# ---- block 1 ----
[src/rtl/decoder_pipe_onehot.sv]
// Registered binary-to-one-hot decoder stage with valid/ready handshake.
// Optional X/Z check on accepted selects: define DECODER_PIPE_XCHECK_EN.
module decoder_pipe_onehot #(
  parameter int IN_W  = 3,
  parameter int OUT_W = 8,
  parameter int CNT_W = 8
) (
  input  logic             clk,
  input  logic             rst,
  input  logic             in_valid,
  output logic             in_ready,
  input  logic             en,
  input  logic [IN_W-1:0]  sel,
  output logic             out_valid,
  input  logic             out_ready,
  output logic [OUT_W-1:0] y,
  output logic             err,
  output logic [CNT_W-1:0] err_cnt
);

  typedef enum logic {
    EMPTY = 1'b0,
    FULL  = 1'b1
  } state_t;

  state_t           state;
  state_t           state_nx;
  logic             accept;
  logic             xfer;
  logic             oor;
  logic             bad;
  logic             err_d;
  logic [IN_W:0]    sel_ext;
  logic [OUT_W-1:0] y_d;

  assign out_valid = (state == FULL);
  assign in_ready  = !out_valid || out_ready;
  assign accept    = in_valid && in_ready;
  assign xfer      = out_valid && out_ready;

  // Extra bit so OUT_W == 2**IN_W still fits the compare.
  assign sel_ext = {1'b0, sel};
  assign oor     = en && (sel_ext >= (IN_W+1)'(OUT_W));

`ifdef DECODER_PIPE_XCHECK_EN
  assign bad = $isunknown({en, sel});

  always @(posedge clk) begin
    if (!rst && accept && bad)
      $display("error t=%0t sel=%b", $time, sel);
  end
`else
  assign bad = 1'b0;
`endif

  always_comb begin
    y_d = '0;
    for (int i = 0; i < OUT_W; i++)
      y_d[i] = en && (sel == IN_W'(i));
    if (bad)
      y_d = '0;
  end

  assign err_d = oor || bad;

  always_ff @(posedge clk or posedge rst) begin
    if (rst)
      state <= EMPTY;
    else
      state <= state_nx;
  end

  always_comb begin
    state_nx = state;
    case (state)
      EMPTY: if (accept) state_nx = FULL;
      FULL:  if (xfer && !accept) state_nx = EMPTY;
      default: state_nx = EMPTY;
    endcase
  end

  always_ff @(posedge clk or posedge rst) begin
    if (rst) begin
      y       <= '0;
      err     <= 1'b0;
      err_cnt <= '0;
    end else if (accept) begin
      y   <= y_d;
      err <= err_d;
      if (err_d && !(&err_cnt))
        err_cnt <= err_cnt + CNT_W'(1);
    end
  end

endmodule

[config.mk]
export PLATFORM = sky130hd
export DESIGN_NAME = decoder_pipe_onehot
export DESIGN_NICKNAME = d
export VERILOG_FILES = /design/src/rtl/decoder_pipe_onehot.sv
export SDC_FILE = /design/constraint.sdc
export NUM_CORES = 1
export LEC_CHECK = 0
export CORE_AREA = 2 2 39 41
export DETAILED_ROUTE_END_ITERATION = 6
export DIE_AREA = 0 0 41 43
export DONT_BUFFER_PORTS = 1
export RECOVER_POWER = 100
export SLEW_MARGIN = 40
export SYNTH_ARGS = -nofsm -noshare
export SYNTH_HDL_FRONTEND = slang
export SYNTH_SLANG_ARGS = --single-unit
[constraint.sdc]
create_clock -name clk -period 2.8 [get_ports clk]
set_clock_uncertainty 0.1 [all_clocks]
set_input_delay 0.28 -clock clk [delete_from_list [all_inputs] [get_ports clk]]
set_output_delay 0.28 -clock clk [all_outputs]
set_load 0.05 [all_outputs]
==> impl_metrics.json <==
{
  "status": "complete, no violations",
  "power_leader": "registers",
  "yosys_area_um2": 519.2,
  "reg2reg_depth": 3,
  "mux_share_pct": 23.13,
  "setup_tns_ns": 0,
  "final_layout_size_suffix_gt1_share_pct": 10.42,
  "crit_chain": "nand2b_1 -> nand2_8 -> mux2_1",
  "fp-utilization_pct": 37.52,
  "cts_setup_buffers": 0,
  "synthFlopType": "dfrtp_1",
  "vias_per_cell": 4.391,
  "ys_seq_share_pct": 43.37,
  "synthCells": 44,
  "synthesis.area_um2": 519.2,
  "layout.area.top_class": "registers",
  "nClkBuffers": 4
}
Block 1, close-up of the layout:
Window x 16 to 41, y 0 to 25 um. Cells in gray, sequential cells in the stronger gray; small squares are vias.
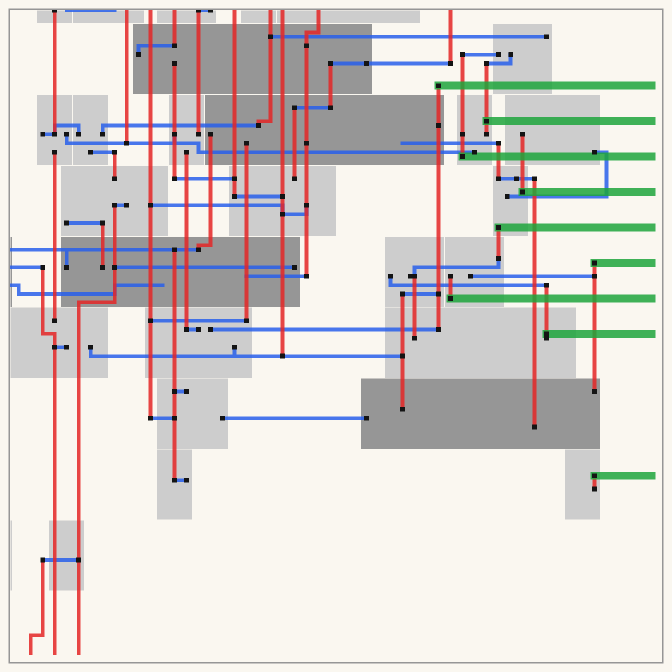
Red stands for metal 2. Blue stands for metal 1. Green stands for metal 3.
Most frequent: mux2_1 (4), dfrtp_1 (4). Netlist names of flops here include y (3), out_valid (1). 22 logic cells have their middle in the window. Sequential cells in the window: 4.

Block 1, drive-strength map:
Bar = 10 um.
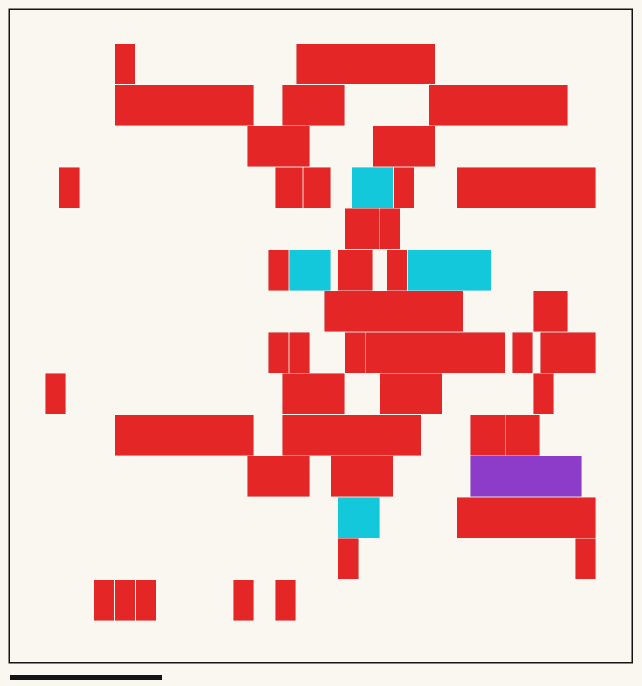
Purple stands for _6 and larger, cells 1, share 2.1%, most used nand2_8. Cyan stands for _3 and _4 cells, cells 4, share 8.3%, most used clkbuf_4. Red stands for _0 and _1 cells, cells 43, share 90%.
Plain + repair buffers: 1
post-route cell area: 504.2 um2
Setup WS post-layout: 0.8012 ns


# ---- block 2 ----
<file path="src/rtl/cbfp_pkg.sv">
// Shared widths and lane-array types for the CBFP reorder buffer.
package cbfp_pkg;

  localparam int unsigned ARRAY_SIZE = 16;
  localparam int unsigned BEAT_NUM   = 4;
  localparam int unsigned DIN_SIZE   = 11;
  localparam int unsigned CNT_SIZE   = 5;
  localparam int unsigned BEAT_W     = $clog2(BEAT_NUM);
  localparam int unsigned LANE_W     = $clog2(ARRAY_SIZE);

  typedef logic signed [DIN_SIZE-1:0] sample_t;
  typedef logic        [CNT_SIZE-1:0] idx_t;
  typedef logic        [BEAT_W-1:0]   beat_t;

  typedef sample_t lane_t     [0:ARRAY_SIZE-1];
  typedef idx_t    idx_lane_t [0:ARRAY_SIZE-1];

endpackage

</file>
<file path="src/rtl/cbfp_pingpong_bank.sv">
// One ping-pong bank: beat-addressed write, stride-transposed combinational read.
module cbfp_pingpong_bank
  import cbfp_pkg::*;
(
  input  logic      clk,
  input  logic      we,
  input  beat_t     wr_beat,
  input  lane_t     wr_re,
  input  lane_t     wr_im,
  input  idx_t      wr_idx,
  input  beat_t     rd_beat,
  output lane_t     rd_re_c,
  output lane_t     rd_im_c,
  output idx_lane_t rd_idx_c
);

  sample_t mem_re  [0:BEAT_NUM-1][0:ARRAY_SIZE-1];
  sample_t mem_im  [0:BEAT_NUM-1][0:ARRAY_SIZE-1];
  idx_t    idx_mem [0:BEAT_NUM-1];

  // Capture one input beat into its row, together with its shift index.
  always_ff @(posedge clk) begin
    if (we) begin
      for (int l = 0; l < ARRAY_SIZE; l++) begin
        mem_re[wr_beat][l] <= wr_re[l];
        mem_im[wr_beat][l] <= wr_im[l];
      end
      idx_mem[wr_beat] <= wr_idx;
    end
  end

  // Output lane l of beat r is sample BEAT_NUM*l + r; its source row is fixed per lane.
  for (genvar l = 0; l < ARRAY_SIZE; l++) begin : g_rd
    localparam int unsigned SRC_BEAT = (BEAT_NUM * l) / ARRAY_SIZE;
    localparam int unsigned SRC_LANE = (BEAT_NUM * l) % ARRAY_SIZE;
    logic [LANE_W-1:0] sel;
    assign sel         = LANE_W'(SRC_LANE) + LANE_W'(rd_beat);
    assign rd_re_c[l]  = mem_re[SRC_BEAT][sel];
    assign rd_im_c[l]  = mem_im[SRC_BEAT][sel];
    assign rd_idx_c[l] = idx_mem[SRC_BEAT];
  end

endmodule

</file>
<file path="src/rtl/cbfp_reorder_buf.sv">
// Double-buffered stride transpose of 64-point CBFP blocks (4 beats x 16 lanes).
module cbfp_reorder_buf
  import cbfp_pkg::*;
(
  input  logic      clk,
  input  logic      rst,
  input  logic      valid_in,
  input  lane_t     din_re,
  input  lane_t     din_im,
  input  idx_t      idx_in,
  output logic      valid_out,
  output lane_t     dout_re,
  output lane_t     dout_im,
  output idx_lane_t idx_out,
  output logic      blk_done
);

  localparam logic [0:0] S_IDLE = 1'b0;
  localparam logic [0:0] S_READ = 1'b1;
  localparam beat_t      LAST_BEAT = beat_t'(BEAT_NUM - 1);

  logic [0:0] state, state_nxt;
  beat_t      wr_beat, rd_beat, rd_beat_nxt;
  logic       wr_bank, rd_bank, rd_bank_nxt;
  logic [1:0] bank_full, full_or_set, wr_set_c, rd_clr_c;
  logic       ovf;
  logic       we_c, wr_done_c, rd_last_c;

  lane_t     b0_re_c, b0_im_c, b1_re_c, b1_im_c;
  idx_lane_t b0_idx_c, b1_idx_c;

  // A write into a still-full bank is dropped rather than corrupting it.
  assign we_c        = valid_in & ~bank_full[wr_bank];
  assign wr_done_c   = we_c & (wr_beat == LAST_BEAT);
  assign wr_set_c    = {wr_done_c & wr_bank, wr_done_c & ~wr_bank};
  assign rd_clr_c    = {rd_last_c & rd_bank, rd_last_c & ~rd_bank};
  // A bank completing this cycle counts as full so reading starts without a bubble.
  assign full_or_set = bank_full | wr_set_c;

  cbfp_pingpong_bank u_bank0 (
    .clk      (clk),
    .we       (we_c & ~wr_bank),
    .wr_beat  (wr_beat),
    .wr_re    (din_re),
    .wr_im    (din_im),
    .wr_idx   (idx_in),
    .rd_beat  (rd_beat),
    .rd_re_c  (b0_re_c),
    .rd_im_c  (b0_im_c),
    .rd_idx_c (b0_idx_c)
  );

  cbfp_pingpong_bank u_bank1 (
    .clk      (clk),
    .we       (we_c & wr_bank),
    .wr_beat  (wr_beat),
    .wr_re    (din_re),
    .wr_im    (din_im),
    .wr_idx   (idx_in),
    .rd_beat  (rd_beat),
    .rd_re_c  (b1_re_c),
    .rd_im_c  (b1_im_c),
    .rd_idx_c (b1_idx_c)
  );

  // Write pointer, bank toggle and sticky overflow flag.
  always_ff @(posedge clk) begin
    if (rst) begin
      wr_beat <= '0;
      wr_bank <= 1'b0;
      ovf     <= 1'b0;
    end else begin
      ovf <= ovf | (valid_in & bank_full[wr_bank]);
      if (we_c) begin
        wr_beat <= wr_done_c ? '0 : wr_beat + beat_t'(1);
        if (wr_done_c) wr_bank <= ~wr_bank;
      end
    end
  end

  // Bank occupancy: set on last written beat, cleared on last read beat.
  always_ff @(posedge clk) begin
    if (rst) bank_full <= '0;
    else     bank_full <= (bank_full & ~rd_clr_c) | wr_set_c;
  end

  // Read FSM state register.
  always_ff @(posedge clk) begin
    if (rst) begin
      state   <= S_IDLE;
      rd_beat <= '0;
      rd_bank <= 1'b0;
    end else begin
      state   <= state_nxt;
      rd_beat <= rd_beat_nxt;
      rd_bank <= rd_bank_nxt;
    end
  end

  // Read FSM next state: lowest full bank first, chain straight into the other bank.
  always_comb begin
    state_nxt   = state;
    rd_beat_nxt = rd_beat;
    rd_bank_nxt = rd_bank;
    rd_last_c   = 1'b0;
    case (state)
      S_IDLE: begin
        rd_beat_nxt = '0;
        if (full_or_set[0]) begin
          state_nxt   = S_READ;
          rd_bank_nxt = 1'b0;
        end else if (full_or_set[1]) begin
          state_nxt   = S_READ;
          rd_bank_nxt = 1'b1;
        end
      end
      S_READ: begin
        if (rd_beat == LAST_BEAT) begin
          rd_last_c   = 1'b1;
          rd_beat_nxt = '0;
          if (full_or_set[~rd_bank]) rd_bank_nxt = ~rd_bank;
          else                       state_nxt   = S_IDLE;
        end else begin
          rd_beat_nxt = rd_beat + beat_t'(1);
        end
      end
      default: state_nxt = S_IDLE;
    endcase
  end

  // Output registers; data holds while idle.
  always_ff @(posedge clk) begin
    if (rst) begin
      valid_out <= 1'b0;
      blk_done  <= 1'b0;
      for (int l = 0; l < ARRAY_SIZE; l++) begin
        dout_re[l] <= '0;
        dout_im[l] <= '0;
        idx_out[l] <= '0;
      end
    end else begin
      valid_out <= (state == S_READ);
      blk_done  <= rd_last_c;
      if (state == S_READ) begin
        for (int l = 0; l < ARRAY_SIZE; l++) begin
          dout_re[l] <= rd_bank ? b1_re_c[l]  : b0_re_c[l];
          dout_im[l] <= rd_bank ? b1_im_c[l]  : b0_im_c[l];
          idx_out[l] <= rd_bank ? b1_idx_c[l] : b0_idx_c[l];
        end
      end
    end
  end

endmodule

</file>
<file path="config.mk">
export PLATFORM = sky130hd
export DESIGN_NAME = cbfp_reorder_buf
export DESIGN_NICKNAME = d
export VERILOG_FILES = /design/src/rtl/cbfp_pkg.sv /design/src/rtl/cbfp_pingpong_bank.sv /design/src/rtl/cbfp_reorder_buf.sv
export SDC_FILE = /design/constraint.sdc
export NUM_CORES = 2
export LEC_CHECK = 0
export CAP_MARGIN = 20
export CELL_PAD_IN_SITES_DETAIL_PLACEMENT = 0
export CELL_PAD_IN_SITES_GLOBAL_PLACEMENT = 1
export CORE_ASPECT_RATIO = 1.75
export CORE_MARGIN = 2
export CORE_UTILIZATION = 52
export CTS_BUF_LIST = sky130_fd_sc_hd__clkbuf_4 sky130_fd_sc_hd__clkbuf_8 sky130_fd_sc_hd__clkbuf_16
export CTS_CLUSTER_SIZE = 14
export DETAILED_ROUTE_END_ITERATION = 10
export MAX_ROUTING_LAYER = met4
export PLACE_DENSITY = 0.89
export SYNTH_ARGS = -nofsm -noshare
export SYNTH_HDL_FRONTEND = slang
export SYNTH_HIERARCHICAL = 1
export SYNTH_SLANG_ARGS = --single-unit
</file>
<file path="constraint.sdc">
create_clock -name clk -period 45.4 [get_ports clk]
set_input_delay 6.81 -clock clk [delete_from_list [all_inputs] [get_ports clk]]
set_output_delay 6.81 -clock clk [all_outputs]
set_load 0.01 [all_outputs]
</file>
==> impl_metrics.json <==
{
  "flop_area_mm2": 0.09465,
  "ys.flops": 3299,
  "tap_cells": 3094,
  "layout.area.top_class": "registers",
  "status": "complete, no violations",
  "cpMostUsedCell": "buf_4",
  "die_w_um": 372.7,
  "seqPwrFrac_pct": 55.9,
  "placed_cells_incl_taps": 9323,
  "synthCells": 5817,
  "synth.avg_cell_area_um2": 21.26,
  "drc_errors": 0,
  "swShare_pct": 20.48,
  "path_clk_slew_ns": 0.06,
  "mux_share_pct": 16.33,
  "ys_seq_share_pct": 76.52,
  "pin_count": 794,
  "crit_chain": "clkdlybuf4s50_1 -> nand2_1 -> nor2_1 -> nor3b_2 -> buf_4 -> buf_4 -> buf_4",
  "comb_area_share_pct": 17.85,
  "slowest_delay_ns": 0.96
}
Block 2, close-up of the layout:
Window x 267 to 292, y 150 to 175 um. Cells in gray, sequential cells in the stronger gray; small squares are vias.
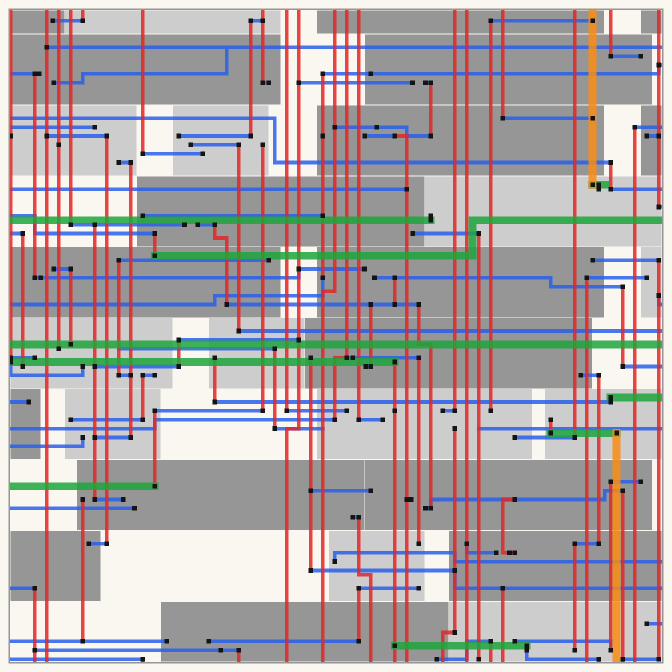
Red stands for metal 2. Orange stands for metal 4. Blue stands for metal 1. Green stands for metal 3.
Netlist names of flops here include u_bank1/mem_re (7), u_bank0/mem_re (4). Sequential cells in the window: 11. 20 logic cells have their middle in the window. Most frequent: edfxtp_1 (11), mux4_2 (4).

Block 2, congestion heat map:
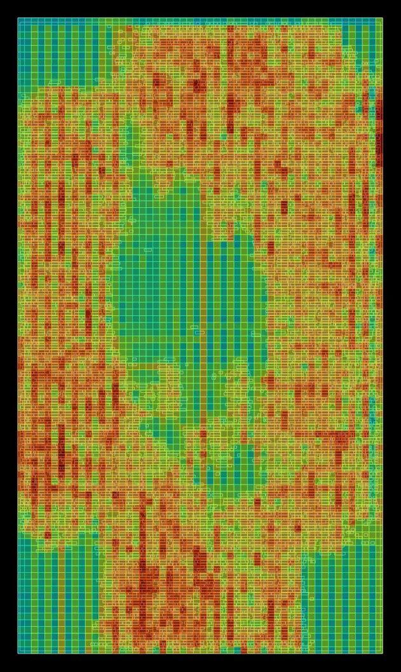
Final Core Density: 60.23%
M1 GR Usage: 29.16%
wire per inst: 28.74 um
Total Routing Usage GR: 23.84%


# ---- block 3 ----
Block 3, register map, names as in the netlist:
Other sequential cells in the stronger gray, the rest of the logic in the fainter gray.
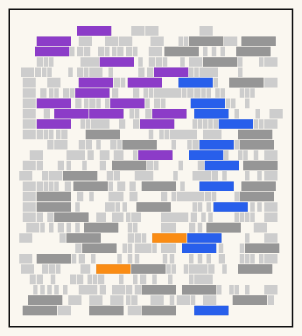
--- config.mk ---
export PLATFORM = sky130hd
export DESIGN_NAME = adder_seq_ctrl
export DESIGN_NICKNAME = d
export VERILOG_FILES = /design/src/rtl/adder_seq_pkg.sv /design/src/rtl/add_slice4.sv /design/src/rtl/adder_seq_ctrl.sv
export SDC_FILE = /design/constraint.sdc
export NUM_CORES = 1
export LEC_CHECK = 0
export ABC_AREA = 1
export CORE_AREA = 2 2 72 81
export DETAILED_ROUTE_END_ITERATION = 16
export DIE_AREA = 0 0 74 83
export PLACE_DENSITY_LB_ADDON = 0.08
export SYNTH_ARGS = -nofsm -noshare
export SYNTH_HDL_FRONTEND = slang
export SYNTH_SLANG_ARGS = --single-unit
--- constraint.sdc ---
create_clock -name clk -period 3.6 [get_ports clk]
set_clock_uncertainty 0.1 [all_clocks]
set_input_delay 0.72 -clock clk [delete_from_list [all_inputs] [get_ports clk]]
set_output_delay 0.72 -clock clk [all_outputs]
set_load 0.05 [all_outputs]
--- src/rtl/adder_seq_pkg.sv ---
// ----------------------------------------------------------------------------
// adder_seq_pkg
// Shared constants and types for the slice-serial adder sequencer.
//   SLICE_W : width of the shared ripple-carry slice (bits per iteration)
//   state_t : sequencer states (IDLE -> RUN -> DONE -> IDLE)
// No ports (package).
// ----------------------------------------------------------------------------
package adder_seq_pkg;

    localparam int SLICE_W = 4;

    typedef enum logic [1:0] {
        IDLE = 2'd0,
        RUN  = 2'd1,
        DONE = 2'd2
    } state_t;

endpackage : adder_seq_pkg

--- src/rtl/add_slice4.sv ---
// ----------------------------------------------------------------------------
// add_slice4
// Purely combinational 4-bit ripple-carry adder slice built from a chain of
// full-adder cells.
// Ports:
//   x, y   : 4-bit addends
//   cin    : carry into bit 0
//   s      : 4-bit sum
//   cout   : carry out of bit 3
// ----------------------------------------------------------------------------
module add_slice4
    import adder_seq_pkg::*;
(
    input  logic [SLICE_W-1:0] x,
    input  logic [SLICE_W-1:0] y,
    input  logic               cin,
    output logic [SLICE_W-1:0] s,
    output logic               cout
);

    // c[i] is the carry into bit i; c[SLICE_W] leaves the slice.
    logic [SLICE_W:0] c;

    assign c[0] = cin;

    for (genvar i = 0; i < SLICE_W; i++) begin : g_fa
        // Full-adder cell: half-adder on x/y, second half-adder with carry-in.
        logic hs;
        logic hc;
        assign hs       = x[i] ^ y[i];
        assign hc       = x[i] & y[i];
        assign s[i]     = hs ^ c[i];
        assign c[i + 1] = hc | (hs & c[i]);
    end

    assign cout = c[SLICE_W];

endmodule : add_slice4

--- src/rtl/adder_seq_ctrl.sv ---
// ----------------------------------------------------------------------------
// adder_seq_ctrl
// Adds two WIDTH-bit operands one 4-bit slice per clock through a single
// shared add_slice4, holding the inter-slice carry in a register.
//
// Optional feature macro: ADDSUB_EN
//   defined   -> extra input 'sub'; sub=1 computes a-b (mod 2^WIDTH) and
//                carry_out=1 means no borrow (a >= b unsigned).
//   undefined -> add only, no 'sub' port.
//
// Ports:
//   clk        : clock, rising edge
//   rst_n      : asynchronous active-low reset
//   in_valid   : a/b (and sub) valid
//   in_ready   : sequencer can accept operands (high only in IDLE)
//   a, b       : WIDTH-bit operands
//   sub        : (ADDSUB_EN only) subtract select, sampled with a/b
//   out_valid  : sum/carry_out valid (high only in DONE)
//   out_ready  : consumer accepts result
//   sum        : registered result, modulo 2^WIDTH
//   carry_out  : registered carry out of the MSB slice
//
// Handshake: a transfer happens on a rising edge where valid && ready are
// both high. On the input side operands are captured only in IDLE; in_valid
// seen in RUN/DONE is ignored and the producer must hold its request. On the
// output side out_valid, sum and carry_out stay stable until out_ready is
// seen, and sum/carry_out keep the last result after the transfer.
// ----------------------------------------------------------------------------
module adder_seq_ctrl
    import adder_seq_pkg::*;
#(
    parameter int WIDTH = 16
) (
    input  logic             clk,
    input  logic             rst_n,
    input  logic             in_valid,
    output logic             in_ready,
    input  logic [WIDTH-1:0] a,
    input  logic [WIDTH-1:0] b,
`ifdef ADDSUB_EN
    input  logic             sub,
`endif
    output logic             out_valid,
    input  logic             out_ready,
    output logic [WIDTH-1:0] sum,
    output logic             carry_out
);

    localparam int NSLICE = WIDTH / SLICE_W;
    localparam int IDX_W  = (NSLICE > 1) ? $clog2(NSLICE) : 1;

    if ((WIDTH % SLICE_W) != 0 || WIDTH < SLICE_W) begin : g_bad_width
        $error("adder_seq_ctrl: WIDTH must be a multiple of 4 and >= 4");
    end

    state_t             state;
    state_t             state_next;

    logic [WIDTH-1:0]   a_sh;
    logic [WIDTH-1:0]   b_sh;
    logic [WIDTH-1:0]   sum_sh;
    logic [WIDTH-1:0]   sum_sh_next;
    logic               carry;
    logic [IDX_W-1:0]   idx;
    logic [WIDTH-1:0]   sum_r;
    logic               cout_r;

    logic               accept;
    logic               last;

    logic [SLICE_W-1:0] slice_b;
    logic [SLICE_W-1:0] slice_s;
    logic               slice_c;
    logic               start_carry;

    // ------------------------------------------------------------------
    // Add/subtract selection. Subtraction is a + ~b + 1: invert every
    // slice of b and seed the carry chain with 1.
    // ------------------------------------------------------------------
`ifdef ADDSUB_EN
    logic sub_q;

    always_ff @(posedge clk or negedge rst_n) begin
        if (!rst_n) begin
            sub_q <= 1'b0;
        end else if (accept) begin
            sub_q <= sub;
        end
    end

    assign slice_b     = sub_q ? ~b_sh[SLICE_W-1:0] : b_sh[SLICE_W-1:0];
    assign start_carry = sub;
`else
    assign slice_b     = b_sh[SLICE_W-1:0];
    assign start_carry = 1'b0;
`endif

    add_slice4 u_slice (
        .x    (a_sh[SLICE_W-1:0]),
        .y    (slice_b),
        .cin  (carry),
        .s    (slice_s),
        .cout (slice_c)
    );

    // Slices arrive LSB first and are shifted in from the top, so after
    // NSLICE iterations the first slice has reached bit 0.
    if (NSLICE == 1) begin : g_one_slice
        assign sum_sh_next = slice_s;
    end else begin : g_multi_slice
        assign sum_sh_next = {slice_s, sum_sh[WIDTH-1:SLICE_W]};
    end

    assign last = (idx == IDX_W'(NSLICE - 1));

    // ------------------------------------------------------------------
    // FSM: state register
    // ------------------------------------------------------------------
    always_ff @(posedge clk or negedge rst_n) begin
        if (!rst_n) begin
            state <= IDLE;
        end else begin
            state <= state_next;
        end
    end

    // ------------------------------------------------------------------
    // FSM: next state and handshake outputs
    // ------------------------------------------------------------------
    always_comb begin
        state_next = state;
        in_ready   = 1'b0;
        out_valid  = 1'b0;
        accept     = 1'b0;
        case (state)
            IDLE: begin
                in_ready = 1'b1;
                if (in_valid) begin
                    accept     = 1'b1;
                    state_next = RUN;
                end
            end
            RUN: begin
                if (last) begin
                    state_next = DONE;
                end
            end
            DONE: begin
                out_valid = 1'b1;
                if (out_ready) begin
                    state_next = IDLE;
                end
            end
            default: begin
                state_next = IDLE;
            end
        endcase
    end

    // ------------------------------------------------------------------
    // Datapath
    // ------------------------------------------------------------------
    always_ff @(posedge clk or negedge rst_n) begin
        if (!rst_n) begin
            a_sh   <= '0;
            b_sh   <= '0;
            sum_sh <= '0;
            carry  <= 1'b0;
            idx    <= '0;
            sum_r  <= '0;
            cout_r <= 1'b0;
        end else begin
            if (accept) begin
                a_sh  <= a;
                b_sh  <= b;
                carry <= start_carry;
                idx   <= '0;
            end else if (state == RUN) begin
                a_sh   <= a_sh >> SLICE_W;
                b_sh   <= b_sh >> SLICE_W;
                sum_sh <= sum_sh_next;
                carry  <= slice_c;
                if (last) begin
                    // Publish the finished result; it is held from here
                    // through DONE and the following IDLE.
                    sum_r  <= sum_sh_next;
                    cout_r <= slice_c;
                end else begin
                    idx <= idx + 1'b1;
                end
            end
        end
    end

    assign sum       = sum_r;
    assign carry_out = cout_r;

endmodule : adder_seq_ctrl

==> impl_metrics.json <==
{
  "status": "complete, no violations",
  "dr_wl_met3_um": 229,
  "synthesis.area_mm2": 0.002850,
  "slew_viol_final": 0,
  "dieArea_mm2": 0.006142,
  "mux_share_pct": 0,
  "ys_warn_count": 0,
  "insertedDiodeCount": 0,
  "post_synth_most_frequent_cells": "nand2_1 (138), dfrtp_1 (66), nand3_1 (59)",
  "synth_top_area_share_pct": 57.95,
  "hold_path_end": "sum[9]$_DFFE_PN0P_",
  "reg2reg_to": "sum_sh[15]$_DFFE_PN0P_",
  "path_clk_slew_ns": 0.07,
  "min_path_type": "register to register",
  "dieHeight_um": 83,
  "rows": 28,
  "p_seq_w": 0.00123,
  "comb_area_share_pct": 28.69,
  "synthCells": 323,
  "ctsHoldBuffers": 0,
  "drc_errors": 0,
  "antenna_found_initial": 0,
  "clockPowerShare_pct": 16.6,
  "crit_chain": "inv_2 -> nor2_1 -> clkdlybuf4s50_1",
  "logic_family": "simple AND/OR/NAND/NOR gates",
  "seq_share_pct": 46.12,
  "critPathBufInv": 2,
  "grt-ovfl-total": 0,
  "vias_per_cell": 4.917,
  "pin_count": 55,
  "area_delta_synth_final_pct": 25.64,
  "timing.slew.headroom_pct": 32.50,
  "simple_gate_share_pct": 30.29,
  "fp-utilization_pct": 53.88,
  "nFillCells": 450,
  "grt_pass1_vias": 2225,
  "setup_tns_ns": 0
}
Notes on 'register map, names as in the netlist' of block 3 above:
Orange stands for idx, placed flops 2. Purple stands for b_sh, placed flops 16. Blue stands for sum_sh, placed flops 12.
Another 36 sequential cells are not colored.


# ---- block 4 ----
$ cat config.mk
export PLATFORM = sky130hd
export DESIGN_NAME = entrada_nota
export DESIGN_NICKNAME = d
export VERILOG_FILES = /design/src/rtl/entrada_nota.sv
export SDC_FILE = /design/constraint.sdc
export NUM_CORES = 1
export LEC_CHECK = 0
export CAP_MARGIN = 20
export CORE_MARGIN = 2
export CORE_UTILIZATION = 42
export DETAILED_ROUTE_END_ITERATION = 8
export GPL_ROUTABILITY_DRIVEN = 0
export PLACE_DENSITY = 0.7
export REMOVE_ABC_BUFFERS = 1
export SLEW_MARGIN = 20
export SYNTH_ARGS = -nofsm -noshare
export SYNTH_HDL_FRONTEND = slang
export SYNTH_SLANG_ARGS = --single-unit
export TNS_END_PERCENT = 100
$ cat constraint.sdc
create_clock -name clk -period 1.55 [get_ports clk]
set_input_delay 0.155 -clock clk [delete_from_list [all_inputs] [get_ports clk]]
set_output_delay 0.155 -clock clk [all_outputs]
set_load 0.01 [all_outputs]
$ cat src/rtl/entrada_nota.sv
// Push-button input stage: synchronizes and debounces btn_ok, captures the note
// switches on each qualified press and emits one registered ok pulse per accepted note.
module entrada_nota #(
  parameter int DEBOUNCE_CYCLES = 16,
  parameter int MAX_NOTAS       = 5
) (
  input  logic       clk,
  input  logic       reset,
  input  logic       btn_ok,
  input  logic [2:0] sw_nota,
  input  logic       sw_mod,
  input  logic       fim,
  output logic       ok,
  output logic [3:0] nota,
  output logic [2:0] contagem,
  output logic       cheio
);

  localparam int CW = $clog2(DEBOUNCE_CYCLES);
  localparam logic [CW-1:0] CNT_LAST = CW'(DEBOUNCE_CYCLES - 1);
  localparam logic [2:0]    MAX_CODE = 3'(MAX_NOTAS);

  typedef enum logic [1:0] {IDLE, PRESS_WAIT, HELD, RELEASE_WAIT} state_t;

  state_t        state_r, state_next_s;
  logic [1:0]    sync_r;
  logic          btn_s;
  logic [CW-1:0] cnt_r, cnt_next_s;
  logic          capture_s;
  logic          accept_s;
  logic          pend_r;

  // Two-flop synchronizer for the raw button
  always_ff @(posedge clk or posedge reset) begin
    if (reset) begin
      sync_r <= 2'b00;
    end else begin
      sync_r <= {sync_r[0], btn_ok};
    end
  end

  assign btn_s = sync_r[1];

  // Debounce state and counter registers
  always_ff @(posedge clk or posedge reset) begin
    if (reset) begin
      state_r <= IDLE;
      cnt_r   <= '0;
    end else begin
      state_r <= state_next_s;
      cnt_r   <= cnt_next_s;
    end
  end

  // Debounce next-state logic; capture fires once per qualified press
  always_comb begin
    state_next_s = state_r;
    cnt_next_s   = cnt_r;
    capture_s    = 1'b0;
    case (state_r)
      IDLE: begin
        if (btn_s) begin
          state_next_s = PRESS_WAIT;
          cnt_next_s   = '0;
        end else begin
          state_next_s = IDLE;
        end
      end
      PRESS_WAIT: begin
        if (!btn_s) begin
          state_next_s = IDLE;
        end else if (cnt_r == CNT_LAST) begin
          state_next_s = HELD;
          capture_s    = 1'b1;
        end else begin
          cnt_next_s = cnt_r + CW'(1);
        end
      end
      HELD: begin
        if (!btn_s) begin
          state_next_s = RELEASE_WAIT;
          cnt_next_s   = '0;
        end else begin
          state_next_s = HELD;
        end
      end
      RELEASE_WAIT: begin
        // A return to 1 here is release bounce, not a new press
        if (btn_s) begin
          state_next_s = HELD;
        end else if (cnt_r == CNT_LAST) begin
          state_next_s = IDLE;
        end else begin
          cnt_next_s = cnt_r + CW'(1);
        end
      end
      default: begin
        state_next_s = IDLE;
        cnt_next_s   = '0;
      end
    endcase
  end

  // Rejection by cheio also makes contagem saturate at MAX_NOTAS
  assign accept_s = capture_s & ~fim & ~cheio;
  assign cheio    = (contagem == MAX_CODE);

  // Note capture, note counter and delayed ok pulse
  always_ff @(posedge clk or posedge reset) begin
    if (reset) begin
      nota     <= 4'b0000;
      contagem <= 3'd0;
      pend_r   <= 1'b0;
      ok       <= 1'b0;
    end else begin
      ok     <= pend_r;
      pend_r <= accept_s;
      if (accept_s) begin
        nota     <= {sw_mod, sw_nota};
        contagem <= contagem + 3'd1;
      end else begin
        nota     <= nota;
        contagem <= contagem;
      end
    end
  end

endmodule

==> impl_metrics.json <==
{
  "signal_buffers": 36,
  "ys_seq_share_pct": 58.12,
  "largest_area_cell": "dfrtp_1",
  "topCellsByArea": "dfrtp_1 (58%), mux2_2 (7.7%), ha_1 (5.1%)",
  "dr.first_iter.drc_count": 0,
  "status": "complete, no violations",
  "layout.area.comb_um2": 354.1,
  "clkLatencyLatePin_ns": 0.29,
  "antenna_found_initial": 0,
  "synthAdderAreaFrac_pct": 5.128,
  "ys_warn_count": 0,
  "placed_area_mm2": 0.001003,
  "cap_violations": 0,
  "fin_nets": 108,
  "wirelength_um": 1572,
  "dieHeight_um": 45.75,
  "timing.final.ws_setup_ns": 0.006890,
  "grt_pass1_vias": 610,
  "p_per_area_mw_per_mm2": 719.7,
  "p_clk_w": 0.000231,
  "use_met3_pct": 2.778,
  "cts_resized": 12
}
Block 4, congestion heat map:
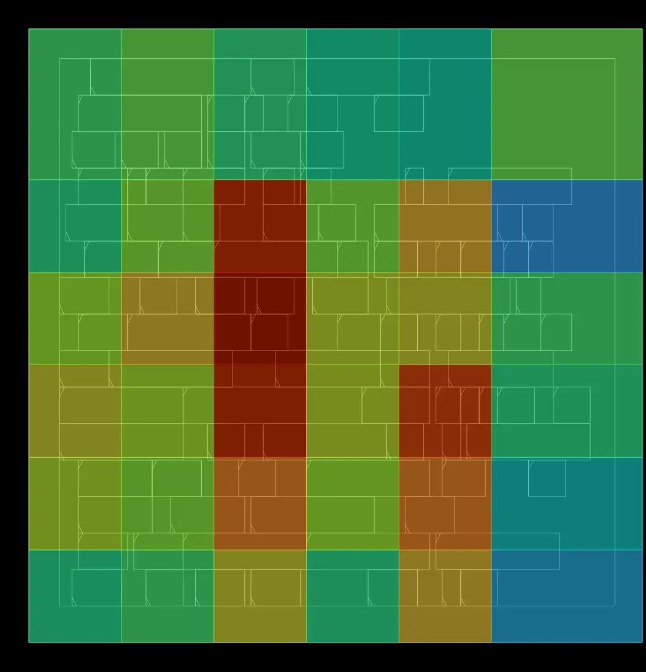
Total Routing Usage GR: 18.63%
M1 GR Usage: 22.51%


# ---- block 5 ----
Block 5, congestion heat map:
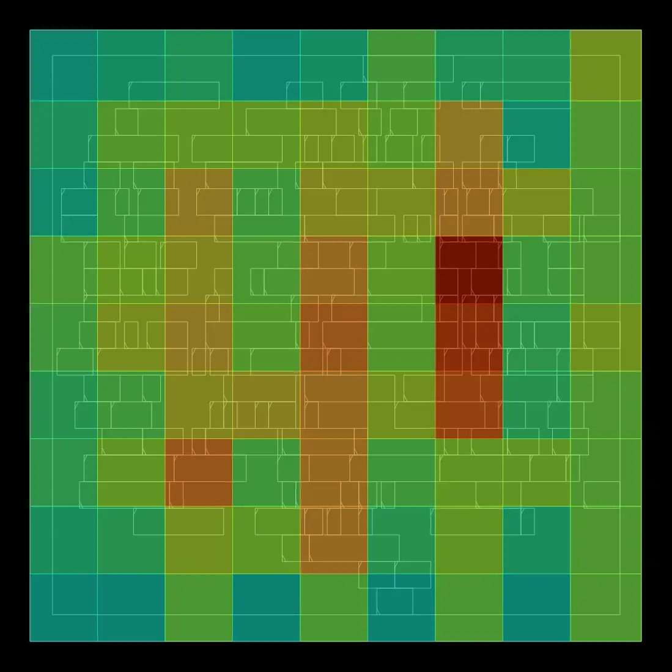
Block 5, PDN straps and rails:
Bar = 20 um. Pins as bars on the die edge. Tap cells in gray.
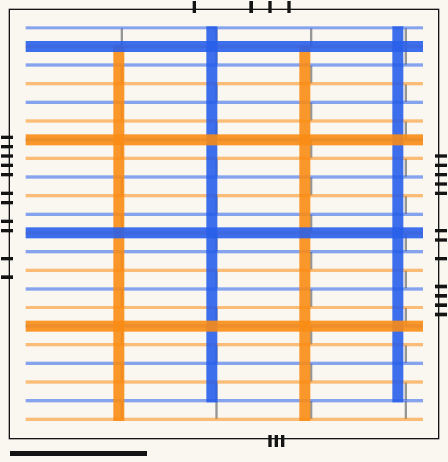
`config.mk`:
```
export PLATFORM = sky130hd
export DESIGN_NAME = tc11_to_binary
export DESIGN_NICKNAME = d
export VERILOG_FILES = /design/src/rtl/tc11_to_binary.sv
export SDC_FILE = /design/constraint.sdc
export NUM_CORES = 1
export LEC_CHECK = 0
export CORE_MARGIN = 2
export CORE_UTILIZATION = 40
export DETAILED_ROUTE_END_ITERATION = 10
export PLACE_DENSITY = 0.74
export SYNTH_ARGS = -nofsm -noshare
export SYNTH_HDL_FRONTEND = slang
export SYNTH_SLANG_ARGS = --single-unit
```
`constraint.sdc`:
```
create_clock -name clk -period 8.1 [get_ports clk]
set_input_delay 1.62 -clock clk [delete_from_list [all_inputs] [get_ports clk]]
set_output_delay 1.62 -clock clk [all_outputs]
set_load 0.05 [all_outputs]
```
`src/rtl/tc11_to_binary.sv`:
```
// Thermometer-to-binary decoder for the modulo-11 residue channel.
// Two-stage valid/ready pipeline; malformed (bubbled) codes are flagged and counted.
module tc11_to_binary #(
    parameter int BUBBLE_FIX = 1,
    parameter int ERR_W      = 8
) (
    input  logic             clk,
    input  logic             rst,
    input  logic [10:1]      in,
    input  logic             in_valid,
    output logic             in_ready,
    output logic [4:1]       out,
    output logic             out_err,
    output logic             out_valid,
    input  logic             out_ready,
    input  logic             clr_err,
    output logic [ERR_W-1:0] err_cnt
);

    logic [10:1] s1_code;
    logic        s1_bad;
    logic        s1_valid;
    logic        in_fire;
    logic        s1_advance;
    logic        out_fire;
    logic        in_bad;
    logic [3:0]  pop;
    logic [3:0]  out_next;

    assign in_ready   = !s1_valid || !out_valid || out_ready;
    assign in_fire    = in_valid && in_ready;
    assign s1_advance = s1_valid && (!out_valid || out_ready);
    assign out_fire   = out_valid && out_ready;

    // A zero sitting directly below a one anywhere means the code is not contiguous.
    assign in_bad = |(in[10:2] & ~in[9:1]);

    always_comb begin
        pop = 4'd0;
        for (int i = 1; i <= 10; i++) begin
            pop = pop + {3'b000, s1_code[i]};
        end
    end

    assign out_next = (s1_bad && (BUBBLE_FIX == 0)) ? 4'hF : pop;

    always_ff @(posedge clk or posedge rst) begin
        if (rst) begin
            s1_code  <= '0;
            s1_bad   <= 1'b0;
            s1_valid <= 1'b0;
        end else if (in_fire) begin
            s1_code  <= in;
            s1_bad   <= in_bad;
            s1_valid <= 1'b1;
        end else if (s1_advance) begin
            s1_valid <= 1'b0;
        end
    end

    always_ff @(posedge clk or posedge rst) begin
        if (rst) begin
            out       <= 4'h0;
            out_err   <= 1'b0;
            out_valid <= 1'b0;
        end else if (s1_advance) begin
            out       <= out_next;
            out_err   <= s1_bad;
            out_valid <= 1'b1;
        end else if (out_ready) begin
            out_valid <= 1'b0;
        end
    end

    // Clear takes priority over a same-cycle increment; the count sticks at all-ones.
    always_ff @(posedge clk or posedge rst) begin
        if (rst) begin
            err_cnt <= '0;
        end else if (clr_err) begin
            err_cnt <= '0;
        end else if (out_fire && out_err && (err_cnt != {ERR_W{1'b1}})) begin
            err_cnt <= err_cnt + 1'b1;
        end
    end

endmodule

```
==> impl_metrics.json <==
{
  "placed_cells_incl_taps": 199,
  "mux_share_pct": 10.44,
  "aoi_share_pct": 7.967,
  "slowest_delay_ns": 0.82,
  "vias_per_cell": 4.970,
  "largest_reg_flops": 10,
  "die_w_um": 62.45,
  "hpwl_um": 2055,
  "synthesis.area_mm2": 0.001366,
  "fin_nets": 182,
  "status": "complete, no violations",
  "r2r-start": "s1_code[1]$_DFFE_PP0P_",
  "grt_pass1_vias": 1006,
  "grt_max_degree": 27,
  "fp_nets": 150,
  "min_path_type": "register to register",
  "critical_path_class": "input port to output port",
  "final_cell_count_no_fill": 203,
  "yosys_cells": 126,
  "drtPass1Iterations": 6,
  "timing.slew.headroom_pct": 35.99,
  "holdPathStages": 2,
  "clock_path_buffers": 2,
  "power_leader": "combinational logic",
  "dp_slack_ns": 3.355,
  "dr.first_iter.drc_count": 58,
  "clockPowerShare_pct": 16.2,
  "synthFlopType": "dfrtp_1",
  "most_common_cell": "dfrtp_1",
  "seqPwrFrac_pct": 39.1,
  "cpMostUsedCell": "clkdlybuf4s50_1",
  "insertedDiodeCount": 0,
  "critPathArrivalTime_ns": 3.12,
  "layout.area.top_class": "registers",
  "crit_cells": 3,
  "dieArea_mm2": 0.003899,
  "flop_area_um2": 650.6,
  "seq_share_pct": 37.36,
  "logic_family": "simple AND/OR/NAND/NOR gates",
  "power_leakage_nw": 0.7573
}
## Picture notes: 'congestion heat map' of block 5
M1 GR Usage: 16.33%
Total Routing Usage GR: 14.05%
met2 usage: 25.54%
wire per inst: 12.68 um
Final Core Density: 52.61%

## Picture notes: 'PDN straps and rails' of block 5
Orange stands for VSS. Blue stands for VDD.
4 straps on met4. 46 tap cells. 22 met1 rails follow the rows. The core has 21 rows. 30 signal pins sit on the boundary.


# ---- block 6 ----
Block 6, met4 routing:
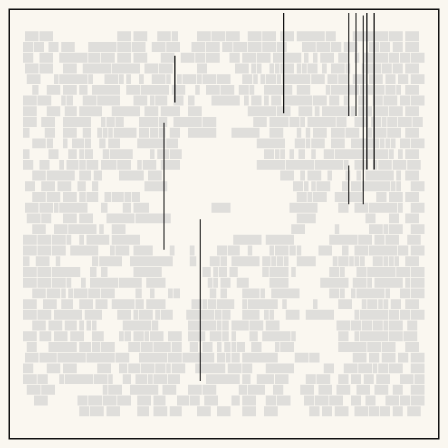
--- config.mk ---
export PLATFORM = sky130hd
export DESIGN_NAME = mem_port_arbiter
export DESIGN_NICKNAME = d
export VERILOG_FILES = /design/src/rtl/mem_port_arbiter_pkg.sv /design/src/rtl/mem_port_arbiter_burst_cnt.sv /design/src/rtl/mem_port_arbiter.sv
export SDC_FILE = /design/constraint.sdc
export NUM_CORES = 1
export LEC_CHECK = 0
export CORE_MARGIN = 3
export CORE_UTILIZATION = 39
export CTS_CLUSTER_DIAMETER = 100
export DETAILED_ROUTE_END_ITERATION = 8
export GPL_TIMING_DRIVEN = 0
export PLACE_DENSITY = 0.95
export SYNTH_ARGS = -nofsm -noshare
export SYNTH_HDL_FRONTEND = slang
export SYNTH_SLANG_ARGS = --single-unit
--- constraint.sdc ---
create_clock -name clk -period 2.7 [get_ports clk]
set_input_delay 0.54 -clock clk [delete_from_list [all_inputs] [get_ports clk]]
set_output_delay 0.54 -clock clk [all_outputs]
set_load 0.02 [all_outputs]
--- src/rtl/mem_port_arbiter_pkg.sv ---
// mem_port_arbiter_pkg: shared FSM states, owner codes and defaults for the memory port arbiter
package mem_port_arbiter_pkg;
  typedef enum logic [1:0] {
    ST_IDLE  = 2'd0,
    ST_GNT_I = 2'd1,
    ST_GNT_D = 2'd2,
    ST_TURN  = 2'd3
  } state_e;
  localparam logic [1:0] OWN_NONE = 2'b00;
  localparam logic [1:0] OWN_I    = 2'b01;
  localparam logic [1:0] OWN_D    = 2'b10;
  localparam int LINE_WORDS_DEF = 4;
endpackage

--- src/rtl/mem_port_arbiter_burst_cnt.sv ---
// mem_burst_cnt: beat counter with load-length, increment-on-ready, last flag and sync clear
module mem_burst_cnt
  import mem_port_arbiter_pkg::*;
#(
  parameter int CW = 2
) (
  input  logic          clk,
  input  logic          clrn,
  input  logic          clr_i,
  input  logic          load_i,
  input  logic [CW-1:0] len_m1_i,
  input  logic          inc_i,
  output logic [CW-1:0] cnt_o,
  output logic          last_o
);
  logic [CW-1:0] cnt_q, cnt_d, lim_q, lim_d;
  assign cnt_o  = cnt_q;
  assign last_o = cnt_q == lim_q;
  // next count wraps to zero on the final beat so the next burst starts clean
  always_comb begin
    cnt_d = (clr_i | load_i) ? '0 : inc_i ? (last_o ? '0 : cnt_q + CW'(1)) : cnt_q;
    lim_d = clr_i ? '0 : load_i ? len_m1_i : lim_q;
  end
  // counter and burst-limit registers
  always_ff @(posedge clk) begin
    if (!clrn) begin
      cnt_q <= '0;
      lim_q <= '0;
    end else begin
      cnt_q <= cnt_d;
      lim_q <= lim_d;
    end
  end
endmodule

--- src/rtl/mem_port_arbiter.sv ---
// mem_port_arbiter: shares one memory port between I and D cache miss engines; MEM_ARB_ROUND_ROBIN_EN selects round-robin collision handling (default: D over I)
module mem_port_arbiter
  import mem_port_arbiter_pkg::*;
#(
  parameter int LINE_WORDS = LINE_WORDS_DEF,
  parameter int AW         = 32,
  parameter int DW         = 32
) (
  input  logic          clk,
  input  logic          clrn,
  input  logic          i_req,
  input  logic [AW-1:0] i_addr,
  output logic          i_ready,
  output logic [DW-1:0] i_data,
  output logic          i_last,
  input  logic          d_req,
  input  logic          d_we,
  input  logic          d_burst,
  input  logic [AW-1:0] d_addr,
  input  logic [DW-1:0] d_wdata,
  output logic          d_ready,
  output logic [DW-1:0] d_data,
  output logic          d_last,
  output logic [AW-1:0] mem_a,
  output logic [DW-1:0] mem_st_data,
  output logic          mem_access,
  output logic          mem_write,
  input  logic [DW-1:0] mem_data,
  input  logic          mem_ready,
  output logic [1:0]    owner
);
  localparam int CW = $clog2(LINE_WORDS);
  localparam logic [AW-1:0] LINE_MASK = ~AW'(LINE_WORDS * 4 - 1);
  localparam logic [AW-1:0] WORD_MASK = ~AW'(3);

  state_e        state_q;
  logic [AW-1:0] addr_q, grant_addr;
  logic [DW-1:0] wdata_q;
  logic          access_q, write_q;
  logic [1:0]    owner_q;
  logic [CW-1:0] cnt, len_m1;
  logic          cnt_last, pick_d, start, d_single, gnt_i, gnt_d, beat;

`ifdef MEM_ARB_ROUND_ROBIN_EN
  logic i_served_q;
  // remember who won the last grant so a collision goes to the other side
  always_ff @(posedge clk) begin
    if (!clrn) i_served_q <= 1'b1;
    else if (start) i_served_q <= ~pick_d;
  end
  assign pick_d = d_req & (~i_req | i_served_q);
`else
  assign pick_d = d_req;
`endif

  // grant decode, beat routing and beat address generation
  always_comb begin
    start       = (state_q == ST_IDLE) & (i_req | d_req);
    d_single    = ~(d_burst & ~d_we);
    grant_addr  = pick_d ? (d_addr & (d_single ? WORD_MASK : LINE_MASK)) : (i_addr & LINE_MASK);
    len_m1      = (pick_d & d_single) ? '0 : CW'(LINE_WORDS - 1);
    gnt_i       = state_q == ST_GNT_I;
    gnt_d       = state_q == ST_GNT_D;
    beat        = mem_ready & (gnt_i | gnt_d);
    i_ready     = mem_ready & gnt_i;
    d_ready     = mem_ready & gnt_d;
    i_last      = i_ready & cnt_last;
    d_last      = d_ready & cnt_last;
    i_data      = mem_data;
    d_data      = mem_data;
    mem_a       = addr_q + AW'({cnt, 2'b00});
    mem_st_data = wdata_q;
    mem_access  = access_q;
    mem_write   = write_q;
    owner       = owner_q;
  end

  mem_burst_cnt #(.CW(CW)) u_cnt (
    .clk      (clk),
    .clrn     (clrn),
    .clr_i    (state_q == ST_TURN),
    .load_i   (start),
    .len_m1_i (len_m1),
    .inc_i    (beat),
    .cnt_o    (cnt),
    .last_o   (cnt_last)
  );

  // ownership FSM: latch request at grant, release on final beat, one idle turnaround cycle
  always_ff @(posedge clk) begin
    if (!clrn) begin
      state_q  <= ST_IDLE;
      addr_q   <= '0;
      wdata_q  <= '0;
      access_q <= 1'b0;
      write_q  <= 1'b0;
      owner_q  <= OWN_NONE;
    end else begin
      case (state_q)
        ST_IDLE: if (start) begin
          state_q  <= pick_d ? ST_GNT_D : ST_GNT_I;
          addr_q   <= grant_addr;
          access_q <= 1'b1;
          write_q  <= pick_d & d_we;
          owner_q  <= pick_d ? OWN_D : OWN_I;
          if (pick_d) wdata_q <= d_wdata;
        end
        ST_GNT_I, ST_GNT_D: if (beat & cnt_last) begin
          state_q  <= ST_TURN;
          access_q <= 1'b0;
          write_q  <= 1'b0;
          owner_q  <= OWN_NONE;
        end
        default: state_q <= ST_IDLE;
      endcase
    end
  end
endmodule

==> impl_metrics.json <==
{
  "use_met3_pct": 5.743,
  "fin_skew_ns": 0.003783,
  "critPathArrivalTime_ns": 2.13,
  "grt-ovfl-total": 0,
  "signal_buffers": 326,
  "cts.sinks": 71,
  "warnings": 36,
  "topCellsByArea": "dfxtp_1 (35%), buf_4 (12%), nand2_1 (10%)",
  "grtUsageMet1_pct": 23.38,
  "synthesis.area_mm2": 0.004111,
  "grt_pass1_vias": 4371,
  "peakVddDrop_uv": 381.3,
  "synthAdderAreaFrac_pct": 2.313,
  "timing.hold.ws_ns": 0.4620,
  "power_leakage_nw": 3.194,
  "hold_path_end": "owner[0]$_SDFFE_PN0P_",
  "final_cell_count_no_fill": 865,
  "cts_buffers": 9,
  "max_freq_mhz": 374.1,
  "p_seq_w": 0.00157,
  "ctsHoldBuffers": 0,
  "largest_area_cell": "dfxtp_1",
  "crit_end": "mem_a[31]",
  "crit_path_end_kind": "output port",
  "core_mm2": 0.01000,
  "crit_chain": "ha_1 -> a21o_1 -> and4b_1 -> buf_6 -> nand4_1 -> xnor2_2 -> buf_4",
  "synth_top_area_share_pct": 34.57,
  "final.min_clock_period_ns": 2.673,
  "pin_count": 271,
  "ys_types": 37,
  "clockPowerShare_pct": 19.9,
  "layout.area.top_class": "buffers",
  "postLayoutCellArea_mm2": 0.006884,
  "reg2reg_to": "addr_q[14]$_SDFFE_PN0P_",
  "yosys_cells": 481,
  "inverters": 4,
  "dr.first_iter.drc_count": 157,
  "critPathBufInv": 2,
  "critical_path.top_delay_family": "simple AND/OR/NAND/NOR gates",
  "wl_met1_um": 4967,
  "cp_max_fo": 10,
  "edf_count": 0,
  "status": "complete, no violations"
}
## Picture notes: 'met4 routing' of block 6
The longest straight run is 47.6 um. 10 nets have wire on it.


# ---- block 7 ----
Block 7, close-up of the layout:
Window x 83 to 108, y 19 to 44 um. Cells in gray, sequential cells in the stronger gray; small squares are vias.
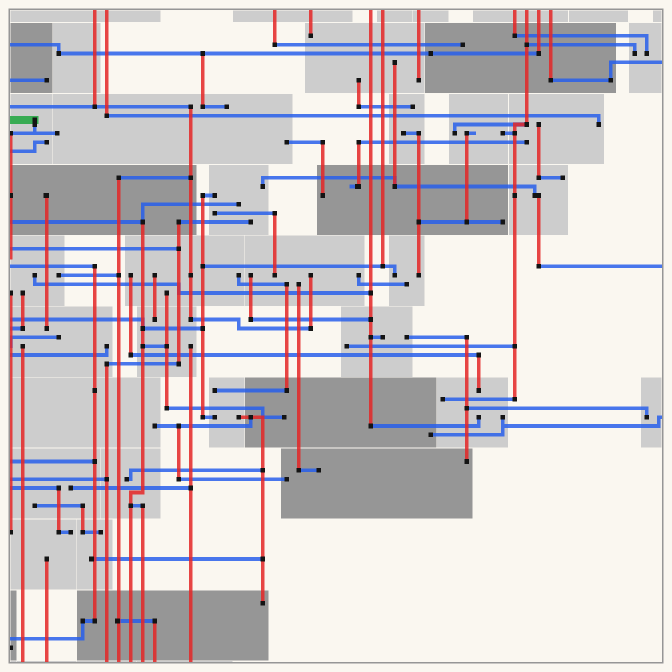
Block 7, met4 routing:
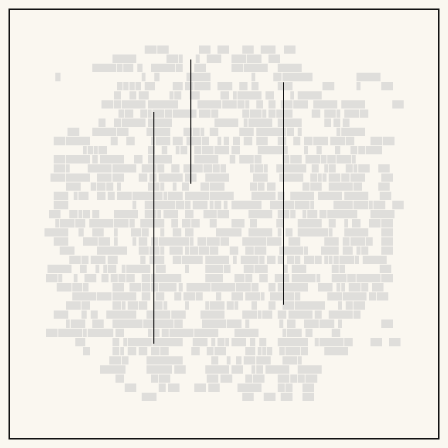
$ cat src/rtl/fc_argmax_pkg.sv
// Shared defaults and state encoding for the fc score argmax block.
package fc_argmax_pkg;

  localparam int NUM_CLASS_DEF = 10;
  localparam int DW_DEF        = 32;
  localparam int IDX_W_DEF     = 4;

  typedef enum logic {
    ST_IDLE = 1'b0,
    ST_SCAN = 1'b1
  } state_t;

endpackage

$ cat src/rtl/fc_argmax.sv
// Streaming argmax over one frame of NUM_CLASS signed fc scores.
// state   | meaning
// IDLE    | no score of the current frame received yet (count 0)
// SCAN    | frame partially received (count 1..NUM_CLASS-1)
module fc_argmax
  import fc_argmax_pkg::*;
#(
  parameter int NUM_CLASS = NUM_CLASS_DEF,
  parameter int DW        = DW_DEF,
  parameter int IDX_W     = IDX_W_DEF
) (
  input  logic                 clk,
  input  logic                 rst,
  input  logic                 ivalid,
  input  logic signed [DW-1:0] din,
  input  logic                 clear,
  output logic                 ovalid,
  output logic [IDX_W-1:0]     class_idx,
  output logic signed [DW-1:0] max_val,
  output logic                 busy
);

  state_t               state, state_nxt;
  logic [IDX_W-1:0]     cnt, cnt_nxt;
  logic signed [DW-1:0] run_max, run_max_nxt;
  logic [IDX_W-1:0]     run_idx, run_idx_nxt;
  logic [IDX_W-1:0]     class_idx_nxt;
  logic signed [DW-1:0] max_val_nxt;
  logic                 ovalid_nxt;

  logic                 take_new;
  logic                 last;
  logic signed [DW-1:0] cur_max;
  logic [IDX_W-1:0]     cur_idx;

  // Index of the incoming score equals cnt (0 in IDLE), so one select covers both states.
  assign take_new = (state == ST_IDLE) || (din > run_max);
  assign cur_max  = take_new ? din : run_max;
  assign cur_idx  = take_new ? cnt : run_idx;
  assign last     = (cnt == IDX_W'(NUM_CLASS - 1));

  always_ff @(posedge clk) begin
    if (rst) begin
      state     <= ST_IDLE;
      cnt       <= '0;
      run_max   <= '0;
      run_idx   <= '0;
      class_idx <= '0;
      max_val   <= '0;
      ovalid    <= 1'b0;
    end else begin
      state     <= state_nxt;
      cnt       <= cnt_nxt;
      run_max   <= run_max_nxt;
      run_idx   <= run_idx_nxt;
      class_idx <= class_idx_nxt;
      max_val   <= max_val_nxt;
      ovalid    <= ovalid_nxt;
    end
  end

  always_comb begin
    state_nxt     = state;
    cnt_nxt       = cnt;
    run_max_nxt   = run_max;
    run_idx_nxt   = run_idx;
    class_idx_nxt = class_idx;
    max_val_nxt   = max_val;
    ovalid_nxt    = 1'b0;
    if (clear) begin
      state_nxt = ST_IDLE;
      cnt_nxt   = '0;
    end else if (ivalid) begin
      run_max_nxt = cur_max;
      run_idx_nxt = cur_idx;
      if (last) begin
        state_nxt     = ST_IDLE;
        cnt_nxt       = '0;
        class_idx_nxt = cur_idx;
        max_val_nxt   = cur_max;
        ovalid_nxt    = 1'b1;
      end else begin
        state_nxt = ST_SCAN;
        cnt_nxt   = cnt + IDX_W'(1);
      end
    end
  end

  always_comb begin
    busy = (state == ST_SCAN);
  end

endmodule

$ cat config.mk
export PLATFORM = sky130hd
export DESIGN_NAME = fc_argmax
export DESIGN_NICKNAME = d
export VERILOG_FILES = /design/src/rtl/fc_argmax_pkg.sv /design/src/rtl/fc_argmax.sv
export SDC_FILE = /design/constraint.sdc
export NUM_CORES = 1
export LEC_CHECK = 0
export ABC_AREA = 0
export CORE_MARGIN = 10
export CORE_UTILIZATION = 40
export CTS_CLUSTER_SIZE = 25
export DETAILED_ROUTE_END_ITERATION = 6
export HOLD_SLACK_MARGIN = 0.15
export PLACE_DENSITY_LB_ADDON = 0.2
export REMOVE_ABC_BUFFERS = 1
export SETUP_SLACK_MARGIN = 0.5
export SKIP_CTS_REPAIR_TIMING = 1
export SKIP_LAST_GASP = 1
export SLEW_MARGIN = 0
export SYNTH_ARGS = -nofsm -noshare
export SYNTH_HDL_FRONTEND = slang
export SYNTH_SLANG_ARGS = --single-unit
export TNS_END_PERCENT = 50
$ cat constraint.sdc
create_clock -name clk -period 3.34 [get_ports clk]
set_input_delay 0.501 -clock clk [delete_from_list [all_inputs] [get_ports clk]]
set_output_delay 0.501 -clock clk [all_outputs]
set_load 0.02 [all_outputs]
==> impl_metrics.json <==
{
  "status": "complete, no violations",
  "synthAdderAreaFrac_pct": 8.679,
  "htree_levels": 3,
  "dp_slack_ns": -0.2672,
  "final.min_clock_period_ns": 3.005,
  "holdPathStages": 2,
  "largest_registers": "max_val (32), run_max (32)",
  "pin_count": 74,
  "yosys_area_mm2": 0.004613,
  "crit_end": "run_max[6]$_SDFFE_PP0P_",
  "critical_path.top_delay_family": "simple AND/OR/NAND/NOR gates",
  "nClkBuffers": 11,
  "drc_errors": 0,
  "p_total_w": 0.002332,
  "layout.area.comb_mm2": 0.002835,
  "seqPwrFrac_pct": 41.7,
  "period_used_pct": 89.97,
  "ys_seq_share_pct": 33.85,
  "dieArea_mm2": 0.01623,
  "layout.area.top_class": "multi-input combinational cells",
  "mostFrequentLayoutCells": "dfxtp_1 (75), nand2b_1 (73), clkdlybuf4s50_1 (56)",
  "dieHeight_um": 127.4,
  "topCellsByArea": "dfxtp_1 (34%), nand2b_1 (10%), ha_1 (8.7%)",
  "wl_met1_um": 5879,
  "clockPowerShare_pct": 43.3,
  "crit_chain": "inv_2 -> ha_4 -> and2_4 -> a221o_1 -> a22o_1 -> or4_4 -> nor4_4 -> buf_4 -> nor3_4 -> buf_6 -> buf_12 -> mux2i_2",
  "track_usage_pct": 14.64,
  "antenna_found_initial": 0,
  "comb.multi_input.count": 354,
  "placed_area_mm2": 0.005672,
  "path_clk_slew_ns": 0.06,
  "use_met3_pct": 3.639,
  "critical_path_class": "register to register",
  "fp-utilization_pct": 40.57,
  "p_int_w": 0.001739,
  "inverters": 45,
  "r2r-start": "run_max[18]$_SDFFE_PP0P_",
  "setup_violations": 0,
  "critPathBufInv": 4,
  "final_cell_count_no_fill": 758,
  "peakVddDrop_uv": 245.3
}
Notes on 'close-up of the layout' of block 7 above:
Green stands for metal 3. Red stands for metal 2. Blue stands for metal 1.
Netlist names of flops here include max_val (4), run_max (2). Sequential cells in the window: 6. 29 logic cells have their middle in the window. Most frequent: dfxtp_1 (6), nand2b_1 (4).

Notes on 'met4 routing' of block 7 above:
The layer carries 171 um of wire. The layer holds 1.4% of the routed length. 2 nets have wire on it. The longest straight run is 68.7 um.
routed wire length: 12440 um
via count: 3955


# ---- block 8 ----
**config.mk**
```make
export PLATFORM = sky130hd
export DESIGN_NAME = tm1638_key_reader
export DESIGN_NICKNAME = d
export VERILOG_FILES = /design/src/rtl/tm1638_pkg.sv /design/src/rtl/tm1638_bit_engine.sv /design/src/rtl/tm1638_key_reader.sv
export SDC_FILE = /design/constraint.sdc
export NUM_CORES = 1
export LEC_CHECK = 0
export ABC_AREA = 1
export ABC_CLOCK_PERIOD_IN_PS = 2300
export CORE_MARGIN = 10
export CORE_UTILIZATION = 50
export CTS_CLUSTER_DIAMETER = 80
export DETAILED_ROUTE_END_ITERATION = 7
export MAX_ROUTING_LAYER = met4
export PLACE_DENSITY_LB_ADDON = 0.25
export SETUP_SLACK_MARGIN = 0.2
export SYNTH_ARGS = -nofsm -noshare
export SYNTH_HDL_FRONTEND = slang
export SYNTH_HIERARCHICAL = 1
export SYNTH_SLANG_ARGS = --single-unit
```
**constraint.sdc**
```tcl
create_clock -name clk1 -period 2.3 [get_ports clk1]
set_clock_uncertainty 0.15 [all_clocks]
set_input_delay 0.46 -clock clk1 [delete_from_list [all_inputs] [get_ports clk1]]
set_output_delay 0.46 -clock clk1 [all_outputs]
set_load 0.03 [all_outputs]
```
**src/rtl/tm1638_pkg.sv**
```systemverilog
// rtl/tm1638_pkg.sv - TM1638 command bytes, key reader states and key decode helper
package tm1638_pkg;

    localparam logic [7:0] CMD_READ_KEYS   = 8'h42;
    localparam logic [7:0] CMD_WRITE_FIXED = 8'h44;
    localparam logic [7:0] CMD_DISPLAY_ON  = 8'h8F;
    localparam logic [7:0] CMD_ADDR_BASE   = 8'hC0;

    typedef enum logic [2:0] {
        IDLE,
        SETUP,
        CMD,
        WAIT,
        READ
    } kr_state_t;

    // Each scan byte carries two keys: bit 0 -> key k, bit 4 -> key k+4.
    function automatic logic [7:0] decode_keys(input logic [31:0] raw);
        logic [7:0] k;
        for (int i = 0; i < 4; i++) begin
            k[i]     = raw[8*i];
            k[i + 4] = raw[8*i + 4];
        end
        return k;
    endfunction

endpackage

```
**src/rtl/tm1638_bit_engine.sv**
```systemverilog
// rtl/tm1638_bit_engine.sv - LSB-first serial bit engine generating sclk for TM1638 transfers
// Shifts i_data out on o_dout and samples i_din at every rising sclk; sclk idles high.
module tm1638_bit_engine #(
    parameter int HALF_PERIOD = 1,
    parameter int W           = 32,
    localparam int BW         = $clog2(W + 1)
) (
    input  logic          clk1,
    input  logic          reset,
    input  logic          i_start,
    input  logic [BW-1:0] i_nbits,
    input  logic [W-1:0]  i_data,
    input  logic          i_din,
    output logic          o_sclk,
    output logic          o_dout,
    output logic          o_done,
    output logic [W-1:0]  o_data
);

    localparam int CW = $clog2(HALF_PERIOD + 1);

    logic          r_active;
    logic          r_high;
    logic [CW-1:0] r_cnt;
    logic [BW-1:0] r_bit;
    logic [BW-1:0] r_nbits;
    logic [W-1:0]  r_shift;
    logic          r_sclk;
    logic          r_dout;
    logic          w_half_end;
    logic          w_last;

    assign w_half_end = r_active && (r_cnt == CW'(HALF_PERIOD - 1));
    assign w_last     = (r_bit == r_nbits - 1'b1);
    // Combinational so the owner can change state on the very edge the last high phase ends.
    assign o_done     = w_half_end && r_high && w_last;
    assign o_sclk     = r_sclk;
    assign o_dout     = r_dout;
    assign o_data     = r_shift;

    always_ff @(posedge clk1 or posedge reset) begin
        if (reset) begin
            r_active <= 1'b0;
            r_high   <= 1'b0;
            r_cnt    <= '0;
            r_bit    <= '0;
            r_nbits  <= '0;
            r_shift  <= '0;
            r_sclk   <= 1'b1;
            r_dout   <= 1'b0;
        end else if (i_start && !r_active) begin
            r_active <= 1'b1;
            r_high   <= 1'b0;
            r_cnt    <= '0;
            r_bit    <= '0;
            r_nbits  <= i_nbits;
            r_shift  <= i_data;
            r_sclk   <= 1'b0;
            r_dout   <= i_data[0];
        end else if (r_active) begin
            if (w_half_end) begin
                r_cnt <= '0;
                if (!r_high) begin
                    r_high  <= 1'b1;
                    r_sclk  <= 1'b1;
                    r_shift <= {i_din, r_shift[W-1:1]};
                end else if (w_last) begin
                    r_active <= 1'b0;
                    r_high   <= 1'b0;
                    r_dout   <= 1'b0;
                end else begin
                    r_high <= 1'b0;
                    r_sclk <= 1'b0;
                    r_bit  <= r_bit + 1'b1;
                    r_dout <= r_shift[0];
                end
            end else begin
                r_cnt <= r_cnt + 1'b1;
            end
        end
    end

endmodule

```
**src/rtl/tm1638_key_reader.sv**
```systemverilog
// rtl/tm1638_key_reader.sv - TM1638 key scan: sends read-keys command, reads 4 bytes, decodes 8 keys
import tm1638_pkg::*;

module tm1638_key_reader #(
    parameter int HALF_PERIOD = 1,
    parameter int T_WAIT      = 2
) (
    input  logic        clk1,
    input  logic        reset,
    input  logic        start,
    output logic        busy,
    output logic        stb,
    output logic        sclk,
    output logic        dio_out,
    output logic        dio_oe,
    input  logic        dio_in,
    output logic [31:0] raw_scan,
    output logic [7:0]  keys,
    output logic        key_valid,
    output logic [7:0]  key_press
);

    localparam int WW = $clog2(T_WAIT + 1);

    kr_state_t     r_state;
    kr_state_t     w_next;
    logic [WW-1:0] r_wait;
    logic [31:0]   r_raw;
    logic [7:0]    r_keys;
    logic          r_key_valid;
    logic [7:0]    r_key_press;
    logic          w_eng_start;
    logic [5:0]    w_eng_nbits;
    logic [31:0]   w_eng_load;
    logic          w_eng_done;
    logic          w_eng_sclk;
    logic          w_eng_dout;
    logic [31:0]   w_eng_data;
    logic [7:0]    w_new_keys;

    tm1638_bit_engine #(
        .HALF_PERIOD (HALF_PERIOD),
        .W           (32)
    ) u_engine (
        .clk1    (clk1),
        .reset   (reset),
        .i_start (w_eng_start),
        .i_nbits (w_eng_nbits),
        .i_data  (w_eng_load),
        .i_din   (dio_in),
        .o_sclk  (w_eng_sclk),
        .o_dout  (w_eng_dout),
        .o_done  (w_eng_done),
        .o_data  (w_eng_data)
    );

    assign w_new_keys = decode_keys(w_eng_data);

    always_comb begin
        w_next      = r_state;
        w_eng_start = 1'b0;
        w_eng_nbits = 6'd32;
        w_eng_load  = '0;
        case (r_state)
            IDLE:  if (start) w_next = SETUP;
            SETUP: begin
                w_next      = CMD;
                w_eng_start = 1'b1;
                w_eng_nbits = 6'd8;
                w_eng_load  = {24'd0, CMD_READ_KEYS};
            end
            CMD:   if (w_eng_done) w_next = WAIT;
            WAIT:  if (r_wait == WW'(T_WAIT - 1)) begin
                w_next      = READ;
                w_eng_start = 1'b1;
            end
            READ:  if (w_eng_done) w_next = IDLE;
            default: w_next = IDLE;
        endcase
    end

    always_ff @(posedge clk1 or posedge reset) begin
        if (reset) begin
            r_state     <= IDLE;
            r_wait      <= '0;
            r_raw       <= '0;
            r_keys      <= '0;
            r_key_valid <= 1'b0;
            r_key_press <= '0;
        end else begin
            r_state     <= w_next;
            r_key_valid <= 1'b0;
            r_key_press <= '0;
            if (r_state == WAIT) r_wait <= r_wait + 1'b1;
            else                 r_wait <= '0;
            if (r_state == READ && w_eng_done) begin
                r_raw       <= w_eng_data;
                r_keys      <= w_new_keys;
                r_key_valid <= 1'b1;
                r_key_press <= w_new_keys & ~r_keys;
            end
        end
    end

    assign busy      = (r_state != IDLE);
    assign stb       = (r_state == IDLE);
    assign sclk      = w_eng_sclk;
    assign dio_out   = (r_state == CMD) & w_eng_dout;
    assign dio_oe    = (r_state == SETUP) || (r_state == CMD);
    assign raw_scan  = r_raw;
    assign keys      = r_keys;
    assign key_valid = r_key_valid;
    assign key_press = r_key_press;

endmodule
```
Block 8, register map, names as in the netlist:
Other sequential cells in the stronger gray, the rest of the logic in the fainter gray.
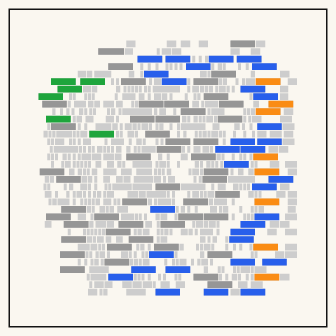
Orange stands for key_press, placed flops 8. Green stands for u_engine/r_bit, placed flops 6, where top left. Blue stands for raw_scan, placed flops 32.
Seq group: 0.00240 W
sequential cell area share: 41.29%
Final Core Density: 66.38%
Flop area: 0.002379 mm2

Block 8, close-up of the layout:
Window x 73 to 98, y 16 to 41 um. Cells in gray, sequential cells in the stronger gray; small squares are vias.
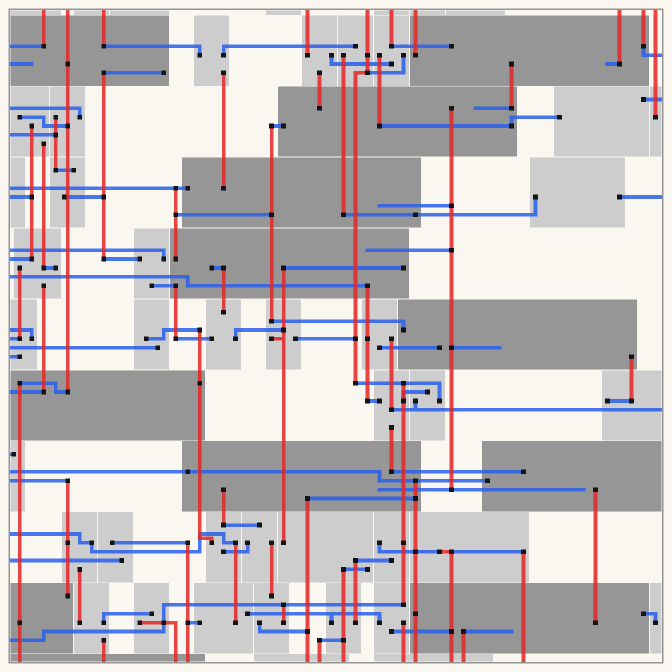
Red stands for metal 2. Blue stands for metal 1.
Sequential cells in the window: 10. Netlist names of flops here include raw_scan (6), key_press (2), u_engine/o_data (2). 42 logic cells have their middle in the window. Most frequent: nand2_1 (19), dfrtp_1 (10), clkdlybuf4s50_1 (4).

==> impl_metrics.json <==
{
  "peakVddDrop_uv": 545.3,
  "htree_levels": 3,
  "comb_area_share_pct": 31.93,
  "switchingPower_w": 0.002249,
  "cp_slowest_cell": "dfrtp_1",
  "postLayoutCellArea_mm2": 0.005761,
  "status": "complete, no violations",
  "xor_share_pct": 1.182,
  "nClkBuffers": 9,
  "crit_cells": 14,
  "insertedDiodeCount": 0,
  "inverters": 65,
  "mux_share_pct": 0,
  "critPathArrivalTime_ns": 2.20,
  "p_total_w": 0.005670,
  "grt_max_degree": 54,
  "p_int_w": 0.003421,
  "cts_buffers": 9,
  "clockPowerShare_pct": 19.4,
  "placed_cells_incl_taps": 702,
  "cpMostUsedCell": "nand2_1",
  "grtUsageMet1_pct": 17.24,
  "drc_errors": 0,
  "fp-utilization_pct": 51.23,
  "power_leader": "registers",
  "grt-ovfl-total": 0,
  "reg2reg_slack_ns": 0.20,
  "cp.required_ns": 2.40,
  "dieHeight_um": 114.3,
  "nFillCells": 727,
  "post_synth_most_frequent_cells": "nand2_1 (188), dfrtp_1 (94), inv_1 (58)",
  "synthArstFlopShare_pct": 100.0,
  "critPathBufInv": 5,
  "synthFlopType": "dfrtp_1",
  "flop-count": 95,
  "synthAdderAreaFrac_pct": 0.8444,
  "warnings": 28,
  "seqPwrFrac_pct": 42.3,
  "ys_warn_count": 6,
  "critical_path.top_delay_family": "simple AND/OR/NAND/NOR gates",
  "use_met3_pct": 3.774
}

# ---- block 9 ----
`src/rtl/pc_pkg.sv`:
```
// pc_pkg: operation encoding shared by the program counter and its return stack.
package pc_pkg;
  localparam int PC_OP_W = 3;
  typedef enum logic [PC_OP_W-1:0] {
    PC_INC  = 3'd0,
    PC_BR   = 3'd1,
    PC_JMP  = 3'd2,
    PC_CALL = 3'd3,
    PC_RET  = 3'd4
  } pc_op_t;
endpackage

```
`src/rtl/pc_return_stack.sv`:
```
// pc_return_stack: LIFO of return addresses; overflowing pushes and underflowing pops are dropped and flagged.
module pc_return_stack #(
  parameter int WIDTH     = 8,
  parameter int RAS_DEPTH = 4
) (
  input  logic             clk,
  input  logic             clr_n,
  input  logic             push,
  input  logic             pop,
  input  logic [WIDTH-1:0] din,
  output logic [WIDTH-1:0] dout,
  output logic             full,
  output logic             empty,
  output logic             err
);
  localparam int PW = $clog2(RAS_DEPTH + 1);
  localparam int IW = RAS_DEPTH > 1 ? $clog2(RAS_DEPTH) : 1;
  logic [WIDTH-1:0] mem_q [RAS_DEPTH];
  logic [PW-1:0]    ptr_q, ptr_d;
  logic             err_q, err_d, do_push, do_pop;
  assign full    = ptr_q == PW'(RAS_DEPTH);
  assign empty   = ptr_q == '0;
  assign err     = err_q;
  assign do_push = push && !full;
  assign do_pop  = pop && !empty;
  assign dout    = empty ? '0 : mem_q[IW'(ptr_q - 1'b1)];
  always_comb begin
    ptr_d = do_push ? ptr_q + 1'b1 : do_pop ? ptr_q - 1'b1 : ptr_q;
    err_d = (push && full) || (pop && empty);
  end
  always_ff @(posedge clk) begin
    if (!clr_n) begin
      ptr_q <= '0;
      err_q <= 1'b0;
    end else begin
      ptr_q <= ptr_d;
      err_q <= err_d;
    end
  end
  always_ff @(posedge clk) begin
    if (clr_n && do_push) mem_q[IW'(ptr_q)] <= din;
  end
endmodule

```
`src/rtl/program_counter_unit.sv`:
```
// program_counter_unit: next-PC mux and PC register; define PC_RAS_EN to build the call/return stack.
module program_counter_unit
  import pc_pkg::*;
#(
  parameter int WIDTH      = 8,
  parameter int STEP       = 1,
  parameter int RESET_ADDR = 0,
  parameter int RAS_DEPTH  = 4
) (
  input  logic             clk,
  input  logic             clr_n,
  input  logic             stall,
  input  pc_op_t           op,
  input  logic             cond,
  input  logic [WIDTH-1:0] offset,
  input  logic [WIDTH-1:0] target,
  output logic [WIDTH-1:0] q,
  output logic             ras_full,
  output logic             ras_empty,
  output logic             ras_err
);
  logic [WIDTH-1:0] q_q, q_d, seq, ret_addr;
  assign seq = q_q + WIDTH'(STEP);
  assign q   = q_q;
`ifdef PC_RAS_EN
  logic [WIDTH-1:0] ras_top;
  logic             ras_empty_w;
  pc_return_stack #(.WIDTH(WIDTH), .RAS_DEPTH(RAS_DEPTH)) u_ras (
    .clk   (clk),
    .clr_n (clr_n),
    .push  (!stall && op == PC_CALL),
    .pop   (!stall && op == PC_RET),
    .din   (seq),
    .dout  (ras_top),
    .full  (ras_full),
    .empty (ras_empty_w),
    .err   (ras_err)
  );
  assign ras_empty = ras_empty_w;
  assign ret_addr  = ras_empty_w ? seq : ras_top;
`else
  logic unused_depth;
  assign unused_depth = RAS_DEPTH > 0;
  assign ras_full     = 1'b0;
  assign ras_empty    = 1'b1;
  assign ras_err      = 1'b0;
  assign ret_addr     = seq;
`endif
  // Reserved op codes fall through to the sequential increment.
  always_comb begin
    q_d = stall                             ? q_q :
          op == PC_BR                       ? (cond ? q_q + offset : seq) :
          (op == PC_JMP || op == PC_CALL)   ? target :
          op == PC_RET                      ? ret_addr : seq;
  end
  always_ff @(posedge clk) begin
    if (!clr_n) q_q <= WIDTH'(RESET_ADDR);
    else        q_q <= q_d;
  end
endmodule

```
`config.mk`:
```
export PLATFORM = sky130hd
export DESIGN_NAME = program_counter_unit
export DESIGN_NICKNAME = d
export VERILOG_FILES = /design/src/rtl/pc_pkg.sv /design/src/rtl/pc_return_stack.sv /design/src/rtl/program_counter_unit.sv
export SDC_FILE = /design/constraint.sdc
export NUM_CORES = 1
export LEC_CHECK = 0
export CAP_MARGIN = 20
export CORE_MARGIN = 5
export CORE_UTILIZATION = 41
export CTS_BUF_LIST = sky130_fd_sc_hd__clkbuf_8
export DETAILED_ROUTE_END_ITERATION = 10
export GPL_TIMING_DRIVEN = 0
export HOLD_SLACK_MARGIN = 0.05
export PLACE_DENSITY = 0.8
export RECOVER_POWER = 25
export SYNTH_ARGS = -nofsm -noshare
export SYNTH_HDL_FRONTEND = slang
export SYNTH_HIERARCHICAL = 1
export SYNTH_SLANG_ARGS = --single-unit
```
`constraint.sdc`:
```
create_clock -name clk -period 2 [get_ports clk]
set_input_delay 0.4 -clock clk [delete_from_list [all_inputs] [get_ports clk]]
set_output_delay 0.4 -clock clk [all_outputs]
set_load 0.03 [all_outputs]
```
Block 9, PDN straps and rails:
Bar = 20 um. Pins as bars on the die edge. Tap cells in gray.
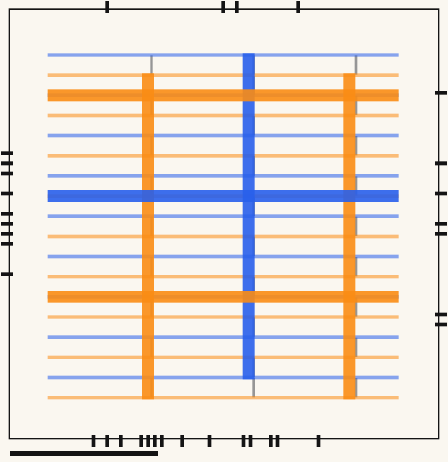
Orange stands for VSS. Blue stands for VDD.
The core has 17 rows. 34 signal pins sit on the boundary. 3 straps on met5. 18 met1 rails follow the rows. 28 tap cells.
core area: 0.002191 mm2
die height: 57.75 um
worst vdd ir: 491.4 uV

Block 9, drive-strength map:
Bar = 20 um.
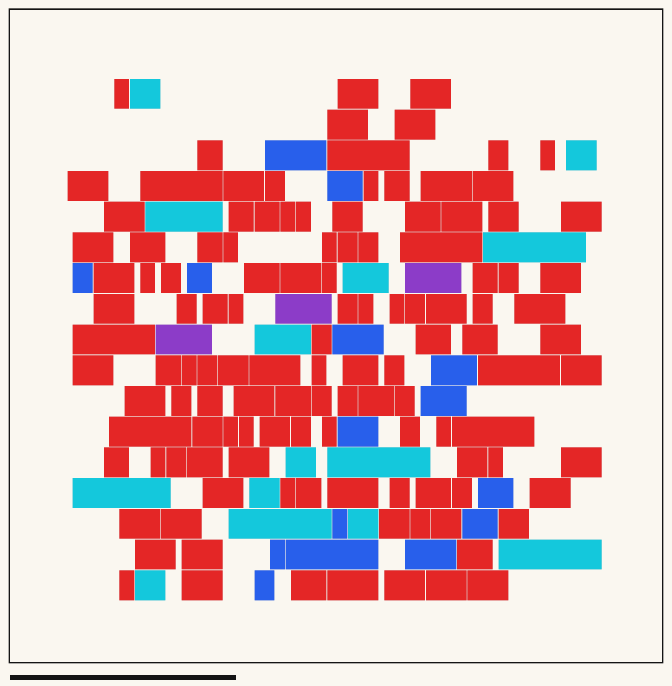
Red stands for _0 and _1 cells, cells 122, share 79%, most used clkdlybuf4s50_1. Purple stands for _6 and larger, cells 3, share 1.9%, most used clkbuf_8. Blue stands for _2 cells, cells 15, share 9.7%. Cyan stands for _3 and _4 cells, cells 14, share 9.1%, most used buf_4.

==> impl_metrics.json <==
{
  "status": "complete, no violations",
  "rows": 17,
  "hold_path_end": "q[6]$_SDFFE_PN0N_",
  "io_buffers": 29,
  "gr-usage-met2_pct": 29.52,
  "die_w_um": 57.75,
  "tap_cells": 28,
  "comb.multi_input.count": 100,
  "comb_power_w": 0.000308,
  "cap_violations": 0,
  "final-nonclk-buf-share_pct": 24.47,
  "p_total_w": 0.0007009,
  "critPathLaunchType": "register",
  "topCellsByArea": "dfxtp_1 (17%), ha_1 (11%), o21ai_0 (5.4%)",
  "synthAdderAreaFrac_pct": 12.85,
  "cp.required_ns": 2.11,
  "p_per_area_mw_per_mm2": 498.4,
  "clock_path_buffers": 2,
  "p_seq_w": 0.000197,
  "wire_per_inst_um": 16.10,
  "wl_met1_um": 1168,
  "placed_cells_incl_taps": 176,
  "comb_area_share_pct": 57.12,
  "vias": 1046,
  "yosys_area_um2": 934.6,
  "post-route-util_pct": 64.19,
  "drtPass1Iterations": 4,
  "ys_warn_count": 6,
  "dr.first_iter.drc_count": 31,
  "nFillCells": 188,
  "clkLatencyLatePin_ns": 0.23,
  "cts_resized": 8,
  "post_synth_most_frequent_cells": "o21ai_0 (10), a21oi_1 (9), dfxtp_1 (8), ha_1 (8), nand2_1 (8)",
  "placed_area_mm2": 0.001265,
  "xor_share_pct": 7.497,
  "ys_seq_share_pct": 17.14,
  "slew_viol_final": 0
}

# ---- block 10 ----
--- src/rtl/packed_trace_buffer.sv ---
// Circular trace memory for packed N-lane vectors, drained oldest-first over valid/ready.
// Each lane keeps its own storage column and output register; the top holds the pointers and control.

module packed_trace_lane #(
    parameter int DATA_WIDTH = 32,
    parameter int DEPTH      = 16,
    parameter int AW         = $clog2(DEPTH)
) (
    input  logic                  clk,
    input  logic                  reset,
    input  logic                  wr_en,
    input  logic [AW-1:0]         wr_addr,
    input  logic [DATA_WIDTH-1:0] wr_data,
    input  logic                  ld_en,
    input  logic [AW-1:0]         ld_addr,
    output logic [DATA_WIDTH-1:0] q
);
    logic [DATA_WIDTH-1:0] mem [DEPTH];

    always_ff @(posedge clk) begin
        if (wr_en) mem[wr_addr] <= wr_data;
    end

    always_ff @(posedge clk) begin
        if (reset)      q <= '0;
        else if (ld_en) q <= mem[ld_addr];
    end
endmodule

module packed_trace_buffer #(
    parameter int N          = 8,
    parameter int DATA_WIDTH = 32,
    parameter int DEPTH      = 16
) (
    input  logic                           clk,
    input  logic                           reset,
    input  logic                           tracing,
    input  logic                           valid_in,
    input  logic [N-1:0][DATA_WIDTH-1:0]   vector_in,
    input  logic                           drain_start,
    input  logic                           out_ready,
    output logic [N-1:0][DATA_WIDTH-1:0]   vector_out,
    output logic                           valid_out,
    output logic                           drain_done,
    output logic [$clog2(DEPTH):0]         occupancy,
    output logic                           wrapped
);
    localparam int AW = $clog2(DEPTH);
    localparam logic [0:0] CAPTURE = 1'b0;
    localparam logic [0:0] DRAIN   = 1'b1;
    localparam logic [AW:0] FULL   = (AW+1)'(DEPTH);
    localparam logic [AW:0] ONE    = (AW+1)'(1);

    logic [0:0]    state;
    logic [AW-1:0] wr_ptr, rd_ptr, ld_addr;
    logic [AW:0]   remaining;
    logic          wr_en, xfer, ld_en;

    always_comb begin
        wr_en   = (state == CAPTURE) && tracing && valid_in;
        xfer    = valid_out && out_ready;
        // First DRAIN cycle fetches the oldest entry; later fetches run one ahead of rd_ptr.
        ld_en   = (state == DRAIN) && (!valid_out || (xfer && remaining > ONE));
        ld_addr = valid_out ? rd_ptr + AW'(1) : rd_ptr;
    end

    for (genvar g = 0; g < N; g++) begin : g_lane
        packed_trace_lane #(.DATA_WIDTH(DATA_WIDTH), .DEPTH(DEPTH), .AW(AW)) u_lane (
            .clk     (clk),
            .reset   (reset),
            .wr_en   (wr_en),
            .wr_addr (wr_ptr),
            .wr_data (vector_in[g]),
            .ld_en   (ld_en),
            .ld_addr (ld_addr),
            .q       (vector_out[g])
        );
    end

    always_ff @(posedge clk) begin
        if (reset) begin
            state      <= CAPTURE;
            wr_ptr     <= '0;
            rd_ptr     <= '0;
            remaining  <= '0;
            occupancy  <= '0;
            wrapped    <= 1'b0;
            valid_out  <= 1'b0;
            drain_done <= 1'b0;
        end else begin
            drain_done <= 1'b0;
            if (state == CAPTURE) begin
                if (wr_en) begin
                    wr_ptr <= wr_ptr + AW'(1);
                    if (occupancy == FULL) wrapped   <= 1'b1;
                    else                   occupancy <= occupancy + ONE;
                end else if (drain_start && !tracing) begin
                    if (occupancy == '0) begin
                        drain_done <= 1'b1;
                    end else begin
                        state     <= DRAIN;
                        rd_ptr    <= wr_ptr - occupancy[AW-1:0];
                        remaining <= occupancy;
                    end
                end
            end else begin
                if (!valid_out) begin
                    valid_out <= 1'b1;
                end else if (xfer) begin
                    remaining <= remaining - ONE;
                    if (remaining == ONE) begin
                        valid_out  <= 1'b0;
                        drain_done <= 1'b1;
                        state      <= CAPTURE;
                        occupancy  <= '0;
                        wrapped    <= 1'b0;
                        wr_ptr     <= '0;
                        rd_ptr     <= '0;
                    end else begin
                        rd_ptr <= rd_ptr + AW'(1);
                    end
                end
            end
        end
    end
endmodule
--- config.mk ---
export PLATFORM = sky130hd
export DESIGN_NAME = packed_trace_buffer
export DESIGN_NICKNAME = d
export VERILOG_FILES = /design/src/rtl/packed_trace_buffer.sv
export SDC_FILE = /design/constraint.sdc
export NUM_CORES = 2
export LEC_CHECK = 0
export CAP_MARGIN = 15
export CORE_UTILIZATION = 41
export CTS_CLUSTER_DIAMETER = 60
export DETAILED_ROUTE_END_ITERATION = 8
export GPL_TIMING_DRIVEN = 0
export REMOVE_ABC_BUFFERS = 1
export SLEW_MARGIN = 0
export SYNTH_ARGS = -nofsm -noshare
export SYNTH_HDL_FRONTEND = slang
export SYNTH_SLANG_ARGS = --single-unit
--- constraint.sdc ---
create_clock -name clk -period 38.3 [get_ports clk]
set_clock_uncertainty 0.15 [all_clocks]
set_input_delay 11.49 -clock clk [delete_from_list [all_inputs] [get_ports clk]]
set_output_delay 11.49 -clock clk [all_outputs]
set_load 0.02 [all_outputs]
Block 10, routed metal, one color a layer:
Two of the layers only.
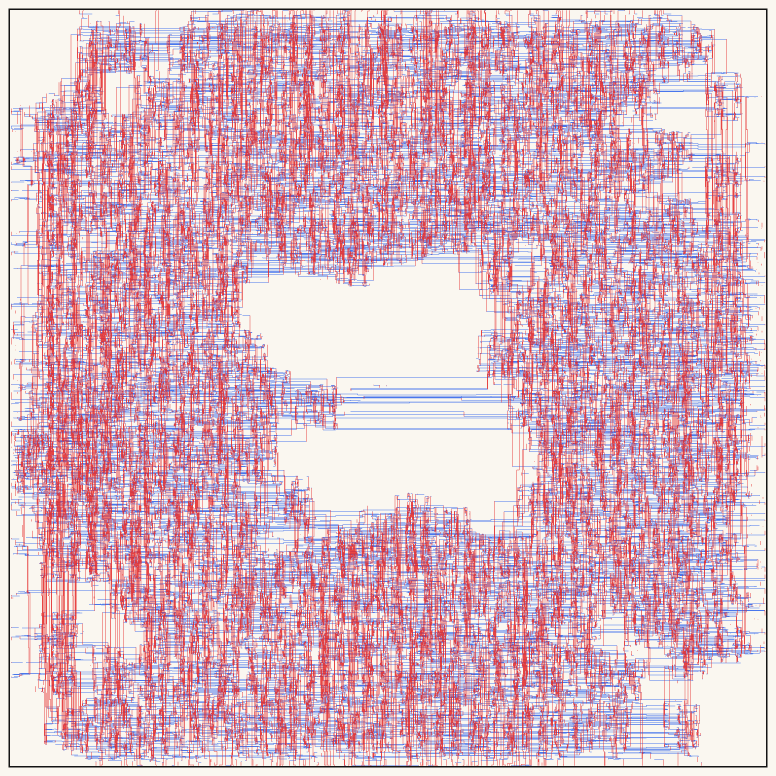
Red stands for metal 2, wire length 283 mm. Blue stands for metal 1, wire length 261 mm.
Total Routing Usage GR: 23.19%
via count: 128900

Block 10, PDN straps and rails:
Bar = 200 um. Pins as bars on the die edge. Tap cells in gray.
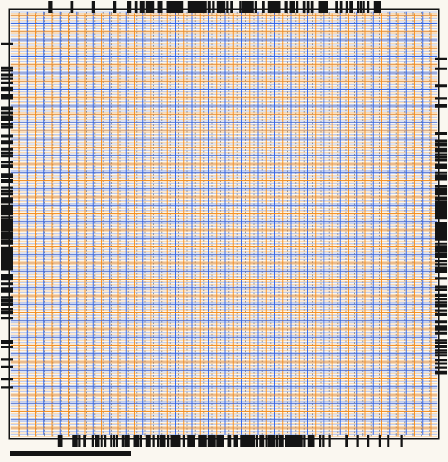
Orange stands for VSS. Blue stands for VDD.
258 met1 rails follow the rows. 51 straps on met4. 526 signal pins sit on the boundary. 6475 tap cells. The core has 257 rows.

==> impl_metrics.json <==
{
  "top_layer": "met5",
  "critical_path_class": "input port to register",
  "timing.slew.headroom_pct": 21.77,
  "p_per_area_mw_per_mm2": 44.68,
  "cts_buffers": 521,
  "r2r-start": "rd_ptr[0]$_SDFFE_PP0P_",
  "area_delta_synth_final_pct": 20.42,
  "status": "complete, no violations",
  "synthAdderAreaFrac_pct": 0.08397,
  "setup_violations": 0,
  "simple_gate_share_pct": 1.672,
  "layout.area.comb_mm2": 0.06855,
  "seqPwrFrac_pct": 48.4,
  "xor_share_pct": 0.03890,
  "switchingPower_w": 0.002483,
  "swShare_pct": 22.78,
  "clkLatencyLatePin_ns": 1.07,
  "aoi_share_pct": 11.69,
  "ctsHoldBuffers": 0,
  "reg2reg_depth": 20,
  "clockPowerShare_pct": 45.0,
  "final_hold_viol_count": 0,
  "nClkBuffers": 701,
  "busiest_layer": "met2",
  "hp-start": "g_lane[2].u_lane.q[20]$_SDFFE_PP0P_",
  "critPathBufInv": 10,
  "max_freq_mhz": 68.09,
  "cts_setup_buffers": 0,
  "drc_errors": 0,
  "drtPass1Iterations": 6,
  "p_int_w": 0.008420,
  "synth_top_area_share_pct": 60.70,
  "dieArea_mm2": 0.4971,
  "comb_power_w": 0.000719,
  "slowest_delay_ns": 0.75,
  "cap_violations": 0,
  "final-clk-cell-share_pct": 6.971,
  "critPathLaunchType": "input port",
  "synthesis.area_mm2": 0.2026,
  "insertedDiodeCount": 55,
  "synth.avg_cell_area_um2": 15.11,
  "place_congestion": 0.6806,
  "use_met3_pct": 4.147,
  "ant_nets": 0,
  "crit_cells": 13,
  "io_buffers": 525,
  "route.met2.wl_um": 283500,
  "startpoint": "tracing",
  "grt_max_degree": 63,
  "cts.sinks": 4374,
  "htree_levels": 6,
  "largest_registers": "g_lane.u_lane.mem (4096), g_lane.u_lane.q (256)",
  "grtUsageMet1_pct": 31.74,
  "ys_types": 55,
  "core_mm2": 0.4910,
  "critPathArrivalTime_ns": 15.30,
  "cts_resized": 0,
  "inverters": 13,
  "final_layout_size_suffix_gt1_share_pct": 11.14,
  "logic_family": "multiplexers",
  "holdPathStages": 1,
  "topCellsByArea": "edfxtp_1 (61%), mux2i_1 (20%), a22oi_1 (7.6%)",
  "final.min_clock_period_ns": 14.69,
  "yosys_cells": 13410,
  "comb_area_share_pct": 28.09,
  "gr-usage-met2_pct": 37.78,
  "reg2reg_slack_ns": 31.02,
  "signal_buffers": 1354,
  "ys_seq_share_pct": 63.45,
  "comb.multi_input.count": 7844
}

# ---- block 11 ----
`src/rtl/multicycle_cu.sv`:
```
// Multi-cycle control unit: FETCH/DECODE/EXEC/MEM/WB sequencing
// with memory timeout, illegal-opcode trap, halt and retire counter.
module multicycle_cu #(
  parameter int OPCODE_W    = 4,
  parameter int MEM_TIMEOUT = 16,
  parameter int CNT_W       = 16
) (
  input  logic                clk,
  input  logic                rst,
  input  logic                run,
  input  logic [OPCODE_W-1:0] opcode,
  input  logic                instr_valid,
  input  logic                mem_ready,
  input  logic                err_clr,
  output logic                fetch_req,
  output logic                pc_en,
  output logic                reg_write_en,
  output logic                mem_write_en,
  output logic                mem_read_en,
  output logic                mem_to_reg,
  output logic                mem_op,
  output logic [1:0]          ALU_select,
  output logic                busy,
  output logic                halted,
  output logic                err,
  output logic [CNT_W-1:0]    retired
);

  localparam logic [2:0] S_IDLE   = 3'd0;
  localparam logic [2:0] S_FETCH  = 3'd1;
  localparam logic [2:0] S_DECODE = 3'd2;
  localparam logic [2:0] S_EXEC   = 3'd3;
  localparam logic [2:0] S_MEM    = 3'd4;
  localparam logic [2:0] S_WB     = 3'd5;
  localparam logic [2:0] S_HALT   = 3'd6;
  localparam logic [2:0] S_ERR    = 3'd7;

  localparam logic [OPCODE_W-1:0] OP_LOAD  = OPCODE_W'(0);
  localparam logic [OPCODE_W-1:0] OP_STORE = OPCODE_W'(1);
  localparam logic [OPCODE_W-1:0] OP_ADD   = OPCODE_W'(2);
  localparam logic [OPCODE_W-1:0] OP_SUB   = OPCODE_W'(3);
  localparam logic [OPCODE_W-1:0] OP_LS    = OPCODE_W'(4);
  localparam logic [OPCODE_W-1:0] OP_CMP   = OPCODE_W'(5);
  localparam logic [OPCODE_W-1:0] OP_HALT  = '1;

  localparam int WAIT_W =
    (MEM_TIMEOUT > 1) ? $clog2(MEM_TIMEOUT) : 1;
  localparam int LIM_I =
    (MEM_TIMEOUT > 0) ? MEM_TIMEOUT - 1 : 0;
  localparam logic [WAIT_W-1:0] LIMIT = WAIT_W'(LIM_I);

  logic [2:0]          state;
  logic [2:0]          next;
  logic [OPCODE_W-1:0] op_q;
  logic [WAIT_W-1:0]   wcnt;
  logic                is_load;
  logic                is_store;
  logic                is_alu;
  logic                is_halt;
  logic [1:0]          alu_fn;

  always_comb begin
    is_load  = 1'b0;
    is_store = 1'b0;
    is_alu   = 1'b0;
    is_halt  = 1'b0;
    alu_fn   = 2'b00;
    unique case (1'b1)
      (op_q == OP_LOAD):  is_load  = 1'b1;
      (op_q == OP_STORE): is_store = 1'b1;
      (op_q == OP_ADD):   is_alu   = 1'b1;
      (op_q == OP_SUB): begin
        is_alu = 1'b1;
        alu_fn = 2'b01;
      end
      (op_q == OP_LS): begin
        is_alu = 1'b1;
        alu_fn = 2'b10;
      end
      (op_q == OP_CMP): begin
        is_alu = 1'b1;
        alu_fn = 2'b11;
      end
      (op_q == OP_HALT):  is_halt  = 1'b1;
      default: ;
    endcase
  end

  always_comb begin
    next = state;
    unique case (state)
      S_IDLE:   if (run) next = S_FETCH;
      S_FETCH: begin
        if (instr_valid) next = S_DECODE;
        else if (!run)   next = S_IDLE;
      end
      S_DECODE: begin
        if (is_halt)                  next = S_HALT;
        else if (is_load || is_store) next = S_MEM;
        else if (is_alu)              next = S_EXEC;
        else                          next = S_ERR;
      end
      S_EXEC:   next = S_WB;
      S_MEM: begin
        // a late mem_ready on the final allowed cycle still completes
        if (mem_ready)
          next = S_WB;
        else if (MEM_TIMEOUT > 0 && wcnt == LIMIT)
          next = S_ERR;
      end
      S_WB:     next = S_FETCH;
      S_HALT:   next = S_HALT;
      S_ERR:    if (err_clr) next = S_IDLE;
      default:  next = S_IDLE;
    endcase
  end

  always_ff @(posedge clk) begin
    if (rst) begin
      state   <= S_IDLE;
      op_q    <= '0;
      wcnt    <= '0;
      retired <= '0;
    end else begin
      state <= next;
      if (state == S_FETCH && instr_valid)
        op_q <= opcode;
      if (state == S_DECODE)
        wcnt <= '0;
      else if (state == S_MEM && !mem_ready)
        wcnt <= wcnt + 1'b1;
      if (state == S_WB)
        retired <= retired + 1'b1;
    end
  end

  always_comb begin
    fetch_req    = (state == S_FETCH);
    halted       = (state == S_HALT);
    err          = (state == S_ERR);
    busy         = (state == S_DECODE) || (state == S_EXEC) ||
                   (state == S_MEM)    || (state == S_WB);
    pc_en        = 1'b0;
    reg_write_en = 1'b0;
    mem_write_en = 1'b0;
    mem_read_en  = 1'b0;
    mem_to_reg   = 1'b0;
    mem_op       = 1'b0;
    ALU_select   = 2'b00;
    unique case (state)
      S_EXEC: if (is_alu) ALU_select = alu_fn;
      S_MEM: begin
        mem_op       = 1'b1;
        mem_read_en  = is_load;
        mem_write_en = is_store;
      end
      S_WB: begin
        pc_en = 1'b1;
        if (is_alu) begin
          reg_write_en = 1'b1;
          ALU_select   = alu_fn;
        end
        if (is_load) begin
          reg_write_en = 1'b1;
          mem_to_reg   = 1'b1;
          mem_op       = 1'b1;
        end
        if (is_store) mem_op = 1'b1;
      end
      default: ;
    endcase
  end

endmodule

```
`config.mk`:
```
export PLATFORM = sky130hd
export DESIGN_NAME = multicycle_cu
export DESIGN_NICKNAME = d
export VERILOG_FILES = /design/src/rtl/multicycle_cu.sv
export SDC_FILE = /design/constraint.sdc
export NUM_CORES = 1
export LEC_CHECK = 0
export ABC_AREA = 1
export CAP_MARGIN = 30
export CELL_PAD_IN_SITES_DETAIL_PLACEMENT = 1
export CELL_PAD_IN_SITES_GLOBAL_PLACEMENT = 1
export CORE_ASPECT_RATIO = 1.1
export CORE_MARGIN = 2
export CORE_UTILIZATION = 30
export DETAILED_ROUTE_END_ITERATION = 6
export MAX_ROUTING_LAYER = met4
export PLACE_DENSITY = 0.71
export REMOVE_ABC_BUFFERS = 1
export SLEW_MARGIN = 10
export SYNTH_ARGS = -nofsm -noshare
export SYNTH_HDL_FRONTEND = slang
export SYNTH_SLANG_ARGS = --single-unit
export TNS_END_PERCENT = 5
```
`constraint.sdc`:
```
create_clock -name clk -period 3.15 [get_ports clk]
set_clock_uncertainty 0.05 [all_clocks]
set_input_delay 0.4725 -clock clk [delete_from_list [all_inputs] [get_ports clk]]
set_output_delay 0.4725 -clock clk [all_outputs]
set_load 0.05 [all_outputs]
```
==> impl_metrics.json <==
{
  "setup_tns_ns": 0,
  "flop-count": 27,
  "slowest_delay_ns": 0.79,
  "postLayoutCellArea_mm2": 0.002016,
  "synthesis.area_mm2": 0.001546,
  "placed_cells_incl_taps": 315,
  "area_delta_synth_final_pct": 30.34,
  "rsz0062_at_grt": "false",
  "power_leader": "registers",
  "warnings": 25,
  "comb_power_w": 0.000170,
  "timing.hold.ws_ns": 0.4257,
  "tritoncts": "done",
  "yosys_cells": 222,
  "top_layer": "met4",
  "mostFrequentLayoutCells": "nor2_1 (37), clkdlybuf4s50_1 (37), nand2_1 (36)",
  "clock_path_buffers": 2,
  "power_leakage_nw": 0.7933,
  "status": "complete, no violations",
  "most_common_cell": "nor2_1",
  "min_path_type": "register to register",
  "p_int_w": 0.0005030,
  "critical_path_class": "register to output port",
  "slew_viol_final": 0,
  "synth.avg_cell_area_um2": 6.966,
  "cts_setup_buffers": 0,
  "holdPathStages": 2,
  "wl_met1_um": 1962,
  "comb.multi_input.count": 162,
  "cts_buffers": 3,
  "reg2reg_slack_ns": 1.51,
  "p_per_area_mw_per_mm2": 372.0,
  "reg2reg_depth": 6,
  "hpwl_um": 3206,
  "final_layout_size_suffix_gt1_share_pct": 11.11,
  "htree_levels": 1,
  "drc_errors": 0,
  "largest_registers": "retired (16), op_q (4), wcnt (4)",
  "ant_nets": 0,
  "yosys_area_mm2": 0.001546,
  "mux_share_pct": 0,
  "dp_slack_ns": 0.5524,
  "crit_chain": "nand2_4 -> nor2_4 -> nor2_1 -> a211o_1 -> inv_1 -> clkdlybuf4s50_1",
  "critPathBufInv": 2
}
Block 11, close-up of the layout:
Window x 42 to 67, y 7 to 32 um. Cells in gray, sequential cells in the stronger gray; small squares are vias.
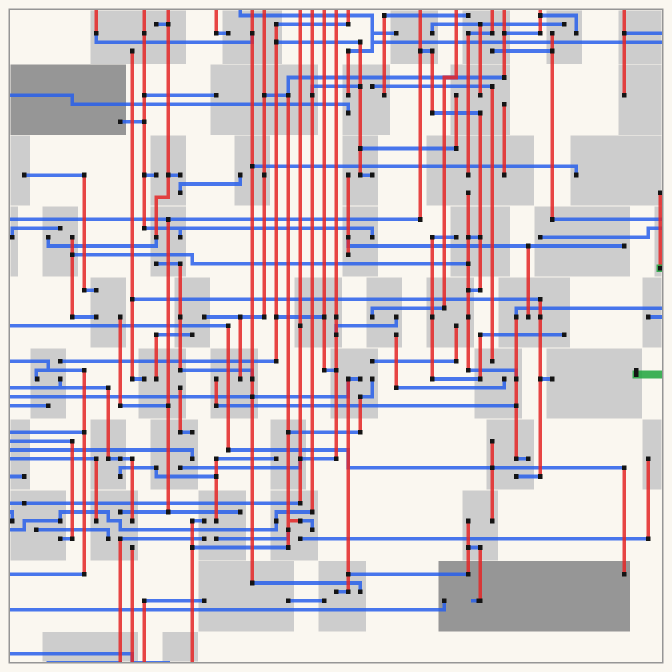
Blue stands for metal 1. Red stands for metal 2. Green stands for metal 3.
44 logic cells have their middle in the window. Sequential cells in the window: 2. Most frequent: nand2_1 (8), nor2_1 (7), nand3_1 (7). Netlist names of flops here include op_q (1), state (1).

Block 11, register map, names as in the netlist:
Other sequential cells in the stronger gray, the rest of the logic in the fainter gray.
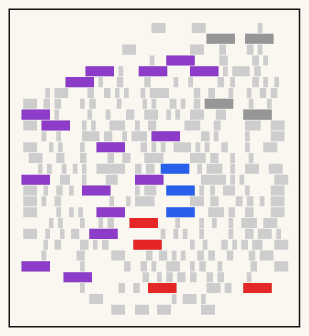
Red stands for op_q, placed flops 4, where bottom middle. Purple stands for retired, placed flops 16. Blue stands for state, placed flops 3.
Another 4 sequential cells are not colored.

Block 11, congestion heat map:
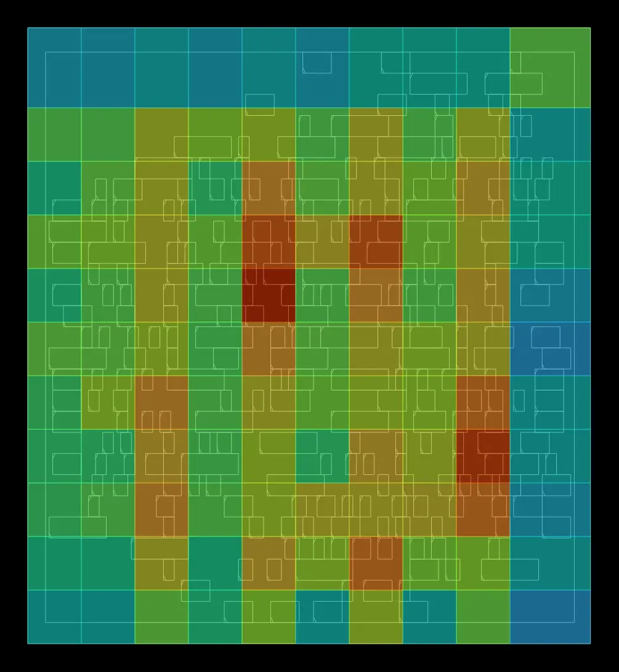
wire per inst: 12.70 um
met2 usage: 25.87%


# ---- block 12 ----
Block 12, PDN straps and rails:
Bar = 100 um. Pins as bars on the die edge. Tap cells in gray.
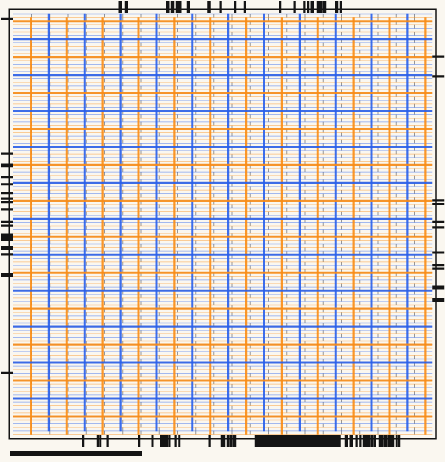
`src/rtl/alu_operand_stage.sv`:
```
// rtl/alu_operand_stage.sv - MIPS decode/operand fetch with bypassed register file and ID/EX holding register
module alu_operand_stage #(
    parameter int NREGS = 32
) (
    input  logic        clk,
    input  logic        rst,
    input  logic        in_valid,
    output logic        in_ready,
    input  logic [31:0] instruction,
    input  logic        wb_en,
    input  logic [4:0]  wb_addr,
    input  logic [31:0] wb_data,
    input  logic        flush,
    input  logic        out_ready,
    output logic        out_valid,
    output logic [5:0]  opcode,
    output logic [31:0] rs_content,
    output logic [31:0] rt_content,
    output logic [4:0]  shamt,
    output logic [5:0]  ALU_control,
    output logic [15:0] immediate,
    output logic [4:0]  rs_addr,
    output logic [4:0]  rt_addr,
    output logic [4:0]  dest_addr
);

    localparam logic [5:0] OP_RTYPE = 6'd0;

    typedef enum logic {
        EMPTY = 1'b0,
        FULL  = 1'b1
    } state_t;

    state_t      state;
    state_t      state_next;
    logic        accept;
    logic        wb_write;
    logic [4:0]  dec_rs;
    logic [4:0]  dec_rt;
    logic [4:0]  dec_dest;
    logic [31:0] rs_read;
    logic [31:0] rt_read;
    logic [31:0] regs [NREGS];

    assign dec_rs   = instruction[25:21];
    assign dec_rt   = instruction[20:16];
    assign dec_dest = (instruction[31:26] == OP_RTYPE) ? instruction[15:11] : instruction[20:16];
    assign wb_write = wb_en && (wb_addr != 5'd0);
    assign out_valid = (state == FULL);

    // Register file: register 0 is never written, so it always reads back as zero.
    always_ff @(posedge clk or posedge rst) begin
        if (rst) begin
            for (int i = 0; i < NREGS; i++) begin
                regs[i] <= 32'd0;
            end
        end else if (wb_write) begin
            regs[wb_addr] <= wb_data;
        end
    end

    // Operand read with write-back bypass so a same-edge write is seen by the capture.
    always_comb begin
        rs_read = 32'd0;
        rt_read = 32'd0;
        if (dec_rs != 5'd0) begin
            rs_read = (wb_write && (wb_addr == dec_rs)) ? wb_data : regs[dec_rs];
        end
        if (dec_rt != 5'd0) begin
            rt_read = (wb_write && (wb_addr == dec_rt)) ? wb_data : regs[dec_rt];
        end
    end

    // Holding-register occupancy state.
    always_ff @(posedge clk or posedge rst) begin
        if (rst) begin
            state <= EMPTY;
        end else begin
            state <= state_next;
        end
    end

    // Handshake and next occupancy; flush overrides any capture.
    always_comb begin
        in_ready   = (state == EMPTY) || out_ready;
        accept     = in_valid && in_ready && !flush;
        state_next = state;
        if (flush) begin
            state_next = EMPTY;
        end else if (accept) begin
            state_next = FULL;
        end else if ((state == FULL) && out_ready) begin
            state_next = EMPTY;
        end
    end

    // Payload capture; a held entry tracks write-backs to its sources so it never goes stale.
    always_ff @(posedge clk or posedge rst) begin
        if (rst) begin
            opcode      <= 6'd0;
            rs_content  <= 32'd0;
            rt_content  <= 32'd0;
            shamt       <= 5'd0;
            ALU_control <= 6'd0;
            immediate   <= 16'd0;
            rs_addr     <= 5'd0;
            rt_addr     <= 5'd0;
            dest_addr   <= 5'd0;
        end else if (accept) begin
            opcode      <= instruction[31:26];
            rs_content  <= rs_read;
            rt_content  <= rt_read;
            shamt       <= instruction[10:6];
            ALU_control <= instruction[5:0];
            immediate   <= instruction[15:0];
            rs_addr     <= dec_rs;
            rt_addr     <= dec_rt;
            dest_addr   <= dec_dest;
        end else if (state == FULL) begin
            if (wb_write && (wb_addr == rs_addr)) begin
                rs_content <= wb_data;
            end
            if (wb_write && (wb_addr == rt_addr)) begin
                rt_content <= wb_data;
            end
        end
    end

endmodule

```
`config.mk`:
```
export PLATFORM = sky130hd
export DESIGN_NAME = alu_operand_stage
export DESIGN_NICKNAME = d
export VERILOG_FILES = /design/src/rtl/alu_operand_stage.sv
export SDC_FILE = /design/constraint.sdc
export NUM_CORES = 2
export LEC_CHECK = 0
export CELL_PAD_IN_SITES_DETAIL_PLACEMENT = 1
export CELL_PAD_IN_SITES_GLOBAL_PLACEMENT = 1
export CORE_AREA = 2 2 320 322
export CTS_BUF_LIST = sky130_fd_sc_hd__clkbuf_4 sky130_fd_sc_hd__clkbuf_8
export DETAILED_ROUTE_END_ITERATION = 10
export DIE_AREA = 0 0 322 324
export GPL_TIMING_DRIVEN = 0
export PLACE_DENSITY = 0.83
export SYNTH_ARGS = -nofsm -noshare
export SYNTH_HDL_FRONTEND = slang
export SYNTH_SLANG_ARGS = --single-unit
```
`constraint.sdc`:
```
create_clock -name clk -period 65.3 [get_ports clk]
set_input_delay 13.06 -clock clk [delete_from_list [all_inputs] [get_ports clk]]
set_output_delay 13.06 -clock clk [all_outputs]
set_load 0.005 [all_outputs]
```
==> impl_metrics.json <==
{
  "status": "complete, but fails checks",
  "failed_checks": "max-capacitance violations, max-slew violations",
  "grtUsageMet1_pct": 56.16,
  "placed_cells_incl_taps": 5535,
  "most_common_cell": "dfrtp_1",
  "placed_area_mm2": 0.06200,
  "final_cell_count_no_fill": 5912,
  "critical_path_class": "input port to output port",
  "switchingPower_w": 0.0006427,
  "synthCells": 4035,
  "clkLatencyLatePin_ns": 0.95,
  "place_congestion": 0.9848,
  "mux_share_pct": 38.78,
  "ys_seq_share_pct": 48.39,
  "crit_path_end_kind": "output port",
  "cp.required_ns": 52.24,
  "vias": 45050,
  "final_layout_size_suffix_gt1_share_pct": 44.48,
  "rsz0062_at_grt": "false",
  "flop_area_mm2": 0.02818,
  "route.met2.wl_um": 108700,
  "synth_top_area_share_pct": 48.39,
  "ys_types": 51,
  "cap_violations": 15,
  "warnings": 54,
  "xor_share_pct": 0.3008,
  "slew_viol_final": 120,
  "tritoncts": "done"
}
Notes on 'PDN straps and rails' of block 12 above:
Blue stands for VDD. Orange stands for VSS.
189 signal pins sit on the boundary. 23 straps on met5.
die height: 324 um
worst vdd ir: 23.14 uV


# ---- block 13 ----
Block 13, close-up of the layout:
Window x 91 to 116, y 22 to 47 um. Cells in gray, sequential cells in the stronger gray; small squares are vias.
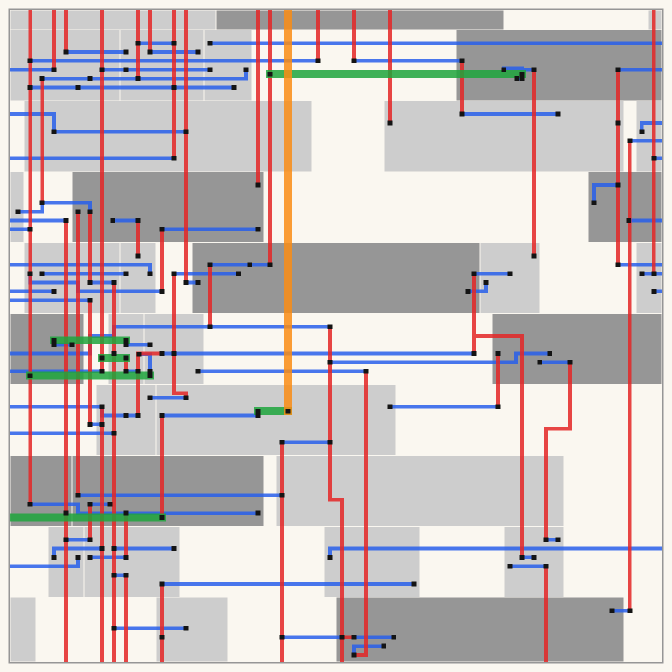
File: src/rtl/adder_pipe.sv
// adder_pipe: add/subtract with the carry chain split into STAGES chunk-wide
// pipeline stages, signed overflow detection and optional signed saturation.
`default_nettype none

module adder_pipe #(
  parameter int WIDTH  = 16,
  parameter int STAGES = 4
) (
  input  logic             CLK,
  input  logic             RST,
  input  logic             EN,
  input  logic             IN_VALID,
  input  logic [WIDTH-1:0] A,
  input  logic [WIDTH-1:0] B,
  input  logic             Cin,
  input  logic             SUB,
  input  logic             SAT,
  output logic             OUT_VALID,
  output logic [WIDTH-1:0] Sum,
  output logic             Cout,
  output logic             OVF
);

  localparam int CW   = WIDTH / STAGES;
  localparam int LAST = STAGES - 1;

  // Slot k holds a transaction about to add chunk k; operands are stored with
  // B already inverted for subtract, so SUB needs no further delay.
  logic [STAGES-1:0] vld_q;
  logic [STAGES-1:0] cry_q;
  logic [STAGES-1:0] sat_q;
  logic [WIDTH-1:0]  a_q    [STAGES];
  logic [WIDTH-1:0]  b_q    [STAGES];
  logic [WIDTH-1:0]  part_q [STAGES];

  logic [CW:0]       chunk_sum [STAGES];
  logic [WIDTH-1:0]  part_next [STAGES];
  logic [STAGES-1:0] cry_next;

  always_comb begin
    for (int k = 0; k < STAGES; k++) begin
      chunk_sum[k] = {1'b0, a_q[k][k*CW +: CW]} + {1'b0, b_q[k][k*CW +: CW]}
                   + {{CW{1'b0}}, cry_q[k]};
      part_next[k] = part_q[k];
      part_next[k][k*CW +: CW] = chunk_sum[k][CW-1:0];
      cry_next[k]  = chunk_sum[k][CW];
    end
  end

  logic [WIDTH-1:0] res_raw;
  logic             res_ovf;
  logic [WIDTH-1:0] res_sat;

  always_comb begin
    res_raw = part_next[LAST];
    res_ovf = (a_q[LAST][WIDTH-1] == b_q[LAST][WIDTH-1]) &&
              (res_raw[WIDTH-1] != a_q[LAST][WIDTH-1]);
    res_sat = a_q[LAST][WIDTH-1] ? {1'b1, {(WIDTH-1){1'b0}}}
                                 : {1'b0, {(WIDTH-1){1'b1}}};
  end

  always_ff @(posedge CLK) begin
    if (RST) begin
      vld_q     <= '0;
      cry_q     <= '0;
      sat_q     <= '0;
      for (int k = 0; k < STAGES; k++) begin
        a_q[k]    <= '0;
        b_q[k]    <= '0;
        part_q[k] <= '0;
      end
      OUT_VALID <= 1'b0;
      Sum       <= '0;
      Cout      <= 1'b0;
      OVF       <= 1'b0;
    end else if (EN) begin
      vld_q[0]  <= IN_VALID;
      a_q[0]    <= A;
      b_q[0]    <= SUB ? ~B : B;
      cry_q[0]  <= SUB ? ~Cin : Cin;
      sat_q[0]  <= SAT;
      part_q[0] <= '0;
      for (int k = 0; k < STAGES - 1; k++) begin
        vld_q[k+1]  <= vld_q[k];
        a_q[k+1]    <= a_q[k];
        b_q[k+1]    <= b_q[k];
        cry_q[k+1]  <= cry_next[k];
        sat_q[k+1]  <= sat_q[k];
        part_q[k+1] <= part_next[k];
      end
      OUT_VALID <= vld_q[LAST];
      // Bubbles leave the last valid result on Sum/Cout/OVF.
      if (vld_q[LAST]) begin
        Sum  <= (sat_q[LAST] && res_ovf) ? res_sat : res_raw;
        Cout <= cry_next[LAST];
        OVF  <= res_ovf;
      end
    end
  end

endmodule

`default_nettype wire

File: config.mk
export PLATFORM = sky130hd
export DESIGN_NAME = adder_pipe
export DESIGN_NICKNAME = d
export VERILOG_FILES = /design/src/rtl/adder_pipe.sv
export SDC_FILE = /design/constraint.sdc
export NUM_CORES = 1
export LEC_CHECK = 0
export CAP_MARGIN = 10
export CORE_MARGIN = 4
export CORE_UTILIZATION = 35
export CTS_CLUSTER_SIZE = 30
export DETAILED_ROUTE_END_ITERATION = 8
export PLACE_DENSITY = 0.56
export SETUP_SLACK_MARGIN = 0.1
export SYNTH_ARGS = -nofsm -noshare
export SYNTH_HDL_FRONTEND = slang
export SYNTH_SLANG_ARGS = --single-unit
File: constraint.sdc
create_clock -name CLK -period 4.6 [get_ports CLK]
set_input_delay 1.38 -clock CLK [delete_from_list [all_inputs] [get_ports CLK]]
set_output_delay 1.38 -clock CLK [all_outputs]
set_load 0.03 [all_outputs]
==> impl_metrics.json <==
{
  "aoi_share_pct": 8.401,
  "ys_warn_count": 0,
  "final.min_clock_period_ns": 3.097,
  "hold_path_end": "Sum[15]$_SDFFE_PP0P_",
  "fin_nets": 554,
  "timing.hold.ws_ns": 0.4733,
  "p_int_w": 0.002336,
  "swShare_pct": 21.02,
  "final_layout_size_suffix_gt1_share_pct": 7.890,
  "tap_cells": 220,
  "critPathArrivalTime_ns": 3.43,
  "ant_nets": 0,
  "synthesis.area_mm2": 0.005868,
  "status": "complete, no violations",
  "synthCells": 440,
  "cts_resized": 0
}
## Picture notes: 'close-up of the layout' of block 13
Green stands for metal 3. Red stands for metal 2. Blue stands for metal 1. Orange stands for metal 4.
Sequential cells in the window: 6. Netlist names of flops here include part_q (4). Most frequent: and2_1 (4), edfxtp_1 (4). 25 logic cells have their middle in the window.


# ---- block 14 ----
### src/rtl/mem_port_arbiter.sv
// Shares one single-ported, variable-latency memory between instruction fetch
// and data access, with alternating priority and a per-access watchdog.
module mem_port_arbiter #(
  parameter int ADDR_W   = 32,
  parameter int DATA_W   = 32,
  parameter int MAX_WAIT = 15
) (
  input  logic              clk,
  input  logic              reset,
  input  logic              if_req,
  input  logic [ADDR_W-1:0] if_addr,
  output logic [DATA_W-1:0] if_rdata,
  output logic              if_ready,
  input  logic              d_req,
  input  logic              d_we,
  input  logic [ADDR_W-1:0] d_addr,
  input  logic [DATA_W-1:0] d_wdata,
  output logic [DATA_W-1:0] d_rdata,
  output logic              d_ready,
  output logic              mem_req,
  output logic              mem_we,
  output logic [ADDR_W-1:0] mem_addr,
  output logic [DATA_W-1:0] mem_wdata,
  input  logic [DATA_W-1:0] mem_rdata,
  input  logic              mem_ack,
  output logic              busy,
  output logic              timeout_err
);

  localparam int CNT_W = (MAX_WAIT < 1) ? 1 : $clog2(MAX_WAIT + 1);

  typedef enum logic [1:0] {IDLE, BUSY_I, BUSY_D, RESP} state_t;

  state_t              state_q, state_d;
  logic                last_d_q, last_d_d;
  logic [CNT_W-1:0]    cnt_q, cnt_d;
  logic [CNT_W-1:0]    cnt_inc;
  logic [DATA_W-1:0]   if_rdata_q, if_rdata_d;
  logic                if_ready_q, if_ready_d;
  logic [DATA_W-1:0]   d_rdata_q, d_rdata_d;
  logic                d_ready_q, d_ready_d;
  logic                mem_req_q, mem_req_d;
  logic                mem_we_q, mem_we_d;
  logic [ADDR_W-1:0]   mem_addr_q, mem_addr_d;
  logic [DATA_W-1:0]   mem_wdata_q, mem_wdata_d;
  logic                busy_q, busy_d;
  logic                timeout_err_q, timeout_err_d;

  assign cnt_inc = cnt_q + CNT_W'(1);

  // Next-state and next-output logic: arbitration, access tracking, watchdog abort.
  always_comb begin
    state_d       = state_q;
    last_d_d      = last_d_q;
    cnt_d         = cnt_q;
    if_rdata_d    = if_rdata_q;
    if_ready_d    = 1'b0;
    d_rdata_d     = d_rdata_q;
    d_ready_d     = 1'b0;
    mem_req_d     = mem_req_q;
    mem_we_d      = mem_we_q;
    mem_addr_d    = mem_addr_q;
    mem_wdata_d   = mem_wdata_q;
    timeout_err_d = timeout_err_q;
    case (state_q)
      IDLE: begin
        cnt_d = '0;
        if (d_req && (!if_req || !last_d_q)) begin
          state_d     = BUSY_D;
          last_d_d    = 1'b1;
          mem_req_d   = 1'b1;
          mem_we_d    = d_we;
          mem_addr_d  = d_addr;
          mem_wdata_d = d_wdata;
        end else if (if_req) begin
          state_d     = BUSY_I;
          last_d_d    = 1'b0;
          mem_req_d   = 1'b1;
          mem_we_d    = 1'b0;
          mem_addr_d  = if_addr;
          mem_wdata_d = '0;
        end
      end
      BUSY_I, BUSY_D: begin
        if (mem_ack) begin
          state_d   = RESP;
          mem_req_d = 1'b0;
          if (state_q == BUSY_I) begin
            if_rdata_d = mem_rdata;
            if_ready_d = 1'b1;
          end else begin
            if (!mem_we_q) begin
              d_rdata_d = mem_rdata;
            end
            d_ready_d = 1'b1;
          end
        end else if (cnt_inc == CNT_W'(MAX_WAIT)) begin
          state_d       = RESP;
          mem_req_d     = 1'b0;
          timeout_err_d = 1'b1;
          if (state_q == BUSY_I) begin
            if_rdata_d = '0;
            if_ready_d = 1'b1;
          end else begin
            d_rdata_d = '0;
            d_ready_d = 1'b1;
          end
        end else begin
          cnt_d = cnt_inc;
        end
      end
      RESP: begin
        state_d = IDLE;
        cnt_d   = '0;
      end
      default: begin
        state_d   = IDLE;
        cnt_d     = '0;
        mem_req_d = 1'b0;
      end
    endcase
    busy_d = (state_d != IDLE);
  end

  // State and registered outputs, cleared by synchronous active-low reset.
  always_ff @(posedge clk) begin
    if (!reset) begin
      state_q       <= IDLE;
      last_d_q      <= 1'b0;
      cnt_q         <= '0;
      if_rdata_q    <= '0;
      if_ready_q    <= 1'b0;
      d_rdata_q     <= '0;
      d_ready_q     <= 1'b0;
      mem_req_q     <= 1'b0;
      mem_we_q      <= 1'b0;
      mem_addr_q    <= '0;
      mem_wdata_q   <= '0;
      busy_q        <= 1'b0;
      timeout_err_q <= 1'b0;
    end else begin
      state_q       <= state_d;
      last_d_q      <= last_d_d;
      cnt_q         <= cnt_d;
      if_rdata_q    <= if_rdata_d;
      if_ready_q    <= if_ready_d;
      d_rdata_q     <= d_rdata_d;
      d_ready_q     <= d_ready_d;
      mem_req_q     <= mem_req_d;
      mem_we_q      <= mem_we_d;
      mem_addr_q    <= mem_addr_d;
      mem_wdata_q   <= mem_wdata_d;
      busy_q        <= busy_d;
      timeout_err_q <= timeout_err_d;
    end
  end

  assign if_rdata    = if_rdata_q;
  assign if_ready    = if_ready_q;
  assign d_rdata     = d_rdata_q;
  assign d_ready     = d_ready_q;
  assign mem_req     = mem_req_q;
  assign mem_we      = mem_we_q;
  assign mem_addr    = mem_addr_q;
  assign mem_wdata   = mem_wdata_q;
  assign busy        = busy_q;
  assign timeout_err = timeout_err_q;

endmodule

### config.mk
export PLATFORM = sky130hd
export DESIGN_NAME = mem_port_arbiter
export DESIGN_NICKNAME = d
export VERILOG_FILES = /design/src/rtl/mem_port_arbiter.sv
export SDC_FILE = /design/constraint.sdc
export NUM_CORES = 1
export LEC_CHECK = 0
export CORE_AREA = 2 2 105 147
export CTS_BUF_LIST = sky130_fd_sc_hd__clkbuf_2
export DETAILED_ROUTE_END_ITERATION = 12
export DIE_AREA = 0 0 107 149
export PLACE_DENSITY = 0.77
export SYNTH_ARGS = -nofsm -noshare
export SYNTH_HDL_FRONTEND = slang
export SYNTH_SLANG_ARGS = --single-unit
### constraint.sdc
create_clock -name clk -period 3.5 [get_ports clk]
set_input_delay 0.35 -clock clk [delete_from_list [all_inputs] [get_ports clk]]
set_output_delay 0.35 -clock clk [all_outputs]
set_load 0.03 [all_outputs]
Block 14, met4 routing:
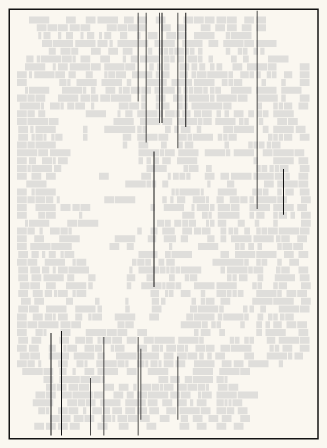
16 nets have wire on it. The layer holds 3.2% of the routed length. The layer carries 575 um of wire.

==> impl_metrics.json <==
{
  "synthFlopType": "dfxtp_1",
  "area_delta_synth_final_pct": 52.57,
  "placed_cells_incl_taps": 1031,
  "rsz0062_at_grt": "false",
  "cts_setup_buffers": 0,
  "synthArstFlopShare_pct": 0,
  "critPathBufInv": 1,
  "most_common_cell": "dfxtp_1",
  "crit_path_end_kind": "register",
  "wire_per_inst_um": 16.66,
  "status": "complete, no violations",
  "reg2reg_to": "if_rdata[26]$_SDFFE_PN0P_",
  "core_mm2": 0.01479,
  "critical_path_class": "register to register",
  "synth.avg_cell_area_um2": 9.114,
  "reg2reg_depth": 5,
  "mux_share_pct": 5.781,
  "final_hold_viol_count": 0,
  "min_path_type": "input port to register",
  "io_buffers": 267,
  "p_int_w": 0.002759,
  "drc_errors": 0,
  "nFillCells": 1329,
  "ys.flops": 141,
  "crit_chain": "inv_1 -> ha_1 -> nand2_1 -> o21ai_0 -> a21oi_1",
  "grt_pass1_wl_um": 27830,
  "timing.slew.headroom_pct": 34.43,
  "grt-ovfl-total": 0,
  "ctsHoldBuffers": 0,
  "synthesis.area_mm2": 0.005714,
  "htree_levels": 4,
  "wirelength_um": 17710,
  "postLayoutCellArea_mm2": 0.008718,
  "cts.sinks": 141,
  "die_w_um": 107,
  "critPathArrivalTime_ns": 3.03
}

# ---- block 15 ----
**config.mk**
```make
export PLATFORM = sky130hd
export DESIGN_NAME = dmem_ctrl
export DESIGN_NICKNAME = d
export VERILOG_FILES = /design/src/rtl/dmem_ctrl.sv
export SDC_FILE = /design/constraint.sdc
export NUM_CORES = 1
export LEC_CHECK = 0
export CAP_MARGIN = 20
export CORE_ASPECT_RATIO = 1.4
export CORE_MARGIN = 5
export CORE_UTILIZATION = 52
export CTS_BUF_LIST = sky130_fd_sc_hd__clkbuf_8 sky130_fd_sc_hd__clkbuf_16
export CTS_CLUSTER_DIAMETER = 50
export DETAILED_ROUTE_END_ITERATION = 6
export GPL_TIMING_DRIVEN = 1
export PLACE_DENSITY = 0.86
export RECOVER_POWER = 100
export SLEW_MARGIN = 10
export SYNTH_ARGS = -nofsm -noshare
export SYNTH_HDL_FRONTEND = slang
export SYNTH_SLANG_ARGS = --single-unit
```
**constraint.sdc**
```tcl
create_clock -name clk -period 8.72 [get_ports clk]
set_clock_uncertainty 0.2 [all_clocks]
set_input_delay 1.744 -clock clk [delete_from_list [all_inputs] [get_ports clk]]
set_output_delay 1.744 -clock clk [all_outputs]
set_load 0.01 [all_outputs]
```
**src/rtl/dmem_ctrl.sv**
```systemverilog
// dmem_ctrl: byte-serial data-memory controller between the MEM stage,
// an 8-bit data RAM and a direct-mapped write-through data cache.
// Aligned word loads that hit the cache finish in one cycle; everything
// else walks the RAM one byte per cycle, refilling the cache on word loads.
module dmem_ctrl (
   input  logic        clk,
   input  logic        rst,
   input  logic        req_valid,
   output logic        req_ready,
   input  logic        req_we,
   input  logic [2:0]  req_func3,
   input  logic [31:0] req_addr,
   input  logic [31:0] req_wdata,
   output logic        done,
   output logic [31:0] rdata,
   output logic [31:0] cache_raddr,
   input  logic        cache_hit,
   input  logic [31:0] cache_data,
   output logic        cache_we,
   output logic [2:0]  cache_wtype,
   output logic [31:0] cache_waddr,
   output logic [7:0]  cache_wdata,
   output logic [31:0] ram_addr,
   output logic        ram_we,
   output logic [7:0]  ram_dout,
   input  logic [7:0]  ram_din
);

   typedef enum logic [1:0] {IDLE = 2'd0, LOAD = 2'd1, STORE = 2'd2, DONE = 2'd3} state_t;

   state_t      state_q, state_d;
   logic [2:0]  func3_q, func3_d;
   logic [31:0] addr_q, addr_d;
   logic [31:0] wdata_q, wdata_d;
   logic [31:0] asm_q, asm_d;
   logic [31:0] rdata_q, rdata_d;
   logic [2:0]  cnt_q, cnt_d;

   logic [2:0]  nbytes;
   logic [31:0] cnt_addr;
   logic [31:0] asm_merged;
   logic [7:0]  store_byte;

   function automatic logic [2:0] byte_count(input logic [1:0] sz);
      case (sz)
         2'b00:   return 3'd1;
         2'b01:   return 3'd2;
         default: return 3'd4;
      endcase
   endfunction

   function automatic logic is_illegal(input logic we, input logic [2:0] f3);
      return (f3 == 3'b011) || (f3[2:1] == 2'b11) || (we && f3[2]);
   endfunction

   function automatic logic [31:0] extend(input logic [2:0] f3, input logic [31:0] w);
      case (f3)
         3'b000:  return {{24{w[7]}}, w[7:0]};
         3'b001:  return {{16{w[15]}}, w[15:0]};
         3'b100:  return {24'd0, w[7:0]};
         3'b101:  return {16'd0, w[15:0]};
         default: return w;
      endcase
   endfunction

   assign nbytes      = byte_count(func3_q[1:0]);
   assign cnt_addr    = addr_q + {29'd0, cnt_q};
   assign req_ready   = (state_q == IDLE);
   assign done        = (state_q == DONE);
   assign rdata       = rdata_q;
   assign cache_raddr = req_addr;

   // Assembly register with the byte arriving this cycle already merged in,
   // so the final byte can feed the extended result without an extra cycle.
   always_comb begin
      asm_merged = asm_q;
      if (state_q == LOAD) begin
         case (cnt_q)
            3'd1:    asm_merged[7:0]   = ram_din;
            3'd2:    asm_merged[15:8]  = ram_din;
            3'd3:    asm_merged[23:16] = ram_din;
            3'd4:    asm_merged[31:24] = ram_din;
            default: ;
         endcase
      end
   end

   // Store data byte selected by the byte counter.
   always_comb begin
      case (cnt_q[1:0])
         2'd0:    store_byte = wdata_q[7:0];
         2'd1:    store_byte = wdata_q[15:8];
         2'd2:    store_byte = wdata_q[23:16];
         default: store_byte = wdata_q[31:24];
      endcase
   end

   // Next-state logic: request acceptance, byte counting and result capture.
   always_comb begin
      state_d = state_q;
      func3_d = func3_q;
      addr_d  = addr_q;
      wdata_d = wdata_q;
      asm_d   = asm_q;
      rdata_d = rdata_q;
      cnt_d   = cnt_q;
      case (state_q)
         IDLE: begin
            if (req_valid) begin
               func3_d = req_func3;
               addr_d  = req_addr;
               wdata_d = req_wdata;
               cnt_d   = 3'd0;
               asm_d   = 32'd0;
               if (is_illegal(req_we, req_func3)) begin
                  rdata_d = 32'd0;
                  state_d = DONE;
               end else if (!req_we && (req_func3 == 3'b010) && cache_hit) begin
                  rdata_d = cache_data;
                  state_d = DONE;
               end else if (req_we) begin
                  state_d = STORE;
               end else begin
                  state_d = LOAD;
               end
            end
         end
         LOAD: begin
            asm_d = asm_merged;
            if (cnt_q == nbytes) begin
               rdata_d = extend(func3_q, asm_merged);
               state_d = DONE;
            end else begin
               cnt_d = cnt_q + 3'd1;
            end
         end
         STORE: begin
            if (cnt_q == nbytes - 3'd1) begin
               state_d = DONE;
            end else begin
               cnt_d = cnt_q + 3'd1;
            end
         end
         DONE: begin
            state_d = IDLE;
         end
         default: state_d = IDLE;
      endcase
   end

   // RAM and cache strobes decoded from state and counter; idle otherwise.
   always_comb begin
      ram_we      = 1'b0;
      ram_addr    = 32'd0;
      ram_dout    = 8'd0;
      cache_we    = 1'b0;
      cache_wtype = 3'd0;
      cache_waddr = 32'd0;
      cache_wdata = 8'd0;
      case (state_q)
         LOAD: begin
            if (cnt_q < nbytes) begin
               ram_addr = cnt_addr;
            end
            if ((func3_q == 3'b010) && (cnt_q != 3'd0)) begin
               cache_we    = 1'b1;
               cache_wtype = 3'b010;
               cache_waddr = cnt_addr - 32'd1;
               cache_wdata = ram_din;
            end
         end
         STORE: begin
            ram_we      = 1'b1;
            ram_addr    = cnt_addr;
            ram_dout    = store_byte;
            cache_we    = 1'b1;
            cache_wtype = func3_q;
            cache_waddr = cnt_addr;
            cache_wdata = store_byte;
         end
         default: ;
      endcase
   end

   // State register; asynchronous reset returns everything to IDLE at once.
   always_ff @(posedge clk or negedge rst) begin
      if (!rst) begin
         state_q <= IDLE;
         func3_q <= 3'd0;
         addr_q  <= 32'd0;
         wdata_q <= 32'd0;
         asm_q   <= 32'd0;
         rdata_q <= 32'd0;
         cnt_q   <= 3'd0;
      end else begin
         state_q <= state_d;
         func3_q <= func3_d;
         addr_q  <= addr_d;
         wdata_q <= wdata_d;
         asm_q   <= asm_d;
         rdata_q <= rdata_d;
         cnt_q   <= cnt_d;
      end
   end

endmodule

```
==> impl_metrics.json <==
{
  "tritoncts": "done",
  "seq_share_pct": 28.15,
  "aoi_share_pct": 16.81,
  "nClkBuffers": 17,
  "path_clk_slew_ns": 0.07,
  "period_used_pct": 85.92,
  "crit_path_end_kind": "output port",
  "ys_types": 63,
  "status": "complete, but fails checks",
  "failed_checks": "design-rule violations, max-capacitance violations, max-slew violations",
  "critPathArrivalTime_ns": 5.55,
  "cap_violations": 4,
  "layout.cells.most_common": "dlygate4sd3_1",
  "cp_slowest_cell": "nor4_1",
  "yosys_cells": 1005,
  "tap_cells": 236,
  "grtUsageMet1_pct": 31.27,
  "pwr-share-comb_pct": 54.6,
  "wl_met1_um": 10540,
  "cts-root-buf": "clkbuf_16",
  "dr.first_iter.drc_count": 754,
  "crit_chain": "ha_1 -> fa_1 -> a21o_1 -> a32oi_1 -> nand2_1 -> a311o_1 -> nor4_1 -> nand2_2 -> o31a_1 -> o32ai_1 -> dlygate4sd3_1",
  "warnings": 34,
  "drc_errors": 3,
  "slew_viol_final": 200
}
Block 15, PDN straps and rails:
Bar = 20 um. Pins as bars on the die edge. Tap cells in gray.
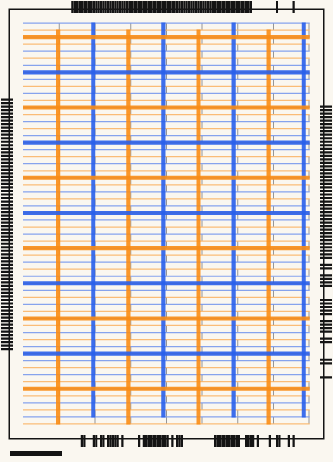
Orange stands for VSS. Blue stands for VDD.
58 met1 rails follow the rows. 263 signal pins sit on the boundary.
die width: 121.1 um
core area: 0.01719 mm2
die height: 165.5 um
worst vdd ir: 218.2 uV

Block 15, met4 routing:
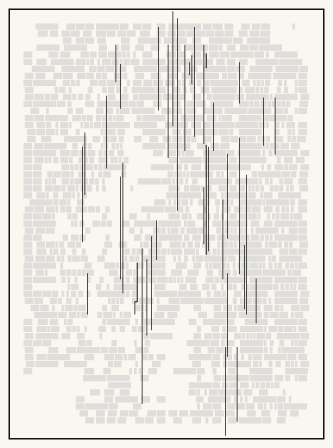
31 nets have wire on it. The wires run mostly vertical. The layer holds 4.1% of the routed length. The longest straight run is 74.1 um.
routed wire length: 29300 um
via count: 8596


# ---- block 16 ----
==> src/rtl/sensor_request_dispatcher.sv <==
// Decodes 2-byte UART requests, polls one of NUM_SENSORS channels, and queues responses for transmit.
// Optional macro SENSOR_TIMEOUT_EN adds a WAIT-state timeout that answers 0x1F/0xEE.
module sensor_request_dispatcher #(
    parameter int NUM_SENSORS    = 32,
    parameter int FIFO_DEPTH     = 4,
    parameter int MONITOR_PERIOD = 50_000_000,
    parameter int TIMEOUT_CYCLES = 5_000_000
) (
    input  logic                     clock,
    input  logic                     reset,
    input  logic                     req_valid,
    input  logic [7:0]               req_command,
    input  logic [7:0]               req_address,
    input  logic                     cancel_monitoring,
    output logic                     busy,
    output logic [NUM_SENSORS-1:0]   sensor_start,
    output logic [7:0]               sensor_command,
    input  logic [NUM_SENSORS-1:0]   sensor_done,
    input  logic [NUM_SENSORS-1:0]   sensor_error,
    input  logic [8*NUM_SENSORS-1:0] sensor_data,
    output logic                     rsp_valid,
    input  logic                     rsp_ready,
    output logic [7:0]               rsp_command,
    output logic [7:0]               rsp_value,
    output logic                     monitoring
);
    localparam int SW = (NUM_SENSORS > 1) ? $clog2(NUM_SENSORS) : 1;
    localparam int AW = $clog2(FIFO_DEPTH);
    localparam int PW = $clog2(MONITOR_PERIOD + 1);

    typedef enum logic [2:0] {IDLE, ISSUE, WAIT, PUSH, MON_WAIT} state_t;

    state_t          state_q, state_d;
    logic [SW-1:0]   addr_q, addr_d;
    logic [7:0]      op_q, op_d;
    logic            mon_d;
    logic            pstop_q, pstop_d;
    logic [7:0]      pcmd_q, pcmd_d, pval_q, pval_d;
    logic [PW-1:0]   period_cnt;
    logic            stop_evt, sel_done, timed_out, push, pop, full;
    logic [7:0]      sel_data;

    logic [7:0]      mem_cmd [FIFO_DEPTH];
    logic [7:0]      mem_val [FIFO_DEPTH];
    logic [AW-1:0]   wr_ptr, rd_ptr;
    logic [AW:0]     count;

    assign stop_evt = (req_valid && req_command == 8'h06) || cancel_monitoring;
    assign sel_done = sensor_done[addr_q];
    assign sel_data = sensor_data[8*addr_q +: 8];
    assign busy     = (state_q != IDLE);
    assign full     = (count == (AW+1)'(FIFO_DEPTH));
    assign pop      = rsp_valid && rsp_ready;
    assign push     = (state_q == PUSH) && (!full || pop);

`ifdef SENSOR_TIMEOUT_EN
    localparam int TW = $clog2(TIMEOUT_CYCLES + 1);
    logic [TW-1:0] timeout_cnt;

    always_ff @(posedge clock) begin
        if (reset)
            timeout_cnt <= '0;
        else if (state_q == ISSUE)
            timeout_cnt <= TW'(1);
        else if (state_q == WAIT && timeout_cnt != TW'(TIMEOUT_CYCLES))
            timeout_cnt <= timeout_cnt + TW'(1);
    end

    assign timed_out = (state_q == WAIT) && (timeout_cnt == TW'(TIMEOUT_CYCLES));
`else
    assign timed_out = 1'b0;
`endif

    always_comb begin
        sensor_start         = '0;
        sensor_command       = 8'h00;
        if (state_q == ISSUE) begin
            sensor_start[addr_q] = 1'b1;
            sensor_command       = op_q;
        end
    end

    always_comb begin
        state_d = state_q;
        addr_d  = addr_q;
        op_d    = op_q;
        mon_d   = monitoring;
        pstop_d = pstop_q;
        pcmd_d  = pcmd_q;
        pval_d  = pval_q;
        case (state_q)
            IDLE: begin
                pstop_d = 1'b0;
                // A simultaneous cancel swallows the request.
                if (req_valid && !cancel_monitoring) begin
                    if (32'(req_address) >= NUM_SENSORS) begin
                        pcmd_d  = 8'hFF;
                        pval_d  = req_address;
                        state_d = PUSH;
                    end else begin
                        addr_d = req_address[SW-1:0];
                        case (req_command)
                            8'h01, 8'h02, 8'h03: begin
                                op_d    = req_command;
                                state_d = ISSUE;
                            end
                            8'h04, 8'h05: begin
                                op_d    = req_command - 8'h02;
                                mon_d   = 1'b1;
                                state_d = ISSUE;
                            end
                            default: begin
                                pcmd_d  = 8'hFF;
                                pval_d  = req_command;
                                state_d = PUSH;
                            end
                        endcase
                    end
                end
            end
            ISSUE: begin
                if (monitoring && stop_evt) pstop_d = 1'b1;
                state_d = WAIT;
            end
            WAIT: begin
                if (sel_done || timed_out) begin
                    state_d = PUSH;
                    if (pstop_q || (monitoring && stop_evt)) begin
                        pcmd_d  = 8'h0A;
                        pval_d  = 8'h00;
                        mon_d   = 1'b0;
                        pstop_d = 1'b0;
                    end else if (!sel_done) begin
                        pcmd_d = 8'h1F;
                        pval_d = 8'hEE;
                    end else if (sensor_error[addr_q]) begin
                        pcmd_d = 8'h1F;
                        pval_d = sel_data;
                    end else begin
                        case (op_q)
                            8'h02:   begin pcmd_d = 8'h09; pval_d = sel_data; end
                            8'h03:   begin pcmd_d = 8'h08; pval_d = sel_data; end
                            default: begin pcmd_d = 8'h07; pval_d = 8'h00;    end
                        endcase
                    end
                end else if (monitoring && stop_evt) begin
                    pstop_d = 1'b1;
                end
            end
            PUSH: begin
                if (monitoring && stop_evt) pstop_d = 1'b1;
                if (!full || pop) state_d = monitoring ? MON_WAIT : IDLE;
            end
            MON_WAIT: begin
                if (stop_evt || pstop_q) begin
                    mon_d   = 1'b0;
                    pstop_d = 1'b0;
                    pcmd_d  = 8'h0A;
                    pval_d  = 8'h00;
                    state_d = PUSH;
                end else if (period_cnt >= PW'(MONITOR_PERIOD - 1)) begin
                    state_d = ISSUE;
                end
            end
            default: state_d = IDLE;
        endcase
    end

    always_ff @(posedge clock) begin
        if (reset) begin
            state_q    <= IDLE;
            addr_q     <= '0;
            op_q       <= 8'h00;
            monitoring <= 1'b0;
            pstop_q    <= 1'b0;
            pcmd_q     <= 8'h00;
            pval_q     <= 8'h00;
        end else begin
            state_q    <= state_d;
            addr_q     <= addr_d;
            op_q       <= op_d;
            monitoring <= mon_d;
            pstop_q    <= pstop_d;
            pcmd_q     <= pcmd_d;
            pval_q     <= pval_d;
        end
    end

    // Period counts cycles since the last ISSUE and saturates at the reload point.
    always_ff @(posedge clock) begin
        if (reset)
            period_cnt <= '0;
        else if (state_q == ISSUE)
            period_cnt <= PW'(1);
        else if (period_cnt < PW'(MONITOR_PERIOD - 1))
            period_cnt <= period_cnt + PW'(1);
    end

    always_ff @(posedge clock) begin
        if (reset) begin
            wr_ptr <= '0;
            rd_ptr <= '0;
            count  <= '0;
            for (int i = 0; i < FIFO_DEPTH; i++) begin
                mem_cmd[i] <= 8'h00;
                mem_val[i] <= 8'h00;
            end
        end else begin
            if (push) begin
                mem_cmd[wr_ptr] <= pcmd_q;
                mem_val[wr_ptr] <= pval_q;
                wr_ptr          <= wr_ptr + AW'(1);
            end
            if (pop) rd_ptr <= rd_ptr + AW'(1);
            if (push && !pop)
                count <= count + (AW+1)'(1);
            else if (pop && !push)
                count <= count - (AW+1)'(1);
        end
    end

    assign rsp_valid   = (count != '0);
    assign rsp_command = mem_cmd[rd_ptr];
    assign rsp_value   = mem_val[rd_ptr];
endmodule

==> config.mk <==
export PLATFORM = sky130hd
export DESIGN_NAME = sensor_request_dispatcher
export DESIGN_NICKNAME = d
export VERILOG_FILES = /design/src/rtl/sensor_request_dispatcher.sv
export SDC_FILE = /design/constraint.sdc
export NUM_CORES = 1
export LEC_CHECK = 0
export ABC_AREA = 1
export CORE_AREA = 2 2 153 155
export DETAILED_ROUTE_END_ITERATION = 8
export DIE_AREA = 0 0 155 157
export GPL_TIMING_DRIVEN = 0
export PLACE_DENSITY = 0.81
export SYNTH_ARGS = -nofsm -noshare
export SYNTH_HDL_FRONTEND = slang
export SYNTH_SLANG_ARGS = --single-unit
==> constraint.sdc <==
create_clock -name clock -period 4.7 [get_ports clock]
set_input_delay 1.175 -clock clock [delete_from_list [all_inputs] [get_ports clock]]
set_output_delay 1.175 -clock clock [all_outputs]
set_load 0.05 [all_outputs]
==> impl_metrics.json <==
{
  "status": "complete, no violations",
  "reg2reg_to": "mem_val[2][3]$_SDFFCE_PN0P_",
  "clock_path_buffers": 2,
  "cp_slowest_cell": "clkdlybuf4s50_1",
  "layout.area.comb_mm2": 0.005436,
  "synth_top_area_share_pct": 20.89,
  "gr-usage-met2_pct": 61.46,
  "vias_per_cell": 5.413,
  "final-clk-cell-share_pct": 4.369,
  "final-nonclk-buf-share_pct": 31.41,
  "signal_buffers": 488,
  "synthFlopType": "dfxtp_1",
  "warnings": 26,
  "most_common_cell": "nand2_1",
  "crit_path_end_kind": "output port",
  "pwr-share-comb_pct": 42.5,
  "final_layout_size_suffix_gt1_share_pct": 6.422,
  "busiest_layer": "met2",
  "placed_cells_incl_taps": 2215,
  "setup_violations": 0,
  "wl_met1_um": 17590,
  "final_cell_count_no_fill": 2252
}
Block 16, routed metal, one color a layer:
Two of the layers only.
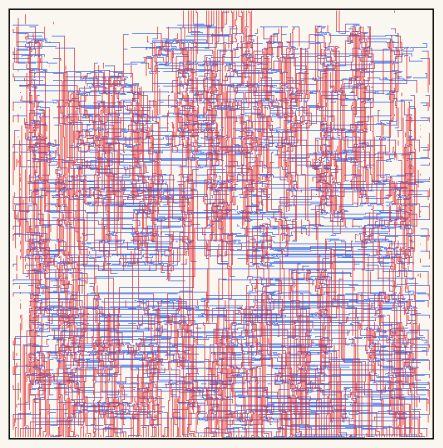
Blue stands for metal 1, wire length 17600 um. Red stands for metal 2, wire length 20.8 mm.
via count: 12190
Total Routing Usage GR: 35.21%
routed wire length: 43680 um
wire per inst: 19.40 um


# ---- block 17 ----
### src/rtl/regfile_pkg.sv
// Shared types and helpers for the scoreboarded register file.
package regfile_pkg;

    typedef enum logic {
        RF_IDLE,
        RF_SWEEP
    } rf_state_e;

    localparam int RF_DATA_W = 8;
    localparam int RF_ADDR_W = 3;

    // One bit of the one-hot decode of an address (addresses up to 16 bits).
    function automatic logic rf_dec(input logic [15:0] addr,
                                    input int unsigned idx);
        return addr == 16'(idx);
    endfunction

endpackage

### src/rtl/register_file_sb_scoreboard.sv
// Per-register busy bits: set by MARK, cleared by write or by sweep index.
module rf_scoreboard
    import regfile_pkg::*;
#(
    parameter int ADDR_W = RF_ADDR_W
) (
    input  logic              clk,
    input  logic              rst,
    input  logic              set_en,
    input  logic [ADDR_W-1:0] set_addr,
    input  logic              clr_en,
    input  logic [ADDR_W-1:0] clr_addr,
    input  logic              sweep_en,
    input  logic [ADDR_W-1:0] sweep_addr,
    input  logic [ADDR_W-1:0] rd_a_addr,
    input  logic [ADDR_W-1:0] rd_b_addr,
    output logic              busy_a,
    output logic              busy_b
);

    localparam int DEPTH = 1 << ADDR_W;

    logic [DEPTH-1:0] busy_q;
    logic [DEPTH-1:0] busy_d;

    // Set has priority over clear so MARK wins over a same-cycle write.
    always_comb begin
        busy_d = busy_q;
        for (int unsigned i = 0; i < DEPTH; i++) begin
            if (sweep_en && rf_dec(16'(sweep_addr), i))
                busy_d[i] = 1'b0;
            else if (set_en && rf_dec(16'(set_addr), i))
                busy_d[i] = 1'b1;
            else if (clr_en && rf_dec(16'(clr_addr), i))
                busy_d[i] = 1'b0;
        end
    end

    always_ff @(posedge clk or posedge rst) begin
        if (rst)
            busy_q <= '0;
        else
            busy_q <= busy_d;
    end

    assign busy_a = busy_q[rd_a_addr];
    assign busy_b = busy_q[rd_b_addr];

endmodule

### src/rtl/register_file_sb.sv
// Parametrised 2R/1W register file with busy scoreboard and clear sweep.
module register_file_sb
    import regfile_pkg::*;
#(
    parameter int DATA_W   = RF_DATA_W,
    parameter int ADDR_W   = RF_ADDR_W,
    parameter int ZERO_REG = 0,
    parameter int BYPASS   = 1
) (
    input  logic              CLK,
    input  logic              RESET,
    input  logic [ADDR_W-1:0] SA,
    input  logic [ADDR_W-1:0] SB,
    input  logic [ADDR_W-1:0] DR,
    input  logic              LD,
    input  logic [DATA_W-1:0] D_in,
    input  logic              MARK,
    input  logic [ADDR_W-1:0] MARK_DR,
    input  logic              CLR_REQ,
    output logic [DATA_W-1:0] DATA_A,
    output logic [DATA_W-1:0] DATA_B,
    output logic              RDY_A,
    output logic              RDY_B,
    output logic              CLR_BUSY,
    output logic              LD_ERR
);

    localparam int DEPTH = 1 << ADDR_W;

    rf_state_e         state_q, state_d;
    logic [ADDR_W-1:0] idx_q, idx_d;
    logic [DATA_W-1:0] regs_q [DEPTH];
    logic              sweeping;
    logic              wr_ok, mk_ok;
    logic              zero_a, zero_b;
    logic              byp_a, byp_b;
    logic              busy_a, busy_b;
    logic              ld_err_q;

    assign sweeping = (state_q == RF_SWEEP);
    assign zero_a   = (ZERO_REG != 0) && (SA == '0);
    assign zero_b   = (ZERO_REG != 0) && (SB == '0);
    assign wr_ok    = LD && !sweeping
                      && !((ZERO_REG != 0) && (DR == '0));
    assign mk_ok    = MARK && !sweeping
                      && !((ZERO_REG != 0) && (MARK_DR == '0));
    assign byp_a    = (BYPASS != 0) && wr_ok && (DR == SA);
    assign byp_b    = (BYPASS != 0) && wr_ok && (DR == SB);

    always_comb begin
        state_d = state_q;
        idx_d   = idx_q;
        unique case (state_q)
            RF_IDLE: begin
                if (CLR_REQ) begin
                    state_d = RF_SWEEP;
                    idx_d   = '0;
                end
            end
            RF_SWEEP: begin
                if (idx_q == ADDR_W'(DEPTH - 1)) begin
                    state_d = RF_IDLE;
                    idx_d   = '0;
                end else begin
                    idx_d = idx_q + 1'b1;
                end
            end
            default: state_d = RF_IDLE;
        endcase
    end

    always_ff @(posedge CLK or posedge RESET) begin
        if (RESET) begin
            state_q  <= RF_IDLE;
            idx_q    <= '0;
            ld_err_q <= 1'b0;
        end else begin
            state_q  <= state_d;
            idx_q    <= idx_d;
            ld_err_q <= sweeping && (LD || MARK);
        end
    end

    always_ff @(posedge CLK or posedge RESET) begin
        if (RESET) begin
            for (int i = 0; i < DEPTH; i++)
                regs_q[i] <= '0;
        end else if (sweeping) begin
            regs_q[idx_q] <= '0;
        end else if (wr_ok) begin
            regs_q[DR] <= D_in;
        end
    end

    rf_scoreboard #(
        .ADDR_W(ADDR_W)
    ) u_sb (
        .clk       (CLK),
        .rst       (RESET),
        .set_en    (mk_ok),
        .set_addr  (MARK_DR),
        .clr_en    (wr_ok),
        .clr_addr  (DR),
        .sweep_en  (sweeping),
        .sweep_addr(idx_q),
        .rd_a_addr (SA),
        .rd_b_addr (SB),
        .busy_a    (busy_a),
        .busy_b    (busy_b)
    );

    always_comb begin
        if (zero_a)
            DATA_A = '0;
        else if (byp_a)
            DATA_A = D_in;
        else
            DATA_A = regs_q[SA];

        if (zero_b)
            DATA_B = '0;
        else if (byp_b)
            DATA_B = D_in;
        else
            DATA_B = regs_q[SB];
    end

    // A sweep hides every operand, including the hardwired zero.
    always_comb begin
        if (sweeping)
            RDY_A = 1'b0;
        else if (zero_a)
            RDY_A = 1'b1;
        else if (byp_a)
            RDY_A = !(mk_ok && (MARK_DR == SA));
        else
            RDY_A = !busy_a;

        if (sweeping)
            RDY_B = 1'b0;
        else if (zero_b)
            RDY_B = 1'b1;
        else if (byp_b)
            RDY_B = !(mk_ok && (MARK_DR == SB));
        else
            RDY_B = !busy_b;
    end

    assign CLR_BUSY = sweeping;
    assign LD_ERR   = ld_err_q;

endmodule

### config.mk
export PLATFORM = sky130hd
export DESIGN_NAME = register_file_sb
export DESIGN_NICKNAME = d
export VERILOG_FILES = /design/src/rtl/regfile_pkg.sv /design/src/rtl/register_file_sb_scoreboard.sv /design/src/rtl/register_file_sb.sv
export SDC_FILE = /design/constraint.sdc
export NUM_CORES = 1
export LEC_CHECK = 0
export CAP_MARGIN = 20
export CORE_MARGIN = 5
export CORE_UTILIZATION = 52
export DETAILED_ROUTE_END_ITERATION = 12
export PLACE_DENSITY_LB_ADDON = 0.15
export SYNTH_ARGS = -nofsm -noshare
export SYNTH_HDL_FRONTEND = slang
export SYNTH_SLANG_ARGS = --single-unit
### constraint.sdc
create_clock -name CLK -period 2.65 [get_ports CLK]
set_input_delay 0.795 -clock CLK [delete_from_list [all_inputs] [get_ports CLK]]
set_output_delay 0.795 -clock CLK [all_outputs]
set_load 0.02 [all_outputs]
Block 17, congestion heat map:
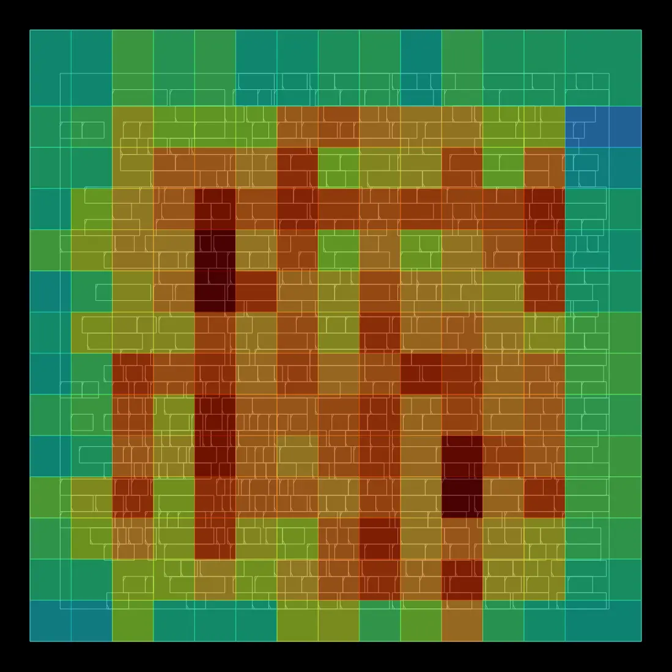
busiest grt layer: met2
Final Core Density: 77.80%
GR Layer Usage met3: 6.689%

==> impl_metrics.json <==
{
  "synth.avg_cell_area_um2": 12.53,
  "grtUsageMet1_pct": 41.15,
  "largest_reg_flops": 64,
  "gr-usage-met2_pct": 43.35,
  "hp-start": "regs_q[0]$_DFFE_PP0P_",
  "synth_top_area_share_pct": 43.33,
  "layout.area.comb_mm2": 0.002794,
  "switchingPower_w": 0.001970,
  "cts_setup_buffers": 4,
  "crit_chain": "buf_12 -> buf_8 -> buf_6 -> xnor2_4 -> nand4_1 -> buf_6 -> buf_6 -> a211oi_4 -> buf_6",
  "ys_seq_share_pct": 43.33,
  "critical_path_class": "input port to output port",
  "track_usage_pct": 28.86,
  "most_common_cell": "dfrtp_1",
  "cts_resized": 182,
  "r2r-start": "CLR_BUSY$_DFF_PP0_",
  "wirelength_um": 14570,
  "hold_path_end": "regs_q[0]$_DFFE_PP0P_",
  "crit_cells": 9,
  "dp_slack_ns": -1.199,
  "synthCells": 355,
  "cts-root-buf": "clkbuf_8",
  "p_seq_w": 0.00197,
  "timing.final.ws_setup_ns": -0.3104,
  "setup_violations": 18,
  "ant_nets": 0,
  "startpoint": "SB[0]",
  "yosys_area_mm2": 0.004447,
  "pwr-share-comb_pct": 47.7,
  "hpwl_um": 9536,
  "rsz0062_at_grt": "true",
  "timing.slew.headroom_pct": 24.36,
  "vias": 3834,
  "simple_gate_share_pct": 8.047,
  "status": "complete, but fails checks",
  "mostFrequentLayoutCells": "dfrtp_1 (77), a22o_1 (64), buf_4 (64)",
  "top_layer": "met4",
  "clock_path_buffers": 2,
  "cp_slowest_cell": "a211oi_4",
  "max_flop_register": "regs_q",
  "route.met2.wl_um": 7012,
  "p_clk_w": 0.000780,
  "critPathLaunchType": "input port",
  "synthFlopType": "dfrtp_1",
  "failed_checks": "negative setup slack",
  "final_layout_size_suffix_gt1_share_pct": 48.85
}

# ---- block 18 ----
<file path="config.mk">
export PLATFORM = sky130hd
export DESIGN_NAME = led_frame_builder
export DESIGN_NICKNAME = d
export VERILOG_FILES = /design/src/rtl/led_pkg.sv /design/src/rtl/led_scale.sv /design/src/rtl/led_frame_builder.sv
export SDC_FILE = /design/constraint.sdc
export NUM_CORES = 2
export LEC_CHECK = 0
export CAP_MARGIN = 20
export CORE_MARGIN = 2
export CORE_UTILIZATION = 58
export DETAILED_ROUTE_END_ITERATION = 10
export DONT_BUFFER_PORTS = 1
export PLACE_DENSITY = 0.76
export RECOVER_POWER = 25
export SLEW_MARGIN = 40
export SYNTH_ARGS = -nofsm -noshare
export SYNTH_HDL_FRONTEND = slang
export SYNTH_SLANG_ARGS = --single-unit
export TNS_END_PERCENT = 100
</file>
<file path="constraint.sdc">
create_clock -name clk -period 26.4 [get_ports clk]
set_clock_uncertainty 0.1 [all_clocks]
set_input_delay 5.28 -clock clk [delete_from_list [all_inputs] [get_ports clk]]
set_output_delay 5.28 -clock clk [all_outputs]
set_load 0.01 [all_outputs]
</file>
<file path="src/rtl/led_pkg.sv">
// Shared constants and types for the LED frame builder and its channel scaler.
package led_pkg;

  localparam int NUM_LEDS = 8;
  localparam int LED_W    = 24;
  localparam int CH_W     = 8;
  localparam int IDX_W    = $clog2(NUM_LEDS);

  // GRB word layout: G[23:16] R[15:8] B[7:0]
  localparam int G_LSB = 16;
  localparam int R_LSB = 8;
  localparam int B_LSB = 0;

  typedef logic [LED_W-1:0] color_t;

  typedef enum logic [1:0] {
    MODE_STATIC = 2'd0,
    MODE_BLINK  = 2'd1,
    MODE_CHASE  = 2'd2,
    MODE_RSVD   = 2'd3
  } mode_e;

  typedef enum logic [1:0] {
    S_IDLE,
    S_SCALE,
    S_UPDATE
  } state_e;

endpackage

</file>
<file path="src/rtl/led_scale.sv">
// Combinational GRB colour scaler: every channel becomes (c * (brightness + 1)) >> 8,
// so brightness 255 is identity and 0 is black.
module led_scale
  import led_pkg::*;
(
  input  color_t          color_i,
  input  logic [CH_W-1:0] bright_i,
  output color_t          color_o
);

  function automatic logic [CH_W-1:0] scale_ch(input logic [CH_W-1:0] c,
                                                input logic [CH_W-1:0] b);
    logic [2*CH_W-1:0] p;
    p = {{CH_W{1'b0}}, c} * ({{CH_W{1'b0}}, b} + (2*CH_W)'(1));
    return CH_W'(p >> CH_W);
  endfunction

  assign color_o[G_LSB +: CH_W] = scale_ch(color_i[G_LSB +: CH_W], bright_i);
  assign color_o[R_LSB +: CH_W] = scale_ch(color_i[R_LSB +: CH_W], bright_i);
  assign color_o[B_LSB +: CH_W] = scale_ch(color_i[B_LSB +: CH_W], bright_i);

endmodule

</file>
<file path="src/rtl/led_frame_builder.sv">
// Builds the eight GRB words for LED_controller: shadow bank + commit, brightness
// scaling and blink/chase animation, with all eight outputs swapped in one edge.
module led_frame_builder
  import led_pkg::*;
#(
  parameter logic [23:0] STEP_DIV = 24'd5000000
) (
  input  logic             clk,
  input  logic             reset,
  input  logic             wr_en,
  input  logic [IDX_W-1:0] wr_addr,
  input  logic [LED_W-1:0] wr_data,
  input  logic             commit,
  input  logic [CH_W-1:0]  brightness,
  input  logic [1:0]       mode,
  output logic [LED_W-1:0] led1,
  output logic [LED_W-1:0] led2,
  output logic [LED_W-1:0] led3,
  output logic [LED_W-1:0] led4,
  output logic [LED_W-1:0] led5,
  output logic [LED_W-1:0] led6,
  output logic [LED_W-1:0] led7,
  output logic [LED_W-1:0] led8,
  output logic             busy,
  output logic             update_done
);

  state_e           state_q, state_d;
  logic [IDX_W-1:0] idx_q, idx_d;
  color_t           shadow_q [NUM_LEDS];
  color_t           shadow_d [NUM_LEDS];
  color_t           active_q [NUM_LEDS];
  color_t           staging_q [NUM_LEDS];
  color_t           led_q [NUM_LEDS];
  logic [23:0]      cnt_q, cnt_d;
  logic             phase_q, phase_d;
  logic [IDX_W-1:0] chase_q, chase_d;
  logic [CH_W-1:0]  bright_q;
  mode_e            mode_q, mode_in;
  logic             pass_phase_q;
  logic [IDX_W-1:0] pass_chase_q;
  logic             pending_q, pending_d, pend_copy_q, pend_copy_d;
  logic             update_done_q;
  logic             anim_on, step_evt, trigger, load, copy, keep;
  color_t           scaled;

  assign mode_in = mode_e'(mode);

  // Write bypass: a commit in the same cycle as a write copies the written value.
  always_comb begin
    shadow_d = shadow_q;
    if (wr_en) shadow_d[wr_addr] = wr_data;
  end

  assign anim_on  = (mode_in == MODE_BLINK) || (mode_in == MODE_CHASE);
  assign step_evt = anim_on && (cnt_q == STEP_DIV - 24'd1);
  assign trigger  = commit || step_evt;

  always_comb begin
    // NOTE: every always_comb output gets a default first, so no path leaves it unassigned (no latch).
    cnt_d   = (anim_on && !step_evt) ? cnt_q + 24'd1 : '0;
    phase_d = phase_q;
    chase_d = chase_q;
    case (mode_in)
      MODE_BLINK: phase_d = phase_q ^ step_evt;
      MODE_CHASE: chase_d = chase_q + IDX_W'(step_evt);
      default:    phase_d = 1'b1;
    endcase
  end

  always_comb begin
    state_d     = state_q;
    idx_d       = idx_q;
    pending_d   = pending_q;
    pend_copy_d = pend_copy_q;
    load        = 1'b0;
    copy        = 1'b0;
    case (state_q)
      S_IDLE: begin
        load = trigger;
        copy = commit;
      end
      S_SCALE: begin
        idx_d = idx_q + 1'b1;
        if (idx_q == IDX_W'(NUM_LEDS - 1)) state_d = S_UPDATE;
        // Triggers during a pass merge into a single follow-up pass.
        if (trigger) begin
          pending_d   = 1'b1;
          pend_copy_d = pend_copy_q | commit;
        end
      end
      S_UPDATE: begin
        state_d     = S_IDLE;
        load        = pending_q || trigger;
        copy        = pend_copy_q || commit;
        pending_d   = 1'b0;
        pend_copy_d = 1'b0;
      end
      default: state_d = S_IDLE;
    endcase
    if (load) begin
      state_d = S_SCALE;
      idx_d   = '0;
    end
  end

  always_comb begin
    keep = 1'b1;
    if (mode_q == MODE_BLINK)      keep = pass_phase_q;
    else if (mode_q == MODE_CHASE) keep = (idx_q == pass_chase_q);
  end

  led_scale u_scale (
    .color_i  (active_q[idx_q]),
    .bright_i (bright_q),
    .color_o  (scaled)
  );

  always_ff @(posedge clk or posedge reset) begin
    if (reset) begin
      state_q       <= S_IDLE;
      idx_q         <= '0;
      cnt_q         <= '0;
      phase_q       <= 1'b1;
      chase_q       <= '0;
      bright_q      <= '0;
      mode_q        <= MODE_STATIC;
      pass_phase_q  <= 1'b1;
      pass_chase_q  <= '0;
      pending_q     <= 1'b0;
      pend_copy_q   <= 1'b0;
      update_done_q <= 1'b0;
      // NOTE: the colour banks are reset too: a reset must blank the frame, and staging is
      // cleared so nothing undefined can ever reach the outputs.
      shadow_q      <= '{default: '0};
      active_q      <= '{default: '0};
      staging_q     <= '{default: '0};
      led_q         <= '{default: '0};
    end else begin
      // NOTE: state registers use non-blocking assignment so every register samples pre-edge values.
      state_q       <= state_d;
      idx_q         <= idx_d;
      cnt_q         <= cnt_d;
      phase_q       <= phase_d;
      chase_q       <= chase_d;
      pending_q     <= pending_d;
      pend_copy_q   <= pend_copy_d;
      shadow_q      <= shadow_d;
      update_done_q <= (state_q == S_UPDATE);
      if (load) begin
        bright_q     <= brightness;
        mode_q       <= mode_in;
        pass_phase_q <= phase_d;
        pass_chase_q <= chase_d;
      end
      if (copy) active_q <= shadow_d;
      if (state_q == S_SCALE) staging_q[idx_q] <= keep ? scaled : '0;
      if (state_q == S_UPDATE) led_q <= staging_q;
    end
  end

  assign led1        = led_q[0];
  assign led2        = led_q[1];
  assign led3        = led_q[2];
  assign led4        = led_q[3];
  assign led5        = led_q[4];
  assign led6        = led_q[5];
  assign led7        = led_q[6];
  assign led8        = led_q[7];
  assign busy        = (state_q != S_IDLE);
  assign update_done = update_done_q;

endmodule

</file>
==> impl_metrics.json <==
{
  "status": "complete, but fails checks",
  "failed_checks": "max-capacitance violations, max-slew violations",
  "crit_cells": 6,
  "critical_path_class": "input port to asynchronous set/reset pin",
  "mostFrequentLayoutCells": "dfrtp_1 (813), mux2_2 (518), nor2_1 (210)",
  "power_leakage_nw": 19.19,
  "dieArea_mm2": 0.06780,
  "mux_share_pct": 21.28,
  "cap_violations": 10,
  "clockPowerShare_pct": 25.0,
  "wl_met1_um": 34330,
  "layout.area.comb_mm2": 0.01671,
  "fin_nets": 3121,
  "logic_family": "multiplexers",
  "p_int_w": 0.003042,
  "route.met2.wl_um": 42700,
  "p_total_w": 0.004928,
  "htree_levels": 3,
  "die_w_um": 260.4,
  "crit_end": "shadow_q[53]$_DFF_PP0_",
  "timing.slew.headroom_pct": -237.8,
  "simple_gate_share_pct": 6.124,
  "flop-count": 818,
  "final_cell_count_no_fill": 3776,
  "placed_cells_incl_taps": 3624,
  "grtUsageMet1_pct": 33.08,
  "tritoncts": "done",
  "dr.first_iter.drc_count": 1940,
  "yosys_cells": 2867,
  "critPathBufInv": 6,
  "final_hold_viol_count": 0,
  "final_layout_size_suffix_gt1_share_pct": 28.31,
  "critical_path.top_delay_family": "buffers and inverters",
  "tap_cells": 855,
  "crit_path_end_kind": "asynchronous set/reset pin",
  "yosys_area_mm2": 0.03813,
  "setup_violations": 0,
  "slew_viol_final": 482,
  "synthesis.area_mm2": 0.03813,
  "inverters": 153,
  "ant_nets": 0,
  "area_delta_synth_final_pct": 10.49,
  "p_per_area_mw_per_mm2": 117.0,
  "top_layer": "met4",
  "xor_share_pct": 1.513,
  "reg2reg_to": "staging_q[100]$_DFFE_PP0P_",
  "path_clk_slew_ns": 0.06,
  "fp-utilization_pct": 58.93,
  "seqPwrFrac_pct": 39.2,
  "flop_area_mm2": 0.02048,
  "largest_area_cell": "dfrtp_1",
  "ys_types": 65,
  "ys.flops": 818,
  "critPathLaunchType": "input port",
  "core_mm2": 0.06470,
  "synth_top_area_share_pct": 53.56,
  "slowest_delay_ns": 2.69,
  "vias_per_cell": 5.896,
  "hp-start": "chase_q[2]$_DFF_PP0_",
  "synth.avg_cell_area_um2": 13.30,
  "use_met3_pct": 5.468,
  "io_buffers": 0
}
Block 18, congestion heat map:
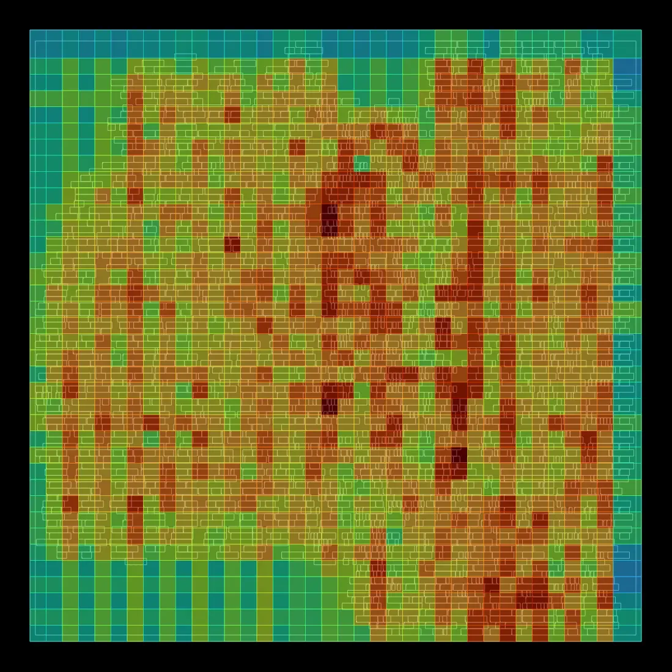
busiest grt layer: met2
Total Routing Usage GR: 25.50%

Block 18, PDN straps and rails:
Bar = 100 um. Pins as bars on the die edge. Tap cells in gray.
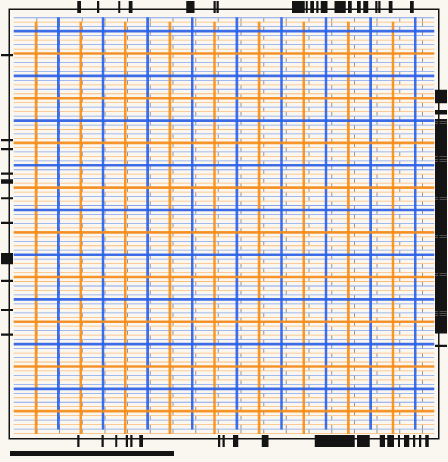
Blue stands for VDD. Orange stands for VSS.
18 straps on met4. 18 straps on met5. The core has 93 rows. 855 tap cells. 235 signal pins sit on the boundary.


# ---- block 19 ----
==> src/rtl/clock_divider_multi_if.sv <==
// Control/status bundle of the multi-channel clock divider.
// The master side drives enables and divide loads; the slave side is the divider itself.
interface clock_divider_multi_if #(
  parameter int CH = 4,
  parameter int W  = 32
);
  logic [CH-1:0]   en;
  logic [CH-1:0]   div_load;
  logic [CH*W-1:0] div_in;
  logic [CH-1:0]   clk_o;
  logic [CH-1:0]   tick;
  logic [CH-1:0]   pend;

  modport master (
    output en,
    output div_load,
    output div_in,
    input  clk_o,
    input  tick,
    input  pend
  );

  modport slave (
    input  en,
    input  div_load,
    input  div_in,
    output clk_o,
    output tick,
    output pend
  );
endinterface

==> src/rtl/clock_divider_multi.sv <==
// CH independent programmable dividers, each with a registered near-50% clock,
// a period-start tick and a shadowed divide value that switches only at period boundaries.
module clock_divider_multi #(
  parameter int          CH      = 4,
  parameter int          W       = 32,
  parameter logic [63:0] DEF_DIV = 64'd50000000
) (
  input logic                  clk,
  input logic                  rst,
  clock_divider_multi_if.slave bus
);

  localparam logic [W-1:0] DEF_DIV_W = DEF_DIV[W-1:0];
  localparam logic [W-1:0] ONE       = W'(1);
  localparam logic [W-1:0] TWO       = W'(2);

  logic [CH-1:0] clk_o_vec;
  logic [CH-1:0] tick_vec;
  logic [CH-1:0] pend_vec;

  generate
    for (genvar gi = 0; gi < CH; gi++) begin : g_ch
      logic [W-1:0] cnt_reg;
      logic [W-1:0] cnt_next;
      logic [W-1:0] div_act_reg;
      logic [W-1:0] div_act_next;
      logic [W-1:0] div_pend_reg;
      logic [W-1:0] div_pend_next;
      logic         pend_reg;
      logic         pend_next;
      logic         armed_reg;
      logic         armed_next;
      logic         clk_o_reg;
      logic         clk_o_next;
      logic         tick_reg;
      logic         tick_next;

      logic         ch_en;
      logic         ch_load;
      logic [W-1:0] ch_din;
      logic         wrap;
      logic [W:0]   high_len;

      assign ch_en   = bus.en[gi];
      assign ch_load = bus.div_load[gi];
      assign ch_din  = bus.div_in[gi*W +: W];

      // div_act < 2 is tested first so the div_act-1 underflow at 0 is harmless;
      // the >= form recovers within a cycle if div_act ever drops below cnt.
      assign wrap = armed_reg
                 || (div_act_reg < TWO)
                 || (cnt_reg >= (div_act_reg - ONE));

      // Per-channel state update
      always_comb begin
        cnt_next      = cnt_reg;
        div_act_next  = div_act_reg;
        div_pend_next = div_pend_reg;
        pend_next     = pend_reg;
        armed_next    = armed_reg;
        tick_next     = 1'b0;

        if (!ch_en) begin
          cnt_next   = '0;
          armed_next = 1'b1;
          if (ch_load) begin
            div_act_next = ch_din;
            pend_next    = 1'b0;
          end
        end else if (wrap) begin
          cnt_next   = '0;
          armed_next = 1'b0;
          pend_next  = 1'b0;
          if (ch_load) begin
            div_act_next = ch_din;
          end else if (pend_reg) begin
            div_act_next = div_pend_reg;
          end
          tick_next = (div_act_next != '0);
        end else begin
          cnt_next = cnt_reg + ONE;
          if (ch_load) begin
            div_pend_next = ch_din;
            pend_next     = 1'b1;
          end
        end
      end

      // One extra bit keeps ceil(D/2) exact for D = 2^W-1.
      assign high_len = ({1'b0, div_act_next} + {{W{1'b0}}, 1'b1}) >> 1;

      always_comb begin
        clk_o_next = ch_en
                  && (div_act_next >= TWO)
                  && ({1'b0, cnt_next} < high_len);
      end

      always_ff @(posedge clk or negedge rst) begin
        if (!rst) begin
          cnt_reg      <= '0;
          div_act_reg  <= DEF_DIV_W;
          div_pend_reg <= '0;
          pend_reg     <= 1'b0;
          armed_reg    <= 1'b1;
          clk_o_reg    <= 1'b0;
          tick_reg     <= 1'b0;
        end else begin
          cnt_reg      <= cnt_next;
          div_act_reg  <= div_act_next;
          div_pend_reg <= div_pend_next;
          pend_reg     <= pend_next;
          armed_reg    <= armed_next;
          clk_o_reg    <= clk_o_next;
          tick_reg     <= tick_next;
        end
      end

      assign clk_o_vec[gi] = clk_o_reg;
      assign tick_vec[gi]  = tick_reg;
      assign pend_vec[gi]  = pend_reg;
    end
  endgenerate

  assign bus.clk_o = clk_o_vec;
  assign bus.tick  = tick_vec;
  assign bus.pend  = pend_vec;

endmodule

==> src/flat_wrapper.sv <==
// flat-port wrapper written by rule: the top's interface ports become plain ports
module clock_divider_multi_flat 
#(
  parameter int          CH      = 4,
  parameter int          W       = 32,
  parameter logic [63:0] DEF_DIV = 64'd50000000
)
  (clk, rst, bus_en, bus_div_load, bus_div_in, bus_clk_o, bus_tick, bus_pend);
  clock_divider_multi_if #(.CH(CH), .W(W)) bus_i ();
  input logic clk;
  input logic rst;
  input wire logic [$bits(bus_i.en)-1:0] bus_en;
  input wire logic [$bits(bus_i.div_load)-1:0] bus_div_load;
  input wire logic [$bits(bus_i.div_in)-1:0] bus_div_in;
  output wire logic [$bits(bus_i.clk_o)-1:0] bus_clk_o;
  output wire logic [$bits(bus_i.tick)-1:0] bus_tick;
  output wire logic [$bits(bus_i.pend)-1:0] bus_pend;
  assign bus_i.en = bus_en;
  assign bus_i.div_load = bus_div_load;
  assign bus_i.div_in = bus_div_in;
  assign bus_clk_o = bus_i.clk_o;
  assign bus_tick = bus_i.tick;
  assign bus_pend = bus_i.pend;
  clock_divider_multi #(.CH(CH), .W(W), .DEF_DIV(DEF_DIV)) u_core (.clk(clk), .rst(rst), .bus(bus_i));
endmodule
==> config.mk <==
export PLATFORM = sky130hd
export DESIGN_NAME = clock_divider_multi_flat
export DESIGN_NICKNAME = d
export VERILOG_FILES = /design/src/rtl/clock_divider_multi_if.sv /design/src/rtl/clock_divider_multi.sv /design/src/flat_wrapper.sv
export SDC_FILE = /design/constraint.sdc
export NUM_CORES = 2
export LEC_CHECK = 0
export CAP_MARGIN = 20
export CORE_MARGIN = 2
export CORE_UTILIZATION = 40
export CTS_BUF_LIST = sky130_fd_sc_hd__clkbuf_2 sky130_fd_sc_hd__clkbuf_4 sky130_fd_sc_hd__clkbuf_8
export DETAILED_ROUTE_END_ITERATION = 10
export GPL_TIMING_DRIVEN = 0
export MAX_ROUTING_LAYER = met4
export PLACE_DENSITY_LB_ADDON = 0.15
export SLEW_MARGIN = 20
export SYNTH_ARGS = -nofsm -noshare
export SYNTH_HDL_FRONTEND = slang
export SYNTH_SLANG_ARGS = --single-unit
==> constraint.sdc <==
create_clock -name clk -period 8.94 [get_ports clk]
set_input_delay 0.894 -clock clk [delete_from_list [all_inputs] [get_ports clk]]
set_output_delay 0.894 -clock clk [all_outputs]
set_load 0.005 [all_outputs]
Block 19, PDN straps and rails:
Bar = 100 um. Pins as bars on the die edge. Tap cells in gray.
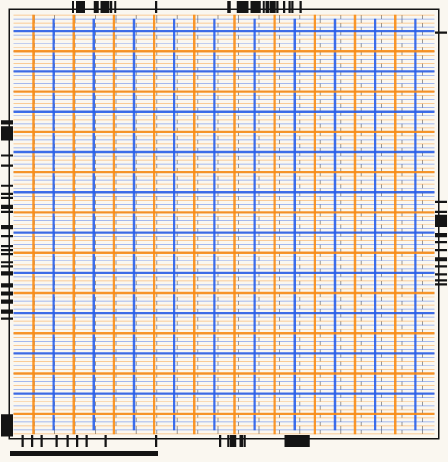
Orange stands for VSS. Blue stands for VDD.
The core has 104 rows. 105 met1 rails follow the rows.
die width: 289.0 um
core area: 0.08042 mm2
worst vdd ir: 131.7 uV
die height: 289.0 um

==> impl_metrics.json <==
{
  "status": "complete, no violations",
  "inverters": 85,
  "dieArea_mm2": 0.08352,
  "crit_cells": 34,
  "final-clk-cell-share_pct": 4.773,
  "area_delta_synth_final_pct": 16.67,
  "insertedDiodeCount": 1,
  "rows": 104,
  "busiest_layer": "met2",
  "comb_area_share_pct": 57.54,
  "place_congestion": 0.9665,
  "drtPass1Iterations": 6,
  "xor_share_pct": 9.300,
  "critical_path.top_delay_family": "simple AND/OR/NAND/NOR gates",
  "startpoint": "u_core.g_ch[3].div_act_reg[15]$_DFF_PN1_",
  "grtUsageMet1_pct": 35.96,
  "clkLatencyLatePin_ns": 0.68,
  "min_path_type": "input port to asynchronous set/reset pin",
  "cts_resized": 52,
  "post_synth_most_frequent_cells": "nand2_1 (361), nor2_1 (354), dfrtp_1 (348)",
  "dr.first_iter.drc_count": 2076,
  "ctsHoldBuffers": 0,
  "setup_tns_ns": 0,
  "fin_nets": 4399,
  "crit_path_end_kind": "register",
  "worst_slew_pin_slew_ns": 0.9520
}
Block 19, met4 routing:
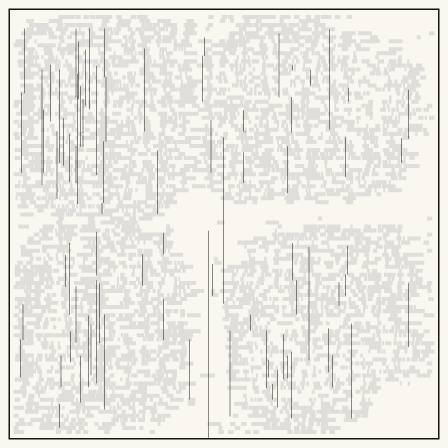
The longest straight run is 139 um. 47 nets have wire on it. The wires run mostly vertical. The layer carries 2940 um of wire.
routed wire length: 108600 um
via count: 29140


# ---- block 20 ----
===== config.mk =====
export PLATFORM = sky130hd
export DESIGN_NAME = pn_dispatch_flat
export DESIGN_NICKNAME = d
export VERILOG_FILES = /design/src/rtl/pn_pkg.sv /design/src/rtl/pn_dispatch_if.sv /design/src/rtl/pn_cmd_fifo.sv /design/src/rtl/pn_dispatch.sv /design/src/flat_wrapper.sv
export SDC_FILE = /design/constraint.sdc
export NUM_CORES = 1
export LEC_CHECK = 0
export ABC_AREA = 1
export CORE_MARGIN = 8
export CORE_UTILIZATION = 40
export CTS_BUF_LIST = sky130_fd_sc_hd__clkbuf_8 sky130_fd_sc_hd__clkbuf_16
export CTS_CLUSTER_DIAMETER = 40
export DETAILED_ROUTE_END_ITERATION = 8
export GPL_ROUTABILITY_DRIVEN = 0
export SKIP_CTS_REPAIR_TIMING = 1
export SKIP_LAST_GASP = 1
export SLEW_MARGIN = 15
export SYNTH_ARGS = -nofsm -noshare
export SYNTH_HDL_FRONTEND = slang
export SYNTH_SLANG_ARGS = --single-unit
export TNS_END_PERCENT = 50

===== constraint.sdc =====
create_clock -name clk_i -period 6.1 [get_ports clk_i]
set_clock_uncertainty 0.1 [all_clocks]
set_input_delay 1.22 -clock clk_i [delete_from_list [all_inputs] [get_ports clk_i]]
set_output_delay 1.22 -clock clk_i [all_outputs]
set_load 0.02 [all_outputs]

===== src/rtl/pn_pkg.sv =====
// Shared types, target codes and address-field helpers for the pn_dispatch command path.
package pn_pkg;

  localparam logic [1:0] TGT_RC   = 2'b00;
  localparam logic [1:0] TGT_SYN  = 2'b01;
  localparam logic [1:0] TGT_SOMA = 2'b10;
  localparam logic [1:0] TGT_STDP = 2'b11;

  typedef enum logic {StIdle = 1'b0, StExpand = 1'b1} state_e;

  // Helpers work on a widest-case address and take the neuron-ID width as an argument.
  localparam int unsigned MaxNidW  = 16;
  localparam int unsigned MaxAddrW = 2 * MaxNidW + 2;

  typedef logic [MaxAddrW-1:0] addr_t;
  typedef logic [MaxNidW-1:0]  nid_t;

  function automatic nid_t pn_nid_mask(int unsigned nid_w);
    return nid_t'((64'd1 << nid_w) - 64'd1);
  endfunction

  function automatic logic pn_field_rc(addr_t addr, int unsigned nid_w);
    return addr[2*nid_w+1];
  endfunction

  function automatic logic pn_field_cfg(addr_t addr, int unsigned nid_w);
    return addr[2*nid_w];
  endfunction

  function automatic logic [1:0] pn_field_tgt(addr_t addr, int unsigned nid_w);
    return 2'(addr >> (2 * nid_w - 2));
  endfunction

  function automatic nid_t pn_field_nb(addr_t addr, int unsigned nid_w);
    return nid_t'(addr >> nid_w) & pn_nid_mask(nid_w);
  endfunction

  function automatic nid_t pn_field_na(addr_t addr, int unsigned nid_w);
    return nid_t'(addr) & pn_nid_mask(nid_w);
  endfunction

endpackage


===== src/rtl/pn_dispatch_if.sv =====
// Command, weight-update and strobe bundle between a command source and pn_dispatch.
interface pn_dispatch_if #(
  parameter int unsigned NID_W  = 7,
  parameter int unsigned DATA_W = 32,
  parameter int unsigned WGT_W  = 8
);
  localparam int unsigned ADDR_W = 2 * NID_W + 2;

  logic              in_valid;
  logic              in_ready;
  logic [ADDR_W-1:0] in_addr;
  logic [DATA_W-1:0] in_data;

  logic              swu_valid;
  logic              swu_ready;
  logic [NID_W-1:0]  swu_addr;
  logic [WGT_W-1:0]  swu_data;

  logic              syn_we;
  logic              syn_rd;
  logic              syn_rc;
  logic [NID_W-1:0]  syn_addr;
  logic [DATA_W-1:0] syn_wdata;
  logic              soma_we;
  logic [DATA_W-1:0] soma_wdata;
  logic              stdp_we;
  logic [NID_W-1:0]  stdp_addr;
  logic [DATA_W-1:0] stdp_wdata;
  logic              busy;

  modport master (
    output in_valid, in_addr, in_data, swu_valid, swu_addr, swu_data,
    input  in_ready, swu_ready, syn_we, syn_rd, syn_rc, syn_addr, syn_wdata,
           soma_we, soma_wdata, stdp_we, stdp_addr, stdp_wdata, busy
  );

  modport slave (
    input  in_valid, in_addr, in_data, swu_valid, swu_addr, swu_data,
    output in_ready, swu_ready, syn_we, syn_rd, syn_rc, syn_addr, syn_wdata,
           soma_we, soma_wdata, stdp_we, stdp_addr, stdp_wdata, busy
  );

endinterface


===== src/rtl/pn_cmd_fifo.sv =====
// Synchronous command FIFO; pointers carry an extra wrap bit to separate full from empty.
module pn_cmd_fifo #(
  parameter int unsigned Width = 48,
  parameter int unsigned Depth = 4
) (
  input  logic             clk_i,
  input  logic             rst_ni,
  input  logic             push_i,
  input  logic [Width-1:0] wdata_i,
  input  logic             pop_i,
  output logic [Width-1:0] rdata_o,
  output logic             full_o,
  output logic             empty_o
);

  localparam int unsigned AW   = $clog2(Depth);
  localparam int unsigned PtrW = AW + 1;

  logic [Width-1:0] mem_q [Depth];
  logic [PtrW-1:0]  wptr_q, wptr_d;
  logic [PtrW-1:0]  rptr_q, rptr_d;
  logic             do_push, do_pop;

  assign empty_o = (wptr_q == rptr_q);
  assign full_o  = (wptr_q[AW] != rptr_q[AW]) && (wptr_q[AW-1:0] == rptr_q[AW-1:0]);
  assign rdata_o = mem_q[rptr_q[AW-1:0]];

  // Full blocks the push even if a pop happens in the same cycle.
  assign do_push = push_i && !full_o;
  assign do_pop  = pop_i && !empty_o;

  always_comb begin
    wptr_d = wptr_q;
    rptr_d = rptr_q;
    if (do_push) wptr_d = wptr_q + PtrW'(1);
    if (do_pop)  rptr_d = rptr_q + PtrW'(1);
  end

  always_ff @(posedge clk_i) begin
    if (!rst_ni) begin
      wptr_q <= '0;
      rptr_q <= '0;
    end else begin
      wptr_q <= wptr_d;
      rptr_q <= rptr_d;
    end
  end

  always_ff @(posedge clk_i) begin
    if (do_push) mem_q[wptr_q[AW-1:0]] <= wdata_i;
  end

endmodule


===== src/rtl/pn_dispatch.sv =====
// Neuron-core command dispatcher: FIFO-buffered decode into synapse/soma/STDP strobes.
// Define PN_DISPATCH_SWU_EN to merge STDP weight-update writes in with priority over commands.
module pn_dispatch
  import pn_pkg::*;
#(
  parameter int unsigned NID_W      = 7,
  parameter int unsigned DATA_W     = 32,
  parameter int unsigned WGT_W      = 8,
  parameter int unsigned FIFO_DEPTH = 4
) (
  input logic         clk_i,
  input logic         rst_ni,
  pn_dispatch_if.slave bus
);

  localparam int unsigned ADDR_W = 2 * NID_W + 2;

  logic [ADDR_W+DATA_W-1:0] fifo_rdata;
  logic [ADDR_W-1:0]        head_addr;
  logic [DATA_W-1:0]        head_data;
  logic                     fifo_full, fifo_empty;
  logic                     in_ready, push, pop;
  logic                     swu_pend;

  addr_t            head_x;
  logic             f_rc, f_cfg;
  logic [1:0]       f_tgt;
  logic [NID_W-1:0] f_na, f_nb;

  state_e            state_q, state_d;
  logic [NID_W-1:0]  nb_q, nb_d;
  logic              ready_q;
  logic              busy_q, busy_d;
  logic              swu_ready_q, swu_ready_d;
  logic              syn_we_q, syn_we_d, syn_rd_q, syn_rd_d, syn_rc_q, syn_rc_d;
  logic [NID_W-1:0]  syn_addr_q, syn_addr_d;
  logic [DATA_W-1:0] syn_wdata_q, syn_wdata_d;
  logic              soma_we_q, soma_we_d;
  logic [DATA_W-1:0] soma_wdata_q, soma_wdata_d;
  logic              stdp_we_q, stdp_we_d;
  logic [NID_W-1:0]  stdp_addr_q, stdp_addr_d;
  logic [DATA_W-1:0] stdp_wdata_q, stdp_wdata_d;

  // ready_q holds in_ready low throughout reset and for the releasing edge.
  assign in_ready = ready_q && !fifo_full;
  assign push     = bus.in_valid && in_ready;

  pn_cmd_fifo #(
    .Width (ADDR_W + DATA_W),
    .Depth (FIFO_DEPTH)
  ) u_fifo (
    .clk_i   (clk_i),
    .rst_ni  (rst_ni),
    .push_i  (push),
    .wdata_i ({bus.in_addr, bus.in_data}),
    .pop_i   (pop),
    .rdata_o (fifo_rdata),
    .full_o  (fifo_full),
    .empty_o (fifo_empty)
  );

  assign {head_addr, head_data} = fifo_rdata;
  assign head_x = addr_t'(head_addr);
  assign f_rc   = pn_field_rc(head_x, NID_W);
  assign f_cfg  = pn_field_cfg(head_x, NID_W);
  assign f_tgt  = pn_field_tgt(head_x, NID_W);
  assign f_na   = NID_W'(pn_field_na(head_x, NID_W));
  assign f_nb   = NID_W'(pn_field_nb(head_x, NID_W));

`ifdef PN_DISPATCH_SWU_EN
  assign swu_pend = bus.swu_valid;
`else
  logic unused_swu;
  assign swu_pend   = 1'b0;
  assign unused_swu = ^{bus.swu_valid, bus.swu_addr, bus.swu_data};
`endif

  always_comb begin
    state_d      = state_q;
    nb_d         = nb_q;
    pop          = 1'b0;
    swu_ready_d  = 1'b0;
    syn_we_d     = 1'b0;
    syn_rd_d     = 1'b0;
    syn_rc_d     = 1'b0;
    syn_addr_d   = '0;
    syn_wdata_d  = '0;
    soma_we_d    = 1'b0;
    soma_wdata_d = '0;
    stdp_we_d    = 1'b0;
    stdp_addr_d  = '0;
    stdp_wdata_d = '0;
    busy_d       = !fifo_empty || (state_q != StIdle);

    case (state_q)
      StExpand: begin
        syn_rd_d   = 1'b1;
        syn_addr_d = nb_q;
        nb_d       = '0;
        state_d    = StIdle;
      end
      default: begin
        if (swu_pend) begin
          syn_we_d    = 1'b1;
          syn_addr_d  = bus.swu_addr;
          syn_wdata_d = DATA_W'(bus.swu_data);
          swu_ready_d = 1'b1;
        end else if (!fifo_empty) begin
          pop = 1'b1;
          if (f_cfg) begin
            unique case (f_tgt)
              TGT_RC: begin
                syn_we_d    = 1'b1;
                syn_rc_d    = 1'b1;
                syn_addr_d  = f_na;
                syn_wdata_d = head_data;
              end
              TGT_SYN: begin
                syn_we_d    = 1'b1;
                syn_addr_d  = f_na;
                syn_wdata_d = head_data;
              end
              TGT_SOMA: begin
                soma_we_d    = 1'b1;
                soma_wdata_d = head_data;
              end
              TGT_STDP: begin
                stdp_we_d    = 1'b1;
                stdp_addr_d  = f_na;
                stdp_wdata_d = head_data;
              end
            endcase
          end else begin
            syn_rd_d   = 1'b1;
            syn_rc_d   = f_rc;
            syn_addr_d = f_na;
            if (!f_rc && (f_nb != '0)) begin
              nb_d    = f_nb;
              state_d = StExpand;
            end
          end
        end
      end
    endcase
  end

  always_ff @(posedge clk_i) begin
    if (!rst_ni) begin
      state_q      <= StIdle;
      nb_q         <= '0;
      ready_q      <= 1'b0;
      busy_q       <= 1'b0;
      swu_ready_q  <= 1'b0;
      syn_we_q     <= 1'b0;
      syn_rd_q     <= 1'b0;
      syn_rc_q     <= 1'b0;
      syn_addr_q   <= '0;
      syn_wdata_q  <= '0;
      soma_we_q    <= 1'b0;
      soma_wdata_q <= '0;
      stdp_we_q    <= 1'b0;
      stdp_addr_q  <= '0;
      stdp_wdata_q <= '0;
    end else begin
      state_q      <= state_d;
      nb_q         <= nb_d;
      ready_q      <= 1'b1;
      busy_q       <= busy_d;
      swu_ready_q  <= swu_ready_d;
      syn_we_q     <= syn_we_d;
      syn_rd_q     <= syn_rd_d;
      syn_rc_q     <= syn_rc_d;
      syn_addr_q   <= syn_addr_d;
      syn_wdata_q  <= syn_wdata_d;
      soma_we_q    <= soma_we_d;
      soma_wdata_q <= soma_wdata_d;
      stdp_we_q    <= stdp_we_d;
      stdp_addr_q  <= stdp_addr_d;
      stdp_wdata_q <= stdp_wdata_d;
    end
  end

  assign bus.in_ready   = in_ready;
`ifdef PN_DISPATCH_SWU_EN
  assign bus.swu_ready  = swu_ready_q;
`else
  assign bus.swu_ready  = 1'b0;
`endif
  assign bus.syn_we     = syn_we_q;
  assign bus.syn_rd     = syn_rd_q;
  assign bus.syn_rc     = syn_rc_q;
  assign bus.syn_addr   = syn_addr_q;
  assign bus.syn_wdata  = syn_wdata_q;
  assign bus.soma_we    = soma_we_q;
  assign bus.soma_wdata = soma_wdata_q;
  assign bus.stdp_we    = stdp_we_q;
  assign bus.stdp_addr  = stdp_addr_q;
  assign bus.stdp_wdata = stdp_wdata_q;
  // Registered so busy stays high across the cycles in which the strobes are visible.
  assign bus.busy       = busy_q;

endmodule


===== src/flat_wrapper.sv =====
// flat-port wrapper written by rule: the top's interface ports become plain ports
module pn_dispatch_flat import pn_pkg::*;
#(
  parameter int unsigned NID_W      = 7,
  parameter int unsigned DATA_W     = 32,
  parameter int unsigned WGT_W      = 8,
  parameter int unsigned FIFO_DEPTH = 4
)
  (clk_i, rst_ni, bus_in_valid, bus_in_addr, bus_in_data, bus_swu_valid, bus_swu_addr, bus_swu_data, bus_in_ready, bus_swu_ready, bus_syn_we, bus_syn_rd, bus_syn_rc, bus_syn_addr, bus_syn_wdata, bus_soma_we, bus_soma_wdata, bus_stdp_we, bus_stdp_addr, bus_stdp_wdata, bus_busy);
  pn_dispatch_if #(.NID_W(NID_W), .DATA_W(DATA_W), .WGT_W(WGT_W)) bus_i ();
  input logic clk_i;
  input logic rst_ni;
  input wire logic [$bits(bus_i.in_valid)-1:0] bus_in_valid;
  input wire logic [$bits(bus_i.in_addr)-1:0] bus_in_addr;
  input wire logic [$bits(bus_i.in_data)-1:0] bus_in_data;
  input wire logic [$bits(bus_i.swu_valid)-1:0] bus_swu_valid;
  input wire logic [$bits(bus_i.swu_addr)-1:0] bus_swu_addr;
  input wire logic [$bits(bus_i.swu_data)-1:0] bus_swu_data;
  output wire logic [$bits(bus_i.in_ready)-1:0] bus_in_ready;
  output wire logic [$bits(bus_i.swu_ready)-1:0] bus_swu_ready;
  output wire logic [$bits(bus_i.syn_we)-1:0] bus_syn_we;
  output wire logic [$bits(bus_i.syn_rd)-1:0] bus_syn_rd;
  output wire logic [$bits(bus_i.syn_rc)-1:0] bus_syn_rc;
  output wire logic [$bits(bus_i.syn_addr)-1:0] bus_syn_addr;
  output wire logic [$bits(bus_i.syn_wdata)-1:0] bus_syn_wdata;
  output wire logic [$bits(bus_i.soma_we)-1:0] bus_soma_we;
  output wire logic [$bits(bus_i.soma_wdata)-1:0] bus_soma_wdata;
  output wire logic [$bits(bus_i.stdp_we)-1:0] bus_stdp_we;
  output wire logic [$bits(bus_i.stdp_addr)-1:0] bus_stdp_addr;
  output wire logic [$bits(bus_i.stdp_wdata)-1:0] bus_stdp_wdata;
  output wire logic [$bits(bus_i.busy)-1:0] bus_busy;
  assign bus_i.in_valid = bus_in_valid;
  assign bus_i.in_addr = bus_in_addr;
  assign bus_i.in_data = bus_in_data;
  assign bus_i.swu_valid = bus_swu_valid;
  assign bus_i.swu_addr = bus_swu_addr;
  assign bus_i.swu_data = bus_swu_data;
  assign bus_in_ready = bus_i.in_ready;
  assign bus_swu_ready = bus_i.swu_ready;
  assign bus_syn_we = bus_i.syn_we;
  assign bus_syn_rd = bus_i.syn_rd;
  assign bus_syn_rc = bus_i.syn_rc;
  assign bus_syn_addr = bus_i.syn_addr;
  assign bus_syn_wdata = bus_i.syn_wdata;
  assign bus_soma_we = bus_i.soma_we;
  assign bus_soma_wdata = bus_i.soma_wdata;
  assign bus_stdp_we = bus_i.stdp_we;
  assign bus_stdp_addr = bus_i.stdp_addr;
  assign bus_stdp_wdata = bus_i.stdp_wdata;
  assign bus_busy = bus_i.busy;
  pn_dispatch #(.NID_W(NID_W), .DATA_W(DATA_W), .WGT_W(WGT_W), .FIFO_DEPTH(FIFO_DEPTH)) u_core (.clk_i(clk_i), .rst_ni(rst_ni), .bus(bus_i));
endmodule

==> impl_metrics.json <==
{
  "edf_count": 192,
  "synthFlopType": "edfxtp_1",
  "largest_area_cell": "edfxtp_1",
  "path_clk_slew_ns": 0.06,
  "route.met2.wl_um": 12270,
  "simple_gate_share_pct": 15.18,
  "switchingPower_w": 0.002032,
  "antenna_found_initial": 0,
  "p_clk_w": 0.00239,
  "hp-start": "u_core.nb_q[5]$_SDFFE_PP0P_",
  "warnings": 45,
  "synthCells": 880,
  "synthesis.area_mm2": 0.01130,
  "track_usage_pct": 14.73,
  "p_total_w": 0.006516,
  "mostFrequentLayoutCells": "nand2_1 (195), edfxtp_1 (192), clkdlybuf4s50_1 (167)",
  "reg2reg_to": "u_core.bus.stdp_wdata[24]$_SDFF_PP0_",
  "yosys_cells": 880,
  "comb_power_w": 0.00153,
  "critPathArrivalTime_ns": 2.01,
  "slowest_delay_ns": 0.59,
  "synth.avg_cell_area_um2": 12.84,
  "nFillCells": 2428,
  "slew_viol_final": 0,
  "grt_max_degree": 81,
  "dr.first_iter.drc_count": 317,
  "cpMostUsedCell": "nand2_1",
  "tap_cells": 378,
  "ant_nets": 0,
  "critical_path_class": "register to output port",
  "timing.hold.ws_ns": 0.3599,
  "cap_violations": 0,
  "critical_path.top_delay_family": "buffers and inverters",
  "flop_area_mm2": 0.008432,
  "min_path_type": "register to register",
  "flop-count": 325,
  "grt_pass1_wl_um": 38900,
  "crit_cells": 6,
  "final_hold_viol_count": 0,
  "power_leader": "registers",
  "fp-utilization_pct": 40.67,
  "crit_chain": "xnor2_1 -> and2_1 -> nand2_1 -> nand2_1 -> inv_1 -> clkdlybuf4s50_1",
  "reg2reg_depth": 8,
  "final-nonclk-buf-share_pct": 11.96,
  "synth_top_area_share_pct": 51.03,
  "status": "complete, no violations",
  "final_layout_size_suffix_gt1_share_pct": 11.67,
  "die_w_um": 184.1,
  "seqPwrFrac_pct": 39.8
}
Block 20, congestion heat map:
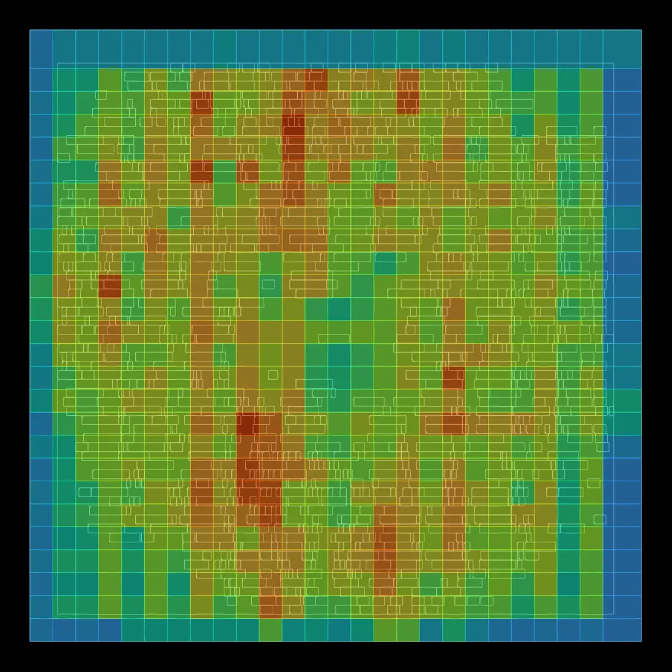
M1 GR Usage: 18.23%
busiest grt layer: met2
GR Layer Usage met3: 3.577%
wire per inst: 17.18 um
Final Core Density: 52.79%

Block 20, met4 routing:
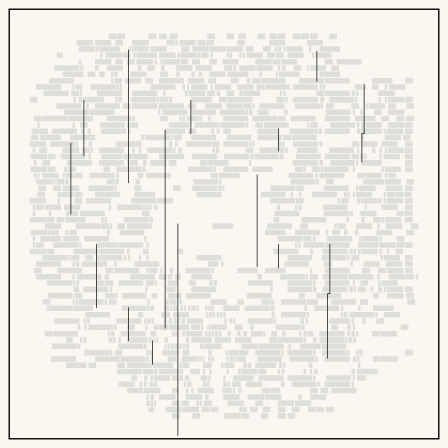
The wires run mostly vertical. The longest straight run is 91.1 um.
via count: 6912
routed wire length: 25190 um


# ---- block 21 ----
**src/rtl/conv_pkg.sv**
```systemverilog
// Shared types and helpers for the 3x3 convolution sequencer.
// The window element k = r*3 + c sits with k=0 at the MSB of PATCH/KERNEL.
package conv_pkg;

    localparam int DATA_W = 16;
    localparam int ACC_W  = 64;

    typedef enum logic [2:0] {
        IDLE,
        FETCH,
        LAST,
        CONV,
        OUT,
        DONE
    } state_t;

    // LSB position of window element k in a 9-element packed vector
    function automatic int elem_lsb(input int k, input int dw);
        return (8 - k) * dw;
    endfunction

endpackage

```
**src/rtl/conv_win_addr.sv**
```systemverilog
// Window element address: (x, y, k) -> (y+r)*IMG_W + x + c, with k = r*3 + c.
module conv_win_addr #(
    parameter int IMG_W  = 8,
    parameter int ADDR_W = 6
) (
    input  logic [7:0]        x,
    input  logic [7:0]        y,
    input  logic [3:0]        k,
    output logic [ADDR_W-1:0] addr
);

    logic [3:0] r;
    logic [3:0] c;

    always_comb begin
        r = 4'd0;
        if (k >= 4'd6)
            r = 4'd2;
        else if (k >= 4'd3)
            r = 4'd1;
        c = k - r * 4'd3;
        addr = (ADDR_W'(y) + ADDR_W'(r)) * ADDR_W'(IMG_W) + ADDR_W'(x) + ADDR_W'(c);
    end

endmodule

```
**src/rtl/conv_3_3_sched.sv**
```systemverilog
// Slides a 3x3 window over a row-major pixel memory, feeds one conv_3_3 engine
// and streams each result out with its (x, y) position.
module conv_3_3_sched #(
    parameter int IMG_W    = 8,
    parameter int IMG_H    = 8,
    parameter int DATA_W   = conv_pkg::DATA_W,
    parameter int ACC_W    = conv_pkg::ACC_W,
    parameter int CONV_LAT = 1,
    parameter int ADDR_W   = 6
) (
    input  logic                CLK,
    input  logic                rst_n,
    input  logic                start,
    input  logic [9*DATA_W-1:0] kernel_in,
    input  logic                kernel_load,
    output logic                pix_rd,
    output logic [ADDR_W-1:0]   pix_addr,
    input  logic [DATA_W-1:0]   pix_data,
    output logic [9*DATA_W-1:0] PATCH,
    output logic [9*DATA_W-1:0] KERNEL,
    input  logic [ACC_W-1:0]    RESULT,
    output logic                res_valid,
    input  logic                res_ready,
    output logic [ACC_W-1:0]    res_data,
    output logic [7:0]          res_x,
    output logic [7:0]          res_y,
    output logic                busy,
    output logic                done
);

    import conv_pkg::*;

    localparam int LW = (CONV_LAT > 1) ? $clog2(CONV_LAT) : 1;

    state_t            state;
    state_t            nxt;
    logic [7:0]        x;
    logic [7:0]        y;
    logic [3:0]        k;
    logic [LW-1:0]     lat;
    logic [ADDR_W-1:0] win_addr;

    wire last_col = (x == 8'(IMG_W - 3));
    wire last_row = (y == 8'(IMG_H - 3));
    wire conv_end = (lat == LW'(CONV_LAT - 1));

    conv_win_addr #(
        .IMG_W  (IMG_W),
        .ADDR_W (ADDR_W)
    ) u_addr (
        .x    (x),
        .y    (y),
        .k    (k),
        .addr (win_addr)
    );

    always_comb begin
        nxt = state;
        case (state)
            IDLE:  if (start) nxt = FETCH;
            FETCH: if (k == 4'd8) nxt = LAST;
            LAST:  nxt = CONV;
            CONV:  if (conv_end) nxt = OUT;
            OUT:   if (res_ready) nxt = (last_col && last_row) ? DONE : FETCH;
            DONE:  nxt = IDLE;
            default: nxt = IDLE;
        endcase
    end

    always_ff @(posedge CLK or negedge rst_n) begin
        if (!rst_n) begin
            state    <= IDLE;
            x        <= '0;
            y        <= '0;
            k        <= '0;
            lat      <= '0;
            PATCH    <= '0;
            KERNEL   <= '0;
            res_data <= '0;
            res_x    <= '0;
            res_y    <= '0;
        end else begin
            state <= nxt;
            case (state)
                IDLE: begin
                    // kernel load and start in the same cycle: the frame sees the new kernel
                    if (kernel_load)
                        KERNEL <= kernel_in;
                    if (start) begin
                        x <= '0;
                        y <= '0;
                        k <= '0;
                    end
                end
                FETCH: begin
                    // read data lags the strobe by one cycle, so it lands in element k-1
                    if (k != 4'd0)
                        PATCH[elem_lsb(int'(k) - 1, DATA_W) +: DATA_W] <= pix_data;
                    k <= k + 4'd1;
                end
                LAST: begin
                    PATCH[elem_lsb(8, DATA_W) +: DATA_W] <= pix_data;
                    k   <= '0;
                    lat <= '0;
                end
                CONV: begin
                    lat <= lat + LW'(1);
                    if (conv_end) begin
                        res_data <= RESULT;
                        res_x    <= x;
                        res_y    <= y;
                    end
                end
                OUT: begin
                    if (res_ready) begin
                        if (last_col) begin
                            if (!last_row) begin
                                x <= '0;
                                y <= y + 8'd1;
                            end
                        end else begin
                            x <= x + 8'd1;
                        end
                    end
                end
                default: ;
            endcase
        end
    end

    assign pix_rd    = (state == FETCH);
    assign pix_addr  = pix_rd ? win_addr : '0;
    assign res_valid = (state == OUT);
    assign busy      = (state != IDLE);
    assign done      = (state == DONE);

endmodule
```
**config.mk**
```make
export PLATFORM = sky130hd
export DESIGN_NAME = conv_3_3_sched
export DESIGN_NICKNAME = d
export VERILOG_FILES = /design/src/rtl/conv_pkg.sv /design/src/rtl/conv_win_addr.sv /design/src/rtl/conv_3_3_sched.sv
export SDC_FILE = /design/constraint.sdc
export NUM_CORES = 1
export LEC_CHECK = 0
export ABC_AREA = 1
export CORE_AREA = 2 2 233 235
export CTS_CLUSTER_SIZE = 40
export DETAILED_ROUTE_END_ITERATION = 7
export DIE_AREA = 0 0 235 237
export GPL_TIMING_DRIVEN = 1
export PLACE_DENSITY = 0.71
export SLEW_MARGIN = 20
export SYNTH_ARGS = -nofsm -noshare
export SYNTH_HDL_FRONTEND = slang
export SYNTH_SLANG_ARGS = --single-unit
```
**constraint.sdc**
```tcl
create_clock -name CLK -period 8.2 [get_ports CLK]
set_clock_uncertainty 0.05 [all_clocks]
set_input_delay 0.82 -clock CLK [delete_from_list [all_inputs] [get_ports CLK]]
set_output_delay 0.82 -clock CLK [all_outputs]
set_load 0.05 [all_outputs]
```
Block 21, close-up of the layout:
Window x 164 to 189, y 47 to 72 um. Cells in gray, sequential cells in the stronger gray; small squares are vias.
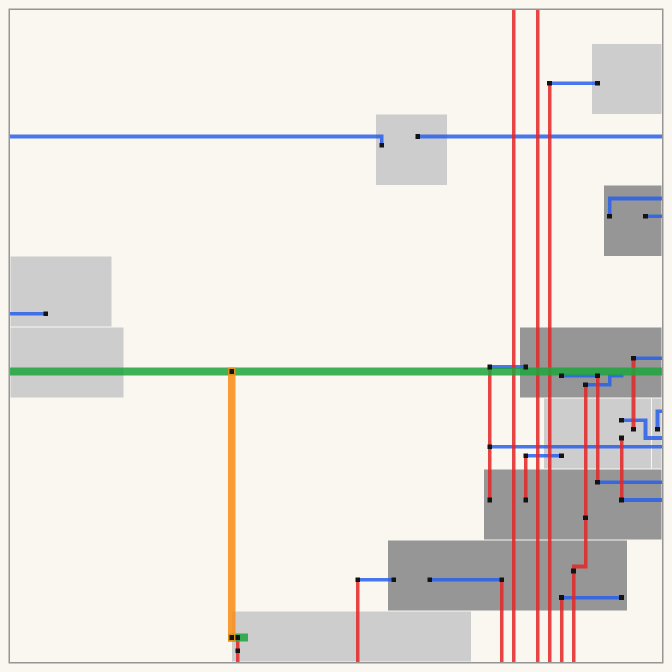
Orange stands for metal 4. Green stands for metal 3. Red stands for metal 2. Blue stands for metal 1.
Netlist names of flops here include KERNEL (3). Most frequent: dfrtp_1 (3). 7 logic cells have their middle in the window. Sequential cells in the window: 3.

Block 21, congestion heat map:
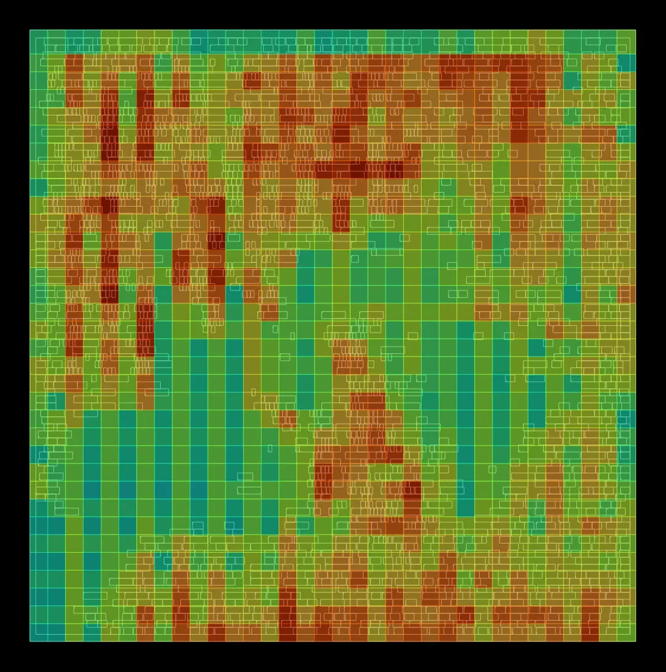
GR Layer Usage met3: 4.675%
Final Core Density: 48.46%
wire per inst: 19.76 um
busiest grt layer: met2

==> impl_metrics.json <==
{
  "layout.area.comb_mm2": 0.007107,
  "ys_seq_share_pct": 55.55,
  "gr-usage-met2_pct": 38.09,
  "critPathLaunchType": "register",
  "status": "complete, no violations",
  "period_used_pct": 78.18,
  "power_leader": "combinational logic",
  "cp.required_ns": 7.33,
  "fin_nets": 2629,
  "yosys_cells": 1803,
  "logic_family": "simple AND/OR/NAND/NOR gates",
  "p_int_w": 0.006402,
  "final-nonclk-buf-share_pct": 23.94,
  "xor_share_pct": 0.5456,
  "wl_met1_um": 23990,
  "ctsHoldBuffers": 0,
  "worst_slew_pin_slew_ns": 1.116,
  "cts_buffers": 44,
  "most_common_cell": "nand2_1",
  "p_clk_w": 0.00204,
  "synthAdderAreaFrac_pct": 2.296,
  "core_mm2": 0.05328,
  "dieHeight_um": 237,
  "largest_area_cell": "dfrtp_1",
  "simple_gate_share_pct": 22.01,
  "synthCells": 1803,
  "antenna_found_initial": 8,
  "aoi_share_pct": 1.807,
  "tap_cells": 696,
  "yosys_area_mm2": 0.01766,
  "slew_viol_final": 0,
  "tritoncts": "done",
  "drc_errors": 0,
  "dp_slack_ns": 1.859,
  "critical_path.top_delay_family": "adder cells",
  "nFillCells": 4825,
  "p_total_w": 0.01302,
  "pwr-share-comb_pct": 59.7,
  "ys_types": 39,
  "cts_resized": 0,
  "layout.cells.most_common": "clkdlybuf4s50_1",
  "cap_violations": 0,
  "rows": 85,
  "reg2reg_to": "PATCH[29]$_DFFE_PN0P_",
  "inverters": 91,
  "cp_max_fo": 23,
  "synth.avg_cell_area_um2": 9.794,
  "grt_pass1_vias": 15270,
  "cp_slowest_cell": "clkdlybuf4s50_1",
  "final_cell_count_no_fill": 3102,
  "seqPwrFrac_pct": 24.7,
  "vias_per_cell": 4.894,
  "ys.flops": 392,
  "seq_share_pct": 37.99,
  "largest_registers": "KERNEL (144), PATCH (144), res_data (64)",
  "crit_path_end_kind": "output port",
  "layout.area.top_class": "registers",
  "comb.multi_input.count": 1224
}

# ---- block 22 ----
===== src/rtl/pc_pkg.sv =====
// rtl/pc_pkg.sv - shared types and default vectors for the CatCORE program-counter unit
package pc_pkg;

  typedef enum logic {ST_RUN, ST_HALTED} state_t;

  typedef enum logic [2:0] {SEL_SEQ, SEL_BR, SEL_JMP, SEL_EPC, SEL_VEC, SEL_HOLD} sel_t;

  localparam int          DEF_WIDTH        = 32;
  localparam logic [31:0] DEF_RESET_VECTOR = 32'h0000_0000;
  localparam logic [31:0] DEF_IRQ_VECTOR   = 32'h0000_0100;
  localparam int          DEF_STEP         = 1;

endpackage


===== src/rtl/pc_next_sel.sv =====
// rtl/pc_next_sel.sv - combinational priority encoder choosing the next PC and the interrupt return address
module pc_next_sel
  import pc_pkg::*;
#(
  parameter int               WIDTH      = DEF_WIDTH,
  parameter logic [WIDTH-1:0] IRQ_VECTOR = WIDTH'(DEF_IRQ_VECTOR)
) (
  input  state_t           state,
  input  logic             stall,
  input  logic             halt,
  input  logic             branch_taken,
  input  logic [WIDTH-1:0] branch_target,
  input  logic             jump,
  input  logic [WIDTH-1:0] jump_target,
  input  logic             reti,
  input  logic             irq_req,
  input  logic             irq_en,
  input  logic [WIDTH-1:0] pc,
  input  logic [WIDTH-1:0] pc_plus,
  input  logic [WIDTH-1:0] epc,
  output sel_t             sel,
  output logic [WIDTH-1:0] nxt,
  output logic [WIDTH-1:0] ret_addr
);

  sel_t             flow_sel;
  logic [WIDTH-1:0] flow_addr;

  // flow_sel is what the program would do if no stall, interrupt or halt intervened;
  // it also defines the address saved into EPC on interrupt entry from RUN.
  always_comb begin
    flow_sel = SEL_SEQ;
    if (reti)              flow_sel = SEL_EPC;
    else if (jump)         flow_sel = SEL_JMP;
    else if (branch_taken) flow_sel = SEL_BR;

    flow_addr = pc_plus;
    case (flow_sel)
      SEL_EPC: flow_addr = epc;
      SEL_JMP: flow_addr = jump_target;
      SEL_BR:  flow_addr = branch_target;
      default: flow_addr = pc_plus;
    endcase
  end

  always_comb begin
    sel = flow_sel;
    if (state == ST_HALTED) begin
      sel = (irq_req && irq_en) ? SEL_VEC : SEL_HOLD;
    end else if (stall) begin
      sel = SEL_HOLD;
    end else if (irq_req && irq_en) begin
      sel = SEL_VEC;
    end else if (halt) begin
      sel = SEL_HOLD;
    end

    nxt = flow_addr;
    case (sel)
      SEL_VEC:  nxt = IRQ_VECTOR;
      SEL_HOLD: nxt = pc;
      default:  nxt = flow_addr;
    endcase

    ret_addr = (state == ST_HALTED) ? pc : flow_addr;
  end

endmodule


===== src/rtl/pc_unit.sv =====
// rtl/pc_unit.sv - fetch-stage program counter with stall, halt/resume and single-level interrupt entry
module pc_unit
  import pc_pkg::*;
#(
  parameter int               WIDTH        = DEF_WIDTH,
  parameter logic [WIDTH-1:0] RESET_VECTOR = WIDTH'(DEF_RESET_VECTOR),
  parameter logic [WIDTH-1:0] IRQ_VECTOR   = WIDTH'(DEF_IRQ_VECTOR),
  parameter int               STEP         = DEF_STEP
) (
  input  logic             clock,
  input  logic             reset,
  input  logic             stall,
  input  logic             halt,
  input  logic             resume,
  input  logic             branch_taken,
  input  logic [WIDTH-1:0] branch_target,
  input  logic             jump,
  input  logic [WIDTH-1:0] jump_target,
  input  logic             reti,
  input  logic             ie_set,
  input  logic             ie_clr,
  input  logic             irq_req,
  output logic [WIDTH-1:0] pc,
  output logic [WIDTH-1:0] pc_plus,
  output logic [WIDTH-1:0] epc,
  output logic             irq_en,
  output logic             irq_ack,
  output logic             halted
);

  state_t           state, state_nxt;
  sel_t             sel;
  logic [WIDTH-1:0] nxt;
  logic [WIDTH-1:0] ret_addr;
  logic             take_irq;
  logic             reti_taken;
  logic             frozen;
  logic             ie_nxt;

  assign pc_plus    = pc + WIDTH'(STEP);
  assign halted     = (state == ST_HALTED);
  assign take_irq   = (sel == SEL_VEC);
  assign reti_taken = (sel == SEL_EPC);
  assign frozen     = (state == ST_RUN) && stall;

  pc_next_sel #(
    .WIDTH      (WIDTH),
    .IRQ_VECTOR (IRQ_VECTOR)
  ) u_next_sel (
    .state         (state),
    .stall         (stall),
    .halt          (halt),
    .branch_taken  (branch_taken),
    .branch_target (branch_target),
    .jump          (jump),
    .jump_target   (jump_target),
    .reti          (reti),
    .irq_req       (irq_req),
    .irq_en        (irq_en),
    .pc            (pc),
    .pc_plus       (pc_plus),
    .epc           (epc),
    .sel           (sel),
    .nxt           (nxt),
    .ret_addr      (ret_addr)
  );

  always_ff @(posedge clock) begin
    if (reset) state <= ST_RUN;
    else       state <= state_nxt;
  end

  // Interrupt entry wakes a halted core; halt in RUN loses to stall and to entry.
  always_comb begin
    state_nxt = state;
    case (state)
      ST_RUN:    if (!stall && !take_irq && halt) state_nxt = ST_HALTED;
      ST_HALTED: if (take_irq || resume)          state_nxt = ST_RUN;
    endcase
  end

  // Clear beats set, and entry beats both; reti re-enables unless cleared the same cycle.
  always_comb begin
    ie_nxt = irq_en;
    if (!frozen) begin
      if (take_irq)                  ie_nxt = 1'b0;
      else if (ie_clr)               ie_nxt = 1'b0;
      else if (ie_set || reti_taken) ie_nxt = 1'b1;
    end
  end

  always_ff @(posedge clock) begin
    if (reset) begin
      pc      <= RESET_VECTOR;
      epc     <= '0;
      irq_en  <= 1'b0;
      irq_ack <= 1'b0;
    end else begin
      pc      <= nxt;
      irq_en  <= ie_nxt;
      irq_ack <= take_irq;
      if (take_irq) epc <= ret_addr;
    end
  end

endmodule


===== config.mk =====
export PLATFORM = sky130hd
export DESIGN_NAME = pc_unit
export DESIGN_NICKNAME = d
export VERILOG_FILES = /design/src/rtl/pc_pkg.sv /design/src/rtl/pc_next_sel.sv /design/src/rtl/pc_unit.sv
export SDC_FILE = /design/constraint.sdc
export NUM_CORES = 1
export LEC_CHECK = 0
export CAP_MARGIN = 0
export CORE_ASPECT_RATIO = 1.75
export CORE_MARGIN = 1.5
export CORE_UTILIZATION = 55
export DETAILED_ROUTE_END_ITERATION = 8
export DONT_BUFFER_PORTS = 1
export PLACE_DENSITY = 0.74
export SLEW_MARGIN = 20
export SYNTH_ARGS = -nofsm -noshare
export SYNTH_HDL_FRONTEND = slang
export SYNTH_SLANG_ARGS = --single-unit

===== constraint.sdc =====
create_clock -name clock -period 3.8 [get_ports clock]
set_input_delay 0.38 -clock clock [delete_from_list [all_inputs] [get_ports clock]]
set_output_delay 0.38 -clock clock [all_outputs]
set_load 0.01 [all_outputs]

Block 22, PDN straps and rails:
Bar = 20 um. Pins as bars on the die edge. Tap cells in gray.
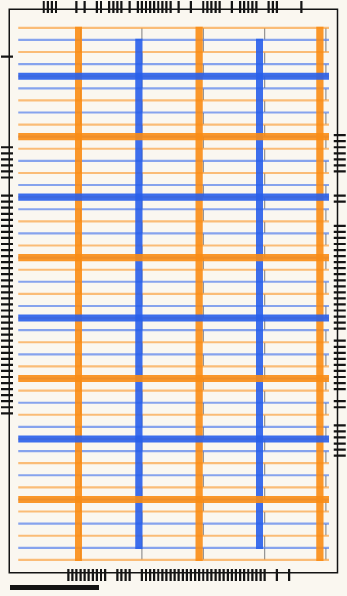
Blue stands for VDD. Orange stands for VSS.
8 straps on met5. 115 tap cells. 174 signal pins sit on the boundary. 5 straps on met4. The core has 44 rows.

Block 22, routed metal, one color a layer:
Two of the layers only.
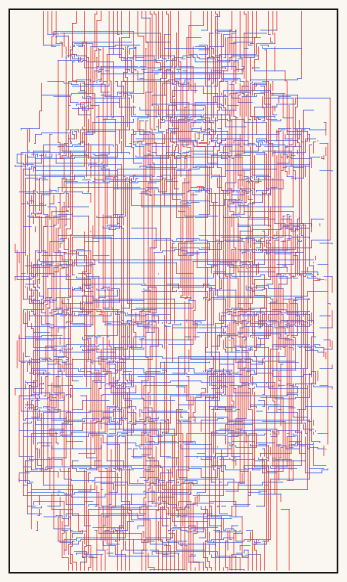
Red stands for metal 2, wire length 8640 um. Blue stands for metal 1, wire length 6010 um.
routed wire length: 16920 um
via count: 5109

==> impl_metrics.json <==
{
  "flop_area_mm2": 0.001341,
  "p_clk_w": 0.000829,
  "power_leader": "the clock network",
  "fin_nets": 668,
  "dieArea_mm2": 0.009295,
  "antenna_found_initial": 0,
  "p_seq_w": 0.000788,
  "logic_family": "AND-OR/OR-AND gates",
  "pwr-share-comb_pct": 13.2,
  "startpoint": "pc[11]$_SDFFE_PP0P_",
  "io_buffers": 0,
  "wl_met1_um": 6010,
  "hpwl_um": 11870,
  "nClkBuffers": 11,
  "min_path_type": "input port to register",
  "final_cell_count_no_fill": 710,
  "grt_max_degree": 52,
  "timing.final.ws_setup_ns": 0.8849,
  "die_w_um": 73.53,
  "synthFlopType": "dfxtp_1",
  "cp_max_fo": 11,
  "flop-count": 67,
  "use_met3_pct": 8.102,
  "synth_top_area_share_pct": 28.02,
  "ant_nets": 0,
  "cts_setup_buffers": 0,
  "final-nonclk-buf-share_pct": 1.791,
  "clockPowerShare_pct": 44.5,
  "mostFrequentLayoutCells": "nand2_1 (94), dfxtp_1 (67), o21ai_0 (37)",
  "final-clk-cell-share_pct": 5.622,
  "synthAdderAreaFrac_pct": 0.2614,
  "ys.flops": 67,
  "comb_area_share_pct": 61.79,
  "setup_tns_ns": 0,
  "pin_count": 174,
  "placed_area_mm2": 0.004747,
  "layout.area.top_class": "multi-input combinational cells",
  "fp_nets": 704,
  "post-route-util_pct": 60.11,
  "cap_violations": 0,
  "ys_types": 77,
  "warnings": 26,
  "critical_path_class": "register to output port",
  "reg2reg_to": "pc[25]$_SDFFE_PP0P_",
  "track_usage_pct": 35.93,
  "top_layer": "met4",
  "largest_area_cell": "dfxtp_1",
  "dp_slack_ns": 1.253,
  "slew_viol_final": 0,
  "hold_path_end": "pc[5]$_SDFFE_PP0P_",
  "gr-usage-met2_pct": 62.00,
  "signal_buffers": 12,
  "cp_slowest_cell": "dfxtp_1",
  "cp.required_ns": 3.42,
  "status": "complete, no violations",
  "synthCells": 628,
  "r2r-start": "halted$_SDFF_PP0_",
  "comb.multi_input.count": 485,
  "timing.hold.ws_ns": 0.1162,
  "grt-ovfl-total": 0,
  "critPathBufInv": 0,
  "wire_per_inst_um": 23.83,
  "core_mm2": 0.008368
}
Block 22, met4 routing:
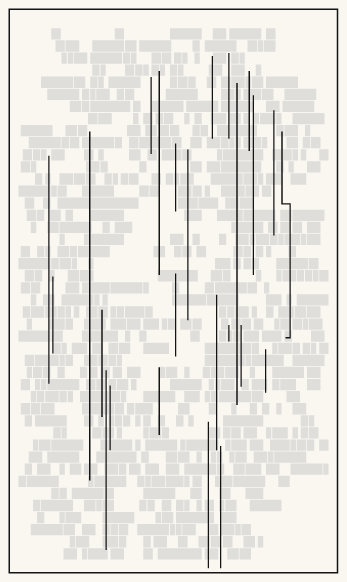
The longest straight run is 78.2 um. The layer carries 739 um of wire. 23 nets have wire on it.


# ---- block 23 ----
--- config.mk ---
export PLATFORM = sky130hd
export DESIGN_NAME = tlb_unit
export DESIGN_NICKNAME = d
export VERILOG_FILES = /design/src/rtl/tlb_unit.sv
export SDC_FILE = /design/constraint.sdc
export NUM_CORES = 1
export LEC_CHECK = 0
export ABC_AREA = 1
export CELL_PAD_IN_SITES_DETAIL_PLACEMENT = 0
export CELL_PAD_IN_SITES_GLOBAL_PLACEMENT = 1
export CORE_UTILIZATION = 39
export CTS_BUF_LIST = sky130_fd_sc_hd__clkbuf_8 sky130_fd_sc_hd__clkbuf_16
export DETAILED_ROUTE_END_ITERATION = 12
export PLACE_DENSITY_LB_ADDON = 0.1
export SLEW_MARGIN = 20
export SYNTH_ARGS = -nofsm -noshare
export SYNTH_HDL_FRONTEND = slang
export SYNTH_SLANG_ARGS = --single-unit
--- constraint.sdc ---
create_clock -name clk -period 3.6 [get_ports clk]
set_input_delay 0.54 -clock clk [delete_from_list [all_inputs] [get_ports clk]]
set_output_delay 0.54 -clock clk [all_outputs]
set_load 0.02 [all_outputs]
--- src/rtl/tlb_unit.sv ---
// Fully associative TLB with miss-signalling FSM (IDLE/SIGNAL/WAIT) and round-robin refill.
// Optional feature macro: TLB_FLUSH_EN adds the tlb_flush port (invalidate all entries).
module tlb_unit #(
  parameter int unsigned ENTRIES = 4
) (
  input  logic        clk,
  input  logic        reset,
  input  logic        supervisor_mode,
  input  logic        req_valid,
  input  logic [31:0] req_vaddr,
  input  logic [31:0] req_pc,
  output logic [31:0] paddr,
  output logic        hit,
  output logic        stall,
  output logic        TLB_MISS,
  output logic [31:0] TLB_PC_REG,
  output logic [31:0] TLB_ADDR_REG,
  input  logic        IRET,
  input  logic        tlb_wr_en,
  input  logic [19:0] tlb_wr_vpn,
`ifdef TLB_FLUSH_EN
  input  logic [19:0] tlb_wr_ppn,
  input  logic        tlb_flush
`else
  input  logic [19:0] tlb_wr_ppn
`endif
);

  localparam int unsigned PW = $clog2(ENTRIES);

  typedef enum logic [1:0] {IDLE, SIGNAL, WAIT} state_t;

  state_t            state;
  logic [ENTRIES-1:0] valid;
  logic [19:0]       vpn [ENTRIES];
  logic [19:0]       ppn [ENTRIES];
  logic [PW-1:0]     ptr;

  logic              u_hit;
  logic [19:0]       u_ppn;
  logic              wr_hit;
  logic [PW-1:0]     wr_idx;
  logic              user_miss;

  // VPNs are unique, so OR-combining the matching ppn is a plain mux.
  always_comb begin
    u_hit  = 1'b0;
    u_ppn  = '0;
    wr_hit = 1'b0;
    wr_idx = '0;
    for (int unsigned i = 0; i < ENTRIES; i++) begin
      if (valid[i] && vpn[i] == req_vaddr[31:12]) begin
        u_hit = 1'b1;
        u_ppn = u_ppn | ppn[i];
      end
      if (valid[i] && vpn[i] == tlb_wr_vpn) begin
        wr_hit = 1'b1;
        wr_idx = PW'(i);
      end
    end
  end

  assign user_miss = req_valid && !supervisor_mode && !u_hit;

  always_comb begin
    hit   = 1'b0;
    paddr = '0;
    if (req_valid) begin
      if (supervisor_mode) begin
        hit   = 1'b1;
        paddr = req_vaddr;
      end else if (u_hit) begin
        hit   = 1'b1;
        paddr = {u_ppn, req_vaddr[11:0]};
      end
    end
    stall = (state == SIGNAL) || user_miss;
  end

  always_ff @(posedge clk) begin
    if (reset) begin
      state        <= IDLE;
      valid        <= '0;
      ptr          <= '0;
      TLB_MISS     <= 1'b0;
      TLB_PC_REG   <= '0;
      TLB_ADDR_REG <= '0;
    end else begin
      TLB_MISS <= 1'b0;
      case (state)
        IDLE: begin
          if (user_miss) begin
            TLB_PC_REG   <= req_pc;
            TLB_ADDR_REG <= req_vaddr;
            TLB_MISS     <= 1'b1;
            state        <= SIGNAL;
          end
        end
        SIGNAL: state <= WAIT;
        WAIT: begin
          if (IRET) state <= IDLE;
        end
        default: state <= IDLE;
      endcase

`ifdef TLB_FLUSH_EN
      if (tlb_flush) begin
        valid <= '0;
        ptr   <= '0;
      end else
`endif
      if (tlb_wr_en) begin
        if (wr_hit) begin
          ppn[wr_idx] <= tlb_wr_ppn;
        end else begin
          valid[ptr] <= 1'b1;
          vpn[ptr]   <= tlb_wr_vpn;
          ppn[ptr]   <= tlb_wr_ppn;
          ptr        <= ptr + 1'b1;
        end
      end
    end
  end

endmodule
Block 23, PDN straps and rails:
Bar = 50 um. Pins as bars on the die edge. Tap cells in gray.
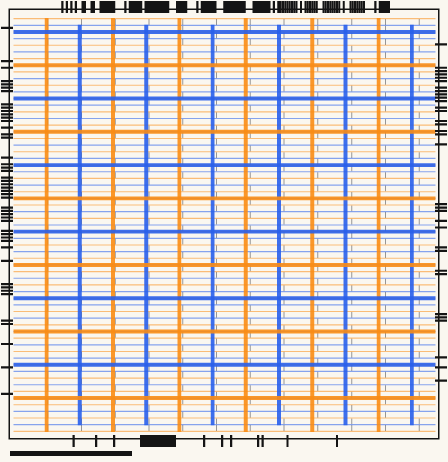
Blue stands for VDD. Orange stands for VSS.
12 straps on met5. 12 straps on met4. 384 tap cells. The core has 62 rows. 209 signal pins sit on the boundary.

==> impl_metrics.json <==
{
  "hold_path_end": "valid[3]$_SDFFE_PP0N_",
  "slew_viol_final": 0,
  "busiest_layer": "met2",
  "critPathArrivalTime_ns": 2.93,
  "p_clk_w": 0.00284,
  "fp-utilization_pct": 40.08,
  "synthesis.area_mm2": 0.01166,
  "rows": 62,
  "comb.multi_input.count": 994,
  "post-route-util_pct": 53.36,
  "timing.slew.headroom_pct": 51.55,
  "startpoint": "req_vaddr[22]",
  "dieHeight_um": 174.9,
  "wl_met1_um": 17490,
  "placed_cells_incl_taps": 2108,
  "cp_max_fo": 8,
  "cap_violations": 0,
  "p_per_area_mw_per_mm2": 436.3,
  "critical_path.top_delay_family": "simple AND/OR/NAND/NOR gates",
  "postLayoutCellArea_mm2": 0.01552,
  "nClkBuffers": 31,
  "flop-count": 233,
  "grtUsageMet1_pct": 36.87,
  "p_total_w": 0.006772,
  "aoi_share_pct": 3.896,
  "flop_area_mm2": 0.006266,
  "inverters": 196,
  "status": "complete, no violations",
  "largest_area_cell": "edfxtp_1",
  "swShare_pct": 25.12,
  "power_leakage_nw": 6.994,
  "ant_nets": 0,
  "logic_family": "simple AND/OR/NAND/NOR gates",
  "vias": 10790,
  "clkLatencyLatePin_ns": 0.54,
  "cts_setup_buffers": 0,
  "cts_buffers": 27,
  "layout.area.comb_mm2": 0.004348,
  "largest_registers": "ppn (80), vpn (80)",
  "setup_violations": 0,
  "simple_gate_share_pct": 31.22,
  "most_common_cell": "nand2_1",
  "min_path_type": "register to register",
  "vias_per_cell": 5.004,
  "rsz0062_at_grt": "false",
  "comb_area_share_pct": 28.01,
  "final.min_clock_period_ns": 3.474,
  "die_w_um": 174.9,
  "track_usage_pct": 26.99,
  "dr.first_iter.drc_count": 1150,
  "yosys_cells": 1481,
  "grt-ovfl-total": 0,
  "peakVddDrop_uv": 324.9,
  "drc_errors": 0,
  "dp_slack_ns": -0.4733,
  "slowest_delay_ns": 0.58,
  "reg2reg_to": "ppn[0][16]$_DFFE_PP_",
  "insertedDiodeCount": 0,
  "use_met3_pct": 3.786,
  "top_layer": "met5",
  "htree_levels": 1,
  "fin_skew_ns": 0.01422,
  "hpwl_um": 30370
}
Block 23, met4 routing:
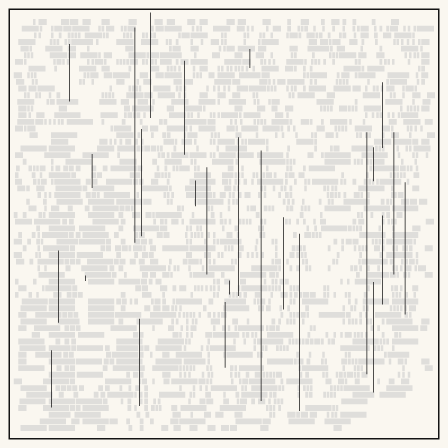
The longest straight run is 102 um. The layer holds 2.5% of the routed length. The wires run mostly vertical.


# ---- block 24 ----
**config.mk**
```make
export PLATFORM = sky130hd
export DESIGN_NAME = pll_lock_sequencer
export DESIGN_NICKNAME = d
export VERILOG_FILES = /design/src/rtl/pll_lock_sequencer.sv
export SDC_FILE = /design/constraint.sdc
export NUM_CORES = 1
export LEC_CHECK = 0
export CAP_MARGIN = 0
export CORE_UTILIZATION = 40
export CTS_CLUSTER_DIAMETER = 100
export DETAILED_ROUTE_END_ITERATION = 12
export GPL_TIMING_DRIVEN = 0
export SYNTH_ARGS = -nofsm -noshare
export SYNTH_HDL_FRONTEND = slang
export SYNTH_SLANG_ARGS = --single-unit
```
**constraint.sdc**
```tcl
create_clock -name ClockIn -period 5.4 [get_ports ClockIn]
set_clock_uncertainty 0.05 [all_clocks]
set_input_delay 1.08 -clock ClockIn [delete_from_list [all_inputs] [get_ports ClockIn]]
set_output_delay 1.08 -clock ClockIn [all_outputs]
set_load 0.02 [all_outputs]
```
**src/rtl/pll_lock_sequencer.sv**
```systemverilog
// Power-up sequencer for the PLL: holds it in reset, measures the reference
// period, then enables sampling and declares lock once the feedback period tracks it.
module pll_lock_sequencer #(
    parameter int CNT_W        = 8,
    parameter int RESET_CYCLES = 16,
    parameter int LOCK_COUNT   = 8,
    parameter int TOL          = 2,
    parameter int TIMEOUT      = 200
) (
    input  logic             ClockIn,
    input  logic             Reset,
    input  logic             Enable,
    input  logic             RefIn,
    input  logic             FbIn,
    output logic             PllReset,
    output logic             Sample,
    output logic             Locked,
    output logic             Fault,
    output logic [CNT_W-1:0] RefPeriod,
    output logic [2:0]       State
);

    typedef enum logic [2:0] {
        S_IDLE      = 3'd0,
        S_RESET_PLL = 3'd1,
        S_MEASURE   = 3'd2,
        S_TRACK     = 3'd3,
        S_LOCKED    = 3'd4,
        S_FAULT     = 3'd5
    } state_t;

    localparam int RW = $clog2(RESET_CYCLES + 1);
    localparam int MW = $clog2(LOCK_COUNT + 1);
    localparam logic [RW-1:0]         RST_LAST   = RW'(RESET_CYCLES - 1);
    localparam logic [MW-1:0]         MATCH_LAST = MW'(LOCK_COUNT - 1);
    localparam logic [CNT_W-1:0]      CNT_MAX    = '1;
    localparam logic [CNT_W-1:0]      TIMEOUT_V  = CNT_W'(TIMEOUT);
    localparam logic signed [CNT_W:0] TOL_S      = (CNT_W + 1)'(TOL);

    state_t           state_q, state_d;
    logic [RW-1:0]    rst_cnt_q, rst_cnt_d;
    logic [MW-1:0]    match_q, match_d;
    logic [1:0]       miss_q, miss_d;
    logic [CNT_W-1:0] ref_period_q, ref_period_d;
    logic             ref_armed_q, ref_armed_d;
    logic             fb_armed_q, fb_armed_d;
    logic             pll_reset_q, sample_q, locked_q, fault_q;

    // Channel 0 = reference, channel 1 = feedback
    logic [1:0]       raw_in;
    logic [1:0]       edge_pls;
    logic [1:0]       cnt_run;
    logic [CNT_W-1:0] per_cnt [2];

    assign raw_in  = {FbIn, RefIn};
    // Counters idle at 1 outside their active states so timeouts start from state entry
    assign cnt_run[0] = (state_q == S_MEASURE) || (state_q == S_TRACK) || (state_q == S_LOCKED);
    assign cnt_run[1] = (state_q == S_TRACK) || (state_q == S_LOCKED);

    generate
        for (genvar gi = 0; gi < 2; gi++) begin : g_chan
            logic             sync1_q, sync2_q, hist_q;
            logic [CNT_W-1:0] cnt_q;

            always_ff @(posedge ClockIn) begin
                if (Reset) begin
                    sync1_q <= 1'b0;
                    sync2_q <= 1'b0;
                    hist_q  <= 1'b0;
                    cnt_q   <= '0;
                end else begin
                    sync1_q <= raw_in[gi];
                    sync2_q <= sync1_q;
                    hist_q  <= sync2_q;
                    if (!cnt_run[gi] || edge_pls[gi]) begin
                        cnt_q <= CNT_W'(1);
                    end else if (cnt_q != CNT_MAX) begin
                        cnt_q <= cnt_q + CNT_W'(1);
                    end
                end
            end

            assign edge_pls[gi] = sync2_q & ~hist_q;
            assign per_cnt[gi]  = cnt_q;
        end
    endgenerate

    logic                 ref_pls, fb_pls, ref_timeout, fb_timeout, fb_match;
    logic signed [CNT_W:0] fb_diff;

    assign ref_pls     = edge_pls[0];
    assign fb_pls      = edge_pls[1];
    assign ref_timeout = per_cnt[0] >= TIMEOUT_V;
    assign fb_timeout  = per_cnt[1] >= TIMEOUT_V;
    assign fb_diff     = $signed({1'b0, per_cnt[1]}) - $signed({1'b0, ref_period_q});
    assign fb_match    = (fb_diff >= -TOL_S) && (fb_diff <= TOL_S) && (per_cnt[1] != CNT_MAX);

    always_comb begin
        state_d      = state_q;
        rst_cnt_d    = rst_cnt_q;
        match_d      = match_q;
        miss_d       = miss_q;
        ref_period_d = ref_period_q;
        ref_armed_d  = ref_armed_q;
        fb_armed_d   = fb_armed_q;

        if (!Enable) begin
            state_d     = S_IDLE;
            match_d     = '0;
            miss_d      = '0;
            ref_armed_d = 1'b0;
            fb_armed_d  = 1'b0;
        end else begin
            case (state_q)
                S_IDLE: begin
                    state_d     = S_RESET_PLL;
                    rst_cnt_d   = '0;
                    ref_armed_d = 1'b0;
                end
                S_RESET_PLL: begin
                    if (rst_cnt_q == RST_LAST) begin
                        state_d = S_MEASURE;
                    end else begin
                        rst_cnt_d = rst_cnt_q + RW'(1);
                    end
                end
                S_MEASURE: begin
                    if (ref_timeout) begin
                        state_d = S_FAULT;
                    end else if (ref_pls) begin
                        if (ref_armed_q) begin
                            ref_period_d = per_cnt[0];
                            state_d      = S_TRACK;
                            match_d      = '0;
                            miss_d       = '0;
                            fb_armed_d   = 1'b0;
                        end else begin
                            ref_armed_d = 1'b1;
                        end
                    end
                end
                S_TRACK: begin
                    if (ref_pls) begin
                        ref_period_d = per_cnt[0];
                    end
                    if (ref_timeout || fb_timeout) begin
                        state_d = S_FAULT;
                    end else if (fb_pls) begin
                        // First fb edge after MEASURE has no valid period behind it
                        if (!fb_armed_q) begin
                            fb_armed_d = 1'b1;
                        end else if (fb_match) begin
                            match_d = match_q + MW'(1);
                            if (match_q == MATCH_LAST) begin
                                state_d = S_LOCKED;
                                miss_d  = '0;
                            end
                        end else begin
                            match_d = '0;
                        end
                    end
                end
                S_LOCKED: begin
                    if (ref_pls) begin
                        ref_period_d = per_cnt[0];
                    end
                    if (ref_timeout || fb_timeout) begin
                        state_d = S_FAULT;
                    end else if (fb_pls) begin
                        if (fb_match) begin
                            miss_d = '0;
                        end else if (miss_q == 2'd1) begin
                            state_d = S_TRACK;
                            match_d = '0;
                            miss_d  = '0;
                        end else begin
                            miss_d = miss_q + 2'd1;
                        end
                    end
                end
                S_FAULT: begin
                    state_d = S_FAULT;
                end
                default: begin
                    state_d = S_IDLE;
                end
            endcase
        end
    end

    // Status pins are decoded from the next state so they move with the state register
    always_ff @(posedge ClockIn) begin
        if (Reset) begin
            state_q      <= S_IDLE;
            rst_cnt_q    <= '0;
            match_q      <= '0;
            miss_q       <= '0;
            ref_period_q <= '0;
            ref_armed_q  <= 1'b0;
            fb_armed_q   <= 1'b0;
            pll_reset_q  <= 1'b1;
            sample_q     <= 1'b0;
            locked_q     <= 1'b0;
            fault_q      <= 1'b0;
        end else begin
            state_q      <= state_d;
            rst_cnt_q    <= rst_cnt_d;
            match_q      <= match_d;
            miss_q       <= miss_d;
            ref_period_q <= ref_period_d;
            ref_armed_q  <= ref_armed_d;
            fb_armed_q   <= fb_armed_d;
            pll_reset_q  <= (state_d == S_IDLE) || (state_d == S_RESET_PLL) || (state_d == S_FAULT);
            sample_q     <= (state_d == S_TRACK) || (state_d == S_LOCKED);
            locked_q     <= (state_d == S_LOCKED);
            fault_q      <= (state_d == S_FAULT);
        end
    end

    assign PllReset  = pll_reset_q;
    assign Sample    = sample_q;
    assign Locked    = locked_q;
    assign Fault     = fault_q;
    assign RefPeriod = ref_period_q;
    assign State     = state_q;

endmodule
```
Block 24, close-up of the layout:
Window x 53 to 78, y 9 to 34 um. Cells in gray, sequential cells in the stronger gray; small squares are vias.
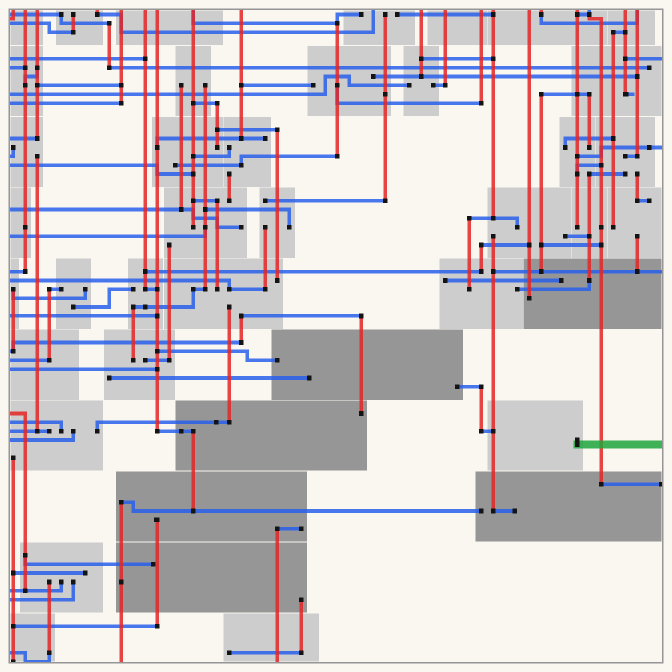
Blue stands for metal 1. Red stands for metal 2. Green stands for metal 3.
Most frequent: dfxtp_1 (6), nand2_1 (4), nor2_1 (3). Netlist names of flops here include match_q (2). 31 logic cells have their middle in the window. Sequential cells in the window: 6.

Block 24, routed metal, one color a layer:
Two of the layers only.
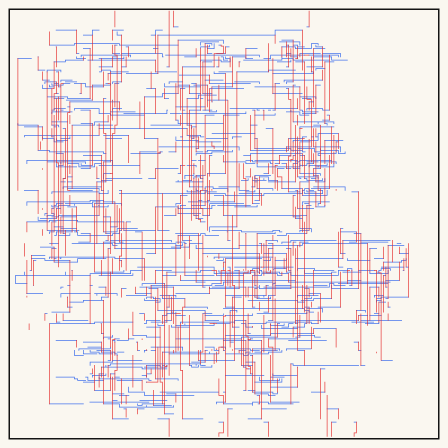
Red stands for metal 2, wire length 2700 um. Blue stands for metal 1, wire length 3080 um.

==> impl_metrics.json <==
{
  "status": "complete, no violations",
  "dieArea_mm2": 0.007611,
  "ys_warn_count": 0,
  "rows": 30,
  "drtPass1Iterations": 6,
  "wire_per_inst_um": 12.77,
  "crit_path_end_kind": "register",
  "vias": 2428,
  "p_per_area_mw_per_mm2": 188.3,
  "ant_nets": 0,
  "critPathArrivalTime_ns": 3.22,
  "mostFrequentLayoutCells": "dfxtp_1 (50), nor2_1 (46), nand2_1 (31)",
  "placed_cells_incl_taps": 466,
  "ys_seq_share_pct": 34.44,
  "top_layer": "met4",
  "critPathBufInv": 1,
  "cp.required_ns": 5.61,
  "final-nonclk-buf-share_pct": 7.707,
  "htree_levels": 2,
  "dp_slack_ns": 2.088,
  "layout.cells.most_common": "dfxtp_1",
  "final_hold_viol_count": 0,
  "place_congestion": 0.8141,
  "critical_path_class": "input port to register"
}

# ---- block 25 ----
Block 25, close-up of the layout:
Window x 68 to 93, y 14 to 39 um. Cells in gray, sequential cells in the stronger gray; small squares are vias.
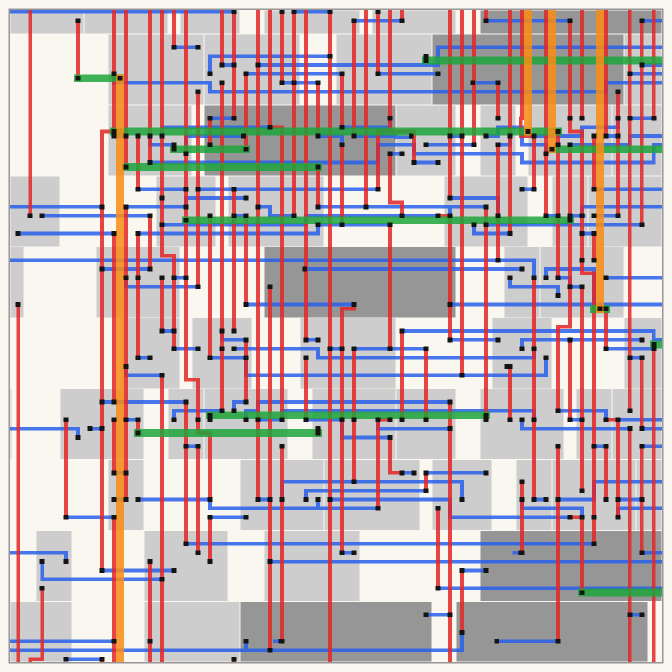
`src/rtl/cpu_iob_bridge.sv`:
```
// CPU memory-stage to IOB bridge: sub-word steering, sign/zero extension, stall and misalignment errors.
// Optional bus timeout is compiled in when CPU_IOB_BRIDGE_TIMEOUT_EN is defined.
`timescale 1ns/1ps

// Handshake: iob_valid_o rises together with iob_addr_o/iob_wdata_o/iob_wstrb_o and all four hold
// until the edge that samples iob_ready_i=1; read data is taken only on iob_rvalid_i while in RESP.
module cpu_iob_bridge #(
  parameter int ADDR_W         = 32,
  parameter int DATA_W         = 32,
  parameter int TIMEOUT_CYCLES = 255
) (
  input  logic              clk,
  input  logic              reset_n,
  input  logic              cpu_req_i,
  input  logic              cpu_we_i,
  input  logic [2:0]        cpu_funct3_i,
  input  logic [ADDR_W-1:0] cpu_addr_i,
  input  logic [DATA_W-1:0] cpu_wdata_i,
  output logic [DATA_W-1:0] cpu_rdata_o,
  output logic              cpu_stall_o,
  output logic              cpu_err_o,
  output logic              iob_valid_o,
  output logic [ADDR_W-1:0] iob_addr_o,
  output logic [DATA_W-1:0] iob_wdata_o,
  output logic [3:0]        iob_wstrb_o,
  input  logic              iob_ready_i,
  input  logic              iob_rvalid_i,
  input  logic [DATA_W-1:0] iob_rdata_i,
  output logic [1:0]        dbg_state_o
);

  typedef enum logic [1:0] {
    ST_IDLE = 2'd0,
    ST_REQ  = 2'd1,
    ST_RESP = 2'd2,
    ST_DONE = 2'd3
  } state_t;

  if (ADDR_W < 3 || DATA_W != 32 || TIMEOUT_CYCLES < 1) begin : g_bad_params
    $error("cpu_iob_bridge: unsupported parameter set");
  end

  state_t            state;
  logic              we_q;
  logic [2:0]        funct3_q;
  logic [1:0]        off_q;

  logic [1:0]        req_off;
  logic              req_illegal;
  logic [3:0]        req_strb;
  logic [DATA_W-1:0] req_wdata;
  logic [DATA_W-1:0] rd_shift;
  logic [DATA_W-1:0] rd_ext;

  assign req_off = cpu_addr_i[1:0];

  // Store steering and legality are decided from the live request, only used in IDLE.
  always_comb begin
    req_illegal = 1'b0;
    req_strb    = 4'b1111;
    req_wdata   = cpu_wdata_i;
    case (cpu_funct3_i)
      3'd0, 3'd4: begin
        req_strb  = 4'b0001 << req_off;
        req_wdata = {4{cpu_wdata_i[7:0]}};
      end
      3'd1, 3'd5: begin
        req_strb    = 4'b0011 << req_off;
        req_wdata   = {2{cpu_wdata_i[15:0]}};
        req_illegal = req_off[0];
      end
      3'd2:    req_illegal = (req_off != 2'b00);
      default: req_illegal = 1'b1;
    endcase
    if (cpu_we_i && cpu_funct3_i[2]) req_illegal = 1'b1;
  end

  assign rd_shift = iob_rdata_i >> {off_q, 3'b000};

  always_comb begin
    case (funct3_q)
      3'd0:    rd_ext = {{24{rd_shift[7]}}, rd_shift[7:0]};
      3'd1:    rd_ext = {{16{rd_shift[15]}}, rd_shift[15:0]};
      3'd4:    rd_ext = {24'd0, rd_shift[7:0]};
      3'd5:    rd_ext = {16'd0, rd_shift[15:0]};
      default: rd_ext = rd_shift;
    endcase
  end

`ifdef CPU_IOB_BRIDGE_TIMEOUT_EN
  logic [31:0] to_cnt;
  logic        to_hit;
  // ">=" keeps the abort armed in RESP even when REQ used up the whole budget.
  assign to_hit = (to_cnt >= 32'(TIMEOUT_CYCLES - 1));
`endif

  assign cpu_stall_o = cpu_req_i & (state != ST_DONE);
  assign dbg_state_o = state;

  always_ff @(posedge clk) begin
    if (!reset_n) begin
      state       <= ST_IDLE;
      we_q        <= 1'b0;
      funct3_q    <= 3'd0;
      off_q       <= 2'd0;
      iob_valid_o <= 1'b0;
      iob_addr_o  <= '0;
      iob_wdata_o <= '0;
      iob_wstrb_o <= 4'd0;
      cpu_rdata_o <= '0;
      cpu_err_o   <= 1'b0;
`ifdef CPU_IOB_BRIDGE_TIMEOUT_EN
      to_cnt      <= '0;
`endif
    end else begin
`ifdef CPU_IOB_BRIDGE_TIMEOUT_EN
      if (state == ST_REQ || state == ST_RESP) to_cnt <= to_cnt + 32'd1;
`endif
      case (state)
        ST_IDLE: begin
          if (cpu_req_i) begin
            we_q     <= cpu_we_i;
            funct3_q <= cpu_funct3_i;
            off_q    <= req_off;
            if (req_illegal) begin
              state       <= ST_DONE;
              cpu_err_o   <= 1'b1;
              cpu_rdata_o <= '0;
            end else begin
              state       <= ST_REQ;
              iob_valid_o <= 1'b1;
              iob_addr_o  <= {cpu_addr_i[ADDR_W-1:2], 2'b00};
              iob_wdata_o <= req_wdata;
              iob_wstrb_o <= cpu_we_i ? req_strb : 4'b0000;
`ifdef CPU_IOB_BRIDGE_TIMEOUT_EN
              to_cnt      <= '0;
`endif
            end
          end
        end
        ST_REQ: begin
          if (iob_ready_i) begin
            iob_valid_o <= 1'b0;
            state       <= we_q ? ST_DONE : ST_RESP;
          end
`ifdef CPU_IOB_BRIDGE_TIMEOUT_EN
          else if (to_hit) begin
            iob_valid_o <= 1'b0;
            state       <= ST_DONE;
            cpu_err_o   <= 1'b1;
            cpu_rdata_o <= '0;
          end
`endif
        end
        ST_RESP: begin
          if (iob_rvalid_i) begin
            cpu_rdata_o <= rd_ext;
            state       <= ST_DONE;
          end
`ifdef CPU_IOB_BRIDGE_TIMEOUT_EN
          else if (to_hit) begin
            state       <= ST_DONE;
            cpu_err_o   <= 1'b1;
            cpu_rdata_o <= '0;
          end
`endif
        end
        ST_DONE: begin
          cpu_err_o <= 1'b0;
          state     <= ST_IDLE;
        end
        default: state <= ST_IDLE;
      endcase
    end
  end

endmodule

```
`config.mk`:
```
export PLATFORM = sky130hd
export DESIGN_NAME = cpu_iob_bridge
export DESIGN_NICKNAME = d
export VERILOG_FILES = /design/src/rtl/cpu_iob_bridge.sv
export SDC_FILE = /design/constraint.sdc
export NUM_CORES = 1
export LEC_CHECK = 0
export CORE_MARGIN = 2
export CORE_UTILIZATION = 46
export CTS_CLUSTER_SIZE = 10
export DETAILED_ROUTE_END_ITERATION = 8
export PLACE_DENSITY = 0.86
export SYNTH_ARGS = -nofsm -noshare
export SYNTH_HDL_FRONTEND = slang
export SYNTH_SLANG_ARGS = --single-unit
```
`constraint.sdc`:
```
create_clock -name clk -period 5.8 [get_ports clk]
set_input_delay 1.45 -clock clk [delete_from_list [all_inputs] [get_ports clk]]
set_output_delay 1.45 -clock clk [all_outputs]
set_load 0.01 [all_outputs]
```
==> impl_metrics.json <==
{
  "critical_path.top_delay_family": "buffers and inverters",
  "core_mm2": 0.01037,
  "rsz0062_at_grt": "false",
  "cts.sinks": 108,
  "cp_slowest_cell": "clkdlybuf4s50_1",
  "critPathBufInv": 3,
  "min_path_type": "register to register",
  "most_common_cell": "nand2_1",
  "grt-ovfl-total": 0,
  "critPathLaunchType": "input port",
  "drc_errors": 0,
  "wire_per_inst_um": 17.46,
  "setup_tns_ns": 0,
  "placed_area_mm2": 0.006977,
  "crit_end": "cpu_stall_o",
  "grt_max_degree": 57,
  "period_used_pct": 75.97,
  "pin_count": 210,
  "cp.required_ns": 4.35,
  "grt_pass1_vias": 4870,
  "xor_share_pct": 0,
  "crit_cells": 4,
  "grtUsageMet1_pct": 30.80,
  "status": "complete, no violations",
  "slowest_delay_ns": 0.63,
  "aoi_share_pct": 25.48,
  "use_met3_pct": 10.96,
  "comb.multi_input.count": 418,
  "clkLatencyLatePin_ns": 0.36,
  "flop_area_mm2": 0.002162,
  "inverters": 6,
  "r2r-start": "dbg_state_o[0]$_SDFFE_PN0P_",
  "clock_path_buffers": 2,
  "place_congestion": 0.8433,
  "ys.flops": 108,
  "power_leakage_nw": 2.490,
  "wl_met1_um": 6091,
  "vias_per_cell": 5.593,
  "crit_path_end_kind": "output port",
  "reg2reg_depth": 7,
  "ctsHoldBuffers": 0,
  "synthArstFlopShare_pct": 0,
  "synthCells": 582,
  "cts-root-buf": "clkbuf_8"
}
## Picture notes: 'close-up of the layout' of block 25
Blue stands for metal 1. Green stands for metal 3. Red stands for metal 2. Orange stands for metal 4.
46 logic cells have their middle in the window. Most frequent: clkdlybuf4s50_1 (7), a32oi_1 (6), dfxtp_1 (6). Sequential cells in the window: 6. Netlist names of flops here include cpu_rdata_o (6).


# ---- block 26 ----
$ cat config.mk
export PLATFORM = sky130hd
export DESIGN_NAME = vertex_cl_packer
export DESIGN_NICKNAME = d
export VERILOG_FILES = /design/src/rtl/graph_pkg.sv /design/src/rtl/vertex_cl_assembler.sv /design/src/rtl/vertex_cl_packer.sv
export SDC_FILE = /design/constraint.sdc
export NUM_CORES = 1
export LEC_CHECK = 0
export ABC_AREA = 0
export CORE_ASPECT_RATIO = 0.5
export CORE_MARGIN = 8
export CORE_UTILIZATION = 27
export DETAILED_ROUTE_END_ITERATION = 12
export RECOVER_POWER = 50
export SYNTH_ARGS = -nofsm -noshare
export SYNTH_HDL_FRONTEND = slang
export SYNTH_SLANG_ARGS = --single-unit
$ cat constraint.sdc
create_clock -name clk -period 2.9 [get_ports clk]
set_input_delay 0.435 -clock clk [delete_from_list [all_inputs] [get_ports clk]]
set_output_delay 0.435 -clock clk [all_outputs]
set_load 0.02 [all_outputs]
$ cat src/rtl/graph_pkg.sv
// Shared vertex and cacheline definitions for the vertex RAM write-back path.
// A cacheline carries eight 32-bit vertices in its low half; the high half is always zero.
package graph_pkg;

   typedef logic [31:0] vertex_t;

   localparam int CL_W        = 512;
   localparam int SLOT_W      = 32;
   localparam int VERT_PER_CL = 8;

   typedef enum logic [1:0] {
      S_IDLE,
      S_ISSUE,
      S_WAIT
   } packer_state_t;

   function automatic logic [CL_W-1:0] to_cacheline(input vertex_t [VERT_PER_CL-1:0] slots);
      return {{(CL_W - VERT_PER_CL*SLOT_W){1'b0}}, slots};
   endfunction

endpackage

$ cat src/rtl/vertex_cl_assembler.sv
// Slot-tagged assembly register feeding a valid/ready output register.
// A completed line waits in the assembly register while the output register is still occupied.
module vertex_cl_assembler
   import graph_pkg::*;
#(
   parameter int ADDR_W = 8
)
(
   input  logic              clk,
   input  logic              reset,
   input  logic              commit_inc,
   input  logic              ret_valid,
   input  logic [ADDR_W-1:0] ret_addr,
   input  vertex_t           ret_data,
   input  logic              cl_ready,
   output logic [CL_W-1:0]   cl_out,
   output logic [ADDR_W-4:0] cl_idx,
   output logic              cl_valid,
   output logic [1:0]        committed,
   output logic              xfer
);

   vertex_t [VERT_PER_CL-1:0] asm_slots;
   vertex_t [VERT_PER_CL-1:0] asm_merged;
   logic [ADDR_W-4:0]         asm_idx;
   logic                      asm_full;
   logic [2:0]                ret_slot;
   logic [ADDR_W-4:0]         ret_line;
   logic                      landing_last;
   logic                      move;

   // The merged view lets slot 7 go straight to the output register in the cycle it lands.
   always_comb begin
      ret_slot   = ret_addr[2:0];
      ret_line   = ret_addr[ADDR_W-1:3];
      asm_merged = asm_slots;
      if (ret_valid) begin
         asm_merged[ret_slot] = ret_data;
      end
      landing_last = ret_valid && (ret_slot == 3'd7);
      xfer         = cl_valid && cl_ready;
      move         = (asm_full || landing_last) && (!cl_valid || cl_ready);
   end

   always_ff @(posedge clk) begin
      if (reset) begin
         asm_slots <= '0;
         asm_idx   <= '0;
         asm_full  <= 1'b0;
         cl_out    <= '0;
         cl_idx    <= '0;
         cl_valid  <= 1'b0;
         committed <= 2'd0;
      end else begin
         if (ret_valid) begin
            asm_slots <= asm_merged;
            asm_idx   <= ret_line;
         end

         if (move) begin
            asm_full <= 1'b0;
         end else if (landing_last) begin
            asm_full <= 1'b1;
         end

         if (move) begin
            cl_out   <= to_cacheline(asm_merged);
            cl_idx   <= landing_last ? ret_line : asm_idx;
            cl_valid <= 1'b1;
         end else if (xfer) begin
            cl_valid <= 1'b0;
         end

         committed <= committed + 2'(commit_inc) - 2'(xfer);
      end
   end

endmodule

$ cat src/rtl/vertex_cl_packer.sv
// Reads a line-aligned vertex range from the vertex RAM one per cycle and emits 512-bit cachelines.
// Holds the FSM, line/slot counters and the read-return tag pipeline; packing lives in the assembler.
module vertex_cl_packer
   import graph_pkg::*;
#(
   parameter int ADDR_W = 8,
   parameter int RD_LAT = 2
)
(
   input  logic              clk,
   input  logic              reset,
   input  logic              start,
   input  logic [ADDR_W-1:0] base_addr,
   input  logic [ADDR_W-3:0] num_cl,
   output logic              busy,
   output logic              done,
   output logic [ADDR_W-1:0] r_addr,
   input  vertex_t           vertex_in,
   output logic [CL_W-1:0]   cl_out,
   output logic [ADDR_W-4:0] cl_idx,
   output logic              cl_valid,
   input  logic              cl_ready
);

   localparam int LINE_W = ADDR_W - 3;

   packer_state_t     state;
   packer_state_t     state_next;
   logic [LINE_W-1:0] line_addr;
   logic [2:0]        slot;
   logic [ADDR_W-3:0] lines_left;
   logic              zero_pend;
   logic              iss_valid;
   logic              tag_valid [RD_LAT];
   logic [ADDR_W-1:0] tag_addr  [RD_LAT];

   logic              start_ok;
   logic              issue_now;
   logic [LINE_W-1:0] issue_line;
   logic [2:0]        issue_slot;
   logic              commit_inc;
   logic              last_xfer;
   logic [1:0]        committed;
   logic              xfer;
   logic              unused_low_bits;

   assign unused_low_bits = ^base_addr[2:0];
   assign start_ok        = (state == S_IDLE) && start && !zero_pend;

   always_ff @(posedge clk) begin
      if (reset) begin
         state <= S_IDLE;
      end else begin
         state <= state_next;
      end
   end

   always_comb begin
      state_next = state;
      case (state)
         S_IDLE:  if (start_ok && (num_cl != '0)) state_next = S_ISSUE;
         S_ISSUE: if (issue_now && (slot == 3'd7) && (lines_left == 1)) state_next = S_WAIT;
         S_WAIT:  if (last_xfer) state_next = S_IDLE;
         default: state_next = S_IDLE;
      endcase
   end

   // Slot 0 of a line is admitted only while fewer than two lines are committed;
   // the first read is issued straight from IDLE so r_addr is valid the cycle after start.
   always_comb begin
      issue_now  = 1'b0;
      issue_line = line_addr;
      issue_slot = slot;
      last_xfer  = 1'b0;
      case (state)
         S_IDLE: begin
            if (start_ok && (num_cl != '0)) begin
               issue_now  = 1'b1;
               issue_line = base_addr[ADDR_W-1:3];
               issue_slot = 3'd0;
            end
         end
         S_ISSUE: issue_now = (slot != 3'd0) || (committed < 2'd2);
         S_WAIT:  last_xfer = xfer && (committed == 2'd1);
         default: issue_now = 1'b0;
      endcase
      commit_inc = issue_now && (issue_slot == 3'd0);
      busy       = (state != S_IDLE) || zero_pend;
      done       = last_xfer || zero_pend;
   end

   always_ff @(posedge clk) begin
      if (reset) begin
         r_addr     <= '0;
         iss_valid  <= 1'b0;
         line_addr  <= '0;
         slot       <= 3'd0;
         lines_left <= '0;
         zero_pend  <= 1'b0;
         for (int i = 0; i < RD_LAT; i++) begin
            tag_valid[i] <= 1'b0;
            tag_addr[i]  <= '0;
         end
      end else begin
         zero_pend <= start_ok && (num_cl == '0);
         iss_valid <= issue_now;

         if (issue_now) begin
            r_addr    <= {issue_line, issue_slot};
            slot      <= issue_slot + 3'd1;
            line_addr <= (issue_slot == 3'd7) ? issue_line + LINE_W'(1) : issue_line;
         end

         if (start_ok && (num_cl != '0)) begin
            lines_left <= num_cl;
         end else if (issue_now && (issue_slot == 3'd7)) begin
            lines_left <= lines_left - 1'b1;
         end

         // The last stage lines up with vertex_in for the address issued RD_LAT cycles earlier.
         tag_valid[0] <= iss_valid;
         tag_addr[0]  <= r_addr;
         for (int i = 1; i < RD_LAT; i++) begin
            tag_valid[i] <= tag_valid[i-1];
            tag_addr[i]  <= tag_addr[i-1];
         end
      end
   end

   vertex_cl_assembler #(
      .ADDR_W(ADDR_W)
   ) u_assembler (
      .clk        (clk),
      .reset      (reset),
      .commit_inc (commit_inc),
      .ret_valid  (tag_valid[RD_LAT-1]),
      .ret_addr   (tag_addr[RD_LAT-1]),
      .ret_data   (vertex_in),
      .cl_ready   (cl_ready),
      .cl_out     (cl_out),
      .cl_idx     (cl_idx),
      .cl_valid   (cl_valid),
      .committed  (committed),
      .xfer       (xfer)
   );

endmodule

==> impl_metrics.json <==
{
  "synth.avg_cell_area_um2": 9.744,
  "switchingPower_w": 0.003781,
  "slew_viol_final": 88,
  "final-nonclk-buf-share_pct": 14.04,
  "grt-ovfl-total": 0,
  "dr_wl_met3_um": 2530,
  "xor_share_pct": 0.3612,
  "status": "complete, but fails checks",
  "ys.flops": 570,
  "period_used_pct": 89.62,
  "htree_levels": 2,
  "post_synth_most_frequent_cells": "dfxtp_1 (570), nor2_1 (546), a211oi_1 (269)",
  "final_cell_count_no_fill": 3613,
  "drtPass1Iterations": 4,
  "seqPwrFrac_pct": 49.6,
  "layout.cells.most_common": "dfxtp_1",
  "failed_checks": "max-capacitance violations, max-slew violations",
  "placed_cells_incl_taps": 3518,
  "fin_skew_ns": 0.01675,
  "critPathArrivalTime_ns": 3.09,
  "top_layer": "met5",
  "power_leakage_nw": 10.77,
  "cap_violations": 1,
  "wire_per_inst_um": 17.22
}
Block 26, PDN straps and rails:
Bar = 100 um. Pins as bars on the die edge. Tap cells in gray.
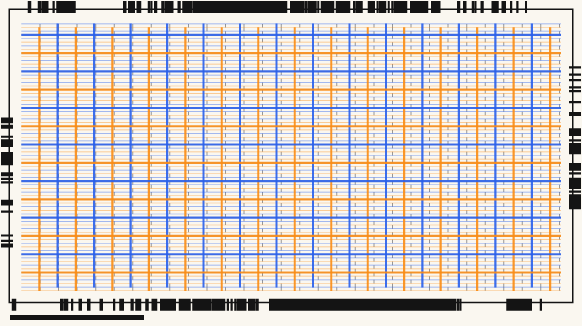
Orange stands for VSS. Blue stands for VDD.
1087 tap cells. 29 straps on met4. 74 met1 rails follow the rows. The core has 73 rows. 578 signal pins sit on the boundary.

Block 26, congestion heat map:
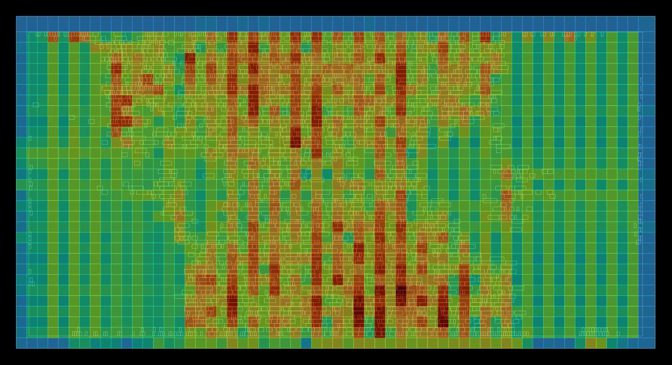
Final Core Density: 33.89%
busiest grt layer: met2
met2 usage: 25.69%
Total Routing Usage GR: 13.00%

Block 26, close-up of the layout:
Window x 301 to 326, y 42 to 67 um. Cells in gray, sequential cells in the stronger gray; small squares are vias.
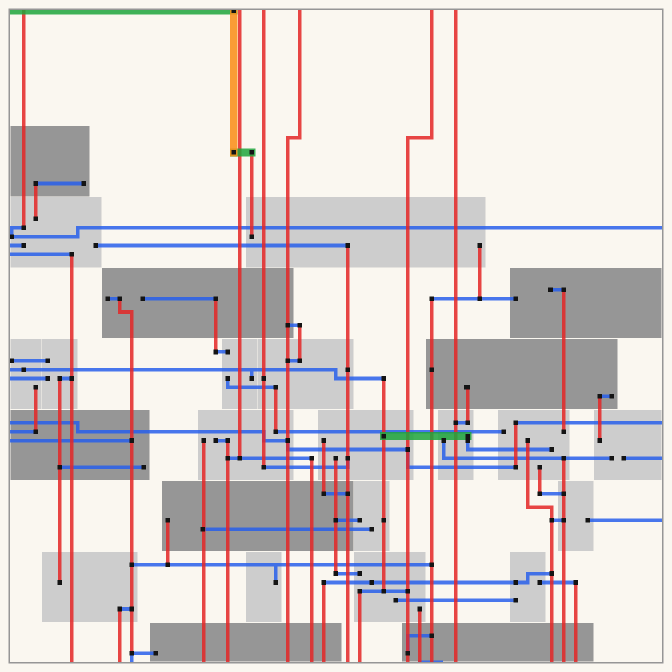
Red stands for metal 2. Orange stands for metal 4. Blue stands for metal 1. Green stands for metal 3.
Sequential cells in the window: 7. Netlist names of flops here include u_assembler.asm_slots (4), u_assembler.cl_out (3). 23 logic cells have their middle in the window. Most frequent: dfxtp_1 (7), nor2_1 (6), mux2i_1 (5).



==> screenshots <==
Routed metal, one color a layer.
Two of the layers only.
panel A
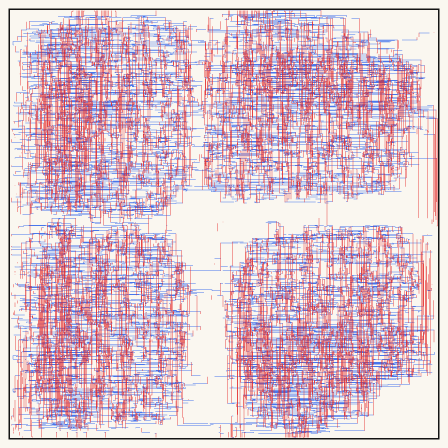
panel B
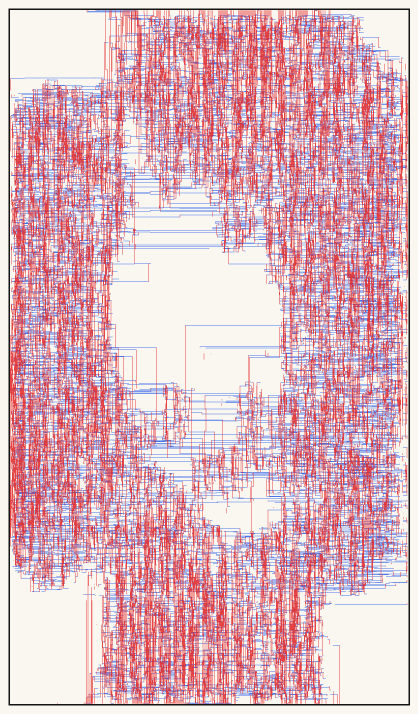
panel C
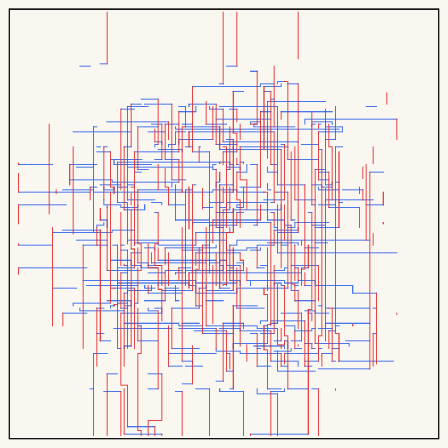
panel D
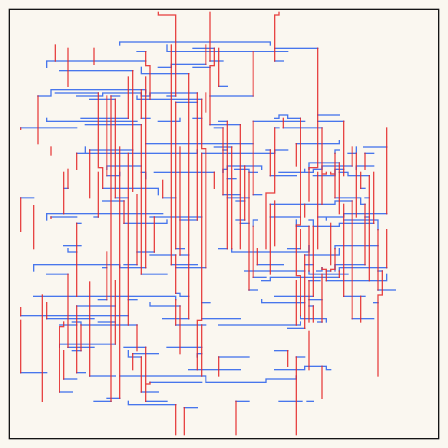
panel E
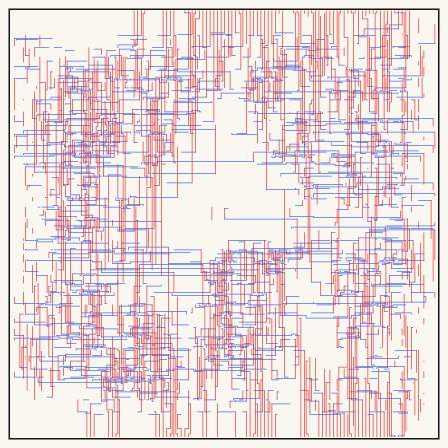
panel F
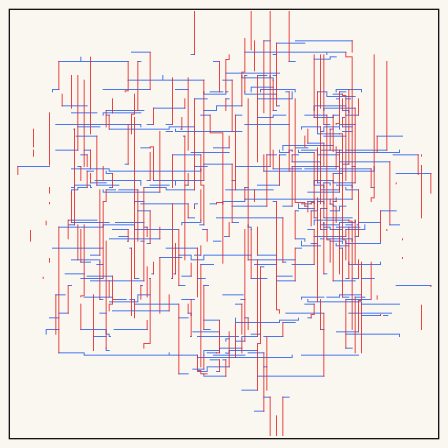
block 2: panel B
block 9: panel C
block 5: panel F
block 19: panel A
block 6: panel E
block 4: panel D
The one with the least wire is panel D.

Key to panel E:
Red stands for metal 2, wire length 7410 um. Blue stands for metal 1, wire length 4970 um.


==> notes/layouts.md <==
Pictures saved along the way, in no particular order.

Close-up of the layout.
image #1
Window x 229 to 254, y 68 to 93 um. Cells in gray, sequential cells in the stronger gray; small squares are vias.
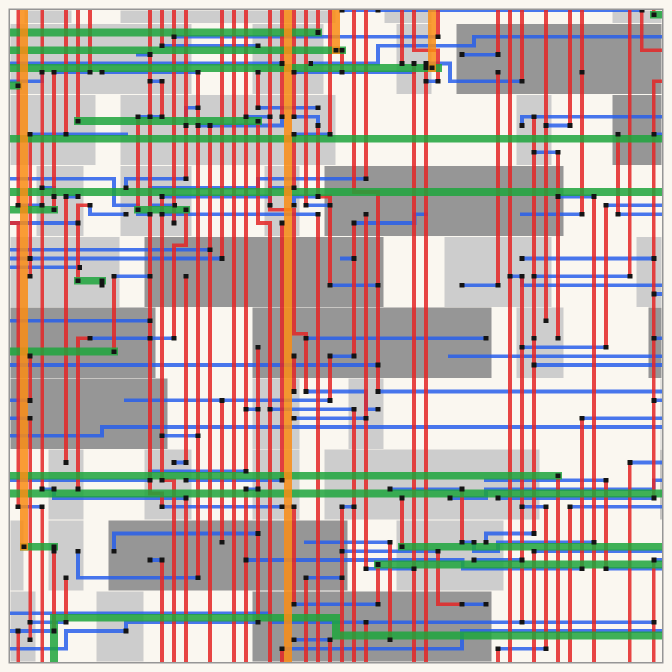
image #2
Window x 126 to 151, y 34 to 59 um. Cells in gray, sequential cells in the stronger gray; small squares are vias.
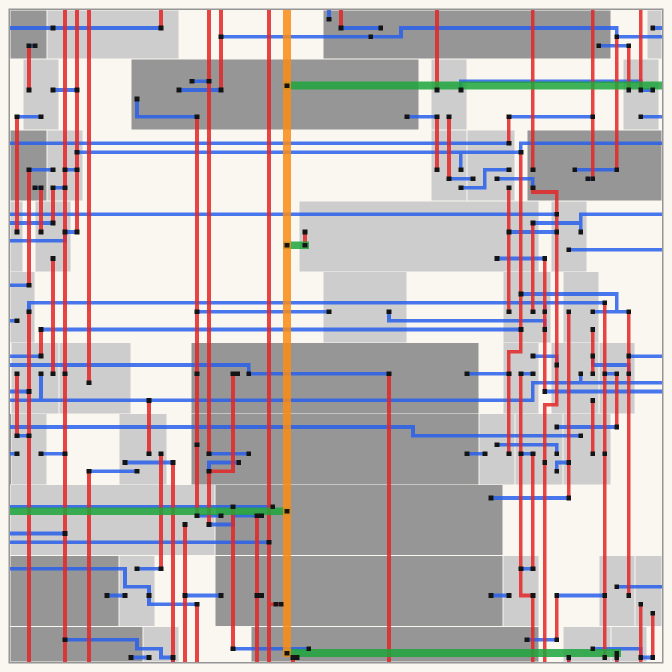
image #3
Window x 516 to 541, y 164 to 189 um. Cells in gray, sequential cells in the stronger gray; small squares are vias.
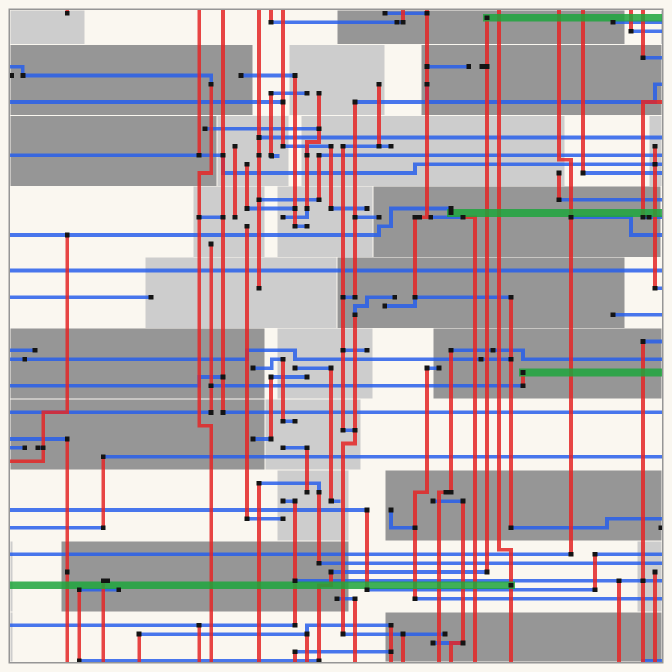
image #4
Window x 183 to 208, y 53 to 78 um. Cells in gray, sequential cells in the stronger gray; small squares are vias.
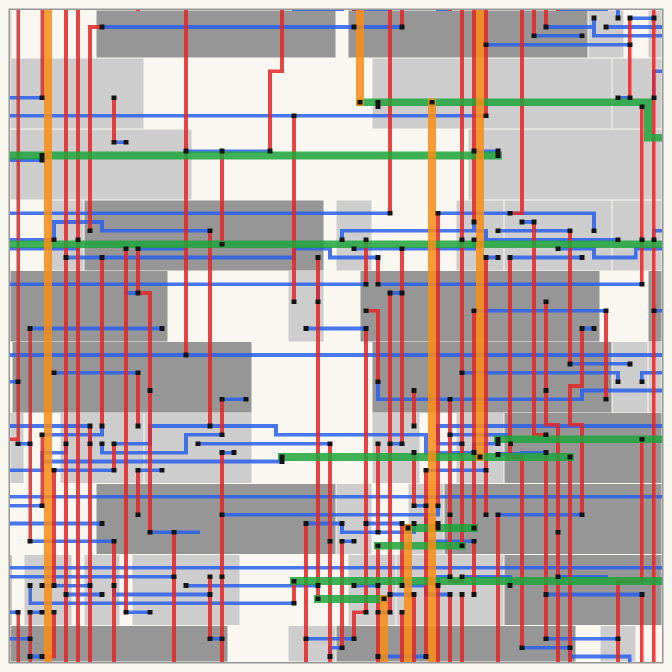
image #5
Window x 69 to 94, y 15 to 40 um. Cells in gray, sequential cells in the stronger gray; small squares are vias.
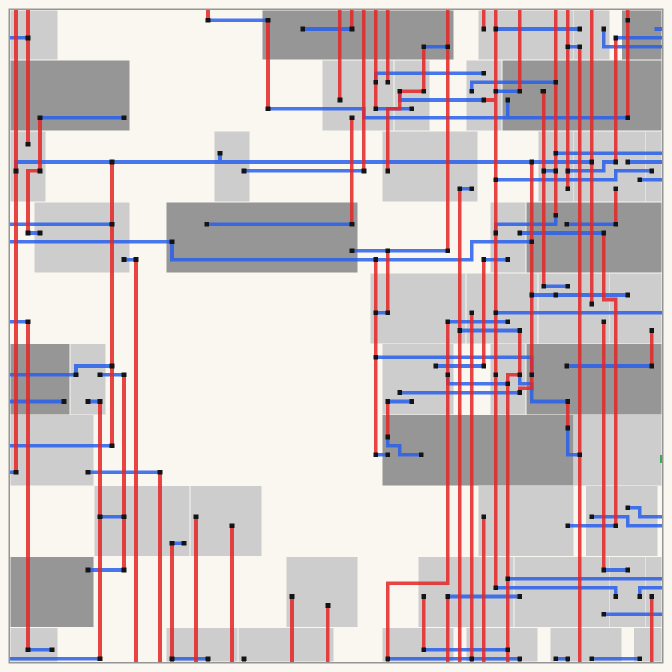
image #6
Window x 64 to 89, y 13 to 38 um. Cells in gray, sequential cells in the stronger gray; small squares are vias.
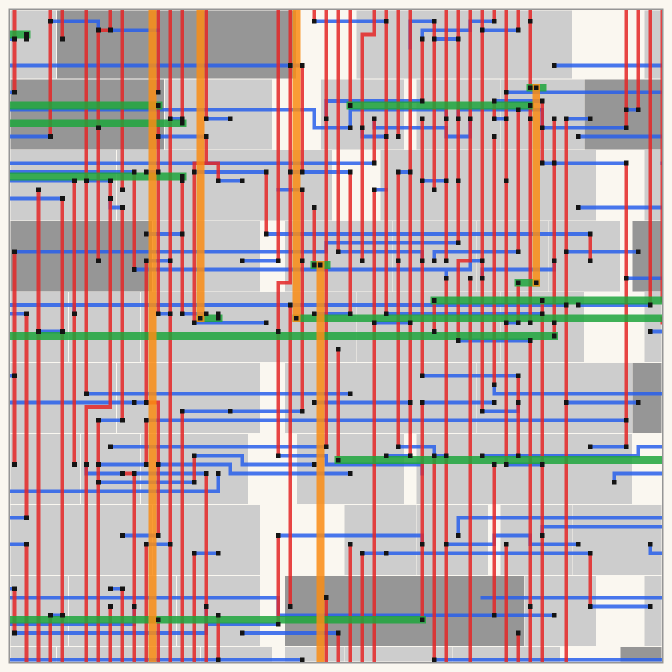
- block 10 = image #3
- block 6 = image #5
- block 20 = image #2
- block 17 = image #6
- block 12 = image #1
- block 18 = image #4

Power and IR drop assume default switching activity.
